# pe_bus_bridge

$ cat src/rtl/pe_bus_pkg.sv
// Shared definitions for the PE-to-CGRA bus bridge: op codes, FSM states and
// the packing width of one queued PE command.
package pe_bus_pkg;

    localparam int OP_W = 2;

    localparam logic [OP_W-1:0] OP_MEM_RD = 2'b00;
    localparam logic [OP_W-1:0] OP_MEM_WR = 2'b01;
    localparam logic [OP_W-1:0] OP_REG_RD = 2'b10;
    localparam logic [OP_W-1:0] OP_REG_WR = 2'b11;

    typedef enum logic [1:0] {
        ST_IDLE,
        ST_REQ,
        ST_ISSUE,
        ST_RESP
    } bridgeState_e;

    // Entry layout: {op, addr, data, pc, rs1, rs2, rd}
    function automatic int entryWidth(input int addrW, input int dataW, input int regW);
        return OP_W + 2 * addrW + dataW + 3 * regW;
    endfunction

endpackage

$ cat src/rtl/bus_req_fifo.sv
// Synchronous FIFO holding PE bus commands. Pointers carry one extra wrap bit so
// full and empty are distinguished without a separate flag.
module bus_req_fifo #(
    parameter int WIDTH = 8,
    parameter int DEPTH = 4
) (
    input  logic                     clk,
    input  logic                     reset,
    input  logic                     push,
    input  logic [WIDTH-1:0]         wrData,
    input  logic                     pop,
    output logic [WIDTH-1:0]         rdData,
    output logic                     full,
    output logic                     empty,
    output logic [$clog2(DEPTH):0]   count
);

    localparam int AW = $clog2(DEPTH);

    logic [WIDTH-1:0] mem [DEPTH];
    logic [AW:0]      wrPtr;
    logic [AW:0]      rdPtr;

    assign empty  = (wrPtr == rdPtr);
    assign full   = (wrPtr[AW] != rdPtr[AW]) && (wrPtr[AW-1:0] == rdPtr[AW-1:0]);
    assign count  = wrPtr - rdPtr;
    assign rdData = mem[rdPtr[AW-1:0]];

    always_ff @(posedge clk or negedge reset) begin
        if (!reset) begin
            wrPtr <= '0;
            rdPtr <= '0;
        end else begin
            if (push && !full)
                wrPtr <= wrPtr + 1'b1;
            if (pop && !empty)
                rdPtr <= rdPtr + 1'b1;
        end
    end

    // Storage needs no reset; the bridge only exposes the head while issuing.
    always_ff @(posedge clk) begin
        if (push && !full)
            mem[wrPtr[AW-1:0]] <= wrData;
    end

endmodule

$ cat src/rtl/pe_bus_bridge.sv
// Queued bridge between one RISC-V PE and the shared CGRA bus: buffers commands,
// arbitrates for the bus, issues one command at a time and returns tagged responses.
module pe_bus_bridge
    import pe_bus_pkg::*;
#(
    parameter int DATA_W  = 32,
    parameter int ADDR_W  = 32,
    parameter int REG_W   = 5,
    parameter int DEPTH   = 4,
    parameter int TIMEOUT = 64
) (
    input  logic                       clk,
    input  logic                       reset,

    input  logic                       pe_req_valid,
    output logic                       pe_req_ready,
    input  logic [OP_W-1:0]            pe_req_op,
    input  logic [ADDR_W-1:0]          pe_req_addr,
    input  logic [DATA_W-1:0]          pe_req_data,
    input  logic [ADDR_W-1:0]          pe_req_pc,
    input  logic [REG_W-1:0]           pe_req_rs1,
    input  logic [REG_W-1:0]           pe_req_rs2,
    input  logic [REG_W-1:0]           pe_req_rd,

    output logic                       pe_rsp_valid,
    output logic [OP_W-1:0]            pe_rsp_op,
    output logic [DATA_W-1:0]          pe_rsp_data_a,
    output logic [DATA_W-1:0]          pe_rsp_data_b,
    output logic                       pe_rsp_err,
    output logic [$clog2(DEPTH+1)-1:0] pe_pending,

    input  logic                       exec_done_pe,
    output logic                       exec_done_bus,

    output logic                       bus_request,
    input  logic                       grant,
    output logic [ADDR_W-1:0]          bus_addr,
    output logic [ADDR_W-1:0]          bus_pc,
    output logic [DATA_W-1:0]          bus_wdata,
    output logic [REG_W-1:0]           bus_rs1,
    output logic [REG_W-1:0]           bus_rs2,
    output logic [REG_W-1:0]           bus_rd,
    output logic                       bus_mem_read,
    output logic                       bus_mem_write,
    output logic                       bus_rd_write,
    output logic                       bus_read_en,
    output logic                       bus_reg_select,
    input  logic                       bus_mem_ack,
    input  logic                       bus_data_ready,
    input  logic [DATA_W-1:0]          bus_mem_data,
    input  logic [DATA_W-1:0]          bus_amux,
    input  logic [DATA_W-1:0]          bus_bmux
);

    localparam int ENTRY_W = entryWidth(ADDR_W, DATA_W, REG_W);
    localparam int CNT_W   = $clog2(DEPTH + 1);
    localparam int TO_W    = (TIMEOUT > 1) ? $clog2(TIMEOUT) : 1;

    bridgeState_e       state;
    logic [ENTRY_W-1:0] pushEntry;
    logic [ENTRY_W-1:0] head;
    logic               fifoFull;
    logic               fifoEmpty;
    logic [CNT_W-1:0]   count;
    logic               push;
    logic               pop;
    logic [TO_W-1:0]    toCnt;

    logic [OP_W-1:0]    hOp;
    logic [ADDR_W-1:0]  hAddr;
    logic [DATA_W-1:0]  hData;
    logic [ADDR_W-1:0]  hPc;
    logic [REG_W-1:0]   hRs1;
    logic [REG_W-1:0]   hRs2;
    logic [REG_W-1:0]   hRd;

    logic               issuing;
    logic               done;
    logic               timedOut;

    assign pushEntry = {pe_req_op, pe_req_addr, pe_req_data, pe_req_pc,
                        pe_req_rs1, pe_req_rs2, pe_req_rd};
    assign {hOp, hAddr, hData, hPc, hRs1, hRs2, hRd} = head;

    assign push = pe_req_valid && !fifoFull;
    assign pop  = (state == ST_RESP);

    bus_req_fifo #(
        .WIDTH (ENTRY_W),
        .DEPTH (DEPTH)
    ) u_fifo (
        .clk    (clk),
        .reset  (reset),
        .push   (push),
        .wrData (pushEntry),
        .pop    (pop),
        .rdData (head),
        .full   (fifoFull),
        .empty  (fifoEmpty),
        .count  (count)
    );

    assign issuing = (state == ST_ISSUE);

    always_comb begin
        done = 1'b0;
        if (issuing) begin
            case (hOp)
                OP_MEM_RD, OP_MEM_WR: done = bus_mem_ack;
                OP_REG_RD:            done = bus_data_ready;
                default:              done = 1'b1;
            endcase
        end
    end

    assign timedOut = issuing && (TIMEOUT != 0) && (toCnt == TO_W'(TIMEOUT - 1));

    // Completion is tested before timeout so a late ack on the last cycle still succeeds.
    always_ff @(posedge clk or negedge reset) begin
        if (!reset) begin
            state         <= ST_IDLE;
            toCnt         <= '0;
            pe_rsp_op     <= '0;
            pe_rsp_data_a <= '0;
            pe_rsp_data_b <= '0;
            pe_rsp_err    <= 1'b0;
        end else begin
            case (state)
                ST_IDLE: begin
                    if (!fifoEmpty)
                        state <= ST_REQ;
                end
                ST_REQ: begin
                    if (grant) begin
                        state <= ST_ISSUE;
                        toCnt <= '0;
                    end
                end
                ST_ISSUE: begin
                    toCnt <= toCnt + 1'b1;
                    if (done) begin
                        state         <= ST_RESP;
                        pe_rsp_op     <= hOp;
                        pe_rsp_err    <= 1'b0;
                        pe_rsp_data_a <= (hOp == OP_MEM_RD) ? bus_mem_data :
                                         (hOp == OP_REG_RD) ? bus_amux : '0;
                        pe_rsp_data_b <= (hOp == OP_REG_RD) ? bus_bmux : '0;
                    end else if (timedOut) begin
                        state         <= ST_RESP;
                        pe_rsp_op     <= hOp;
                        pe_rsp_err    <= 1'b1;
                        pe_rsp_data_a <= '0;
                        pe_rsp_data_b <= '0;
                    end
                end
                ST_RESP: begin
                    state <= (count > CNT_W'(1) || push) ? ST_REQ : ST_IDLE;
                end
                default: state <= ST_IDLE;
            endcase
        end
    end

    always_ff @(posedge clk or negedge reset) begin
        if (!reset)
            exec_done_bus <= 1'b0;
        else
            exec_done_bus <= exec_done_pe;
    end

    assign pe_req_ready = !fifoFull;
    assign pe_pending   = count;
    assign pe_rsp_valid = (state == ST_RESP);
    assign bus_request  = (state == ST_REQ) || issuing;

    assign bus_addr  = issuing ? hAddr : '0;
    assign bus_pc    = issuing ? hPc   : '0;
    assign bus_wdata = issuing ? hData : '0;
    assign bus_rs1   = issuing ? hRs1  : '0;
    assign bus_rs2   = issuing ? hRs2  : '0;
    assign bus_rd    = issuing ? hRd   : '0;

    assign bus_mem_read   = issuing && (hOp == OP_MEM_RD);
    assign bus_mem_write  = issuing && (hOp == OP_MEM_WR);
    assign bus_read_en    = issuing && (hOp == OP_REG_RD);
    assign bus_reg_select = issuing && (hOp == OP_REG_RD);
    assign bus_rd_write   = issuing && (hOp == OP_REG_WR);

endmodule

$ cat config.mk
export PLATFORM = sky130hd
export DESIGN_NAME = pe_bus_bridge
export DESIGN_NICKNAME = d
export VERILOG_FILES = /design/src/rtl/pe_bus_pkg.sv /design/src/rtl/bus_req_fifo.sv /design/src/rtl/pe_bus_bridge.sv
export SDC_FILE = /design/constraint.sdc
export NUM_CORES = 1
export LEC_CHECK = 0
export ABC_AREA = 1
export CAP_MARGIN = 25
export CORE_UTILIZATION = 54
export CTS_BUF_LIST = sky130_fd_sc_hd__clkbuf_8
export CTS_CLUSTER_SIZE = 12
export DETAILED_ROUTE_END_ITERATION = 16
export GPL_TIMING_DRIVEN = 0
export PLACE_DENSITY = 0.82
export SLEW_MARGIN = 20
export SYNTH_ARGS = -nofsm -noshare
export SYNTH_HDL_FRONTEND = slang
export SYNTH_SLANG_ARGS = --single-unit
export TNS_END_PERCENT = 1
$ cat constraint.sdc
create_clock -name clk -period 7.7 [get_ports clk]
set_input_delay 0.77 -clock clk [delete_from_list [all_inputs] [get_ports clk]]
set_output_delay 0.77 -clock clk [all_outputs]
set_load 0.02 [all_outputs]
# iir_notch_mac_sequencer

$ cat config.mk
export PLATFORM = sky130hd
export DESIGN_NAME = iir_notch_mac_sequencer
export DESIGN_NICKNAME = d
export VERILOG_FILES = /design/src/rtl/iir_notch_mac_sequencer.sv
export SDC_FILE = /design/constraint.sdc
export NUM_CORES = 1
export LEC_CHECK = 0
export CAP_MARGIN = 0
export CORE_MARGIN = 8
export CORE_UTILIZATION = 35
export CTS_CLUSTER_SIZE = 10
export DETAILED_ROUTE_END_ITERATION = 6
export SLEW_MARGIN = 20
export SYNTH_ARGS = -nofsm -noshare
export SYNTH_HDL_FRONTEND = slang
export SYNTH_SLANG_ARGS = --single-unit
$ cat constraint.sdc
create_clock -name clk_i -period 28.3 [get_ports clk_i]
set_clock_uncertainty 0.2 [all_clocks]
set_input_delay 5.66 -clock clk_i [delete_from_list [all_inputs] [get_ports clk_i]]
set_output_delay 5.66 -clock clk_i [all_outputs]
set_load 0.02 [all_outputs]
$ cat src/rtl/iir_notch_mac_sequencer.sv
// Time-multiplexed biquad notch controller: one shared signed MAC runs b0,b1,b2,-a1,-a2 per sample.
// Latency: accept at edge k, result valid from edge k+6; back-pressure holds OUT and blocks new input.
module iir_notch_mac_sequencer #(
    parameter int WIDTH  = 16,
    parameter int COEF_W = 16,
    parameter int FRAC   = 14,
    parameter int ACC_W  = WIDTH + COEF_W + 4
) (
    input  logic                     clk_i,
    input  logic                     reset_i,
    input  logic                     clear_i,
    input  logic                     in_valid_i,
    output logic                     in_ready_o,
    input  logic signed [WIDTH-1:0]  x_in_i,
    output logic                     out_valid_o,
    input  logic                     out_ready_i,
    output logic signed [WIDTH-1:0]  y_out_o,
    output logic                     sat_o,
    input  logic                     cfg_we_i,
    input  logic [2:0]               cfg_addr_i,
    input  logic signed [COEF_W-1:0] cfg_wdata_i,
    output logic                     cfg_err_o,
    output logic                     busy_o
);
    localparam int PROD_W = WIDTH + COEF_W;

    localparam logic signed [COEF_W-1:0] UNITY =
        {{(COEF_W-FRAC-1){1'b0}}, 1'b1, {FRAC{1'b0}}};
    localparam logic signed [ACC_W-1:0] RND_HALF =
        {{(ACC_W-FRAC){1'b0}}, 1'b1, {(FRAC-1){1'b0}}};
    localparam logic signed [ACC_W-1:0] Y_MAX =
        {{(ACC_W-WIDTH+1){1'b0}}, {(WIDTH-1){1'b1}}};
    localparam logic signed [ACC_W-1:0] Y_MIN =
        {{(ACC_W-WIDTH+1){1'b1}}, {(WIDTH-1){1'b0}}};

    typedef enum logic [2:0] {
        IDLE = 3'd0,
        MAC0 = 3'd1,
        MAC1 = 3'd2,
        MAC2 = 3'd3,
        MAC3 = 3'd4,
        MAC4 = 3'd5,
        RND  = 3'd6,
        OUT  = 3'd7
    } state_t;

    state_t state_q, state_d;

    logic signed [COEF_W-1:0] b0_q, b1_q, b2_q, a1_q, a2_q;
    logic signed [COEF_W-1:0] b0_d, b1_d, b2_d, a1_d, a2_d;
    logic signed [WIDTH-1:0]  x_q, x1_q, x2_q, y1_q, y2_q;
    logic signed [WIDTH-1:0]  x_d, x1_d, x2_d, y1_d, y2_d;
    logic signed [ACC_W-1:0]  acc_q, acc_d;
    logic signed [WIDTH-1:0]  y_q, y_d;
    logic                     sat_q, sat_d;
    logic                     cfg_err_q, cfg_err_d;

    logic                     accept;
    logic                     handshake;
    logic                     cfg_ok;

    logic signed [COEF_W-1:0] coef_sel;
    logic signed [WIDTH-1:0]  data_sel;
    logic signed [PROD_W-1:0] prod;
    logic signed [ACC_W-1:0]  prod_ext;
    logic signed [ACC_W-1:0]  rnd_sum;
    logic signed [ACC_W-1:0]  rnd_shift;

    // ---------------------------------------------------------------- FSM
    always_ff @(posedge clk_i or posedge reset_i) begin
        if (reset_i) begin
            state_q <= IDLE;
        end else begin
            state_q <= state_d;
        end
    end

    always_comb begin
        state_d = state_q;
        if (clear_i && (state_q != IDLE)) begin
            state_d = IDLE;
        end else begin
            case (state_q)
                IDLE:    if (in_valid_i) state_d = MAC0;
                MAC0:    state_d = MAC1;
                MAC1:    state_d = MAC2;
                MAC2:    state_d = MAC3;
                MAC3:    state_d = MAC4;
                MAC4:    state_d = RND;
                RND:     state_d = OUT;
                OUT:     if (out_ready_i) state_d = IDLE;
                default: state_d = IDLE;
            endcase
        end
    end

    // A clear in OUT must not let the aborted result complete a handshake.
    always_comb begin
        in_ready_o  = (state_q == IDLE);
        out_valid_o = (state_q == OUT) && !clear_i;
        busy_o      = (state_q != IDLE);
    end

    assign accept    = in_valid_i && in_ready_o;
    assign handshake = out_valid_o && out_ready_i;

    // ---------------------------------------------------------------- MAC
    always_comb begin
        coef_sel = b0_q;
        data_sel = x_q;
        case (state_q)
            MAC1: begin coef_sel = b1_q; data_sel = x1_q; end
            MAC2: begin coef_sel = b2_q; data_sel = x2_q; end
            MAC3: begin coef_sel = a1_q; data_sel = y1_q; end
            MAC4: begin coef_sel = a2_q; data_sel = y2_q; end
            default: begin coef_sel = b0_q; data_sel = x_q; end
        endcase
    end

    assign prod     = coef_sel * data_sel;
    assign prod_ext = {{(ACC_W-PROD_W){prod[PROD_W-1]}}, prod};

    always_comb begin
        acc_d = acc_q;
        case (state_q)
            MAC0:       acc_d = prod_ext;
            MAC1, MAC2: acc_d = acc_q + prod_ext;
            MAC3, MAC4: acc_d = acc_q - prod_ext;
            default:    acc_d = acc_q;
        endcase
        if (clear_i) begin
            acc_d = '0;
        end
    end

    // Round half toward +inf, then clamp to the sample range.
    assign rnd_sum   = acc_q + RND_HALF;
    assign rnd_shift = rnd_sum >>> FRAC;

    always_comb begin
        y_d   = y_q;
        sat_d = sat_q;
        if (state_q == RND) begin
            if (rnd_shift > Y_MAX) begin
                y_d   = Y_MAX[WIDTH-1:0];
                sat_d = 1'b1;
            end else if (rnd_shift < Y_MIN) begin
                y_d   = Y_MIN[WIDTH-1:0];
                sat_d = 1'b1;
            end else begin
                y_d   = rnd_shift[WIDTH-1:0];
                sat_d = 1'b0;
            end
        end
    end

    // ---------------------------------------------------------------- history
    always_comb begin
        x_d  = x_q;
        x1_d = x1_q;
        x2_d = x2_q;
        y1_d = y1_q;
        y2_d = y2_q;
        if (accept) begin
            x_d = x_in_i;
        end
        if (handshake) begin
            x2_d = x1_q;
            x1_d = x_q;
            y2_d = y1_q;
            y1_d = y_q;
        end
        if (clear_i) begin
            x1_d = '0;
            x2_d = '0;
            y1_d = '0;
            y2_d = '0;
        end
    end

    // ---------------------------------------------------------------- config
    assign cfg_ok = cfg_we_i && (state_q == IDLE) && (cfg_addr_i <= 3'd4);

    always_comb begin
        b0_d      = b0_q;
        b1_d      = b1_q;
        b2_d      = b2_q;
        a1_d      = a1_q;
        a2_d      = a2_q;
        cfg_err_d = cfg_we_i && !cfg_ok;
        if (cfg_ok) begin
            case (cfg_addr_i)
                3'd0:    b0_d = cfg_wdata_i;
                3'd1:    b1_d = cfg_wdata_i;
                3'd2:    b2_d = cfg_wdata_i;
                3'd3:    a1_d = cfg_wdata_i;
                3'd4:    a2_d = cfg_wdata_i;
                default: b0_d = b0_q;
            endcase
        end
    end

    // ---------------------------------------------------------------- registers
    always_ff @(posedge clk_i or posedge reset_i) begin
        if (reset_i) begin
            b0_q      <= UNITY;
            b1_q      <= '0;
            b2_q      <= '0;
            a1_q      <= '0;
            a2_q      <= '0;
            x_q       <= '0;
            x1_q      <= '0;
            x2_q      <= '0;
            y1_q      <= '0;
            y2_q      <= '0;
            acc_q     <= '0;
            y_q       <= '0;
            sat_q     <= 1'b0;
            cfg_err_q <= 1'b0;
        end else begin
            b0_q      <= b0_d;
            b1_q      <= b1_d;
            b2_q      <= b2_d;
            a1_q      <= a1_d;
            a2_q      <= a2_d;
            x_q       <= x_d;
            x1_q      <= x1_d;
            x2_q      <= x2_d;
            y1_q      <= y1_d;
            y2_q      <= y2_d;
            acc_q     <= acc_d;
            y_q       <= y_d;
            sat_q     <= sat_d;
            cfg_err_q <= cfg_err_d;
        end
    end

    assign y_out_o   = y_q;
    assign sat_o     = sat_q;
    assign cfg_err_o = cfg_err_q;

endmodule

# imem_loader_flat

$ cat src/rtl/riscv_pkg.sv
// Shared definitions for the instruction-memory loader: FSM state encoding
// and the byte geometry of one instruction word.
package riscv_pkg;

    // Bytes that make up one instruction word on the serial stream.
    localparam int BYTES_PER_WORD = 4;

    // Width of the byte-lane index within a word.
    localparam int BYTE_IDX_W = $clog2(BYTES_PER_WORD);

    // Width of the length field carried in the two length bytes.
    localparam int LEN_WIDTH = 16;

    // Loader FSM states, in stream order.
    typedef enum logic [2:0] {
        IDLE   = 3'd0,
        LEN_LO = 3'd1,
        LEN_HI = 3'd2,
        DATA   = 3'd3,
        CSUM   = 3'd4,
        DONE   = 3'd5,
        ERR    = 3'd6
    } loader_state_t;

    // States in which a fresh start pulse is honoured.
    function automatic logic start_allowed(input loader_state_t s);
        return (s == IDLE) || (s == DONE) || (s == ERR);
    endfunction

endpackage

$ cat src/rtl/imem_loader_if.sv
// Byte-stream receive handshake plus IMem write port, bundled so the loader
// and its surroundings connect through a single port.
interface imem_loader_if #(
    parameter int ADDR_WIDTH = 32,
    parameter int INST_WIDTH = 32
);
    // Serial byte source.
    logic [7:0]            rx_data;
    logic                  rx_valid;
    logic                  rx_ready;

    // IMem write port.
    logic                  we;
    logic [ADDR_WIDTH-1:0] waddr;
    logic [INST_WIDTH-1:0] wdata;

    // Loader side: consumes bytes, drives the IMem write port.
    modport master (
        input  rx_data,
        input  rx_valid,
        output rx_ready,
        output we,
        output waddr,
        output wdata
    );

    // Environment side: supplies bytes, observes the IMem write port.
    modport slave (
        output rx_data,
        output rx_valid,
        input  rx_ready,
        input  we,
        input  waddr,
        input  wdata
    );

endinterface

$ cat src/rtl/imem_word_packer.sv
// Assembles little-endian instruction words from accepted bytes and keeps a
// running XOR checksum of every byte it sees.
module imem_word_packer
    import riscv_pkg::*;
(
    input  logic                        clk,
    input  logic                        rst_n,
    input  logic                        clear,      // restart: new load begins
    input  logic                        byte_valid, // a data byte is accepted this cycle
    input  logic [7:0]                  byte_data,
    output logic                        last_byte,  // the current byte completes a word
    output logic [BYTES_PER_WORD*8-1:0] word,       // word completed by the current byte
    output logic [7:0]                  csum        // XOR of all bytes accepted so far
);

    localparam int LOW_W = (BYTES_PER_WORD - 1) * 8;

    logic [BYTE_IDX_W-1:0] byte_idx;
    logic [LOW_W-1:0]      low_bytes;

    // The final byte is combined directly so the word is ready in the same
    // cycle as its last handshake; the loader registers it on that edge.
    assign last_byte = (byte_idx == BYTE_IDX_W'(BYTES_PER_WORD - 1));
    assign word      = {byte_data, low_bytes};

    // Shift bytes in from the top so the first byte ends up least significant.
    always_ff @(posedge clk or negedge rst_n) begin
        // NOTE: state registers use non-blocking assignment so every flop
        // samples pre-edge values regardless of statement order.
        if (!rst_n) begin
            byte_idx  <= '0;
            low_bytes <= '0;
            csum      <= '0;
        end else if (clear) begin
            byte_idx  <= '0;
            low_bytes <= '0;
            csum      <= '0;
        end else if (byte_valid) begin
            // Index wraps naturally after the last byte of a word.
            byte_idx  <= byte_idx + 1'b1;
            low_bytes <= {byte_data, low_bytes[LOW_W-1:8]};
            csum      <= csum ^ byte_data;
        end
    end

endmodule

$ cat src/rtl/imem_loader.sv
// Receives a length-prefixed, checksummed byte stream and writes the carried
// instruction words into IMem, holding the CPU until a load succeeds.
module imem_loader
    import riscv_pkg::*;
#(
    parameter int ADDR_WIDTH = 32,
    parameter int INST_WIDTH = 32,
    parameter int IMEM_DEPTH = 1024
) (
    input  logic                 clk,
    input  logic                 rst_n,
    input  logic                 start,
    imem_loader_if.master        bus,
    output logic                 cpu_hold,
    output logic                 busy,
    output logic                 done,
    output logic                 error,
    output logic [LEN_WIDTH-1:0] word_count
);

    // Largest word count that fits the IMem.
    localparam int unsigned MAX_WORDS = IMEM_DEPTH / BYTES_PER_WORD;

    loader_state_t               state;
    logic [7:0]                  len_lo;
    logic [LEN_WIDTH-1:0]        len;

    logic                        xfer;
    logic                        start_ok;
    logic                        data_xfer;
    logic [LEN_WIDTH-1:0]        len_rx;
    logic [LEN_WIDTH-1:0]        wc_next;

    logic                        pk_last;
    logic [BYTES_PER_WORD*8-1:0] pk_word;
    logic [7:0]                  pk_csum;

    assign xfer      = bus.rx_valid && bus.rx_ready;
    assign start_ok  = start && start_allowed(state);
    assign data_xfer = xfer && (state == DATA);
    assign len_rx    = {bus.rx_data, len_lo};
    assign wc_next   = word_count + 1'b1;

    imem_word_packer u_packer (
        .clk        (clk),
        .rst_n      (rst_n),
        .clear      (start_ok),
        .byte_valid (data_xfer),
        .byte_data  (bus.rx_data),
        .last_byte  (pk_last),
        .word       (pk_word),
        .csum       (pk_csum)
    );

    // Loader FSM: every output is registered and updated on the transition
    // that enters the state it belongs to.
    always_ff @(posedge clk or negedge rst_n) begin
        if (!rst_n) begin
            state        <= IDLE;
            len_lo       <= '0;
            len          <= '0;
            bus.rx_ready <= 1'b0;
            bus.we       <= 1'b0;
            bus.waddr    <= '0;
            bus.wdata    <= '0;
            cpu_hold     <= 1'b1;
            busy         <= 1'b0;
            done         <= 1'b0;
            error        <= 1'b0;
            word_count   <= '0;
        end else begin
            // Write strobe is a single-cycle pulse unless a word completes.
            bus.we <= 1'b0;

            case (state)
                IDLE, DONE, ERR: begin
                    // rx_ready is low here, so a coincident byte is never taken.
                    if (start) begin
                        state        <= LEN_LO;
                        bus.rx_ready <= 1'b1;
                        busy         <= 1'b1;
                        cpu_hold     <= 1'b1;
                        done         <= 1'b0;
                        error        <= 1'b0;
                        word_count   <= '0;
                    end
                end

                LEN_LO: begin
                    if (xfer) begin
                        len_lo <= bus.rx_data;
                        state  <= LEN_HI;
                    end
                end

                LEN_HI: begin
                    if (xfer) begin
                        len <= len_rx;
                        if (32'(len_rx) > MAX_WORDS) begin
                            // Oversized image: reject before touching IMem.
                            state        <= ERR;
                            bus.rx_ready <= 1'b0;
                            busy         <= 1'b0;
                            error        <= 1'b1;
                        end else if (len_rx == '0) begin
                            state <= CSUM;
                        end else begin
                            state <= DATA;
                        end
                    end
                end

                DATA: begin
                    if (xfer && pk_last) begin
                        bus.we     <= 1'b1;
                        bus.waddr  <= ADDR_WIDTH'(int'(word_count) * BYTES_PER_WORD);
                        bus.wdata  <= INST_WIDTH'(pk_word);
                        word_count <= wc_next;
                        if (wc_next == len) begin
                            state <= CSUM;
                        end
                    end
                end

                CSUM: begin
                    if (xfer) begin
                        bus.rx_ready <= 1'b0;
                        busy         <= 1'b0;
                        if (bus.rx_data == pk_csum) begin
                            // Only a verified image releases the CPU.
                            state    <= DONE;
                            cpu_hold <= 1'b0;
                            done     <= 1'b1;
                        end else begin
                            state <= ERR;
                            error <= 1'b1;
                        end
                    end
                end

                default: begin
                    state        <= IDLE;
                    bus.rx_ready <= 1'b0;
                    busy         <= 1'b0;
                    cpu_hold     <= 1'b1;
                end
            endcase
        end
    end

endmodule
$ cat src/flat_wrapper.sv
// flat-port wrapper written by rule: the top's interface ports become plain ports
module imem_loader_flat import riscv_pkg::*;
#(
    parameter int ADDR_WIDTH = 32,
    parameter int INST_WIDTH = 32,
    parameter int IMEM_DEPTH = 1024
)
  (clk, rst_n, start, cpu_hold, busy, done, error, word_count, bus_rx_data, bus_rx_valid, bus_rx_ready, bus_we, bus_waddr, bus_wdata);
  imem_loader_if #(.ADDR_WIDTH(ADDR_WIDTH), .INST_WIDTH(INST_WIDTH)) bus_i ();
  input  logic clk;
  input  logic rst_n;
  input  logic start;
  output logic cpu_hold;
  output logic busy;
  output logic done;
  output logic error;
  output logic [LEN_WIDTH-1:0] word_count;
  input wire logic [$bits(bus_i.rx_data)-1:0] bus_rx_data;
  input wire logic [$bits(bus_i.rx_valid)-1:0] bus_rx_valid;
  output wire logic [$bits(bus_i.rx_ready)-1:0] bus_rx_ready;
  output wire logic [$bits(bus_i.we)-1:0] bus_we;
  output wire logic [$bits(bus_i.waddr)-1:0] bus_waddr;
  output wire logic [$bits(bus_i.wdata)-1:0] bus_wdata;
  assign bus_i.rx_data = bus_rx_data;
  assign bus_i.rx_valid = bus_rx_valid;
  assign bus_rx_ready = bus_i.rx_ready;
  assign bus_we = bus_i.we;
  assign bus_waddr = bus_i.waddr;
  assign bus_wdata = bus_i.wdata;
  imem_loader #(.ADDR_WIDTH(ADDR_WIDTH), .INST_WIDTH(INST_WIDTH), .IMEM_DEPTH(IMEM_DEPTH)) u_core (.clk(clk), .rst_n(rst_n), .start(start), .bus(bus_i), .cpu_hold(cpu_hold), .busy(busy), .done(done), .error(error), .word_count(word_count));
endmodule
$ cat config.mk
export PLATFORM = sky130hd
export DESIGN_NAME = imem_loader_flat
export DESIGN_NICKNAME = d
export VERILOG_FILES = /design/src/rtl/riscv_pkg.sv /design/src/rtl/imem_loader_if.sv /design/src/rtl/imem_word_packer.sv /design/src/rtl/imem_loader.sv /design/src/flat_wrapper.sv
export SDC_FILE = /design/constraint.sdc
export NUM_CORES = 1
export LEC_CHECK = 0
export ABC_AREA = 1
export CORE_MARGIN = 2
export CORE_UTILIZATION = 30
export DETAILED_ROUTE_END_ITERATION = 10
export MAX_ROUTING_LAYER = met4
export SLEW_MARGIN = 20
export SYNTH_ARGS = -nofsm -noshare
export SYNTH_HDL_FRONTEND = slang
export SYNTH_HIERARCHICAL = 1
export SYNTH_SLANG_ARGS = --single-unit
$ cat constraint.sdc
create_clock -name clk -period 3.5 [get_ports clk]
set_input_delay 0.525 -clock clk [delete_from_list [all_inputs] [get_ports clk]]
set_output_delay 0.525 -clock clk [all_outputs]
set_load 0.005 [all_outputs]
==> iir_notch_mac_sequencer/flops_by_reg.png <==
Other sequential cells in the stronger grey, the rest of the logic in the fainter grey.
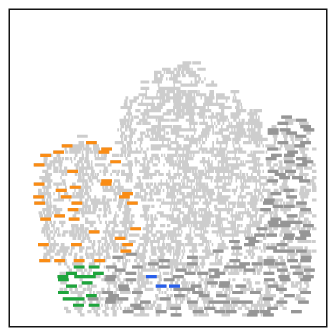
legend:
  `y_out_o`:
    colour: green
    placed_flops: 16
    where: bottom left
  `acc_q`:
    colour: orange
    placed_flops: 36
  `state_q`:
    colour: blue
    placed_flops: 3
not coloured: 162

==> reports/summary.txt, iir_notch_mac_sequencer <==
Top cell types by occurrence after synthesis -> sky130_fd_sc_hd__inv_1, sky130_fd_sc_hd__nand2_1, sky130_fd_sc_hd__fa_1
Clock slew at the register clock pins of the worst setup and hold paths -> 0.06 ns
Antenna Diode Count -> 0
Cell Area, Placed -> 24000 µm²
Detailed route wirelength on metal3 -> 3870 µm
Endpoint with the worst hold slack -> acc_q[0]
Final Worst Setup Slack -> 15.01 ns
Portion of the layout cell area used by clock cells -> 3.08%
PortBufs -> 61
Final setup violation count -> 0
Area of the die -> 72600 µm²
Number of distinct standard cells referenced by the synthesized netlist -> 72
Status -> finished clean
MUX area fraction -> 5.09%
Post-placement cell count -> 3327
Xor/xnor cell area share of the yosys netlist -> 4.44%
Met3 Usage GRT -> 2.75%
Setup repair after global routing missed its margin -> no
Largest family of logic cells by area -> adder cells
Hold-fix buffer count after cts -> 0
Flip-flop and latch count after synthesis -> 217
Num CTS Buffers -> 26
Post-DP HPWL -> 47400 µm
Initial antenna violation count -> 0
FF+latch area -> 5430 µm²
Largest cell class by area -> logic gates
Site row count -> 93
Category of the worst setup path capture point -> output port
Core Region -> 64000 µm²
Area occupied by multi-input gates -> 15400 µm²
Maximum fanout encountered on the critical timing path -> 71
Transition time of the tightest slew-check pin -> 1.06 ns
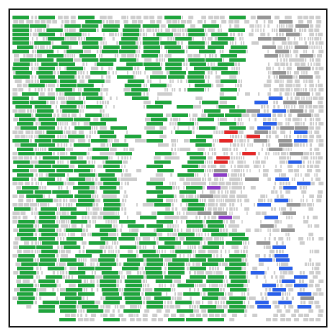
(pe_bus_bridge/flops_by_reg.png)
Other sequential cells in the stronger grey, the rest of the logic in the fainter grey.
legend:
  `u_fifo.mem`:
    colour: green
    placed_flops: 452
  `toCnt`:
    colour: red
    placed_flops: 6
  `u_fifo.wrPtr`:
    colour: purple
    placed_flops: 3
  `pe_rsp_data_b`:
    colour: blue
    placed_flops: 32
not coloured: 41

==> reports/summary.txt, pe_bus_bridge <==
Status -> finished clean
Layout clock buffer count -> 89
Area of the die -> 40800 µm²
Core Region -> 39000 µm²
End of the critical path -> bus_addr[25]
Tap cell instance count -> 518
Setup repair after global routing missed its margin -> no
Maximum achievable frequency -> 209 MHz
Number of warning messages in the logs -> 34
Busiest grt layer -> met2
FF+latch area -> 15600 µm²
Routability-driven placement congestion ratio -> 0.954
Path type of the worst min-delay path -> input pin to asynchronous set/reset pin
Final routed wirelength across all metal layers -> 64800 µm
Final Instance Count excl. Fillers -> 2974
# DRC -> 0
Crit path top cell by count -> sky130_fd_sc_hd__clkbuf_1
Largest family of logic cells by area -> simple AND/OR/NAND/NOR gates
Yosys top cell area share -> 62.9%
Crit Path Class -> flop to output port
Antenna Diode Count -> 4
Residual overflow from global routing -> 0
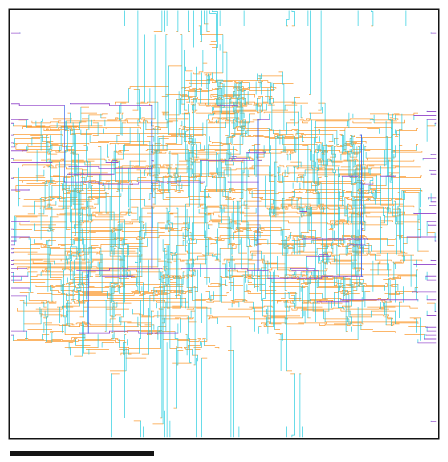
(imem_loader_flat/wires.png)
Scale bar: 50 µm.
legend:
  metal 3:
    colour: purple
    wire_length: 652 µm
  metal 4:
    colour: blue
    wire_length: 206 µm
  metal 2:
    colour: cyan
    wire_length: 6810 µm
  metal 1:
    colour: orange
    wire_length: 7440 µm

==> reports/summary.txt, imem_loader_flat <==
# Cells Yosys -> 778
Post-Synthesis Mean Instance Area -> 8.04 µm²
Critical Path Start -> bus_rx_valid
Cell type with the highest aggregate area in the netlist -> sky130_fd_sc_hd__dfrtp_1
Number of nets with antenna violations after routing -> 0
Setup repair after global routing missed its margin -> no
Flip-flop and latch count after synthesis -> 130
Initial DRT Pass Iterations -> 5
Portion of the layout cell area used by clock cells -> 7.73%
Category of the worst setup path capture point -> flop
Startpoint of the lowest-slack register-to-register path -> u_core/word_count[1]
Number of slew-limit violations in the final report -> 0
Status -> finished clean
Highest-delay cell along the critical path -> sky130_fd_sc_hd__clkdlybuf4s50_1
Clock tree root driver cell -> sky130_fd_sc_hd__clkbuf_16
Area Growth Syn to Fin -> 25.2%
Xor/xnor cell area share of the yosys netlist -> 0.280%
Detailed route wirelength on metal3 -> 651 µm
DRT met1 WL -> 7440 µm
Post-layout nets -> 864
Top cell types by occurrence after synthesis -> sky130_fd_sc_hd__nand2_1, sky130_fd_sc_hd__dfrtp_1, sky130_fd_sc_hd__inv_1
Highest-count logic cell in the final layout -> sky130_fd_sc_hd__nand2_1
Site row count -> 52
Area fraction in and, or, nand and nor cells after synthesis -> 30.1%
Area occupied by multi-input gates -> 2480 µm²
DIE HEIGHT -> 148 µm
Tcrit/Tclk final -> 60.9%
Hold-fix buffer count after cts -> 0
Number of fillers in the final layout -> 2120
Post-DP HPWL -> 10500 µm
Antenna Diode Count -> 0
Sequential area share after synthesis -> 52.0%
Synth Area in Adders -> 0.400%
CP Depth -> 8
MUX area fraction -> 0%
Routability-driven placement congestion ratio -> 0.830
Horiz. Die Dim -> 148 µm
Highest metal layer used by the detailed router -> met4
Kind of launch point of the worst setup path -> input pin
Layout Skew -> 0.00985 ns
Cell family contributing the most delay on the critical path -> buffers and inverters
PortBufs -> 81
Ys async rst share -> 100%
Final setup violation count -> 0
Seq area share -> 41.5%
Critical R2R Capture -> u_core/state[2]
Layout clock buffer count -> 17
Logic gate fraction of the total cell area -> 31.7%
Number of distinct standard cells referenced by the synthesized netlist -> 34
Count of library flops with an enable pin -> 0

# pipe_wb_skid_stage_flat

[config.mk]
export PLATFORM = sky130hd
export DESIGN_NAME = pipe_wb_skid_stage_flat
export DESIGN_NICKNAME = d
export VERILOG_FILES = /design/src/rtl/pipe_wb_skid_stage_pkg.sv /design/src/rtl/pipe_wb_skid_stage_if.sv /design/src/rtl/pipe_entry_reg.sv /design/src/rtl/pipe_wb_skid_stage.sv /design/src/flat_wrapper.sv
export SDC_FILE = /design/constraint.sdc
export NUM_CORES = 1
export LEC_CHECK = 0
export CAP_MARGIN = 20
export CORE_AREA = 2 2 116 118
export CTS_CLUSTER_DIAMETER = 200
export DETAILED_ROUTE_END_ITERATION = 8
export DIE_AREA = 0 0 118 120
export GPL_TIMING_DRIVEN = 0
export PLACE_DENSITY = 0.85
export SLEW_MARGIN = 30
export SYNTH_ARGS = -nofsm -noshare
export SYNTH_HDL_FRONTEND = slang
export SYNTH_SLANG_ARGS = --single-unit
[constraint.sdc]
create_clock -name clk -period 2.7 [get_ports clk]
set_clock_uncertainty 0.1 [all_clocks]
set_input_delay 0.27 -clock clk [delete_from_list [all_inputs] [get_ports clk]]
set_output_delay 0.27 -clock clk [all_outputs]
set_load 0.01 [all_outputs]
[src/rtl/pipe_wb_skid_stage_pkg.sv]
// rtl/pipe_wb_skid_stage_pkg.sv - shared pipeline widths, state encoding and entry layout
package pipe_wb_skid_stage_pkg;

  localparam int WORD_WIDTH = 64;
  localparam int REG_SIZE   = 5;
  localparam logic [WORD_WIDTH-1:0] ZEROWORD = '0;

  typedef enum logic [1:0] {
    ST_EMPTY = 2'd0,
    ST_ONE   = 2'd1,
    ST_TWO   = 2'd2
  } skid_state_e;

  // Stored entry is packed as {valid, we, waddr, data}.
  function automatic int entry_w(input int data_w, input int addr_w);
    return 2 + addr_w + data_w;
  endfunction

endpackage

[src/rtl/pipe_wb_skid_stage_if.sv]
// rtl/pipe_wb_skid_stage_if.sv - valid/ready writeback entry stream
interface pipe_wb_skid_stage_if
  import pipe_wb_skid_stage_pkg::*;
#(
  parameter int DATA_W = WORD_WIDTH,
  parameter int ADDR_W = REG_SIZE
);
  logic              valid;
  logic              ready;
  logic              we;
  logic [ADDR_W-1:0] waddr;
  logic [DATA_W-1:0] data;

  modport master (output valid, we, waddr, data, input ready);
  modport slave  (input valid, we, waddr, data, output ready);
endinterface

[src/rtl/pipe_entry_reg.sv]
// rtl/pipe_entry_reg.sv - one {valid, we, waddr, data} entry with load and clear
module pipe_entry_reg
  import pipe_wb_skid_stage_pkg::*;
#(
  parameter int DATA_W = WORD_WIDTH,
  parameter int ADDR_W = REG_SIZE
)(
  input  logic              clk,
  input  logic              rst,
  input  logic              ld,
  input  logic              clr,
  input  logic              d_we,
  input  logic [ADDR_W-1:0] d_waddr,
  input  logic [DATA_W-1:0] d_data,
  output logic              q_valid,
  output logic              q_we,
  output logic [ADDR_W-1:0] q_waddr,
  output logic [DATA_W-1:0] q_data
);
  localparam int EW = entry_w(DATA_W, ADDR_W);

  logic [EW-1:0] ent;

  // Clear drops only the valid bit so the last payload stays visible.
  always_ff @(posedge clk) begin
    if (rst)
      ent <= '0;
    else if (clr)
      ent[EW-1] <= 1'b0;
    else if (ld)
      ent <= {1'b1, d_we, d_waddr, d_data};
  end

  assign {q_valid, q_we, q_waddr, q_data} = ent;

endmodule

[src/rtl/pipe_wb_skid_stage.sv]
// rtl/pipe_wb_skid_stage.sv - memory/writeback stage register with 2-entry skid and forwarding
module pipe_wb_skid_stage
  import pipe_wb_skid_stage_pkg::*;
#(
  parameter int DATA_W        = WORD_WIDTH,
  parameter int ADDR_W        = REG_SIZE,
  parameter int ZERO_REG_SKIP = 1
)(
  input  logic                clk,
  input  logic                rst,
  pipe_wb_skid_stage_if.slave  up,
  pipe_wb_skid_stage_if.master dn,
  input  logic                flush,
  input  logic [ADDR_W-1:0]   fwd_addr,
  output logic                fwd_hit,
  output logic [DATA_W-1:0]   fwd_data,
  output logic [1:0]          occupancy
);
  skid_state_e state, state_nxt;

  logic              main_valid, main_we, skid_valid, skid_we;
  logic [ADDR_W-1:0] main_waddr, skid_waddr;
  logic [DATA_W-1:0] main_data, skid_data;
  logic              in_ready, push, pop;
  logic              main_ld, main_from_skid, main_clr, skid_ld, skid_clr;

  assign push = up.valid & in_ready;
  assign pop  = main_valid & dn.ready;

  always_ff @(posedge clk) begin
    if (rst)
      state <= ST_EMPTY;
    else
      state <= state_nxt;
  end

  always_comb begin
    state_nxt = state;
    if (flush)
      state_nxt = ST_EMPTY;
    else begin
      case (state)
        ST_EMPTY: if (push) state_nxt = ST_ONE;
        ST_ONE: begin
          if (push & ~pop)      state_nxt = ST_TWO;
          else if (pop & ~push) state_nxt = ST_EMPTY;
        end
        ST_TWO:   if (pop) state_nxt = ST_ONE;
        default:  state_nxt = ST_EMPTY;
      endcase
    end
  end

  // in_ready depends only on registered state, never on dn.ready.
  always_comb begin
    in_ready       = (state != ST_TWO) & ~rst;
    main_ld        = 1'b0;
    main_from_skid = 1'b0;
    main_clr       = 1'b0;
    skid_ld        = 1'b0;
    skid_clr       = 1'b0;
    if (flush) begin
      main_clr = 1'b1;
      skid_clr = 1'b1;
    end else begin
      case (state)
        ST_EMPTY: main_ld = push;
        ST_ONE: begin
          main_ld  = push & pop;
          skid_ld  = push & ~pop;
          main_clr = pop & ~push;
        end
        ST_TWO: begin
          main_ld        = pop;
          main_from_skid = pop;
          skid_clr       = pop;
        end
        default: ;
      endcase
    end
  end

  pipe_entry_reg #(.DATA_W(DATA_W), .ADDR_W(ADDR_W)) u_main (
    .clk     (clk),
    .rst     (rst),
    .ld      (main_ld),
    .clr     (main_clr),
    .d_we    (main_from_skid ? skid_we    : up.we),
    .d_waddr (main_from_skid ? skid_waddr : up.waddr),
    .d_data  (main_from_skid ? skid_data  : up.data),
    .q_valid (main_valid),
    .q_we    (main_we),
    .q_waddr (main_waddr),
    .q_data  (main_data)
  );

  pipe_entry_reg #(.DATA_W(DATA_W), .ADDR_W(ADDR_W)) u_skid (
    .clk     (clk),
    .rst     (rst),
    .ld      (skid_ld),
    .clr     (skid_clr),
    .d_we    (up.we),
    .d_waddr (up.waddr),
    .d_data  (up.data),
    .q_valid (skid_valid),
    .q_we    (skid_we),
    .q_waddr (skid_waddr),
    .q_data  (skid_data)
  );

  assign up.ready  = in_ready;
  assign dn.valid  = main_valid;
  assign dn.we     = main_valid & main_we;
  assign dn.waddr  = main_waddr;
  assign dn.data   = main_data;

  assign fwd_hit   = main_valid & main_we & (main_waddr == fwd_addr)
                   & ~((ZERO_REG_SKIP != 0) && (fwd_addr == '0));
  assign fwd_data  = main_data;
  assign occupancy = {1'b0, main_valid} + {1'b0, skid_valid};

  a_skid_needs_main: assert property (@(posedge clk) disable iff (rst) skid_valid |-> main_valid);
  a_occ_max:         assert property (@(posedge clk) disable iff (rst) occupancy != 2'd3);
  a_no_push_full:    assert property (@(posedge clk) disable iff (rst) !(skid_ld && state == ST_TWO));

endmodule

[src/flat_wrapper.sv]
// flat-port wrapper written by rule: the top's interface ports become plain ports
module pipe_wb_skid_stage_flat import pipe_wb_skid_stage_pkg::*;
#(
  parameter int DATA_W        = WORD_WIDTH,
  parameter int ADDR_W        = REG_SIZE,
  parameter int ZERO_REG_SKIP = 1
)
  (clk, rst, flush, fwd_addr, fwd_hit, fwd_data, occupancy, up_valid, up_we, up_waddr, up_data, up_ready, dn_valid, dn_we, dn_waddr, dn_data, dn_ready);
  pipe_wb_skid_stage_if #(.DATA_W(DATA_W), .ADDR_W(ADDR_W)) up_i ();
  pipe_wb_skid_stage_if #(.DATA_W(DATA_W), .ADDR_W(ADDR_W)) dn_i ();
  input  logic clk;
  input  logic rst;
  input  logic flush;
  input  logic [ADDR_W-1:0] fwd_addr;
  output logic fwd_hit;
  output logic [DATA_W-1:0] fwd_data;
  output logic [1:0] occupancy;
  input wire logic [$bits(up_i.valid)-1:0] up_valid;
  input wire logic [$bits(up_i.we)-1:0] up_we;
  input wire logic [$bits(up_i.waddr)-1:0] up_waddr;
  input wire logic [$bits(up_i.data)-1:0] up_data;
  output wire logic [$bits(up_i.ready)-1:0] up_ready;
  output wire logic [$bits(dn_i.valid)-1:0] dn_valid;
  output wire logic [$bits(dn_i.we)-1:0] dn_we;
  output wire logic [$bits(dn_i.waddr)-1:0] dn_waddr;
  output wire logic [$bits(dn_i.data)-1:0] dn_data;
  input wire logic [$bits(dn_i.ready)-1:0] dn_ready;
  assign up_i.valid = up_valid;
  assign up_i.we = up_we;
  assign up_i.waddr = up_waddr;
  assign up_i.data = up_data;
  assign up_ready = up_i.ready;
  assign dn_valid = dn_i.valid;
  assign dn_we = dn_i.we;
  assign dn_waddr = dn_i.waddr;
  assign dn_data = dn_i.data;
  assign dn_i.ready = dn_ready;
  pipe_wb_skid_stage #(.DATA_W(DATA_W), .ADDR_W(ADDR_W), .ZERO_REG_SKIP(ZERO_REG_SKIP)) u_core (.clk(clk), .rst(rst), .up(up_i), .dn(dn_i), .flush(flush), .fwd_addr(fwd_addr), .fwd_hit(fwd_hit), .fwd_data(fwd_data), .occupancy(occupancy));
endmodule
# heichips25_pwm_capture

$ cat src/rtl/heichips25_pwm_capture.sv
// PWM capture receiver: measures high time and period on ui_in[0] and returns them as four bytes via an rd strobe.
// Build option: define PWM_CAPTURE_GLITCH_FILTER_EN to insert a 3-sample majority filter on pwm_in.
//
// state  | meaning
// S_IDLE | waiting for the first rising edge, no measurement running
// S_HIGH | pwm high: high and period counters both running
// S_LOW  | pwm low: high count frozen, period counter running
module heichips25_pwm_capture #(
    parameter int CNT_W       = 16,
    parameter int SYNC_STAGES = 2
) (
    input  logic       clk,
    input  logic       rst_n,
    input  logic       ena,
    input  logic [7:0] ui_in,
    input  logic [7:0] uio_in,
    output logic [7:0] uo_out,
    output logic [7:0] uio_out,
    output logic [7:0] uio_oe
);
    localparam logic [CNT_W-1:0] CNT_MAX = '1;

    typedef enum logic [1:0] {S_IDLE, S_HIGH, S_LOW} state_t;

    state_t state, state_nxt;
    logic [SYNC_STAGES-1:0][2:0] sync_q;
    logic pwm_s, rd_s, clr_s, pwm_f;
    logic pwm_q, rd_q, rise, fall, rd_p;
    logic [CNT_W-1:0] high_cnt, per_cnt;
    logic load, hi_inc, per_inc, publish, sat;
    logic [15:0] res_high, res_per;
    logic valid, ovf, missed, rd_last, accept;
    logic [1:0] idx;
    logic unused_pins;

    assign unused_pins = &{1'b0, uio_in, ui_in[7:3]};

    always_ff @(posedge clk) begin
        if (!rst_n) sync_q <= '0;
        else if (ena) sync_q <= {sync_q[SYNC_STAGES-2:0], ui_in[2:0]};
    end

    assign pwm_s = sync_q[SYNC_STAGES-1][0];
    assign rd_s  = sync_q[SYNC_STAGES-1][1];
    assign clr_s = sync_q[SYNC_STAGES-1][2];

`ifdef PWM_CAPTURE_GLITCH_FILTER_EN
    logic [1:0] flt_q;
    always_ff @(posedge clk) begin
        if (!rst_n) flt_q <= '0;
        else if (ena) flt_q <= {flt_q[0], pwm_s};
    end
    assign pwm_f = (pwm_s & flt_q[0]) | (pwm_s & flt_q[1]) | (flt_q[0] & flt_q[1]);
`else
    assign pwm_f = pwm_s;
`endif

    always_ff @(posedge clk) begin
        if (!rst_n) begin
            pwm_q <= 1'b0;
            rd_q  <= 1'b0;
        end else if (ena) begin
            pwm_q <= pwm_f;
            rd_q  <= rd_s;
        end
    end

    assign rise = pwm_f & ~pwm_q;
    assign fall = ~pwm_f & pwm_q;
    assign rd_p = rd_s & ~rd_q;

    always_ff @(posedge clk) begin
        if (!rst_n) state <= S_IDLE;
        else if (ena) state <= state_nxt;
    end

    always_comb begin
        state_nxt = state;
        load      = 1'b0;
        hi_inc    = 1'b0;
        per_inc   = 1'b0;
        publish   = 1'b0;
        sat       = 1'b0;
        case (state)
            S_IDLE: begin
                if (rise) begin
                    load      = 1'b1;
                    state_nxt = S_HIGH;
                end
            end
            S_HIGH: begin
                if (per_cnt == CNT_MAX) begin
                    sat       = 1'b1;
                    publish   = 1'b1;
                    state_nxt = S_IDLE;
                end else if (fall) begin
                    per_inc   = 1'b1;
                    state_nxt = S_LOW;
                end else begin
                    hi_inc  = 1'b1;
                    per_inc = 1'b1;
                end
            end
            S_LOW: begin
                // A closing rise wins over saturation: the period is exactly CNT_MAX
                if (rise) begin
                    publish   = 1'b1;
                    load      = 1'b1;
                    state_nxt = S_HIGH;
                end else if (per_cnt == CNT_MAX) begin
                    sat       = 1'b1;
                    publish   = 1'b1;
                    state_nxt = S_IDLE;
                end else begin
                    per_inc = 1'b1;
                end
            end
            default: state_nxt = S_IDLE;
        endcase
        if (clr_s) begin
            state_nxt = S_IDLE;
            load      = 1'b0;
            hi_inc    = 1'b0;
            per_inc   = 1'b0;
            publish   = 1'b0;
            sat       = 1'b0;
        end
    end

    // The final read of a result frees the register for a publish in the same cycle
    assign rd_last = rd_p & valid & (idx == 2'd3);
    assign accept  = ~valid | rd_last;

    always_ff @(posedge clk) begin
        if (!rst_n) begin
            high_cnt <= '0;
            per_cnt  <= '0;
            res_high <= '0;
            res_per  <= '0;
            valid    <= 1'b0;
            ovf      <= 1'b0;
            missed   <= 1'b0;
            idx      <= 2'd0;
        end else if (ena) begin
            if (load) begin
                high_cnt <= CNT_W'(1);
                per_cnt  <= CNT_W'(1);
            end else begin
                if (hi_inc) high_cnt <= high_cnt + CNT_W'(1);
                if (per_inc) per_cnt <= per_cnt + CNT_W'(1);
            end
            if (clr_s) begin
                valid  <= 1'b0;
                idx    <= 2'd0;
                ovf    <= 1'b0;
                missed <= 1'b0;
            end else begin
                if (rd_p && valid) begin
                    idx <= idx + 2'd1;
                    if (idx == 2'd3) valid <= 1'b0;
                end
                if (publish) begin
                    if (accept) begin
                        res_high <= 16'(high_cnt);
                        res_per  <= 16'(per_cnt);
                        valid    <= 1'b1;
                    end else begin
                        missed <= 1'b1;
                    end
                end
                if (sat) ovf <= 1'b1;
            end
        end
    end

    always_comb begin
        uo_out = res_high[7:0];
        case (idx)
            2'd0: uo_out = res_high[7:0];
            2'd1: uo_out = res_high[15:8];
            2'd2: uo_out = res_per[7:0];
            2'd3: uo_out = res_per[15:8];
            default: uo_out = res_high[7:0];
        endcase
    end

    assign uio_out = {3'b000, idx, missed, ovf, valid};
    assign uio_oe  = 8'h1F;
endmodule
$ cat config.mk
export PLATFORM = sky130hd
export DESIGN_NAME = heichips25_pwm_capture
export DESIGN_NICKNAME = d
export VERILOG_FILES = /design/src/rtl/heichips25_pwm_capture.sv
export SDC_FILE = /design/constraint.sdc
export NUM_CORES = 1
export LEC_CHECK = 0
export CORE_ASPECT_RATIO = 1.75
export CORE_MARGIN = 1
export CORE_UTILIZATION = 40
export DETAILED_ROUTE_END_ITERATION = 12
export RECOVER_POWER = 100
export SLEW_MARGIN = 20
export SYNTH_ARGS = -nofsm -noshare
export SYNTH_HDL_FRONTEND = slang
export SYNTH_SLANG_ARGS = --single-unit
$ cat constraint.sdc
create_clock -name clk -period 3.72 [get_ports clk]
set_input_delay 0.558 -clock clk [delete_from_list [all_inputs] [get_ports clk]]
set_output_delay 0.558 -clock clk [all_outputs]
set_load 0.01 [all_outputs]
# fetch_unit_flat

[config.mk]
export PLATFORM = sky130hd
export DESIGN_NAME = fetch_unit_flat
export DESIGN_NICKNAME = d
export VERILOG_FILES = /design/src/rtl/fetch_unit_pkg.sv /design/src/rtl/fetch_unit_if.sv /design/src/rtl/fetch_unit_target_gen.sv /design/src/rtl/fetch_unit.sv /design/src/flat_wrapper.sv
export SDC_FILE = /design/constraint.sdc
export NUM_CORES = 1
export LEC_CHECK = 0
export CAP_MARGIN = 20
export CORE_ASPECT_RATIO = 2
export CORE_MARGIN = 3
export CORE_UTILIZATION = 45
export DETAILED_ROUTE_END_ITERATION = 10
export PLACE_DENSITY_LB_ADDON = 0.15
export SKIP_LAST_GASP = 1
export SLEW_MARGIN = 15
export SYNTH_ARGS = -nofsm -noshare
export SYNTH_HDL_FRONTEND = slang
export SYNTH_SLANG_ARGS = --single-unit
[constraint.sdc]
create_clock -name clock -period 3.45 [get_ports clock]
set_input_delay 0.69 -clock clock [delete_from_list [all_inputs] [get_ports clock]]
set_output_delay 0.69 -clock clock [all_outputs]
set_load 0.01 [all_outputs]
[src/rtl/fetch_unit_pkg.sv]
//----------------------------------------------------------------------------
// Module  : fetch_unit_pkg
// Brief   : Opcode, fetch-state and instruction-field definitions
// Revision: 1.0 - initial release
//----------------------------------------------------------------------------
`default_nettype none

package fetch_unit_pkg;

  localparam logic [5:0] TY_J = 6'h02;
  localparam logic [5:0] TY_B = 6'h04;

  typedef enum logic [1:0] {
    FS_RST  = 2'd0,
    FS_REQ  = 2'd1,
    FS_HOLD = 2'd2
  } fetch_state_e;

  localparam int c_OPC_HI       = 30;
  localparam int c_OPC_LO       = 25;
  localparam int c_BR_SENSE_BIT = 14;
  localparam int c_IMM14_HI     = 13;
  localparam int c_IMM24_HI     = 23;

  // Offsets are halfword-scaled: sign-extend then shift left by one.
  function automatic logic [31:0] imm14_offset(input logic [13:0] imm);
    return {{17{imm[13]}}, imm, 1'b0};
  endfunction

  function automatic logic [31:0] imm24_offset(input logic [23:0] imm);
    return {{7{imm[23]}}, imm, 1'b0};
  endfunction

endpackage

`default_nettype wire

[src/rtl/fetch_unit_if.sv]
//----------------------------------------------------------------------------
// Module  : fetch_unit_if
// Brief   : Instruction-memory and controller-side signals of the fetch stage
// Revision: 1.0 - initial release
//----------------------------------------------------------------------------
`default_nettype none

interface fetch_unit_if;
  logic [31:0] im_addr;
  logic        im_read_req;
  logic        im_ready;
  logic [31:0] im_rdata;
  logic [31:0] instr;
  logic        instr_valid;
  logic        instr_accept;
  logic [5:0]  opcode;
  logic [4:0]  sub_op_base;
  logic [7:0]  sub_op_ls;
  logic        reg_rt_ra_equal;
  logic [31:0] pc;
  logic        redirect;
  logic [31:0] retired_count;

  modport master (
    output im_addr, im_read_req, instr, instr_valid, opcode, sub_op_base,
           sub_op_ls, pc, redirect, retired_count,
    input  im_ready, im_rdata, instr_accept, reg_rt_ra_equal
  );

  modport slave (
    input  im_addr, im_read_req, instr, instr_valid, opcode, sub_op_base,
           sub_op_ls, pc, redirect, retired_count,
    output im_ready, im_rdata, instr_accept, reg_rt_ra_equal
  );
endinterface

`default_nettype wire

[src/rtl/fetch_unit_target_gen.sv]
//----------------------------------------------------------------------------
// Module  : fetch_target_gen
// Brief   : Next-PC and taken resolution for the instruction held in instr
// Revision: 1.0 - initial release
//----------------------------------------------------------------------------
`default_nettype none

module fetch_target_gen
  import fetch_unit_pkg::*;
#(
  parameter logic [31:0] PC_STEP = 32'd4
) (
  input  logic [31:0] pc,
  input  logic [31:0] instr,
  input  logic        reg_rt_ra_equal,
  output logic [31:0] next_pc,
  output logic        taken
);

  logic [5:0] w_opcode;
  logic       w_unused;

  assign w_opcode = instr[c_OPC_HI:c_OPC_LO];
  assign w_unused = instr[31];

  always_comb begin
    taken   = 1'b0;
    next_pc = pc + PC_STEP;
    if (w_opcode == TY_B) begin
      // Sense bit selects BEQ (0) or BNE (1).
      taken = reg_rt_ra_equal ^ instr[c_BR_SENSE_BIT];
      if (taken) begin
        next_pc = pc + imm14_offset(instr[c_IMM14_HI:0]);
      end
    end else if (w_opcode == TY_J) begin
      taken   = 1'b1;
      next_pc = pc + imm24_offset(instr[c_IMM24_HI:0]);
    end
  end

endmodule

`default_nettype wire

[src/rtl/fetch_unit.sv]
//----------------------------------------------------------------------------
// Module  : fetch_unit
// Brief   : Single-outstanding instruction fetch with branch/jump redirect
// Revision: 1.0 - initial release
//----------------------------------------------------------------------------
`default_nettype none

module fetch_unit
  import fetch_unit_pkg::*;
#(
  parameter logic [31:0] RESET_PC = 32'h0000_0000,
  parameter logic [31:0] PC_STEP  = 32'd4
) (
  input  logic          clock,
  input  logic          reset,
  fetch_unit_if.master  bus
);

  fetch_state_e r_state;
  fetch_state_e w_state_next;
  logic [31:0]  r_pc;
  logic [31:0]  r_instr;
  logic [31:0]  r_retired;
  logic         r_redirect;
  logic         w_accept;
  logic         w_latch;
  logic [31:0]  w_next_pc;
  logic         w_taken;

  fetch_target_gen #(
    .PC_STEP (PC_STEP)
  ) u_target_gen (
    .pc              (r_pc),
    .instr           (r_instr),
    .reg_rt_ra_equal (bus.reg_rt_ra_equal),
    .next_pc         (w_next_pc),
    .taken           (w_taken)
  );

  always_ff @(posedge clock or negedge reset) begin
    if (!reset) begin
      r_state <= FS_RST;
    end else begin
      r_state <= w_state_next;
    end
  end

  always_comb begin
    w_state_next = r_state;
    w_accept     = 1'b0;
    w_latch      = 1'b0;
    case (r_state)
      FS_RST: w_state_next = FS_REQ;
      FS_REQ: begin
        if (bus.im_ready) begin
          w_latch      = 1'b1;
          w_state_next = FS_HOLD;
        end
      end
      FS_HOLD: begin
        if (bus.instr_accept) begin
          w_accept     = 1'b1;
          w_state_next = FS_REQ;
        end
      end
      default: w_state_next = FS_RST;
    endcase
  end

  always_ff @(posedge clock or negedge reset) begin
    if (!reset) begin
      r_pc       <= RESET_PC;
      r_instr    <= 32'd0;
      r_retired  <= 32'd0;
      r_redirect <= 1'b0;
    end else begin
      r_redirect <= w_accept & w_taken;
      if (w_latch) begin
        r_instr <= bus.im_rdata;
      end
      if (w_accept) begin
        r_pc      <= w_next_pc;
        r_retired <= r_retired + 32'd1;
      end
    end
  end

  assign bus.im_addr       = r_pc;
  assign bus.im_read_req   = (r_state == FS_REQ);
  assign bus.instr         = r_instr;
  assign bus.instr_valid   = (r_state == FS_HOLD);
  assign bus.opcode        = r_instr[c_OPC_HI:c_OPC_LO];
  assign bus.sub_op_base   = r_instr[4:0];
  assign bus.sub_op_ls     = r_instr[7:0];
  assign bus.pc            = r_pc;
  assign bus.redirect      = r_redirect;
  assign bus.retired_count = r_retired;

endmodule

`default_nettype wire

[src/flat_wrapper.sv]
// flat-port wrapper written by rule: the top's interface ports become plain ports
module fetch_unit_flat import fetch_unit_pkg::*;
#(
  parameter logic [31:0] RESET_PC = 32'h0000_0000,
  parameter logic [31:0] PC_STEP  = 32'd4
)
  (clock, reset, bus_im_addr, bus_im_read_req, bus_instr, bus_instr_valid, bus_opcode, bus_sub_op_base, bus_sub_op_ls, bus_pc, bus_redirect, bus_retired_count, bus_im_ready, bus_im_rdata, bus_instr_accept, bus_reg_rt_ra_equal);
  fetch_unit_if bus_i ();
  input  logic clock;
  input  logic reset;
  output wire logic [$bits(bus_i.im_addr)-1:0] bus_im_addr;
  output wire logic [$bits(bus_i.im_read_req)-1:0] bus_im_read_req;
  output wire logic [$bits(bus_i.instr)-1:0] bus_instr;
  output wire logic [$bits(bus_i.instr_valid)-1:0] bus_instr_valid;
  output wire logic [$bits(bus_i.opcode)-1:0] bus_opcode;
  output wire logic [$bits(bus_i.sub_op_base)-1:0] bus_sub_op_base;
  output wire logic [$bits(bus_i.sub_op_ls)-1:0] bus_sub_op_ls;
  output wire logic [$bits(bus_i.pc)-1:0] bus_pc;
  output wire logic [$bits(bus_i.redirect)-1:0] bus_redirect;
  output wire logic [$bits(bus_i.retired_count)-1:0] bus_retired_count;
  input wire logic [$bits(bus_i.im_ready)-1:0] bus_im_ready;
  input wire logic [$bits(bus_i.im_rdata)-1:0] bus_im_rdata;
  input wire logic [$bits(bus_i.instr_accept)-1:0] bus_instr_accept;
  input wire logic [$bits(bus_i.reg_rt_ra_equal)-1:0] bus_reg_rt_ra_equal;
  assign bus_im_addr = bus_i.im_addr;
  assign bus_im_read_req = bus_i.im_read_req;
  assign bus_instr = bus_i.instr;
  assign bus_instr_valid = bus_i.instr_valid;
  assign bus_opcode = bus_i.opcode;
  assign bus_sub_op_base = bus_i.sub_op_base;
  assign bus_sub_op_ls = bus_i.sub_op_ls;
  assign bus_pc = bus_i.pc;
  assign bus_redirect = bus_i.redirect;
  assign bus_retired_count = bus_i.retired_count;
  assign bus_i.im_ready = bus_im_ready;
  assign bus_i.im_rdata = bus_im_rdata;
  assign bus_i.instr_accept = bus_instr_accept;
  assign bus_i.reg_rt_ra_equal = bus_reg_rt_ra_equal;
  fetch_unit #(.RESET_PC(RESET_PC), .PC_STEP(PC_STEP)) u_core (.clock(clock), .reset(reset), .bus(bus_i));
endmodule

==> notes/layouts.md <==
Pictures saved along the way, in no particular order.

Routed clock nets over the placement.
Scale bar: 20 µm.
Plate I
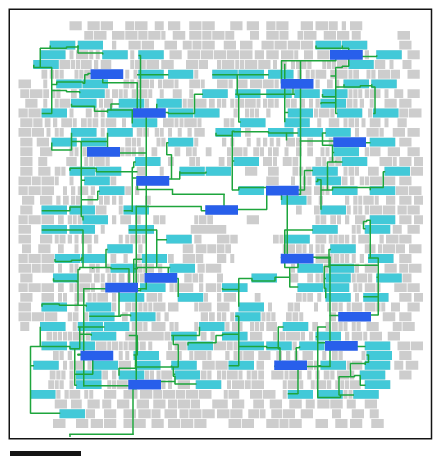
Plate II
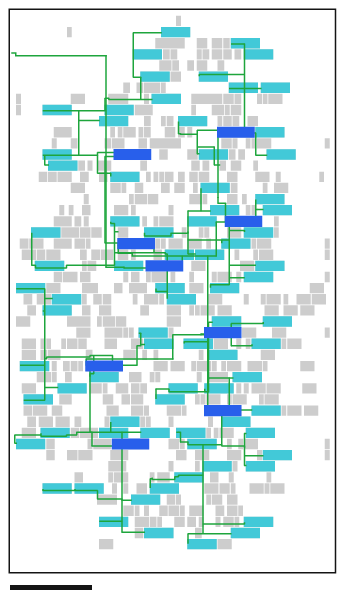
Plate III
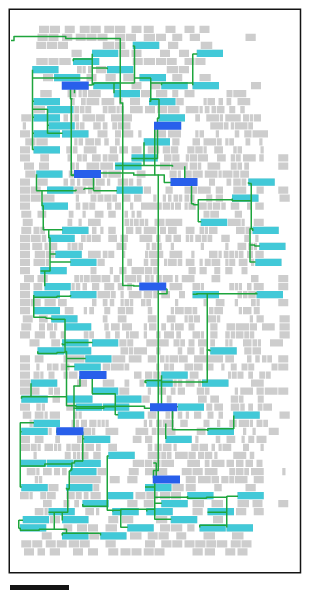
Of these, smallest die: Plate II
Plate II is heichips25_pwm_capture.
Plate III is fetch_unit_flat.
Plate I is pipe_wb_skid_stage_flat.

==> heichips25_pwm_capture/wires.png <==
Scale bar: 20 µm.
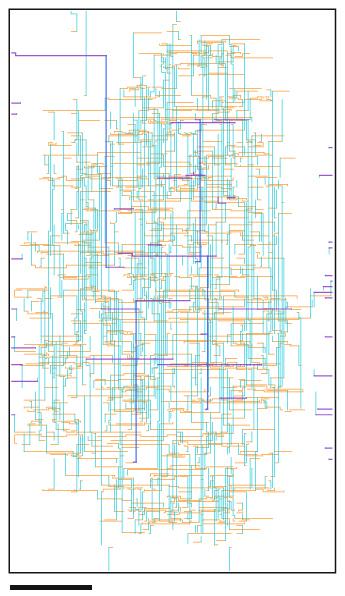
legend:
  metal 4:
    colour: blue
    wire_length: 163 µm
  metal 1:
    colour: orange
    wire_length: 3950 µm
  metal 2:
    colour: cyan
    wire_length: 4950 µm
  metal 3:
    colour: purple
    wire_length: 254 µm

==> reports/summary.txt, heichips25_pwm_capture <==
Fraction of power consumed by sequential logic -> 48.7%
Largest cell class by area -> logic gates
Slowest Stage Delay on Critical Path -> 0.92 ns
Syn Inst Count -> 473
Portion of the layout cell area used by clock cells -> 6.24%
Sequential logic power -> 0.858 mW
Cell Area, Placed -> 4330 µm²
Routability-driven placement congestion ratio -> 0.819
Power per Cell Area -> 387 nW/µm²
Met1 track demand over resource -> 21.0%
Number of fillers in the final layout -> 1014
Flip-flop and latch count after synthesis -> 79
Post-placement cell count -> 588
Clock slew at the register clock pins of the worst setup and hold paths -> 0.06 ns
Comb group -> 0.0755 mW
Buffer and inverter count on the worst path -> 1
Count of library flops with an enable pin -> 0
Synth Area in Adders -> 2.99%
Layout buffering overhead excluding clock cells -> 4.32%
Count of flip-flops and latches -> 79
CP Depth -> 6
Transition time of the tightest slew-check pin -> 1.17 ns
DIE HEIGHT -> 137 µm
Antenna Diode Count -> 0
Via count of the routed design -> 3272
Post-synth design cell area -> 4190 µm²
Number of slew-limit violations in the final report -> 0
Critical Path Start -> per_cnt[0]
Number of distinct standard cells referenced by the synthesized netlist -> 59
Met2 usage -> 33.0%
Yosys top cell area share -> 37.8%
Number of global-route vias before repair -> 3121
Leakage Power -> 1.60 nW
Fraction of power spent switching nets -> 22.0%
Area occupied by multi-input gates -> 2250 µm²
Status -> finished clean
Depth of the most critical reg-to-reg path -> 6
Highest-count logic cell in the final layout -> sky130_fd_sc_hd__nand2_1
Post-Synthesis Mean Instance Area -> 8.85 µm²
Internal reg-to-reg setup slack -> 0.64 ns
Busiest grt layer -> met2
Routed via count divided by cell count -> 5.43
Initial antenna violation count -> 0
Count of yosys warnings during synthesis -> 0
Wire length on met2 -> 4950 µm
MUX area fraction -> 12.4%
Seq area share -> 34.8%
Clock buffer depth -> 2
Multi-input combinational cell count -> 340
Number of signal-net inverters in the final layout -> 20
Endpoint with the worst hold slack -> res_high[5]
Num CTS Buffers -> 9
Critical path data arrival time -> 3.30 ns
Layout Skew -> 0.00470 ns
Compound Share, Synth -> 11.4%
Site row count -> 49
Number of DRC markers after the initial detailed-route iteration -> 287
Sequential area share after synthesis -> 37.8%
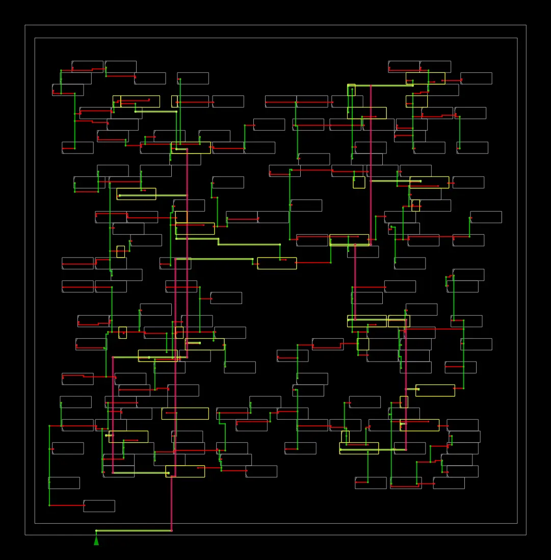
(pipe_wb_skid_stage_flat/clocks.png)
layout clock buffer count: 20
clock network latency to the later pin of the worst-skew pair: 0.42 ns
Num CTS Buffers: 17
count of flip-flops and latches: 144

==> reports/summary.txt, pipe_wb_skid_stage_flat <==
Status -> finished clean
Site row count -> 42
Cell type with the highest aggregate area in the netlist -> sky130_fd_sc_hd__dfxtp_1
NetSw -> 1.21 mW
PortBufs -> 217
Number of clock sinks seen by CTS -> 144
Detailed route wirelength on metal3 -> 1010 µm
Depth of the most critical reg-to-reg path -> 5
Setup repair bufs after CTS -> 0
Final routed wirelength across all metal layers -> 18000 µm
Worst hold slack -> 0.0626 ns
Largest registers -> u_core.u_main.ent x71, u_core.u_skid.ent x71, u_core.state x2
Number of DRC markers after the initial detailed-route iteration -> 460
Final Worst Setup Slack -> 0.268 ns
Relative contribution of the clock network to total power -> 42.6%
Post-placement worst setup slack -> 0.0407 ns
Yosys top cell area share -> 46.4%
Post-DP HPWL -> 12400 µm
Setup repair after global routing missed its margin -> no
Number of H-tree levels -> 4
Count of library flops with an enable pin -> 0
Antenna Diode Count -> 0
Fraction of final layout cells with drive strength greater than 1 -> 13.0%
Post-cts resize count -> 0
Clk. pwr -> 2.18 mW
Count of buffers not belonging to the clock network in the layout -> 344
Critical R2R Capture -> u_core.u_main.ent[64]
# Cells Yosys -> 799
Sequential area share after synthesis -> 46.4%
Top cell types by occurrence after synthesis -> sky130_fd_sc_hd__nand2_1, sky130_fd_sc_hd__dfxtp_1, sky130_fd_sc_hd__nor2_1
Power per Cell Area -> 557 nW/µm²
Residual overflow from global routing -> 0
FF+latch area -> 2880 µm²
Post-synth design cell area -> 6220 µm²
Largest family of logic cells by area -> simple AND/OR/NAND/NOR gates
DRT met1 WL -> 7690 µm
Internal reg-to-reg setup slack -> 0.38 ns
Post-synth top flop -> sky130_fd_sc_hd__dfxtp_1
Endpoint required time on the critical path -> 2.33 ns
Post-placement cell count -> 1192
Overall Power -> 5.10 mW
Core Region -> 13000 µm²
Flip-flop and latch count after synthesis -> 144
Highest-count logic cell in the final layout -> sky130_fd_sc_hd__nand2_1
Largest cell class by area -> non-clock buffers
Maximum number of pins on one net before global-route repair -> 17
Number of distinct standard cells referenced by the synthesized netlist -> 29
Seq area share -> 31.5%
Final setup violation count -> 0
Highest-delay cell along the critical path -> sky130_fd_sc_hd__clkdlybuf4s50_1
Syn Inst Count -> 799
Cell Area, Placed -> 8610 µm²
Pre-Place Util -> 47.9%
Ys async rst share -> 0%
Routed via count divided by cell count -> 5.10
Met2 usage -> 42.4%
Maximum fanout encountered on the critical timing path -> 10
Hold-fix buffer count after cts -> 0
Routability-driven placement congestion ratio -> 0.801
Portion of the layout cell area used by clock cells -> 6.00%
Hold violation count in the final report -> 0
Comb group -> 0.682 mW
Wire length on met2 -> 8860 µm
Crit path top cell by count -> sky130_fd_sc_hd__clkdlybuf4s50_1
Initial antenna violation count -> 1
Clock buffer depth -> 2
Area Growth Syn to Fin -> 47.3%
Busiest grt layer -> met2
Highest metal layer used by the detailed router -> met5
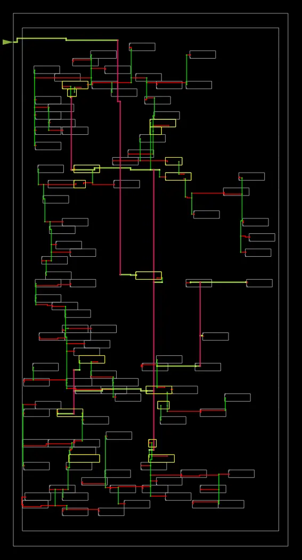
(fetch_unit_flat/clocks.png)
Clk. pwr: 1.10 mW
Layout Skew: 0.0103 ns
number of clock sinks seen by CTS: 98

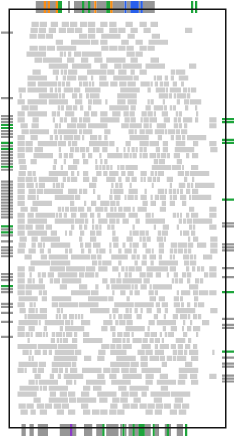
(fetch_unit_flat/io_placement.png)
Pins as bars across the die edge, other pins in grey.
legend:
  `bus_pc`:
    colour: green
    pins: 32
    direction: output
    edge: 9 bottom, 8 left, 8 top, 7 right
  `bus_im_read_req`:
    colour: purple
    pins: 1
    direction: output
    edge: bottom
  `bus_sub_op_base`:
    colour: orange
    pins: 5
    direction: output
    edge: top
  `bus_opcode`:
    colour: blue
    pins: 6
    direction: output
    edge: top

==> reports/summary.txt, fetch_unit_flat <==
Clock tree root driver cell -> sky130_fd_sc_hd__clkbuf_16
Ports placed on the boundary -> 187
Detailed route wirelength on metal3 -> 1050 µm
Peak VDD IR -> 0.000498 V
Fraction of power consumed by sequential logic -> 21.7%
Count of library flops with an enable pin -> 0
Cell type with the highest aggregate area in the netlist -> sky130_fd_sc_hd__dfrtp_1
Hold violation count in the final report -> 0
Time the final worst path needs with I/O delays and setup -> 3.21 ns
FF+latch area -> 2450 µm²
Layout buffering overhead excluding clock cells -> 21.3%
Final setup violation count -> 0
Number of slew-limit violations in the final report -> 0
Via count of the routed design -> 7175
Pre-Place Util -> 46.4%
Tap cell instance count -> 204
Sequential logic power -> 2.04 mW
Cell with the most instances after synthesis -> sky130_fd_sc_hd__dfrtp_1
Cell family contributing the most delay on the critical path -> AND-OR/OR-AND gates
Antenna Diode Count -> 0
Count of buffers not belonging to the clock network in the layout -> 215
Post-synth design cell area -> 7630 µm²
Kind of launch point of the worst setup path -> flop
Number of H-tree levels -> 3
Status -> finished clean
Transition time of the tightest slew-check pin -> 0.796 ns
Highest metal layer used by the detailed router -> met4
Post-DP HPWL -> 19200 µm
Met3 Usage GRT -> 3.41%
Critical path data arrival time -> 3.44 ns
Post-placement cell count -> 1203
Routability-driven placement congestion ratio -> 1.00
Leakage Power -> 4.23 nW
Sequential area share after synthesis -> 32.1%
Fraction of final layout cells with drive strength greater than 1 -> 10.9%
Logic gate fraction of the total cell area -> 47.3%
Post-synth top flop -> sky130_fd_sc_hd__dfrtp_1
Count of flip-flops and latches -> 98
Busiest grt layer -> met2
Combinational share of power -> 66.7%
Number of warning messages in the logs -> 26
Initial antenna violation count -> 0
Comb group -> 6.27 mW
PortBufs -> 184
DIE HEIGHT -> 190 µm
Clock buffer depth -> 2
MUX area fraction -> 5.53%
Area Growth Syn to Fin -> 29.0%

# ex_pipeline_controller

==> ex_pipeline_controller/wires.png <==
Scale bar: 20 µm.
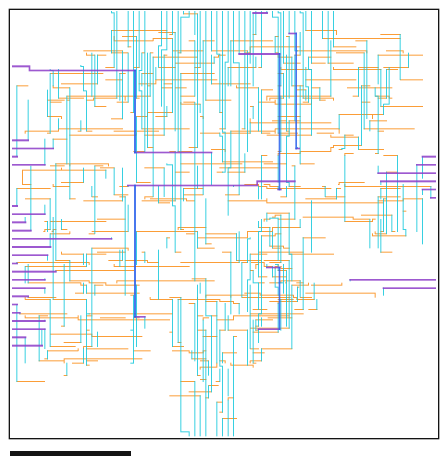

--- src/rtl/ex_pipeline_controller.sv ---
// EX-stage sequencer for the 32-bit pipeline.
// Freezes IF/OF/EX while a multi-cycle ALU op (mul/div/mod) runs, inserts a
// bubble on a load-use hazard, and redirects fetch and flushes the wrong path
// on a taken branch.
// Optional build macro: EX_PERF_COUNT_EN adds the saturating stall_cycles and
// flush_count outputs (width CNT_W).
module ex_pipeline_controller #(
  parameter int MC_LAT = 4
`ifdef EX_PERF_COUNT_EN
  , parameter int CNT_W = 32
`endif
) (
  input  logic        clk,
  input  logic        reset,
  input  logic        ex_valid,
  input  logic        ex_is_multicycle,
  input  logic        IsBranchTaken,
  input  logic [31:0] BranchPC,
  input  logic        ld_use_hazard,
  output logic        stall,
  output logic        bubble_ex,
  output logic        flush_if_of,
  output logic        pc_sel,
  output logic [31:0] pc_target,
  output logic        alu_start,
  output logic        ex_done
`ifdef EX_PERF_COUNT_EN
  ,
  output logic [CNT_W-1:0] stall_cycles,
  output logic [CNT_W-1:0] flush_count
`endif
);

  // Countdown is loaded with MC_LAT-1 and only ever decrements to zero.
  localparam int CW = $clog2(MC_LAT) + 1;
  localparam logic [CW-1:0] CNT_LOAD = CW'(MC_LAT - 1);

  typedef enum logic [1:0] {
    IDLE     = 2'd0,
    MC_BUSY  = 2'd1,
    REDIRECT = 2'd2
  } state_t;

  state_t        state_q, state_d;
  logic [CW-1:0] cnt_q, cnt_d;
  logic          hz_q, hz_d;
  logic [31:0]   pc_target_q, pc_target_d;
  logic          take_branch;
  logic          take_mc;

  // Branch wins over multi-cycle, which wins over load-use.
  assign take_branch = ex_valid & IsBranchTaken;
  assign take_mc     = ex_valid & ex_is_multicycle & ~IsBranchTaken;

  // State, countdown, hazard flag and redirect target registers.
  always_ff @(posedge clk or posedge reset) begin
    if (reset) begin
      state_q     <= IDLE;
      cnt_q       <= '0;
      hz_q        <= 1'b0;
      pc_target_q <= 32'd0;
    end else begin
      state_q     <= state_d;
      cnt_q       <= cnt_d;
      hz_q        <= hz_d;
      pc_target_q <= pc_target_d;
    end
  end

  // Next-state logic; the hazard flag is only armed from IDLE with nothing
  // of higher priority pending, so it is ignored in MC_BUSY and REDIRECT.
  always_comb begin
    state_d     = state_q;
    cnt_d       = cnt_q;
    hz_d        = 1'b0;
    pc_target_d = pc_target_q;
    case (state_q)
      IDLE: begin
        if (take_branch) begin
          state_d     = REDIRECT;
          pc_target_d = BranchPC;
        end else if (take_mc) begin
          state_d = MC_BUSY;
          cnt_d   = CNT_LOAD;
        end else begin
          hz_d = ld_use_hazard;
        end
      end
      MC_BUSY: begin
        if (cnt_q == '0) begin
          state_d = IDLE;
        end else begin
          cnt_d = cnt_q - CW'(1);
        end
      end
      REDIRECT: state_d = IDLE;
      default:  state_d = IDLE;
    endcase
  end

  // Moore outputs decoded from the registered state.
  always_comb begin
    stall       = 1'b0;
    bubble_ex   = 1'b0;
    flush_if_of = 1'b0;
    pc_sel      = 1'b0;
    alu_start   = 1'b0;
    ex_done     = 1'b0;
    case (state_q)
      IDLE: begin
        stall     = hz_q;
        bubble_ex = hz_q;
      end
      MC_BUSY: begin
        // cnt equals its load value only in the first busy cycle.
        alu_start = (cnt_q == CNT_LOAD);
        stall     = (cnt_q != '0);
        ex_done   = (cnt_q == '0);
      end
      REDIRECT: begin
        pc_sel      = 1'b1;
        flush_if_of = 1'b1;
      end
      default: ;
    endcase
  end

  assign pc_target = pc_target_q;

`ifdef EX_PERF_COUNT_EN
  logic [CNT_W-1:0] stall_cycles_q;
  logic [CNT_W-1:0] flush_count_q;

  // Saturating counters: stalled cycles and REDIRECT entries.
  always_ff @(posedge clk or posedge reset) begin
    if (reset) begin
      stall_cycles_q <= '0;
      flush_count_q  <= '0;
    end else begin
      if (stall && (stall_cycles_q != '1)) begin
        stall_cycles_q <= stall_cycles_q + CNT_W'(1);
      end
      if ((state_q == IDLE) && (state_d == REDIRECT) && (flush_count_q != '1)) begin
        flush_count_q <= flush_count_q + CNT_W'(1);
      end
    end
  end

  assign stall_cycles = stall_cycles_q;
  assign flush_count  = flush_count_q;
`endif

endmodule

--- config.mk ---
export PLATFORM = sky130hd
export DESIGN_NAME = ex_pipeline_controller
export DESIGN_NICKNAME = d
export VERILOG_FILES = /design/src/rtl/ex_pipeline_controller.sv
export SDC_FILE = /design/constraint.sdc
export NUM_CORES = 1
export LEC_CHECK = 0
export ABC_CLOCK_PERIOD_IN_PS = 1880
export CORE_MARGIN = 2
export CORE_UTILIZATION = 38
export CTS_BUF_LIST = sky130_fd_sc_hd__clkbuf_8
export DETAILED_ROUTE_END_ITERATION = 8
export PLACE_DENSITY = 0.76
export SYNTH_ARGS = -nofsm -noshare
export SYNTH_HDL_FRONTEND = slang
export SYNTH_SLANG_ARGS = --single-unit
--- constraint.sdc ---
create_clock -name clk -period 1.88 [get_ports clk]
set_clock_uncertainty 0.05 [all_clocks]
set_input_delay 0.282 -clock clk [delete_from_list [all_inputs] [get_ports clk]]
set_output_delay 0.282 -clock clk [all_outputs]
set_load 0.03 [all_outputs]
# serial_add_ctrl

[src/rtl/alu_pkg.sv]
// Shared encodings for the 4-bit processor ALU path: controller states and op codes.
package alu_pkg;

   localparam logic [1:0] ST_IDLE = 2'd0;
   localparam logic [1:0] ST_RUN  = 2'd1;
   localparam logic [1:0] ST_DONE = 2'd2;

   localparam logic OP_ADD = 1'b0;
   localparam logic OP_SUB = 1'b1;

   typedef enum logic [1:0] {
      S_IDLE = ST_IDLE,
      S_RUN  = ST_RUN,
      S_DONE = ST_DONE
   } state_e;

endpackage

[src/rtl/full_adder_1bit.sv]
// Single-bit full adder cell shared by the serial ALU path; purely combinational.
module full_adder_1bit (
   input  logic a_i,
   input  logic b_i,
   input  logic cin_i,
   output logic sum_o,
   output logic cout_o
);

   assign sum_o  = a_i ^ b_i ^ cin_i;
   assign cout_o = (a_i & b_i) | (a_i & cin_i) | (b_i & cin_i);

endmodule

[src/rtl/serial_add_ctrl.sv]
// Bit-serial add/subtract controller: steps one full_adder_1bit over WIDTH cycles,
// LSB first, with a start/busy/done handshake and registered result plus C/V/Z flags.
module serial_add_ctrl
   import alu_pkg::*;
#(
   parameter int WIDTH = 4
) (
   input  logic             clk,
   input  logic             rst,
   input  logic             start,
   input  logic             op_sub,
   input  logic [WIDTH-1:0] a,
   input  logic [WIDTH-1:0] b,
   output logic             busy,
   output logic             done,
   output logic [WIDTH-1:0] result,
   output logic             carry_out,
   output logic             overflow,
   output logic             zero
);

   localparam int CW = $clog2(WIDTH + 1);
   localparam logic [CW-1:0] LAST_BIT = CW'(WIDTH - 1);

   // Handshake: start is taken only in IDLE; busy covers RUN and DONE;
   // done is a one-cycle pulse marking result/flags valid until the next accepted start.
   state_e           state_q, state_d;
   logic [CW-1:0]    cnt_q, cnt_d;
   logic [WIDTH-1:0] sh_a_q, sh_a_d;
   logic [WIDTH-1:0] sh_b_q, sh_b_d;
   logic             cy_q, cy_d;
   logic [WIDTH-1:0] result_q, result_d;
   logic             carry_q, carry_d;
   logic             ovf_q, ovf_d;
   logic             zero_q, zero_d;

   logic             fa_sum, fa_cout;
   logic [WIDTH-1:0] result_shift;

   full_adder_1bit u_fa (
      .a_i    (sh_a_q[0]),
      .b_i    (sh_b_q[0]),
      .cin_i  (cy_q),
      .sum_o  (fa_sum),
      .cout_o (fa_cout)
   );

   assign result_shift = {fa_sum, result_q[WIDTH-1:1]};

   always_ff @(posedge clk) begin
      if (rst) begin
         state_q  <= S_IDLE;
         cnt_q    <= '0;
         sh_a_q   <= '0;
         sh_b_q   <= '0;
         cy_q     <= 1'b0;
         result_q <= '0;
         carry_q  <= 1'b0;
         ovf_q    <= 1'b0;
         zero_q   <= 1'b0;
      end else begin
         state_q  <= state_d;
         cnt_q    <= cnt_d;
         sh_a_q   <= sh_a_d;
         sh_b_q   <= sh_b_d;
         cy_q     <= cy_d;
         result_q <= result_d;
         carry_q  <= carry_d;
         ovf_q    <= ovf_d;
         zero_q   <= zero_d;
      end
   end

   always_comb begin
      state_d  = state_q;
      cnt_d    = cnt_q;
      sh_a_d   = sh_a_q;
      sh_b_d   = sh_b_q;
      cy_d     = cy_q;
      result_d = result_q;
      carry_d  = carry_q;
      ovf_d    = ovf_q;
      zero_d   = zero_q;

      case (state_q)
         S_IDLE: begin
            if (start) begin
               // Subtraction is a + ~b + 1: invert B and seed the carry with 1.
               sh_a_d   = a;
               sh_b_d   = (op_sub == OP_SUB) ? ~b : b;
               cy_d     = (op_sub == OP_SUB);
               cnt_d    = '0;
               result_d = '0;
               carry_d  = 1'b0;
               ovf_d    = 1'b0;
               zero_d   = 1'b0;
               state_d  = S_RUN;
            end
         end
         S_RUN: begin
            result_d = result_shift;
            sh_a_d   = {1'b0, sh_a_q[WIDTH-1:1]};
            sh_b_d   = {1'b0, sh_b_q[WIDTH-1:1]};
            cy_d     = fa_cout;
            cnt_d    = cnt_q + CW'(1);
            if (cnt_q == LAST_BIT) begin
               // cy_q here is the carry into the MSB.
               carry_d = fa_cout;
               ovf_d   = cy_q ^ fa_cout;
               zero_d  = (result_shift == '0);
               state_d = S_DONE;
            end
         end
         S_DONE: begin
            state_d = S_IDLE;
         end
         default: begin
            state_d = S_IDLE;
         end
      endcase
   end

   assign busy      = (state_q != S_IDLE);
   assign done      = (state_q == S_DONE);
   assign result    = result_q;
   assign carry_out = carry_q;
   assign overflow  = ovf_q;
   assign zero      = zero_q;

endmodule

[config.mk]
export PLATFORM = sky130hd
export DESIGN_NAME = serial_add_ctrl
export DESIGN_NICKNAME = d
export VERILOG_FILES = /design/src/rtl/alu_pkg.sv /design/src/rtl/full_adder_1bit.sv /design/src/rtl/serial_add_ctrl.sv
export SDC_FILE = /design/constraint.sdc
export NUM_CORES = 1
export LEC_CHECK = 0
export CORE_MARGIN = 5
export CORE_UTILIZATION = 48
export CTS_CLUSTER_DIAMETER = 50
export CTS_CLUSTER_SIZE = 25
export DETAILED_ROUTE_END_ITERATION = 16
export PLACE_DENSITY = 0.77
export SKIP_LAST_GASP = 1
export SLEW_MARGIN = 20
export SYNTH_ARGS = -nofsm -noshare
export SYNTH_HDL_FRONTEND = slang
export SYNTH_SLANG_ARGS = --single-unit
[constraint.sdc]
create_clock -name clk -period 2 [get_ports clk]
set_clock_uncertainty 0.05 [all_clocks]
set_input_delay 0.5 -clock clk [delete_from_list [all_inputs] [get_ports clk]]
set_output_delay 0.5 -clock clk [all_outputs]
set_load 0.01 [all_outputs]

==> screenshots <==
Sequential cells coloured by netlist name.
Other sequential cells in the stronger grey, the rest of the logic in the fainter grey.
image #1
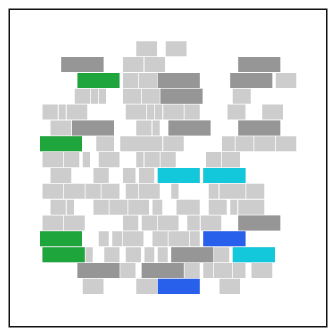
image #2
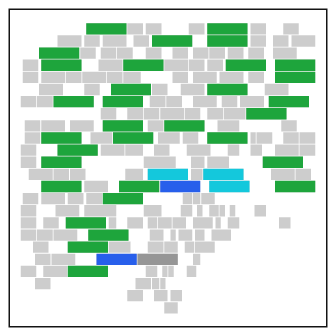
Of these, most sequential cells: image #2
Of these, most cells: image #2
image #1 -> serial_add_ctrl
image #2 -> ex_pipeline_controller

Key to image #2:
legend:
  `state_q`:
    colour: blue
    placed_flops: 2
  `pc_target`:
    colour: green
    placed_flops: 32
  `cnt_q`:
    colour: cyan
    placed_flops: 3

==> serial_add_ctrl/io_placement.png <==
Pins as bars across the die edge, other pins in grey.
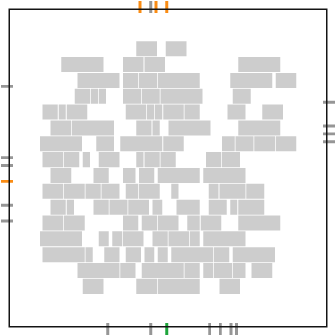
legend:
  `b`:
    colour: orange
    pins: 4
    direction: input
    edge: 3 top, 1 left
  `carry_out`:
    colour: green
    pins: 1
    direction: output
    edge: bottom

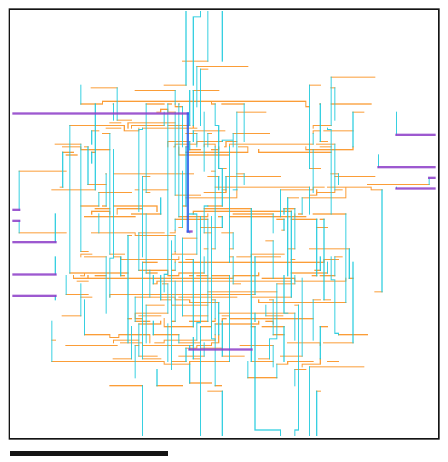
(serial_add_ctrl/wires.png)
Scale bar: 20 µm.
legend:
  metal 1:
    colour: orange
    wire_length: 897 µm
  metal 3:
    colour: purple
    wire_length: 64.9 µm
  metal 2:
    colour: cyan
    wire_length: 941 µm
  metal 4:
    colour: blue
    wire_length: 15.0 µm

==> reports/summary.txt, serial_add_ctrl <==
Initial DRT Pass Iterations -> 6
Highest-count logic cell in the final layout -> sky130_fd_sc_hd__dfxtp_1
Largest family of logic cells by area -> AND-OR/OR-AND gates
Syn Inst Count -> 90
Internal power component -> 0.588 mW
Worst hold path stage count -> 1
Synth Area in Adders -> 4.79%
Tap cell instance count -> 27
Number of DRC markers after the initial detailed-route iteration -> 7
Internal reg-to-reg setup slack -> 0.33 ns
DRT met1 WL -> 896 µm
Number of fillers in the final layout -> 173
Post-synth top flop -> sky130_fd_sc_hd__dfxtp_1
Post-placement cell count -> 138
Category of the worst setup path capture point -> output port
Number of slew-limit violations in the final report -> 0
Ys async rst share -> 0%
Highest metal layer used by the detailed router -> met4
Net count after synthesis -> 105
Busiest grt layer -> met2
Post-cts resize count -> 0
Number of distinct standard cells referenced by the synthesized netlist -> 34
Tot GR Track Use -> 15.5%
Number of global-route vias before repair -> 725
Wire length on met2 -> 940 µm
Setup TNS -> 0 ns
Endpoint with the worst hold slack -> cnt_q[2]
Setup repair after global routing missed its margin -> no
Status -> finished clean
Routed via count divided by cell count -> 5.32
Count of yosys warnings during synthesis -> 0
Maximum number of pins on one net before global-route repair -> 13
Logic gate fraction of the total cell area -> 38.2%
Yosys top cell area share -> 44.7%
Critical Path Start -> state_q[1]
Residual overflow from global routing -> 0
Sequential logic power -> 0.453 mW
Hold violation count in the final report -> 0
Post-placement worst setup slack -> 0.107 ns
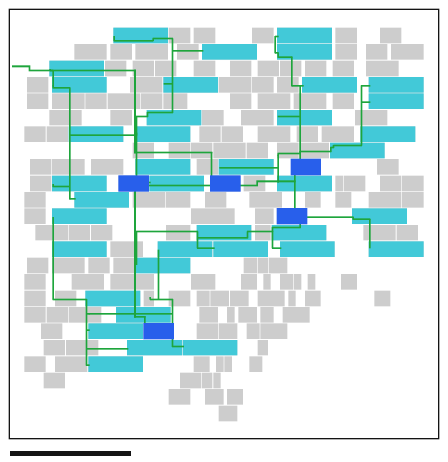
(ex_pipeline_controller/clk_routes.png)
Scale bar: 20 µm.
legend:
  clock drivers:
    colour: blue
    count: 5
  flip-flops:
    colour: cyan
    count: 38
  clock wires:
    colour: green
    length: 419 µm
routed clock nets: 6

About ex_pipeline_controller/wires.png:
legend:
  metal 2:
    colour: cyan
    wire_length: 1970 µm
  metal 1:
    colour: orange
    wire_length: 1440 µm
  metal 4:
    colour: blue
    wire_length: 87.0 µm
  metal 3:
    colour: purple
    wire_length: 223 µm

==> reports/summary.txt, ex_pipeline_controller <==
Final setup violation count -> 0
Number of nets with antenna violations after routing -> 0
NetSw -> 1.79 mW
Number of H-tree levels -> 2
Leakage Power -> 1.17 nW
Number of warning messages in the logs -> 28
Transition time of the tightest slew-check pin -> 0.362 ns
Clock network latency to the later pin of the worst-skew pair -> 0.28 ns
Depth of the most critical reg-to-reg path -> 4
Clock tree root driver cell -> sky130_fd_sc_hd__clkbuf_8
Layout clock buffer count -> 6
Endpoint required time on the critical path -> 1.55 ns
Worst hold slack -> 0.273 ns
Initial DRT Pass Iterations -> 4
Status -> finished clean
Core Region -> 4320 µm²
Number of DRC markers after the initial detailed-route iteration -> 36
Crit-path cells -> or2b_2 > nor3b_1 > buf_4
Busiest grt layer -> met2
Post-placement cell count -> 231

# load_store_unit_flat

==> src/rtl/load_store_unit_if.sv <==
// load_store_unit_if: core request/response and data-memory signals of the load/store unit
interface load_store_unit_if #(parameter int ADDR_W = 7);
  logic              req_valid;
  logic              req_ready;
  logic              req_we;
  logic [1:0]        req_size;
  logic              req_signed;
  logic [ADDR_W+1:0] req_addr;
  logic [31:0]       req_wdata;
  logic              rsp_valid;
  logic [31:0]       rsp_rdata;
  logic              rsp_err;
  logic [ADDR_W-1:0] mem_address;
  logic [31:0]       mem_write_data;
  logic              mem_we2;
  logic [31:0]       mem_read_data;
  modport master (
    output req_valid, req_we, req_size, req_signed, req_addr, req_wdata, mem_read_data,
    input  req_ready, rsp_valid, rsp_rdata, rsp_err, mem_address, mem_write_data, mem_we2
  );
  modport slave (
    input  req_valid, req_we, req_size, req_signed, req_addr, req_wdata, mem_read_data,
    output req_ready, rsp_valid, rsp_rdata, rsp_err, mem_address, mem_write_data, mem_we2
  );
endinterface

==> src/rtl/load_store_unit.sv <==
// load_store_unit: byte/halfword/word loads and read-modify-write stores to word memory; LSU_MISALIGN_TRAP_EN enables misalignment traps
module load_store_unit #(
  parameter int ADDR_W = 7
) (
  input logic               clk,
  input logic               reset,
  load_store_unit_if.slave  bus
);
  typedef enum logic [1:0] {IDLE, ACCESS, MERGE, RESP} state_t;
  state_t            state_q, state_d;
  logic              we_q, signed_q;
  logic [1:0]        size_q;
  logic [ADDR_W+1:0] addr_q, addr_d;
  logic [31:0]       wdata_q, rdata_q, rdata_d, merge_q, merge_d;
  logic [31:0]       shifted, ext, mask, sdata;
  logic [4:0]        sh_amt;
  logic              is_word, is_half, accept, rsp_load, mis_q;
  assign accept  = (state_q == IDLE) && bus.req_valid;
  assign is_word = size_q[1];
  assign is_half = (size_q == 2'b01);
  // low address bits that a wider access cannot use are cleared at capture
  assign addr_d = bus.req_size[1] ? {bus.req_addr[ADDR_W+1:2], 2'b00} :
                  bus.req_size[0] ? {bus.req_addr[ADDR_W+1:1], 1'b0} : bus.req_addr;
`ifdef LSU_MISALIGN_TRAP_EN
  logic mis_d, err_q;
  assign mis_d = bus.req_size[1] ? |bus.req_addr[1:0] : bus.req_size[0] & bus.req_addr[0];
  // flag a misaligned request at accept and publish it with the response
  always_ff @(posedge clk or posedge reset)
    if (reset) begin
      mis_q <= 1'b0;
      err_q <= 1'b0;
    end else begin
      if (accept) mis_q <= mis_d;
      if (rsp_load) err_q <= mis_q;
    end
  assign bus.rsp_err = err_q;
`else
  assign mis_q       = 1'b0;
  assign bus.rsp_err = 1'b0;
`endif
  // state register
  always_ff @(posedge clk or posedge reset)
    if (reset) state_q <= IDLE;
    else state_q <= state_d;
  // next state: sub-word stores take the extra merge cycle
  always_comb
    state_d = (state_q == IDLE)   ? (bus.req_valid ? ACCESS : IDLE) :
              (state_q == ACCESS) ? ((mis_q || !we_q || is_word) ? RESP : MERGE) :
              (state_q == MERGE)  ? RESP : IDLE;
  // outputs decoded from registered state only, so the write strobe cannot glitch
  always_comb begin
    bus.req_ready      = (state_q == IDLE);
    bus.rsp_valid      = (state_q == RESP);
    bus.mem_we2        = (state_q == MERGE) || ((state_q == ACCESS) && we_q && is_word && !mis_q);
    bus.mem_address    = (state_q == IDLE) ? '0 : addr_q[ADDR_W+1:2];
    bus.mem_write_data = (state_q == MERGE) ? merge_q : wdata_q;
  end
  // lane extraction, extension and lane merge share one shift amount
  always_comb begin
    sh_amt  = {addr_q[1:0], 3'b000};
    shifted = bus.mem_read_data >> sh_amt;
    ext     = is_word ? bus.mem_read_data :
              is_half ? {{16{signed_q & shifted[15]}}, shifted[15:0]} :
                        {{24{signed_q & shifted[7]}}, shifted[7:0]};
    mask    = is_half ? (32'h0000_FFFF << sh_amt) : (32'h0000_00FF << sh_amt);
    sdata   = is_half ? {2{wdata_q[15:0]}} : {4{wdata_q[7:0]}};
    merge_d = (bus.mem_read_data & ~mask) | (sdata & mask);
    rdata_d = (we_q || mis_q) ? 32'h0 : ext;
  end
  // response data changes only on the edge that enters RESP
  assign rsp_load = ((state_q == ACCESS) && (state_d == RESP)) || (state_q == MERGE);
  // request capture, merge word and response data
  always_ff @(posedge clk or posedge reset)
    if (reset) begin
      we_q     <= 1'b0;
      signed_q <= 1'b0;
      size_q   <= 2'b00;
      addr_q   <= '0;
      wdata_q  <= 32'h0;
      merge_q  <= 32'h0;
      rdata_q  <= 32'h0;
    end else begin
      if (accept) begin
        we_q     <= bus.req_we;
        signed_q <= bus.req_signed;
        size_q   <= bus.req_size;
        addr_q   <= addr_d;
        wdata_q  <= bus.req_wdata;
      end
      if (state_q == ACCESS) merge_q <= merge_d;
      if (rsp_load) rdata_q <= rdata_d;
    end
  assign bus.rsp_rdata = rdata_q;
endmodule

==> src/flat_wrapper.sv <==
// flat-port wrapper written by rule: the top's interface ports become plain ports
module load_store_unit_flat 
#(
  parameter int ADDR_W = 7
)
  (clk, reset, bus_req_valid, bus_req_we, bus_req_size, bus_req_signed, bus_req_addr, bus_req_wdata, bus_mem_read_data, bus_req_ready, bus_rsp_valid, bus_rsp_rdata, bus_rsp_err, bus_mem_address, bus_mem_write_data, bus_mem_we2);
  load_store_unit_if #(.ADDR_W(ADDR_W)) bus_i ();
  input logic clk;
  input logic reset;
  input wire logic [$bits(bus_i.req_valid)-1:0] bus_req_valid;
  input wire logic [$bits(bus_i.req_we)-1:0] bus_req_we;
  input wire logic [$bits(bus_i.req_size)-1:0] bus_req_size;
  input wire logic [$bits(bus_i.req_signed)-1:0] bus_req_signed;
  input wire logic [$bits(bus_i.req_addr)-1:0] bus_req_addr;
  input wire logic [$bits(bus_i.req_wdata)-1:0] bus_req_wdata;
  input wire logic [$bits(bus_i.mem_read_data)-1:0] bus_mem_read_data;
  output wire logic [$bits(bus_i.req_ready)-1:0] bus_req_ready;
  output wire logic [$bits(bus_i.rsp_valid)-1:0] bus_rsp_valid;
  output wire logic [$bits(bus_i.rsp_rdata)-1:0] bus_rsp_rdata;
  output wire logic [$bits(bus_i.rsp_err)-1:0] bus_rsp_err;
  output wire logic [$bits(bus_i.mem_address)-1:0] bus_mem_address;
  output wire logic [$bits(bus_i.mem_write_data)-1:0] bus_mem_write_data;
  output wire logic [$bits(bus_i.mem_we2)-1:0] bus_mem_we2;
  assign bus_i.req_valid = bus_req_valid;
  assign bus_i.req_we = bus_req_we;
  assign bus_i.req_size = bus_req_size;
  assign bus_i.req_signed = bus_req_signed;
  assign bus_i.req_addr = bus_req_addr;
  assign bus_i.req_wdata = bus_req_wdata;
  assign bus_i.mem_read_data = bus_mem_read_data;
  assign bus_req_ready = bus_i.req_ready;
  assign bus_rsp_valid = bus_i.rsp_valid;
  assign bus_rsp_rdata = bus_i.rsp_rdata;
  assign bus_rsp_err = bus_i.rsp_err;
  assign bus_mem_address = bus_i.mem_address;
  assign bus_mem_write_data = bus_i.mem_write_data;
  assign bus_mem_we2 = bus_i.mem_we2;
  load_store_unit #(.ADDR_W(ADDR_W)) u_core (.clk(clk), .reset(reset), .bus(bus_i));
endmodule
==> config.mk <==
export PLATFORM = sky130hd
export DESIGN_NAME = load_store_unit_flat
export DESIGN_NICKNAME = d
export VERILOG_FILES = /design/src/rtl/load_store_unit_if.sv /design/src/rtl/load_store_unit.sv /design/src/flat_wrapper.sv
export SDC_FILE = /design/constraint.sdc
export NUM_CORES = 1
export LEC_CHECK = 0
export ABC_CLOCK_PERIOD_IN_PS = 8430
export CAP_MARGIN = 20
export CORE_ASPECT_RATIO = 0.7
export CORE_MARGIN = 4
export CORE_UTILIZATION = 52
export DETAILED_ROUTE_END_ITERATION = 10
export PLACE_DENSITY_LB_ADDON = 0.12
export RECOVER_POWER = 100
export SLEW_MARGIN = 20
export SYNTH_ARGS = -nofsm -noshare
export SYNTH_HDL_FRONTEND = slang
export SYNTH_SLANG_ARGS = --single-unit
==> constraint.sdc <==
create_clock -name clk -period 8.43 [get_ports clk]
set_clock_uncertainty 0.15 [all_clocks]
set_input_delay 1.686 -clock clk [delete_from_list [all_inputs] [get_ports clk]]
set_output_delay 1.686 -clock clk [all_outputs]
set_load 0.01 [all_outputs]
# fir_ntap_pipelined

[src/rtl/fir_pkg.sv]
// Shared definitions for the N-tap pipelined FIR.
//   acc_width()  : full-precision accumulator width (no overflow for any input/coeff)
//   out_width()  : result width after the fractional shift
//   ROUND_*      : values for the ROUND parameter
//   Default coefficients are Q1.15: 0.125, 0.25, 0.25, 0.125 (h0 in the LSBs).
package fir_pkg;

  localparam int unsigned ROUND_TRUNCATE = 0;
  localparam int unsigned ROUND_HALF_UP  = 1;

  localparam logic signed [15:0] COEFF_Q15_EIGHTH  = 16'sd4096;
  localparam logic signed [15:0] COEFF_Q15_QUARTER = 16'sd8192;

  localparam logic [63:0] DEFAULT_COEFF_INIT = {COEFF_Q15_EIGHTH, COEFF_Q15_QUARTER,
                                                COEFF_Q15_QUARTER, COEFF_Q15_EIGHTH};

  function automatic int unsigned acc_width(input int unsigned dw, input int unsigned cw,
                                            input int unsigned n);
    return dw + cw + $clog2(n);
  endfunction

  function automatic int unsigned out_width(input int unsigned dw, input int unsigned cw,
                                            input int unsigned n, input int unsigned frac);
    return acc_width(dw, cw, n) - frac;
  endfunction

endpackage

[src/rtl/fir_delay_line.sv]
// Sample delay line: NUM_TAPS x DATA_WIDTH shift register.
//   clk   : clock
//   reset : synchronous, active-low; clears every tap
//   en    : shift in din this edge (otherwise all taps hold)
//   din   : new sample, becomes tap 0
//   taps  : all taps packed, tap 0 in the LSBs
module fir_delay_line
  import fir_pkg::*;
#(
  parameter int unsigned NUM_TAPS   = 4,
  parameter int unsigned DATA_WIDTH = 16
) (
  input  logic                           clk,
  input  logic                           reset,
  input  logic                           en,
  input  logic [DATA_WIDTH-1:0]          din,
  output logic [NUM_TAPS*DATA_WIDTH-1:0] taps
);

  logic [NUM_TAPS*DATA_WIDTH-1:0] taps_q;

  always_ff @(posedge clk) begin
    if (!reset) begin
      taps_q <= '0;
    end else if (en) begin
      taps_q <= {taps_q[(NUM_TAPS-1)*DATA_WIDTH-1:0], din};
    end
  end

  assign taps = taps_q;

endmodule

[src/rtl/fir_ntap_pipelined.sv]
// Parametrised N-tap direct-form FIR with a two-stage pipelined datapath.
// Accepting edge loads the delay line; the next edge registers the products; the edge after
// that registers the shifted full-precision sum, so results appear 2 edges after acceptance.
// Optional feature macro: FIR_COEFF_LOAD_EN (runtime-writable coefficients and i_coeff_* ports).
//   clk          : clock
//   reset        : synchronous, active-low
//   i_valid      : i_data is a new sample
//   i_data       : signed sample
//   i_coeff_we   : coefficient write strobe        (FIR_COEFF_LOAD_EN only)
//   i_coeff_addr : tap index to write              (FIR_COEFF_LOAD_EN only)
//   i_coeff_data : signed coefficient              (FIR_COEFF_LOAD_EN only)
//   o_data_sum   : signed result, holds between results
//   o_data_valid : one-cycle pulse per result
module fir_ntap_pipelined
  import fir_pkg::*;
#(
  parameter int unsigned                      NUM_TAPS             = 4,
  parameter int unsigned                      DATA_WIDTH           = 16,
  parameter int unsigned                      COEFF_WIDTH          = 16,
  parameter int unsigned                      COEFF_FRACTION_WIDTH = 15,
  parameter int unsigned                      ROUND                = ROUND_TRUNCATE,
  parameter logic [NUM_TAPS*COEFF_WIDTH-1:0]  COEFF_INIT           = DEFAULT_COEFF_INIT
) (
  input  logic                          clk,
  input  logic                          reset,
  input  logic                          i_valid,
  input  logic signed [DATA_WIDTH-1:0]  i_data,
`ifdef FIR_COEFF_LOAD_EN
  input  logic                          i_coeff_we,
  input  logic [$clog2(NUM_TAPS)-1:0]   i_coeff_addr,
  input  logic signed [COEFF_WIDTH-1:0] i_coeff_data,
`endif
  output logic signed [out_width(DATA_WIDTH, COEFF_WIDTH, NUM_TAPS,
                                 COEFF_FRACTION_WIDTH)-1:0] o_data_sum,
  output logic                          o_data_valid
);

  localparam int unsigned ProdWidth = DATA_WIDTH + COEFF_WIDTH;
  localparam int unsigned AccWidth  = acc_width(DATA_WIDTH, COEFF_WIDTH, NUM_TAPS);
  localparam int unsigned OutWidth  = out_width(DATA_WIDTH, COEFF_WIDTH, NUM_TAPS,
                                                COEFF_FRACTION_WIDTH);
  // Half an output LSB, added once to the whole sum before the shift (round-half-up).
  localparam logic signed [AccWidth-1:0] RoundBias =
      (ROUND != 0 && COEFF_FRACTION_WIDTH > 0) ? AccWidth'(1) << (COEFF_FRACTION_WIDTH - 1)
                                                : '0;

  logic [NUM_TAPS*DATA_WIDTH-1:0] taps;
  logic signed [DATA_WIDTH-1:0]   x     [NUM_TAPS];
  logic signed [COEFF_WIDTH-1:0]  coeff [NUM_TAPS];
  logic signed [ProdWidth-1:0]    prod_q[NUM_TAPS];
  logic                           valid0_q, valid1_q, valid_out_q;
  logic signed [AccWidth-1:0]     acc;
  logic signed [OutWidth-1:0]     sum_d, sum_q;

  fir_delay_line #(
    .NUM_TAPS  (NUM_TAPS),
    .DATA_WIDTH(DATA_WIDTH)
  ) u_delay_line (
    .clk  (clk),
    .reset(reset),
    .en   (i_valid),
    .din  (i_data),
    .taps (taps)
  );

  always_comb begin
    for (int unsigned k = 0; k < NUM_TAPS; k++) begin
      x[k] = taps[k*DATA_WIDTH +: DATA_WIDTH];
    end
  end

`ifdef FIR_COEFF_LOAD_EN
  localparam int unsigned AddrWidth = $clog2(NUM_TAPS);

  logic signed [COEFF_WIDTH-1:0] coeff_q [NUM_TAPS];

  // Addresses with no matching tap simply match nothing and are dropped.
  always_ff @(posedge clk) begin
    if (!reset) begin
      for (int unsigned k = 0; k < NUM_TAPS; k++) begin
        coeff_q[k] <= COEFF_INIT[k*COEFF_WIDTH +: COEFF_WIDTH];
      end
    end else if (i_coeff_we) begin
      for (int unsigned k = 0; k < NUM_TAPS; k++) begin
        if (i_coeff_addr == AddrWidth'(k)) coeff_q[k] <= i_coeff_data;
      end
    end
  end

  always_comb begin
    for (int unsigned k = 0; k < NUM_TAPS; k++) coeff[k] = coeff_q[k];
  end
`else
  always_comb begin
    for (int unsigned k = 0; k < NUM_TAPS; k++) begin
      coeff[k] = COEFF_INIT[k*COEFF_WIDTH +: COEFF_WIDTH];
    end
  end
`endif

  // Stage 1: products of the freshly loaded delay line.
  always_ff @(posedge clk) begin
    if (!reset) begin
      valid0_q <= 1'b0;
      valid1_q <= 1'b0;
      for (int unsigned k = 0; k < NUM_TAPS; k++) prod_q[k] <= '0;
    end else begin
      valid0_q <= i_valid;
      valid1_q <= valid0_q;
      if (valid0_q) begin
        for (int unsigned k = 0; k < NUM_TAPS; k++) begin
          prod_q[k] <= ProdWidth'(x[k]) * ProdWidth'(coeff[k]);
        end
      end
    end
  end

  always_comb begin
    acc = '0;
    for (int unsigned k = 0; k < NUM_TAPS; k++) acc = acc + AccWidth'(prod_q[k]);
    sum_d = OutWidth'((acc + RoundBias) >>> COEFF_FRACTION_WIDTH);
  end

  // Stage 2: registered result; holds its value while no result is due.
  always_ff @(posedge clk) begin
    if (!reset) begin
      sum_q       <= '0;
      valid_out_q <= 1'b0;
    end else begin
      valid_out_q <= valid1_q;
      if (valid1_q) sum_q <= sum_d;
    end
  end

  assign o_data_sum   = sum_q;
  assign o_data_valid = valid_out_q;

endmodule

[config.mk]
export PLATFORM = sky130hd
export DESIGN_NAME = fir_ntap_pipelined
export DESIGN_NICKNAME = d
export VERILOG_FILES = /design/src/rtl/fir_pkg.sv /design/src/rtl/fir_delay_line.sv /design/src/rtl/fir_ntap_pipelined.sv
export SDC_FILE = /design/constraint.sdc
export NUM_CORES = 1
export LEC_CHECK = 0
export ABC_AREA = 1
export CORE_ASPECT_RATIO = 0.6
export CORE_MARGIN = 2
export CORE_UTILIZATION = 50
export DETAILED_ROUTE_END_ITERATION = 10
export PLACE_DENSITY = 0.64
export SYNTH_ARGS = -nofsm -noshare
export SYNTH_HDL_FRONTEND = slang
export SYNTH_SLANG_ARGS = --single-unit
[constraint.sdc]
create_clock -name clk -period 3 [get_ports clk]
set_input_delay 0.3 -clock clk [delete_from_list [all_inputs] [get_ports clk]]
set_output_delay 0.3 -clock clk [all_outputs]
set_load 0.05 [all_outputs]
# sort4_ctrl

$ cat src/rtl/sort4_pkg.sv
// sort4_pkg: shared state encodings and the compare-exchange pair schedule
// for sort4_ctrl. The schedule is a fixed four-entry bubble sort.
package sort4_pkg;

  typedef enum logic [1:0] {
    S_LOAD = 2'd0,
    S_SORT = 2'd1,
    S_DONE = 2'd2
  } state_t;

  localparam int SORT_STEPS = 6;

  // Lower index of the pair compared at a given step.
  function automatic logic [1:0] pair_i(input logic [2:0] step);
    case (step)
      3'd0:    pair_i = 2'd0;
      3'd1:    pair_i = 2'd1;
      3'd2:    pair_i = 2'd2;
      3'd3:    pair_i = 2'd0;
      3'd4:    pair_i = 2'd1;
      default: pair_i = 2'd0;
    endcase
  endfunction

  // Upper index of the pair compared at a given step.
  function automatic logic [1:0] pair_j(input logic [2:0] step);
    case (step)
      3'd0:    pair_j = 2'd1;
      3'd1:    pair_j = 2'd2;
      3'd2:    pair_j = 2'd3;
      3'd3:    pair_j = 2'd1;
      3'd4:    pair_j = 2'd2;
      default: pair_j = 2'd1;
    endcase
  endfunction

endpackage

$ cat src/rtl/sort4_cmp_swap.sv
// cmp_swap: combinational compare-exchange. lo is the value that belongs in
// the lower array index, hi the one for the upper index.
// Optional macro SORT4_DESCEND_EN flips the order to descending.
module cmp_swap #(
  parameter int W = 8
) (
  input  logic [W-1:0] x,
  input  logic [W-1:0] y,
  output logic [W-1:0] lo,
  output logic [W-1:0] hi
);

  logic swap;

`ifdef SORT4_DESCEND_EN
  assign swap = (x < y);
`else
  assign swap = (x > y);
`endif

  // Equal operands never swap, which keeps the sort stable.
  always_comb begin
    lo = swap ? y : x;
    hi = swap ? x : y;
  end

endmodule

$ cat src/rtl/sort4_ctrl.sv
// sort4_ctrl: collects four bytes, sorts them through one shared
// compare-exchange over six fixed steps, and presents the result under a
// valid/ready handshake.
// Optional macro SORT4_DESCEND_EN (honoured inside cmp_swap) selects
// descending order.
module sort4_ctrl
  import sort4_pkg::*;
#(
  parameter int W = 8
) (
  input  logic         clk,
  input  logic         rst,
  input  logic         in_valid,
  output logic         in_ready,
  input  logic [W-1:0] data_in,
  output logic         out_valid,
  input  logic         out_ready,
  output logic [W-1:0] ra,
  output logic [W-1:0] rb,
  output logic [W-1:0] rc,
  output logic [W-1:0] rd,
  output logic         busy
);

  state_t                state, state_nx;
  logic [1:0]            idx;
  logic [2:0]            step;
  logic [3:0][W-1:0]     data, data_nx;
  logic                  armed;
  logic [1:0]            pi, pj;
  logic [W-1:0]          cmp_lo, cmp_hi;
  logic                  last_step;

  // armed holds in_ready low while rst is asserted without a path from rst.
  assign in_ready  = (state == S_LOAD) && armed;
  assign out_valid = (state == S_DONE);
  assign busy      = (state == S_SORT);

  assign pi        = pair_i(step);
  assign pj        = pair_j(step);
  assign last_step = (step == 3'(SORT_STEPS - 1));

  cmp_swap #(.W(W)) u_cmp (
    .x  (data[pi]),
    .y  (data[pj]),
    .lo (cmp_lo),
    .hi (cmp_hi)
  );

  // Post-exchange array for the current step.
  always_comb begin
    data_nx     = data;
    data_nx[pi] = cmp_lo;
    data_nx[pj] = cmp_hi;
  end

  // Next-state decode.
  always_comb begin
    state_nx = state;
    case (state)
      S_LOAD:  if (in_valid && in_ready && idx == 2'd3) state_nx = S_SORT;
      S_SORT:  if (last_step) state_nx = S_DONE;
      S_DONE:  if (out_ready) state_nx = S_LOAD;
      default: state_nx = S_LOAD;
    endcase
  end

  // State, counters, data array and result registers.
  always_ff @(posedge clk) begin
    if (rst) begin
      state <= S_LOAD;
      armed <= 1'b0;
      idx   <= 2'd0;
      step  <= 3'd0;
      data  <= '0;
      ra    <= '0;
      rb    <= '0;
      rc    <= '0;
      rd    <= '0;
    end else begin
      state <= state_nx;
      armed <= 1'b1;
      case (state)
        S_LOAD: begin
          if (in_valid && in_ready) begin
            data[idx] <= data_in;
            idx       <= idx + 2'd1;
            if (idx == 2'd3) step <= 3'd0;
          end
        end
        S_SORT: begin
          data <= data_nx;
          if (last_step) begin
            step <= 3'd0;
            ra   <= data_nx[0];
            rb   <= data_nx[1];
            rc   <= data_nx[2];
            rd   <= data_nx[3];
          end else begin
            step <= step + 3'd1;
          end
        end
        default: ;
      endcase
    end
  end

endmodule

$ cat config.mk
export PLATFORM = sky130hd
export DESIGN_NAME = sort4_ctrl
export DESIGN_NICKNAME = d
export VERILOG_FILES = /design/src/rtl/sort4_pkg.sv /design/src/rtl/sort4_cmp_swap.sv /design/src/rtl/sort4_ctrl.sv
export SDC_FILE = /design/constraint.sdc
export NUM_CORES = 1
export LEC_CHECK = 0
export ABC_AREA = 1
export CAP_MARGIN = 10
export CORE_MARGIN = 2
export CORE_UTILIZATION = 50
export CTS_BUF_LIST = sky130_fd_sc_hd__clkbuf_2 sky130_fd_sc_hd__clkbuf_4 sky130_fd_sc_hd__clkbuf_8
export CTS_CLUSTER_DIAMETER = 30
export DETAILED_ROUTE_END_ITERATION = 10
export PLACE_DENSITY = 0.79
export SETUP_SLACK_MARGIN = 0.1
export SLEW_MARGIN = 20
export SYNTH_ARGS = -nofsm -noshare
export SYNTH_HDL_FRONTEND = slang
export SYNTH_SLANG_ARGS = --single-unit
$ cat constraint.sdc
create_clock -name clk -period 3.03 [get_ports clk]
set_input_delay 0.606 -clock clk [delete_from_list [all_inputs] [get_ports clk]]
set_output_delay 0.606 -clock clk [all_outputs]
set_load 0.02 [all_outputs]

==> layout pictures side by side <==
Metal layers overlaid.
(a)
Scale bar: 50 µm.
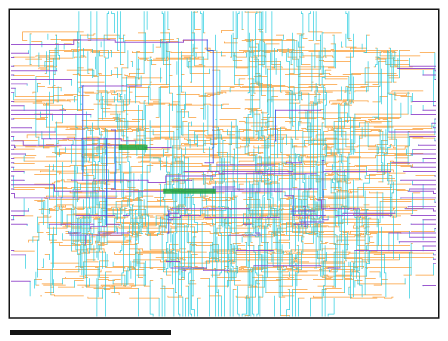
(b)
Scale bar: 20 µm.
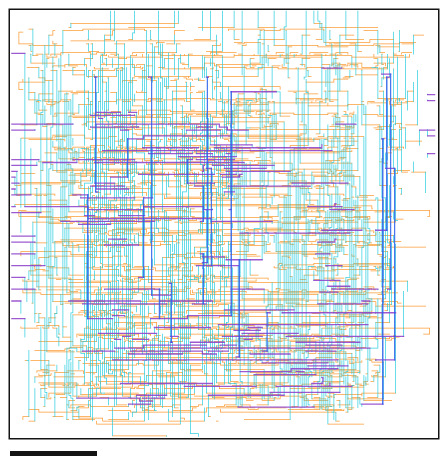
(c)
Scale bar: 50 µm.
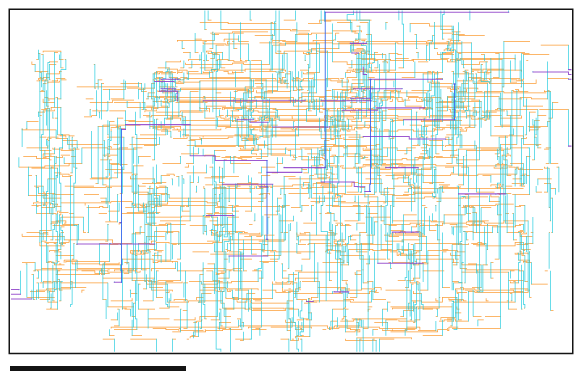
(a): load_store_unit_flat
(c): fir_ntap_pipelined
(b): sort4_ctrl
The one with the smallest die is (b).
The one with the largest die is (c).

Key to (a):
legend:
  metal 1:
    colour: orange
    wire_length: 6760 µm
  metal 3:
    colour: purple
    wire_length: 1230 µm
  metal 2:
    colour: cyan
    wire_length: 7120 µm
  metal 5:
    colour: green
    wire_length: 22.1 µm
  metal 4:
    colour: blue
    wire_length: 163 µm

==> load_store_unit_flat/flops_by_reg.png <==
Other sequential cells in the stronger grey, the rest of the logic in the fainter grey.
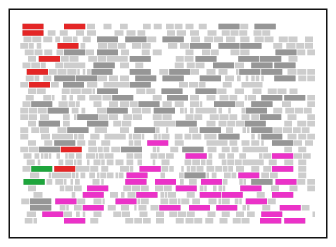
legend:
  `u_core.addr_q`:
    colour: red
    placed_flops: 9
  `u_core.bus.rsp_rdata`:
    colour: magenta
    placed_flops: 32
  `u_core.size_q`:
    colour: green
    placed_flops: 2
not coloured: 68

==> reports/summary.txt, load_store_unit_flat <==
Status -> complete, but fails checks
Violations in the final reports -> capacitance limit, slew limit
Area occupied by multi-input gates -> 2660 µm²
Highest metal layer used by the detailed router -> met5
Post-cts resize count -> 0
Count of library flops with an enable pin -> 0
Sequential area share after synthesis -> 49.0%
Critical path data arrival time -> 3.17 ns
Depth of the most critical reg-to-reg path -> 6
First-pass GRT wire length -> 24200 µm
Post-layout nets -> 679
Worst hold slack -> 0.328 ns
Met2 usage -> 39.5%
End of the critical path -> bus_mem_write_data[8]
Routed via count divided by cell count -> 5.90
Fraction of power consumed by sequential logic -> 32.3%
Maximum number of pins on one net before global-route repair -> 75
Busiest grt layer -> met2
Relative contribution of the clock network to total power -> 15.2%
Number of warning messages in the logs -> 29
Clock tree from TritonCTS -> built
Area of the die -> 12700 µm²
Ports placed on the boundary -> 155
Number of signal-net inverters in the final layout -> 8
Sequential logic power -> 0.992 mW
Transition time of the tightest slew-check pin -> 2.01 ns
Largest family of logic cells by area -> multiplexers
Group drawing the most power -> combinational logic
Final Instance Count excl. Fillers -> 732
Number of fillers in the final layout -> 751
Setup repair bufs after CTS -> 0
Routability-driven placement congestion ratio -> 0.821
Ys async rst share -> 100%
Cell Area, Placed -> 7220 µm²
MUX area fraction -> 28.2%
Worst hold path stage count -> 2
Peak VDD IR -> 0.000236 V
DR WL/cell -> 20.9 µm
Syn Inst Count -> 465
Tot GR Track Use -> 24.5%
Number of global-route vias before repair -> 4519
Compound Share, Synth -> 11.9%
Endpoint with the worst hold slack -> u_core.bus.rsp_rdata[7]
Count of yosys warnings during synthesis -> 0
Antenna Diode Count -> 0
Yosys chip area -> 5670 µm²
# Cells Yosys -> 465
Slowest Stage Delay on Critical Path -> 1.26 ns
Comb group -> 1.61 mW
Commonest non-fill, non-tap cells in the layout -> sky130_fd_sc_hd__dfrtp_1, sky130_fd_sc_hd__mux2_2, sky130_fd_sc_hd__dlygate4sd3_1
Post-DP HPWL -> 11100 µm
Final Worst Setup Slack -> 3.42 ns
Number of slew-limit violations in the final report -> 169
Power per Cell Area -> 408 nW/µm²
Crit-path cells -> inv_1 > ha_1 > mux2_2 > dlygate4sd3_1
Top cell types by occurrence after synthesis -> sky130_fd_sc_hd__mux2_2, sky130_fd_sc_hd__dfrtp_1, sky130_fd_sc_hd__mux2i_1
Reported max-cap violation count -> 4
Post-placement worst setup slack -> 4.41 ns
Startpoint of the lowest-slack register-to-register path -> u_core.state_q[0]
Time the final worst path needs with I/O delays and setup -> 5.01 ns
Setup TNS -> 0 ns
Post-synth top flop -> sky130_fd_sc_hd__dfrtp_1
Wire length on met2 -> 7120 µm
Layout clock buffer count -> 9
Overall Power -> 3.07 mW
Core Region -> 10500 µm²
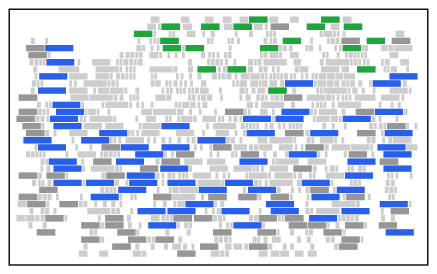
(fir_ntap_pipelined/flops_by_reg.png)
Other sequential cells in the stronger grey, the rest of the logic in the fainter grey.
legend:
  `prod_q`:
    colour: blue
    placed_flops: 64
  `o_data_sum`:
    colour: green
    placed_flops: 19
not coloured: 67

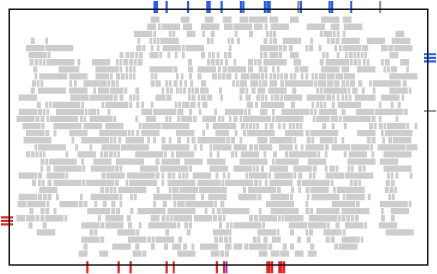
(fir_ntap_pipelined/io_placement.png)
Pins as bars across the die edge, other pins in grey.
legend:
  `i_data`:
    colour: red
    pins: 16
    direction: input
    edge: 13 bottom, 3 left
  `o_data_sum`:
    colour: blue
    pins: 19
    direction: output
    edge: 16 top, 3 right
  `i_valid`:
    colour: purple
    pins: 1
    direction: input
    edge: bottom
all pins by edge: 18 top, 14 bottom, 4 right, 3 left

==> reports/summary.txt, fir_ntap_pipelined <==
Number of signal-net inverters in the final layout -> 204
Time the final worst path needs with I/O delays and setup -> 2.87 ns
Post-synth top flop -> sky130_fd_sc_hd__dfxtp_1
Pre-Place Util -> 50.7%
Area occupied by multi-input gates -> 2830 µm²
Count of flip-flops and latches -> 150
Routed via count divided by cell count -> 4.88
Sequential area share after synthesis -> 50.0%
Via count of the routed design -> 5266
Status -> finished clean
Number of warning messages in the logs -> 27
Critical path data arrival time -> 3.19 ns
Compound Share, Synth -> 11.0%
Path type of the worst min-delay path -> flop to flop
Core Region -> 14400 µm²
Final Worst Setup Slack -> 0.132 ns
Fraction of power consumed by sequential logic -> 40.6%
Post-DP HPWL -> 9640 µm
Clock tree root driver cell -> sky130_fd_sc_hd__clkbuf_16
Worst hold path stage count -> 2
Tot GR Track Use -> 19.9%
MUX area fraction -> 0%
Headroom to the max-slew limit -> 43.9%
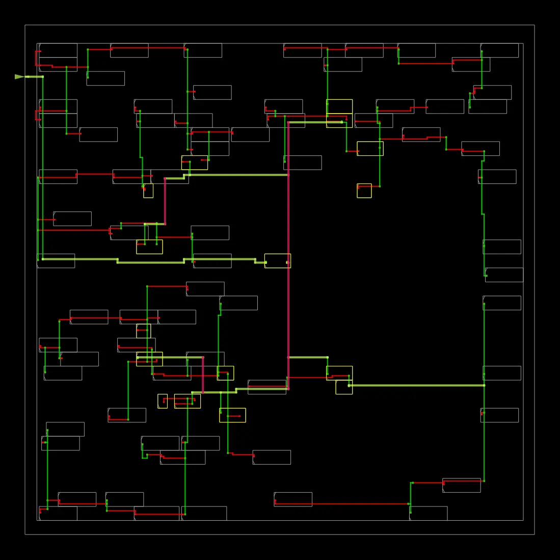
(sort4_ctrl/clocks.png)
Num CTS Buffers: 9
count of flip-flops and latches: 72
number of clock sinks seen by CTS: 72
Clk. pwr: 0.724 mW

==> reports/summary.txt, sort4_ctrl <==
Multi-input combinational cell count -> 501
Initial DRT Pass Iterations -> 6
Tap cell instance count -> 108
Residual overflow from global routing -> 0
Clock tree root driver cell -> sky130_fd_sc_hd__clkbuf_8
Status -> finished clean
Kind of launch point of the worst setup path -> flop
# Cells Yosys -> 719
Final Instance Count excl. Fillers -> 893
Met2 usage -> 48.9%
Ports placed on the boundary -> 47
Register bank with the most flops -> data
Horiz. Die Dim -> 98.8 µm
Flip-flop and latch count after synthesis -> 72
Number of DRC markers after the initial detailed-route iteration -> 583
MUX area fraction -> 0%
Buffer and inverter count on the worst path -> 4
Worst hold path stage count -> 2
End of the critical path -> data[11]
Crit-path cells -> inv_4 > nand2_8 > nand2_8 > nand2_8 > nand3_1 > nand3_1 > inv_1 > ha_1 > nand2_1 > nor2_2 > nand4_1 > buf_4 > buf_4 > nand4_1 > nand3_1 > nand2_2 > nand2_1 > a21oi_1
Setup TNS -> 0 ns
Logic gate fraction of the total cell area -> 47.2%

# key_cmd_gen

==> key_cmd_gen/wires.png <==
Scale bar: 20 µm.
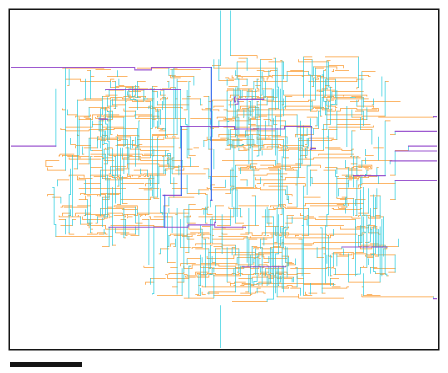

===== src/rtl/key_cmd_pkg.sv =====
// Shared types for the key command front-end: command ids and arbiter states.
package key_cmd_pkg;

   typedef enum logic [1:0] {
      CMD_PAGE_WR = 2'd0,
      CMD_PAGE_RD = 2'd1,
      CMD_AUX     = 2'd2
   } cmd_id_e;

   typedef enum logic {
      ST_IDLE = 1'b0,
      ST_HOLD = 1'b1
   } arb_state_e;

endpackage


===== src/rtl/key_debounce.sv =====
// Single-key conditioner: 2-flop synchroniser, stability counter, stable level
// register and a one-cycle event pulse on the selected debounced edge.
// Build option: KEY_RELEASE_TRIG_EN selects the release (0->1) edge as the
// event instead of the press (1->0) edge.
module key_debounce #(
   parameter int CNT_MAX = 999
) (
   input  logic clk,
   input  logic rst_n,
   input  logic key_raw,
   output logic level,
   output logic evt
);

   localparam int CNT_W = (CNT_MAX > 0) ? $clog2(CNT_MAX + 1) : 1;

`ifdef KEY_RELEASE_TRIG_EN
   localparam logic TRIG_LVL = 1'b1;
`else
   localparam logic TRIG_LVL = 1'b0;
`endif

   logic             sync_1;
   logic             sync_2;
   logic [CNT_W-1:0] cnt;
   logic             settle;

   // Level has differed for CNT_MAX+1 consecutive cycles.
   assign settle = (sync_2 != level) && (cnt == CNT_W'(CNT_MAX));

   // Two-flop synchroniser, released (1) out of reset.
   always_ff @(posedge clk or negedge rst_n) begin
      if (!rst_n) begin
         sync_1 <= 1'b1;
         sync_2 <= 1'b1;
      end else begin
         sync_1 <= key_raw;
         sync_2 <= sync_1;
      end
   end

   // Stability counter; clears on agreement or on acceptance, so it never wraps.
   always_ff @(posedge clk or negedge rst_n) begin
      if (!rst_n) begin
         cnt <= '0;
      end else if ((sync_2 == level) || settle) begin
         cnt <= '0;
      end else begin
         cnt <= cnt + CNT_W'(1);
      end
   end

   // Stable level update and matching edge pulse on the same clock.
   always_ff @(posedge clk or negedge rst_n) begin
      if (!rst_n) begin
         level <= 1'b1;
         evt   <= 1'b0;
      end else begin
         if (settle) level <= sync_2;
         evt <= settle && (sync_2 == TRIG_LVL);
      end
   end

endmodule


===== src/rtl/key_cmd_gen.sv =====
// Key command generator: debounces KEY_NUM active-low buttons and issues one
// command per debounced event on a valid/ready handshake, lowest key first.
// Each key can queue one further event behind the command in flight.
// Build option: KEY_RELEASE_TRIG_EN (see key_debounce) triggers on release.
//
//   state   | meaning
//   --------+------------------------------------------------------------
//   ST_IDLE | no command offered; grants lowest pending key when any set
//   ST_HOLD | cmd_valid high, cmd_id frozen until cmd_ready is seen
module key_cmd_gen
   import key_cmd_pkg::*;
#(
   parameter int CLK_FREQ_HZ = 50_000_000,
   parameter int DEBOUNCE_MS = 20,
   parameter int KEY_NUM     = 3,
   localparam int ID_W       = (KEY_NUM > 1) ? $clog2(KEY_NUM) : 1
) (
   input  logic               clk,
   input  logic               rst_n,
   input  logic [KEY_NUM-1:0] key,
   output logic               cmd_valid,
   output logic [ID_W-1:0]    cmd_id,
   input  logic               cmd_ready,
   output logic [KEY_NUM-1:0] key_level
);

   localparam int CNT_MAX = CLK_FREQ_HZ / 1000 * DEBOUNCE_MS - 1;

   logic [KEY_NUM-1:0] evt;
   logic [KEY_NUM-1:0] pending;
   logic [KEY_NUM-1:0] clr;
   logic               grant_any;
   logic [ID_W-1:0]    grant_idx;
   logic               take;
   arb_state_e         state;
   arb_state_e         state_nxt;

   for (genvar g = 0; g < KEY_NUM; g++) begin : g_key
      key_debounce #(
         .CNT_MAX (CNT_MAX)
      ) u_deb (
         .clk     (clk),
         .rst_n   (rst_n),
         .key_raw (key[g]),
         .level   (key_level[g]),
         .evt     (evt[g])
      );
   end

   // Lowest-index pending key wins.
   always_comb begin
      grant_any = 1'b0;
      grant_idx = '0;
      for (int i = KEY_NUM - 1; i >= 0; i--) begin
         if (pending[i]) begin
            grant_any = 1'b1;
            grant_idx = ID_W'(i);
         end
      end
   end

   // One-hot clear of the granted pending bit.
   always_comb begin
      clr = '0;
      for (int i = 0; i < KEY_NUM; i++) begin
         clr[i] = take && (grant_idx == ID_W'(i));
      end
   end

   // Pending flags; a new event in the same cycle as its grant keeps the bit set.
   always_ff @(posedge clk or negedge rst_n) begin
      if (!rst_n) pending <= '0;
      else        pending <= (pending & ~clr) | evt;
   end

   // Arbiter state register.
   always_ff @(posedge clk or negedge rst_n) begin
      if (!rst_n) state <= ST_IDLE;
      else        state <= state_nxt;
   end

   // Arbiter next-state and grant strobe.
   always_comb begin
      state_nxt = state;
      take      = 1'b0;
      case (state)
         ST_IDLE: begin
            if (grant_any) begin
               take      = 1'b1;
               state_nxt = ST_HOLD;
            end
         end
         ST_HOLD: begin
            if (cmd_ready) state_nxt = ST_IDLE;
         end
         default: state_nxt = ST_IDLE;
      endcase
   end

   // Command id latched at grant, held through HOLD.
   always_ff @(posedge clk or negedge rst_n) begin
      if (!rst_n)    cmd_id <= '0;
      else if (take) cmd_id <= grant_idx;
   end

   assign cmd_valid = (state == ST_HOLD);

endmodule


===== config.mk =====
export PLATFORM = sky130hd
export DESIGN_NAME = key_cmd_gen
export DESIGN_NICKNAME = d
export VERILOG_FILES = /design/src/rtl/key_cmd_pkg.sv /design/src/rtl/key_debounce.sv /design/src/rtl/key_cmd_gen.sv
export SDC_FILE = /design/constraint.sdc
export NUM_CORES = 1
export LEC_CHECK = 0
export ABC_AREA = 0
export CORE_ASPECT_RATIO = 0.75
export CORE_MARGIN = 10
export CORE_UTILIZATION = 50
export DETAILED_ROUTE_END_ITERATION = 12
export PLACE_DENSITY = 0.67
export SYNTH_ARGS = -nofsm -noshare
export SYNTH_HDL_FRONTEND = slang
export SYNTH_SLANG_ARGS = --single-unit

===== constraint.sdc =====
create_clock -name clk -period 2.7 [get_ports clk]
set_clock_uncertainty 0.2 [all_clocks]
set_input_delay 0.54 -clock clk [delete_from_list [all_inputs] [get_ports clk]]
set_output_delay 0.54 -clock clk [all_outputs]
set_load 0.05 [all_outputs]

# vp_119_amux

===== src/rtl/vp_119_amux.sv =====
// vp_119_amux: DRAM row/column address multiplexer and RAS-only refresh row counter.
// Define VP119_AMUX_REFWRAP_EN to add PIN_RWRAP, a one-clock pulse when the refresh counter wraps.
module vp_119_amux #(
  parameter int MA_WIDTH  = 8,
  parameter int COL_DELAY = 1
) (
  input  logic                PIN_CLK,
  input  logic                PIN_nDCLO,
  input  logic [21:0]         PIN_A,
  input  logic                PIN_nLA,
  input  logic                PIN_nRAS0,
  input  logic                PIN_nRAS1,
  input  logic                PIN_nCAS,
  output logic [MA_WIDTH-1:0] PIN_MA,
  output logic                PIN_MSEL,
  output logic                PIN_RFSH
`ifdef VP119_AMUX_REFWRAP_EN
  ,
  output logic                PIN_RWRAP
`endif
);
  typedef enum logic [1:0] {IDLE, ROW, COL, REFR} state_t;
  state_t              r_state, w_state_nxt;
  logic [20:0]         r_alat, w_alat_nxt;
  logic [MA_WIDTH-1:0] r_ma, w_ma_nxt, r_rcnt, w_rcnt_nxt;
  logic [MA_WIDTH-1:0] w_row, w_row_nxt, w_col;
  logic [1:0]          r_dcnt, w_dcnt_nxt;
  logic                r_msel, w_msel_nxt, r_rfsh, w_rfsh_nxt;
  logic                r_ras0, r_ras1, w_f0, w_f1, w_up;
  logic                w_unused;
`ifdef VP119_AMUX_REFWRAP_EN
  logic                r_rwrap, w_rwrap_nxt;
  assign PIN_RWRAP = r_rwrap;
`endif
  // r_alat holds ALAT[21:1], so index 0 is bus address bit 1
  assign w_alat_nxt = PIN_nLA ? r_alat : PIN_A[21:1];
  assign w_row      = r_alat[MA_WIDTH-1:0];
  assign w_row_nxt  = w_alat_nxt[MA_WIDTH-1:0];
  assign w_col      = r_alat[2*MA_WIDTH-1:MA_WIDTH];
  assign w_f0       = r_ras0 & ~PIN_nRAS0;
  assign w_f1       = r_ras1 & ~PIN_nRAS1;
  assign w_up       = PIN_nRAS0 & PIN_nRAS1;
  assign w_unused   = ^{PIN_A[0], r_alat[20:2*MA_WIDTH], w_row};
  assign PIN_MA     = r_ma;
  assign PIN_MSEL   = r_msel;
  assign PIN_RFSH   = r_rfsh;

  always_comb begin
    w_state_nxt = r_state;
    w_ma_nxt    = r_ma;
    w_msel_nxt  = r_msel;
    w_rfsh_nxt  = r_rfsh;
    w_dcnt_nxt  = r_dcnt;
    w_rcnt_nxt  = r_rcnt;
`ifdef VP119_AMUX_REFWRAP_EN
    w_rwrap_nxt = 1'b0;
`endif
    case (r_state)
      IDLE: begin
        w_ma_nxt   = w_row_nxt;
        w_msel_nxt = 1'b0;
        if (w_f0 && w_f1) begin
          w_state_nxt = REFR;
          w_ma_nxt    = r_rcnt;
          w_rfsh_nxt  = 1'b1;
        end else if (w_f0 || w_f1) begin
          w_state_nxt = ROW;
          w_dcnt_nxt  = 2'(COL_DELAY);
        end
      end
      ROW: begin
        // RAS release aborts the access before any column is issued
        if (w_up) begin
          w_state_nxt = IDLE;
          w_ma_nxt    = w_row_nxt;
          w_msel_nxt  = 1'b0;
          w_dcnt_nxt  = 2'd0;
        end else if (!PIN_nCAS || r_dcnt <= 2'd1) begin
          w_state_nxt = COL;
          w_ma_nxt    = w_col;
          w_msel_nxt  = 1'b1;
          w_dcnt_nxt  = 2'd0;
        end else begin
          w_dcnt_nxt  = r_dcnt - 2'd1;
        end
      end
      COL: begin
        if (w_up) begin
          w_state_nxt = IDLE;
          w_ma_nxt    = w_row_nxt;
          w_msel_nxt  = 1'b0;
        end
      end
      default: begin
        if (w_up) begin
          w_state_nxt = IDLE;
          w_ma_nxt    = w_row_nxt;
          w_rfsh_nxt  = 1'b0;
          w_rcnt_nxt  = r_rcnt + MA_WIDTH'(1);
`ifdef VP119_AMUX_REFWRAP_EN
          w_rwrap_nxt = &r_rcnt;
`endif
        end
      end
    endcase
  end

  always_ff @(posedge PIN_CLK or negedge PIN_nDCLO) begin
    if (!PIN_nDCLO) begin
      r_state <= IDLE;
      r_alat  <= '0;
      r_rcnt  <= '0;
      r_ma    <= '0;
      r_msel  <= 1'b0;
      r_rfsh  <= 1'b0;
      r_dcnt  <= 2'd0;
      r_ras0  <= 1'b1;
      r_ras1  <= 1'b1;
`ifdef VP119_AMUX_REFWRAP_EN
      r_rwrap <= 1'b0;
`endif
    end else begin
      r_state <= w_state_nxt;
      r_alat  <= w_alat_nxt;
      r_rcnt  <= w_rcnt_nxt;
      r_ma    <= w_ma_nxt;
      r_msel  <= w_msel_nxt;
      r_rfsh  <= w_rfsh_nxt;
      r_dcnt  <= w_dcnt_nxt;
      r_ras0  <= PIN_nRAS0;
      r_ras1  <= PIN_nRAS1;
`ifdef VP119_AMUX_REFWRAP_EN
      r_rwrap <= w_rwrap_nxt;
`endif
    end
  end
endmodule


===== config.mk =====
export PLATFORM = sky130hd
export DESIGN_NAME = vp_119_amux
export DESIGN_NICKNAME = d
export VERILOG_FILES = /design/src/rtl/vp_119_amux.sv
export SDC_FILE = /design/constraint.sdc
export NUM_CORES = 1
export LEC_CHECK = 0
export ABC_CLOCK_PERIOD_IN_PS = 2000
export CAP_MARGIN = 30
export CORE_MARGIN = 1.5
export CORE_UTILIZATION = 45
export DETAILED_ROUTE_END_ITERATION = 8
export PLACE_DENSITY = 0.84
export SLEW_MARGIN = 0
export SYNTH_ARGS = -nofsm -noshare
export SYNTH_HDL_FRONTEND = slang
export SYNTH_SLANG_ARGS = --single-unit

===== constraint.sdc =====
create_clock -name PIN_CLK -period 2 [get_ports PIN_CLK]
set_clock_uncertainty 0.2 [all_clocks]
set_input_delay 0.6 -clock PIN_CLK [delete_from_list [all_inputs] [get_ports PIN_CLK]]
set_output_delay 0.6 -clock PIN_CLK [all_outputs]
set_load 0.02 [all_outputs]

# pla_tt_sweeper_flat

===== src/rtl/pla_tt_sweeper_if.sv =====
// Truth-table word stream between pla_tt_sweeper (master) and its sink (slave).
interface pla_tt_sweeper_if #(
  parameter int unsigned NUM_INPUTS = 9
);
  localparam int unsigned IDX_W = NUM_INPUTS - 5;

  logic [31:0]      word_data;
  logic [IDX_W-1:0] word_index;
  logic             word_valid;
  logic             word_ready;

  modport master (output word_data, output word_index, output word_valid, input word_ready);
  modport slave  (input word_data, input word_index, input word_valid, output word_ready);
endinterface


===== src/rtl/pla_tt_sweeper.sv =====
// Sweeps every input vector of a PLA netlist, samples its output and streams 32-bit truth-table words.
// Optional feature macro TT_ONSET_COUNT_EN adds o_onset_count (number of y==1 samples in the sweep).
module pla_tt_sweeper #(
  parameter int unsigned SETTLE_CYCLES = 2,
  parameter int unsigned NUM_INPUTS    = 9
) (
  input  logic                  i_clk,
  input  logic                  i_rst,
  input  logic                  i_start,
  output logic                  o_busy,
  output logic                  o_done,
  output logic [NUM_INPUTS-1:0] o_x,
  input  logic                  i_y,
`ifdef TT_ONSET_COUNT_EN
  output logic [NUM_INPUTS:0]   o_onset_count,
`endif
  pla_tt_sweeper_if.master      m_word
);

  localparam int unsigned ADDR_W    = NUM_INPUTS;
  localparam int unsigned IDX_W     = NUM_INPUTS - 5;
  localparam int unsigned CNT_W     = 4;
  localparam int unsigned LAST_ADDR = (1 << NUM_INPUTS) - 1;

  localparam logic [ADDR_W-1:0] ADDR_LAST  = ADDR_W'(LAST_ADDR);
  localparam logic [CNT_W-1:0]  SETTLE_END = CNT_W'(SETTLE_CYCLES - 1);

  typedef enum logic [2:0] {
    S_IDLE,
    S_SETTLE,
    S_SAMPLE,
    S_PUSH,
    S_DONE
  } state_t;

  state_t            r_state;
  logic [ADDR_W-1:0] r_addr;
  logic [CNT_W-1:0]  r_cnt;
  logic [30:0]       r_shift;
  logic [ADDR_W-1:0] r_x;
  logic              r_busy;
  logic              r_done;
  logic [31:0]       r_data;
  logic [IDX_W-1:0]  r_index;
  logic              r_valid;

  logic w_start_acc;
  logic w_last_bit;

  assign w_start_acc = i_start && ((r_state == S_IDLE) || (r_state == S_DONE));
  assign w_last_bit  = (r_addr[4:0] == 5'd31);

  // Sweep sequencer; bit 31 of each word bypasses the shift register straight into r_data.
  always_ff @(posedge i_clk) begin
    if (i_rst) begin
      r_state <= S_IDLE;
      r_addr  <= '0;
      r_cnt   <= '0;
      r_shift <= '0;
      r_x     <= '0;
      r_busy  <= 1'b0;
      r_done  <= 1'b0;
      r_data  <= '0;
      r_index <= '0;
      r_valid <= 1'b0;
    end else begin
      r_done <= 1'b0;
      case (r_state)
        S_IDLE, S_DONE: begin
          r_x <= '0;
          if (w_start_acc) begin
            r_state <= S_SETTLE;
            r_addr  <= '0;
            r_cnt   <= '0;
            r_busy  <= 1'b1;
          end else begin
            r_state <= S_IDLE;
          end
        end
        S_SETTLE: begin
          if (r_cnt == SETTLE_END) begin
            r_cnt   <= '0;
            r_state <= S_SAMPLE;
          end else begin
            r_cnt <= r_cnt + CNT_W'(1);
          end
        end
        S_SAMPLE: begin
          if (!w_last_bit) begin
            r_shift[r_addr[4:0]] <= i_y;
            r_addr  <= r_addr + ADDR_W'(1);
            r_x     <= r_addr + ADDR_W'(1);
            r_state <= S_SETTLE;
          end else begin
            r_data  <= {i_y, r_shift};
            r_index <= IDX_W'(r_addr >> 5);
            r_valid <= 1'b1;
            r_state <= S_PUSH;
          end
        end
        S_PUSH: begin
          if (m_word.word_ready) begin
            r_valid <= 1'b0;
            if (r_addr == ADDR_LAST) begin
              r_state <= S_DONE;
              r_done  <= 1'b1;
              r_busy  <= 1'b0;
            end else begin
              r_addr  <= r_addr + ADDR_W'(1);
              r_x     <= r_addr + ADDR_W'(1);
              r_state <= S_SETTLE;
            end
          end
        end
        default: r_state <= S_IDLE;
      endcase
    end
  end

`ifdef TT_ONSET_COUNT_EN
  localparam int unsigned ONS_W     = NUM_INPUTS + 1;
  localparam int unsigned ONSET_MAX = 1 << NUM_INPUTS;

  logic [ONS_W-1:0] r_onset;

  // Ones counter; holds its final value after the sweep until the next accepted start.
  always_ff @(posedge i_clk) begin
    if (i_rst || w_start_acc) begin
      r_onset <= '0;
    end else if ((r_state == S_SAMPLE) && i_y && (r_onset != ONS_W'(ONSET_MAX))) begin
      r_onset <= r_onset + ONS_W'(1);
    end
  end

  assign o_onset_count = r_onset;
`endif

  assign o_busy            = r_busy;
  assign o_done            = r_done;
  assign o_x               = r_x;
  assign m_word.word_data  = r_data;
  assign m_word.word_index = r_index;
  assign m_word.word_valid = r_valid;

endmodule


===== src/flat_wrapper.sv =====
// flat-port wrapper written by rule: the top's interface ports become plain ports
module pla_tt_sweeper_flat 
#(
  parameter int unsigned SETTLE_CYCLES = 2,
  parameter int unsigned NUM_INPUTS    = 9
)
  (i_clk, i_rst, i_start, o_busy, o_done, o_x, i_y, m_word_word_data, m_word_word_index, m_word_word_valid, m_word_word_ready);
  pla_tt_sweeper_if #(.NUM_INPUTS(NUM_INPUTS)) m_word_i ();
  input  logic i_clk;
  input  logic i_rst;
  input  logic i_start;
  output logic o_busy;
  output logic o_done;
  output logic [NUM_INPUTS-1:0] o_x;
  input  logic i_y;
  output wire logic [$bits(m_word_i.word_data)-1:0] m_word_word_data;
  output wire logic [$bits(m_word_i.word_index)-1:0] m_word_word_index;
  output wire logic [$bits(m_word_i.word_valid)-1:0] m_word_word_valid;
  input wire logic [$bits(m_word_i.word_ready)-1:0] m_word_word_ready;
  assign m_word_word_data = m_word_i.word_data;
  assign m_word_word_index = m_word_i.word_index;
  assign m_word_word_valid = m_word_i.word_valid;
  assign m_word_i.word_ready = m_word_word_ready;
  pla_tt_sweeper #(.SETTLE_CYCLES(SETTLE_CYCLES), .NUM_INPUTS(NUM_INPUTS)) u_core (.i_clk(i_clk), .i_rst(i_rst), .i_start(i_start), .o_busy(o_busy), .o_done(o_done), .o_x(o_x), .i_y(i_y), .m_word(m_word_i));
endmodule

===== config.mk =====
export PLATFORM = sky130hd
export DESIGN_NAME = pla_tt_sweeper_flat
export DESIGN_NICKNAME = d
export VERILOG_FILES = /design/src/rtl/pla_tt_sweeper_if.sv /design/src/rtl/pla_tt_sweeper.sv /design/src/flat_wrapper.sv
export SDC_FILE = /design/constraint.sdc
export NUM_CORES = 1
export LEC_CHECK = 0
export CORE_ASPECT_RATIO = 1.75
export CORE_UTILIZATION = 40
export CTS_CLUSTER_SIZE = 8
export DETAILED_ROUTE_END_ITERATION = 16
export REMOVE_ABC_BUFFERS = 1
export SYNTH_ARGS = -nofsm -noshare
export SYNTH_HDL_FRONTEND = slang
export SYNTH_SLANG_ARGS = --single-unit

===== constraint.sdc =====
create_clock -name i_clk -period 5.2 [get_ports i_clk]
set_input_delay 1.04 -clock i_clk [delete_from_list [all_inputs] [get_ports i_clk]]
set_output_delay 1.04 -clock i_clk [all_outputs]
set_load 0.02 [all_outputs]

# ros2_res_arbiter

===== config.mk =====
export PLATFORM = sky130hd
export DESIGN_NAME = ros2_res_arbiter
export DESIGN_NICKNAME = d
export VERILOG_FILES = /design/src/rtl/ros2_arb_pkg.sv /design/src/rtl/ros2_arb_pick.sv /design/src/rtl/ros2_res_arbiter.sv
export SDC_FILE = /design/constraint.sdc
export NUM_CORES = 1
export LEC_CHECK = 0
export CAP_MARGIN = 10
export CORE_AREA = 4 4 41 43
export DETAILED_ROUTE_END_ITERATION = 7
export DIE_AREA = 0 0 45 47
export GPL_ROUTABILITY_DRIVEN = 0
export PLACE_DENSITY = 0.55
export SETUP_SLACK_MARGIN = 0.05
export SLEW_MARGIN = 20
export SYNTH_ARGS = -nofsm -noshare
export SYNTH_HDL_FRONTEND = slang
export SYNTH_SLANG_ARGS = --single-unit

===== constraint.sdc =====
create_clock -name clk_int -period 1.1 [get_ports clk_int]
set_clock_uncertainty 0.05 [all_clocks]
set_input_delay 0.22 -clock clk_int [delete_from_list [all_inputs] [get_ports clk_int]]
set_output_delay 0.22 -clock clk_int [all_outputs]
set_load 0.02 [all_outputs]

===== src/rtl/ros2_arb_pkg.sv =====
// Shared types and constants for the resource arbiter.
package ros2_arb_pkg;

  typedef enum logic {
    ST_IDLE    = 1'b0,
    ST_GRANTED = 1'b1
  } arb_state_e;

  localparam int ARB_FIXED = 0;
  localparam int ARB_RR    = 1;

endpackage


===== src/rtl/ros2_arb_pick.sv =====
// Rotating first-set picker: returns the first set bit of vec_i at or after start_i (wrapping).
module ros2_arb_pick #(
  parameter int N_REQ = 2,
  localparam int IW   = $clog2(N_REQ)
) (
  input  logic [N_REQ-1:0] vec_i,
  input  logic [IW-1:0]    start_i,
  output logic [N_REQ-1:0] onehot_o,
  output logic             valid_o
);

  logic          found;
  logic [IW-1:0] k;

  always_comb begin
    onehot_o = '0;
    found    = 1'b0;
    k        = '0;
    for (int i = 0; i < N_REQ; i++) begin
      k = IW'((int'(start_i) + i) % N_REQ);
      if (!found && vec_i[k]) begin
        onehot_o[k] = 1'b1;
        found       = 1'b1;
      end
    end
  end

  assign valid_o = |vec_i;

endmodule


===== src/rtl/ros2_res_arbiter.sv =====
// Single-resource arbiter (fixed priority or round-robin) with latched pending requests.
// Optional hold timeout with forced release is enabled by defining ROS2_ARB_TIMEOUT_EN.
module ros2_res_arbiter
  import ros2_arb_pkg::*;
#(
  parameter int N_REQ   = 2,
  parameter int RR_MODE = 0,
  parameter int TMO_W   = 16
) (
  input  logic                     clk_int,
  input  logic                     rst_int,
  input  logic [N_REQ-1:0]         req,
  input  logic [N_REQ-1:0]         rel,
  output logic [N_REQ-1:0]         grant,
  output logic [$clog2(N_REQ)-1:0] owner,
  output logic                     busy,
  output logic [N_REQ-1:0]         pend
`ifdef ROS2_ARB_TIMEOUT_EN
  ,
  input  logic [TMO_W-1:0]         tmo_cfg,
  output logic                     tmo_evt
`endif
);

  localparam int OW = $clog2(N_REQ);

  if (N_REQ < 2 || N_REQ > 8 || TMO_W < 1 ||
      (RR_MODE != ARB_FIXED && RR_MODE != ARB_RR)) begin : g_param_err
    $error("ros2_res_arbiter: illegal parameter combination");
  end

  arb_state_e       state_q, state_d;
  logic [N_REQ-1:0] grant_q, grant_d;
  logic [N_REQ-1:0] pend_q, pend_d;
  logic [OW-1:0]    owner_q, owner_d;
  logic [OW-1:0]    rr_ptr_q, rr_ptr_d;

  logic [N_REQ-1:0] pick_vec, pick_oh;
  logic             pick_vld;
  logic [OW-1:0]    pick_idx, pick_start;
  logic             rel_own, tmo_hit;

  assign pick_vec   = pend_q | req;
  assign pick_start = (RR_MODE == ARB_RR) ? rr_ptr_q : '0;
  assign rel_own    = rel[owner_q];

  ros2_arb_pick #(.N_REQ(N_REQ)) u_pick (
    .vec_i    (pick_vec),
    .start_i  (pick_start),
    .onehot_o (pick_oh),
    .valid_o  (pick_vld)
  );

  always_comb begin
    pick_idx = '0;
    for (int i = 0; i < N_REQ; i++) begin
      if (pick_oh[i]) pick_idx = OW'(i);
    end
  end

  // Requests always latch; only the winner of a fresh grant is consumed.
  always_comb begin
    state_d  = state_q;
    grant_d  = grant_q;
    owner_d  = owner_q;
    rr_ptr_d = rr_ptr_q;
    pend_d   = pend_q | req;
    unique case (state_q)
      ST_IDLE: begin
        if (pick_vld) begin
          state_d  = ST_GRANTED;
          grant_d  = pick_oh;
          owner_d  = pick_idx;
          rr_ptr_d = OW'((int'(pick_idx) + 1) % N_REQ);
          pend_d   = (pend_q | req) & ~pick_oh;
        end
      end
      ST_GRANTED: begin
        if (rel_own || tmo_hit) begin
          state_d = ST_IDLE;
          grant_d = '0;
        end
      end
      default: state_d = ST_IDLE;
    endcase
  end

  always_ff @(posedge clk_int) begin
    if (rst_int) begin
      state_q  <= ST_IDLE;
      grant_q  <= '0;
      pend_q   <= '0;
      owner_q  <= '0;
      rr_ptr_q <= '0;
    end else begin
      state_q  <= state_d;
      grant_q  <= grant_d;
      pend_q   <= pend_d;
      owner_q  <= owner_d;
      rr_ptr_q <= rr_ptr_d;
    end
  end

`ifdef ROS2_ARB_TIMEOUT_EN
  logic [TMO_W-1:0] cnt_q, cnt_d, cnt_inc;
  logic             evt_q, evt_d;

  // cnt_inc is the number of cycles held including the current one.
  assign cnt_inc = cnt_q + 1'b1;
  assign tmo_hit = (state_q == ST_GRANTED) && (tmo_cfg != '0) && (cnt_inc == tmo_cfg);
  assign evt_d   = tmo_hit && !rel_own;

  always_comb begin
    cnt_d = cnt_q;
    if (state_q == ST_IDLE && pick_vld) cnt_d = '0;
    else if (state_q == ST_GRANTED)     cnt_d = cnt_inc;
  end

  always_ff @(posedge clk_int) begin
    if (rst_int) begin
      cnt_q <= '0;
      evt_q <= 1'b0;
    end else begin
      cnt_q <= cnt_d;
      evt_q <= evt_d;
    end
  end

  assign tmo_evt = evt_q;
`else
  assign tmo_hit = 1'b0;
`endif

  assign grant = grant_q;
  assign owner = owner_q;
  assign busy  = |grant_q;
  assign pend  = pend_q;

endmodule


==> key_cmd_gen/flops_by_reg.png <==
Other sequential cells in the stronger grey, the rest of the logic in the fainter grey.
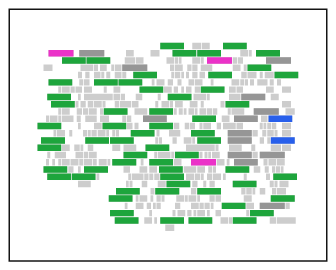
legend:
  `g_key.u_deb.cnt`:
    colour: green
    placed_flops: 60
  `g_key.u_deb.sync_1`:
    colour: magenta
    placed_flops: 3
  `cmd_id`:
    colour: blue
    placed_flops: 2

Notes on key_cmd_gen/wires.png above:
legend:
  metal 4:
    colour: blue
    wire_length: 70.7 µm
  metal 3:
    colour: purple
    wire_length: 277 µm
  metal 1:
    colour: orange
    wire_length: 3270 µm
  metal 2:
    colour: cyan
    wire_length: 2880 µm

==> reports/summary.txt, key_cmd_gen <==
Status -> complete, but fails checks
Violations in the final reports -> hold timing
Layout clock buffer count -> 10
Register bank with the most flops -> g_key.u_deb.cnt
Largest cell class by area -> sequential cells
Buffer and inverter count on the worst path -> 1
Maximum fanout encountered on the critical timing path -> 4
Cell with the most instances after synthesis -> sky130_fd_sc_hd__dfrtp_1
PortBufs -> 11
Clock slew at the register clock pins of the worst setup and hold paths -> 0.09 ns
Leakage Power -> 1.62 nW
Hold violation count in the final report -> 21
Synth area leaders -> sky130_fd_sc_hd__dfrtp_1, sky130_fd_sc_hd__xnor2_1, sky130_fd_sc_hd__dfstp_2
Logic gate fraction of the total cell area -> 38.1%
Ports placed on the boundary -> 12
Depth of the most critical reg-to-reg path -> 4
Reported max-cap violation count -> 0
Number of flip-flops in the largest register -> 60
Fraction of power consumed by sequential logic -> 53.0%
FF+latch area -> 1960 µm²
Setup repair bufs after CTS -> 0
Count of flip-flops and latches -> 78
MUX area fraction -> 2.04%
Area of the die -> 11100 µm²
Area occupied by multi-input gates -> 1560 µm²
Clk. pwr -> 0.986 mW
Relative contribution of the clock network to total power -> 43.4%
Seq area share -> 47.8%
Fraction of final layout cells with drive strength greater than 1 -> 12.1%
Post-placement cell count -> 462
Post-route standard cell area excluding fillers -> 4110 µm²
Commonest non-fill, non-tap cells in the layout -> sky130_fd_sc_hd__dfrtp_1, sky130_fd_sc_hd__nor2_1, sky130_fd_sc_hd__xnor2_1
Kind of launch point of the worst setup path -> flop
Clock tree from TritonCTS -> built
Wire length on met2 -> 2880 µm
Flip-flop and latch count after synthesis -> 78
Worst hold slack -> -0.0246 ns
Top cell types by occurrence after synthesis -> sky130_fd_sc_hd__dfrtp_1, sky130_fd_sc_hd__nor2_1, sky130_fd_sc_hd__xnor2_1
Layout Utilization -> 59.2%
Xor/xnor cell area share of the yosys netlist -> 10.9%
Compound Share, Synth -> 5.25%
Met2 usage -> 19.4%
Number of slew-limit violations in the final report -> 0
Number of signal-net inverters in the final layout -> 16
Category of the worst setup path capture point -> output port
Final routed wirelength across all metal layers -> 6500 µm
Tap cell instance count -> 98
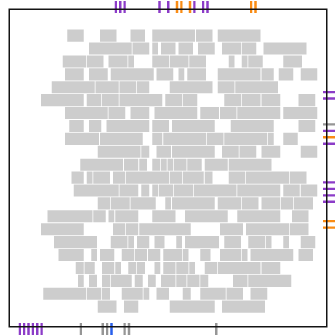
(vp_119_amux/io_placement.png)
Pins as bars across the die edge, other pins in grey.
legend:
  `PIN_nRAS1`:
    colour: blue
    pins: 1
    direction: input
    edge: bottom
  `PIN_A`:
    colour: purple
    pins: 22
    direction: input
    edge: 8 right, 8 top, 6 bottom
  `PIN_MA`:
    colour: orange
    pins: 8
    direction: output
    edge: 5 top, 3 right

==> reports/summary.txt, vp_119_amux <==
Status -> finished clean
Tcrit/Tclk final -> 99.5%
Seq area share -> 39.6%
Wire length on met2 -> 2120 µm
Slowest Stage Delay on Critical Path -> 0.38 ns
Horiz. Die Dim -> 66.6 µm
Cell Area, Placed -> 2360 µm²
Compound Share, Synth -> 7.90%
Layout Utilization -> 67.3%
Logic gate fraction of the total cell area -> 30.8%
Number of global-route vias before repair -> 1378
PortBufs -> 31
Critical R2R Capture -> PIN_MA[1]
Area occupied by multi-input gates -> 782 µm²
Cell type with the highest aggregate area in the netlist -> sky130_fd_sc_hd__dfrtp_1
Hold violation count in the final report -> 0
Hold-fix buffer count after cts -> 0
Yosys top cell area share -> 52.2%
Tot GR Track Use -> 19.3%
Largest family of logic cells by area -> multiplexers
Commonest non-fill, non-tap cells in the layout -> sky130_fd_sc_hd__dfrtp_1, sky130_fd_sc_hd__buf_4, sky130_fd_sc_hd__mux2_2, sky130_fd_sc_hd__clkdlybuf4s50_1, sky130_fd_sc_hd__inv_1
Post-synth design cell area -> 1820 µm²
Comb group -> 1.28 mW
Final setup violation count -> 0
Clock buffer depth -> 2
Relative contribution of the clock network to total power -> 22.7%
Cell family contributing the most delay on the critical path -> simple AND/OR/NAND/NOR gates
Xor/xnor cell area share of the yosys netlist -> 3.37%
Yosys chip area -> 1820 µm²
Clock tree from TritonCTS -> built
Kind of launch point of the worst setup path -> input pin
Residual overflow from global routing -> 0
Tap cell instance count -> 48
End of the critical path -> r_dcnt[0]
Buffer and inverter count on the worst path -> 3
Number of signal-net inverters in the final layout -> 13
Antenna Diode Count -> 0
Leakage Power -> 1.18 nW
Busiest grt layer -> met2
# Cells Yosys -> 145
DR WL/cell -> 15.8 µm
Post-synth top flop -> sky130_fd_sc_hd__dfrtp_1
Count of library flops with an enable pin -> 0
Transition time of the tightest slew-check pin -> 0.452 ns
Number of distinct standard cells referenced by the synthesized netlist -> 30
Reported max-cap violation count -> 0
Net count after synthesis -> 179
Post-placement worst setup slack -> -0.655 ns
Post-Synthesis Mean Instance Area -> 12.6 µm²
Combinational share of power -> 41.0%
Ports placed on the boundary -> 38
NetSw -> 1.02 mW
Count of yosys warnings during synthesis -> 0
Post-layout nets -> 237
Maximum achievable frequency -> 503 MHz
Count of buffers not belonging to the clock network in the layout -> 56
Flip-flop and latch count after synthesis -> 40
Maximum fanout encountered on the critical timing path -> 2
Final Instance Count excl. Fillers -> 252
Fraction of final layout cells with drive strength greater than 1 -> 31.9%
Worst hold slack -> 0.0523 ns
Met3 Usage GRT -> 3.04%
Detailed route wirelength on metal3 -> 118 µm
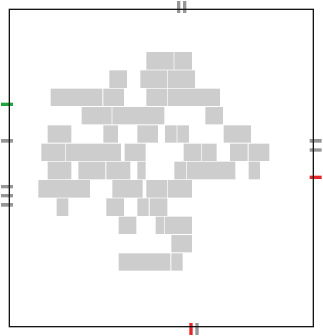
(ros2_res_arbiter/io_placement.png)
Pins as bars across the die edge, other pins in grey.
legend:
  `pend`:
    colour: red
    pins: 2
    direction: output
    edge: 1 bottom, 1 right
  `clk_int`:
    colour: green
    pins: 1
    direction: input
    edge: left

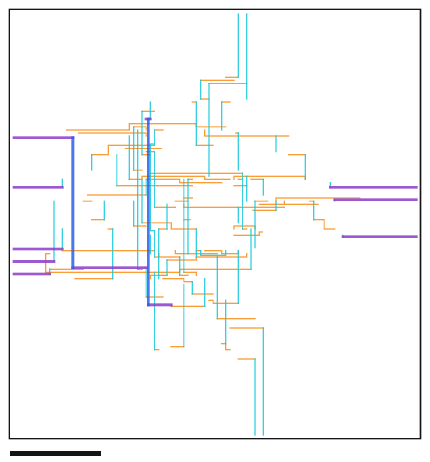
(ros2_res_arbiter/wires.png)
Scale bar: 10 µm.
legend:
  metal 1:
    colour: orange
    wire_length: 286 µm
  metal 2:
    colour: cyan
    wire_length: 255 µm
  metal 4:
    colour: blue
    wire_length: 34.7 µm
  metal 3:
    colour: purple
    wire_length: 62.6 µm

==> reports/summary.txt, ros2_res_arbiter <==
Fraction of power spent switching nets -> 29.1%
Synth area leaders -> sky130_fd_sc_hd__dfxtp_1, sky130_fd_sc_hd__a211oi_2, sky130_fd_sc_hd__a21oi_1
Worst hold slack -> 0.396 ns
Slowest Stage Delay on Critical Path -> 0.31 ns
Kind of launch point of the worst setup path -> flop
CP Depth -> 2
DRT met1 WL -> 285 µm
Number of distinct standard cells referenced by the synthesized netlist -> 16
Flip-flop and latch count after synthesis -> 6
Critical path data arrival time -> 0.92 ns
Top cell types by occurrence after synthesis -> sky130_fd_sc_hd__dfxtp_1, sky130_fd_sc_hd__a21oi_1, sky130_fd_sc_hd__nor3_1
Net count after synthesis -> 32
Yosys top cell area share -> 48.0%
Layout Utilization -> 37.4%
Post-DP HPWL -> 475 µm
Post-layout nets -> 54
Combinational share of power -> 30.1%
Number of global-route vias before repair -> 256
Status -> complete, but fails checks
Commonest non-fill, non-tap cells in the layout -> sky130_fd_sc_hd__buf_6, sky130_fd_sc_hd__dfxtp_2
Transition time of the tightest slew-check pin -> 0.291 ns
Area Growth Syn to Fin -> 94.5%
Routed via count divided by cell count -> 4.31
Reported max-cap violation count -> 0
Wire length on met2 -> 254 µm
Number of clock sinks seen by CTS -> 6
Number of fillers in the final layout -> 141
Site row count -> 13
Internal power component -> 0.474 mW
FF+latch area -> 126 µm²
Setup repair after global routing missed its margin -> yes
Violations in the final reports -> setup timing
Clock tree from TritonCTS -> built
Count of flip-flops and latches -> 6
Final Worst Setup Slack -> -0.0940 ns
Startpoint of the most critical hold path -> req[1]
Layout clock buffer count -> 3
Path type of the worst min-delay path -> input pin to flop
Leakage Power -> 0.206 nW
Final setup violation count -> 1
Internal reg-to-reg setup slack -> 0.03 ns
Buffer and inverter count on the worst path -> 1
Crit-path cells -> or2_4 > buf_6
Residual overflow from global routing -> 0
Clock tree root driver cell -> sky130_fd_sc_hd__clkbuf_4
Post-synth top flop -> sky130_fd_sc_hd__dfxtp_1
DIE HEIGHT -> 47 µm
Cell type with the highest aggregate area in the netlist -> sky130_fd_sc_hd__dfxtp_1
Detailed route wirelength on metal3 -> 62 µm
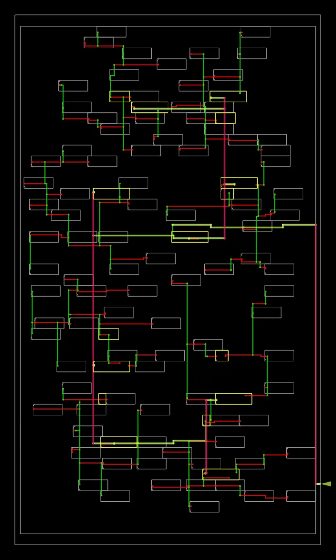
(pla_tt_sweeper_flat/clocks.png)
Clk. pwr: 0.638 mW
Num CTS Buffers: 9
number of clock sinks seen by CTS: 95
layout clock buffer count: 12
clock network latency to the later pin of the worst-skew pair: 0.34 ns

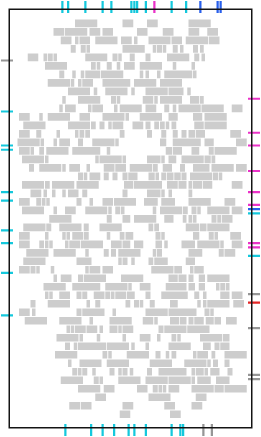
(pla_tt_sweeper_flat/io_placement.png)
Pins as bars across the die edge, other pins in grey.
legend:
  `m_word_word_index`:
    colour: blue
    pins: 4
    direction: output
    edge: 3 top, 1 right
  `m_word_word_data`:
    colour: cyan
    pins: 32
    direction: output
    edge: 11 top, 10 bottom, 9 left, 2 right
  `o_x`:
    colour: magenta
    pins: 9
    direction: output
    edge: 8 right, 1 top
  `m_word_word_valid`:
    colour: red
    pins: 1
    direction: output
    edge: right

==> reports/summary.txt, pla_tt_sweeper_flat <==
Layout Skew -> 0.00569 ns
Critical path data arrival time -> 3.08 ns
Fraction of power consumed by sequential logic -> 50.5%
Via count of the routed design -> 3190
Layout Utilization -> 50.3%
Crit-path cells -> ha_1 > and3_1 > ha_1 > nor4b_4 > buf_4 > a211oi_2 > nor3_1 > a22o_1
Status -> finished clean
Hold-fix buffer count after cts -> 0
Maximum fanout encountered on the critical timing path -> 32
Final Instance Count excl. Fillers -> 619
Yosys top cell area share -> 48.1%
Post-synth top flop -> sky130_fd_sc_hd__dfxtp_1
Critical Path Start -> u_core.r_addr[1]
Yosys chip area -> 3950 µm²
Count of buffers not belonging to the clock network in the layout -> 56
Cell Area, Placed -> 4500 µm²
Fraction of final layout cells with drive strength greater than 1 -> 5.84%
Fraction of power spent switching nets -> 23.6%
Highest metal layer used by the detailed router -> met4


==> gallery <==
Pin placement.
Pins as bars across the die edge, other pins in grey.
shot_01.png
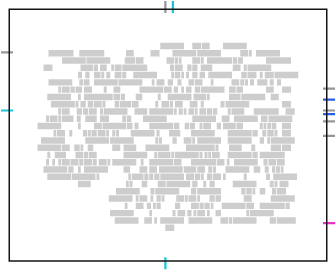
shot_02.png
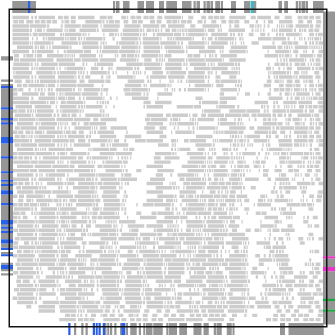
shot_03.png
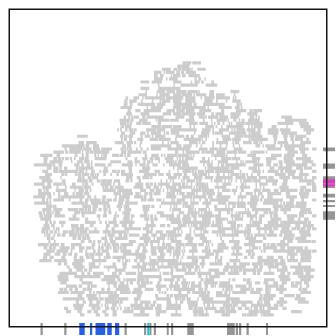
shot_04.png
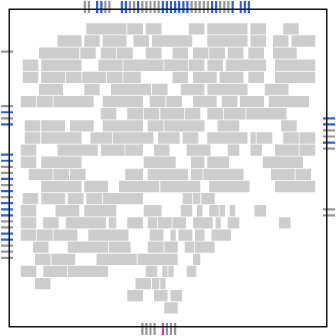
shot_05.png
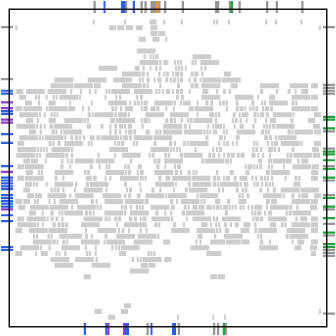
shot_06.png
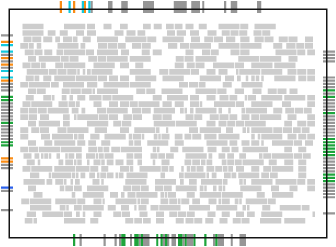
shot_02.png is pe_bus_bridge.
shot_05.png is imem_loader_flat.
shot_04.png is ex_pipeline_controller.
shot_03.png is iir_notch_mac_sequencer.
shot_06.png is load_store_unit_flat.
shot_01.png is key_cmd_gen.

Key to shot_03.png:
legend:
  `cfg_addr_i`:
    colour: magenta
    pins: 3
    direction: input
    edge: right
  `out_ready_i`:
    colour: cyan
    pins: 1
    direction: input
    edge: bottom
  `y_out_o`:
    colour: blue
    pins: 16
    direction: output
    edge: bottom
all pins by edge: 41 bottom, 21 right


## Gallery

Pin placement.
Pins as bars across the die edge, other pins in grey.
panel A
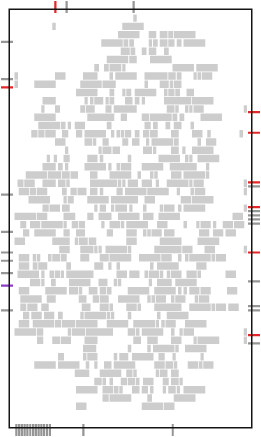
panel B
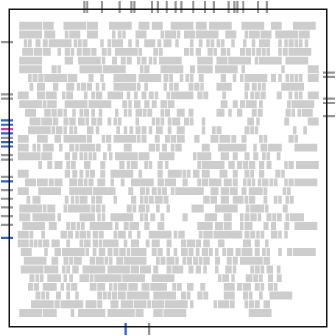
panel C
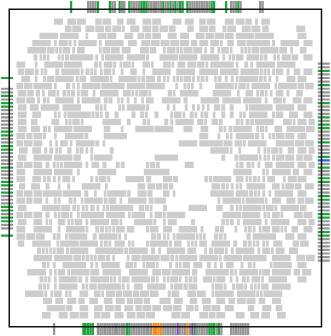
sort4_ctrl: panel B
heichips25_pwm_capture: panel A
pipe_wb_skid_stage_flat: panel C

No activity file was given, so power comes from the tool's default toggle rates.
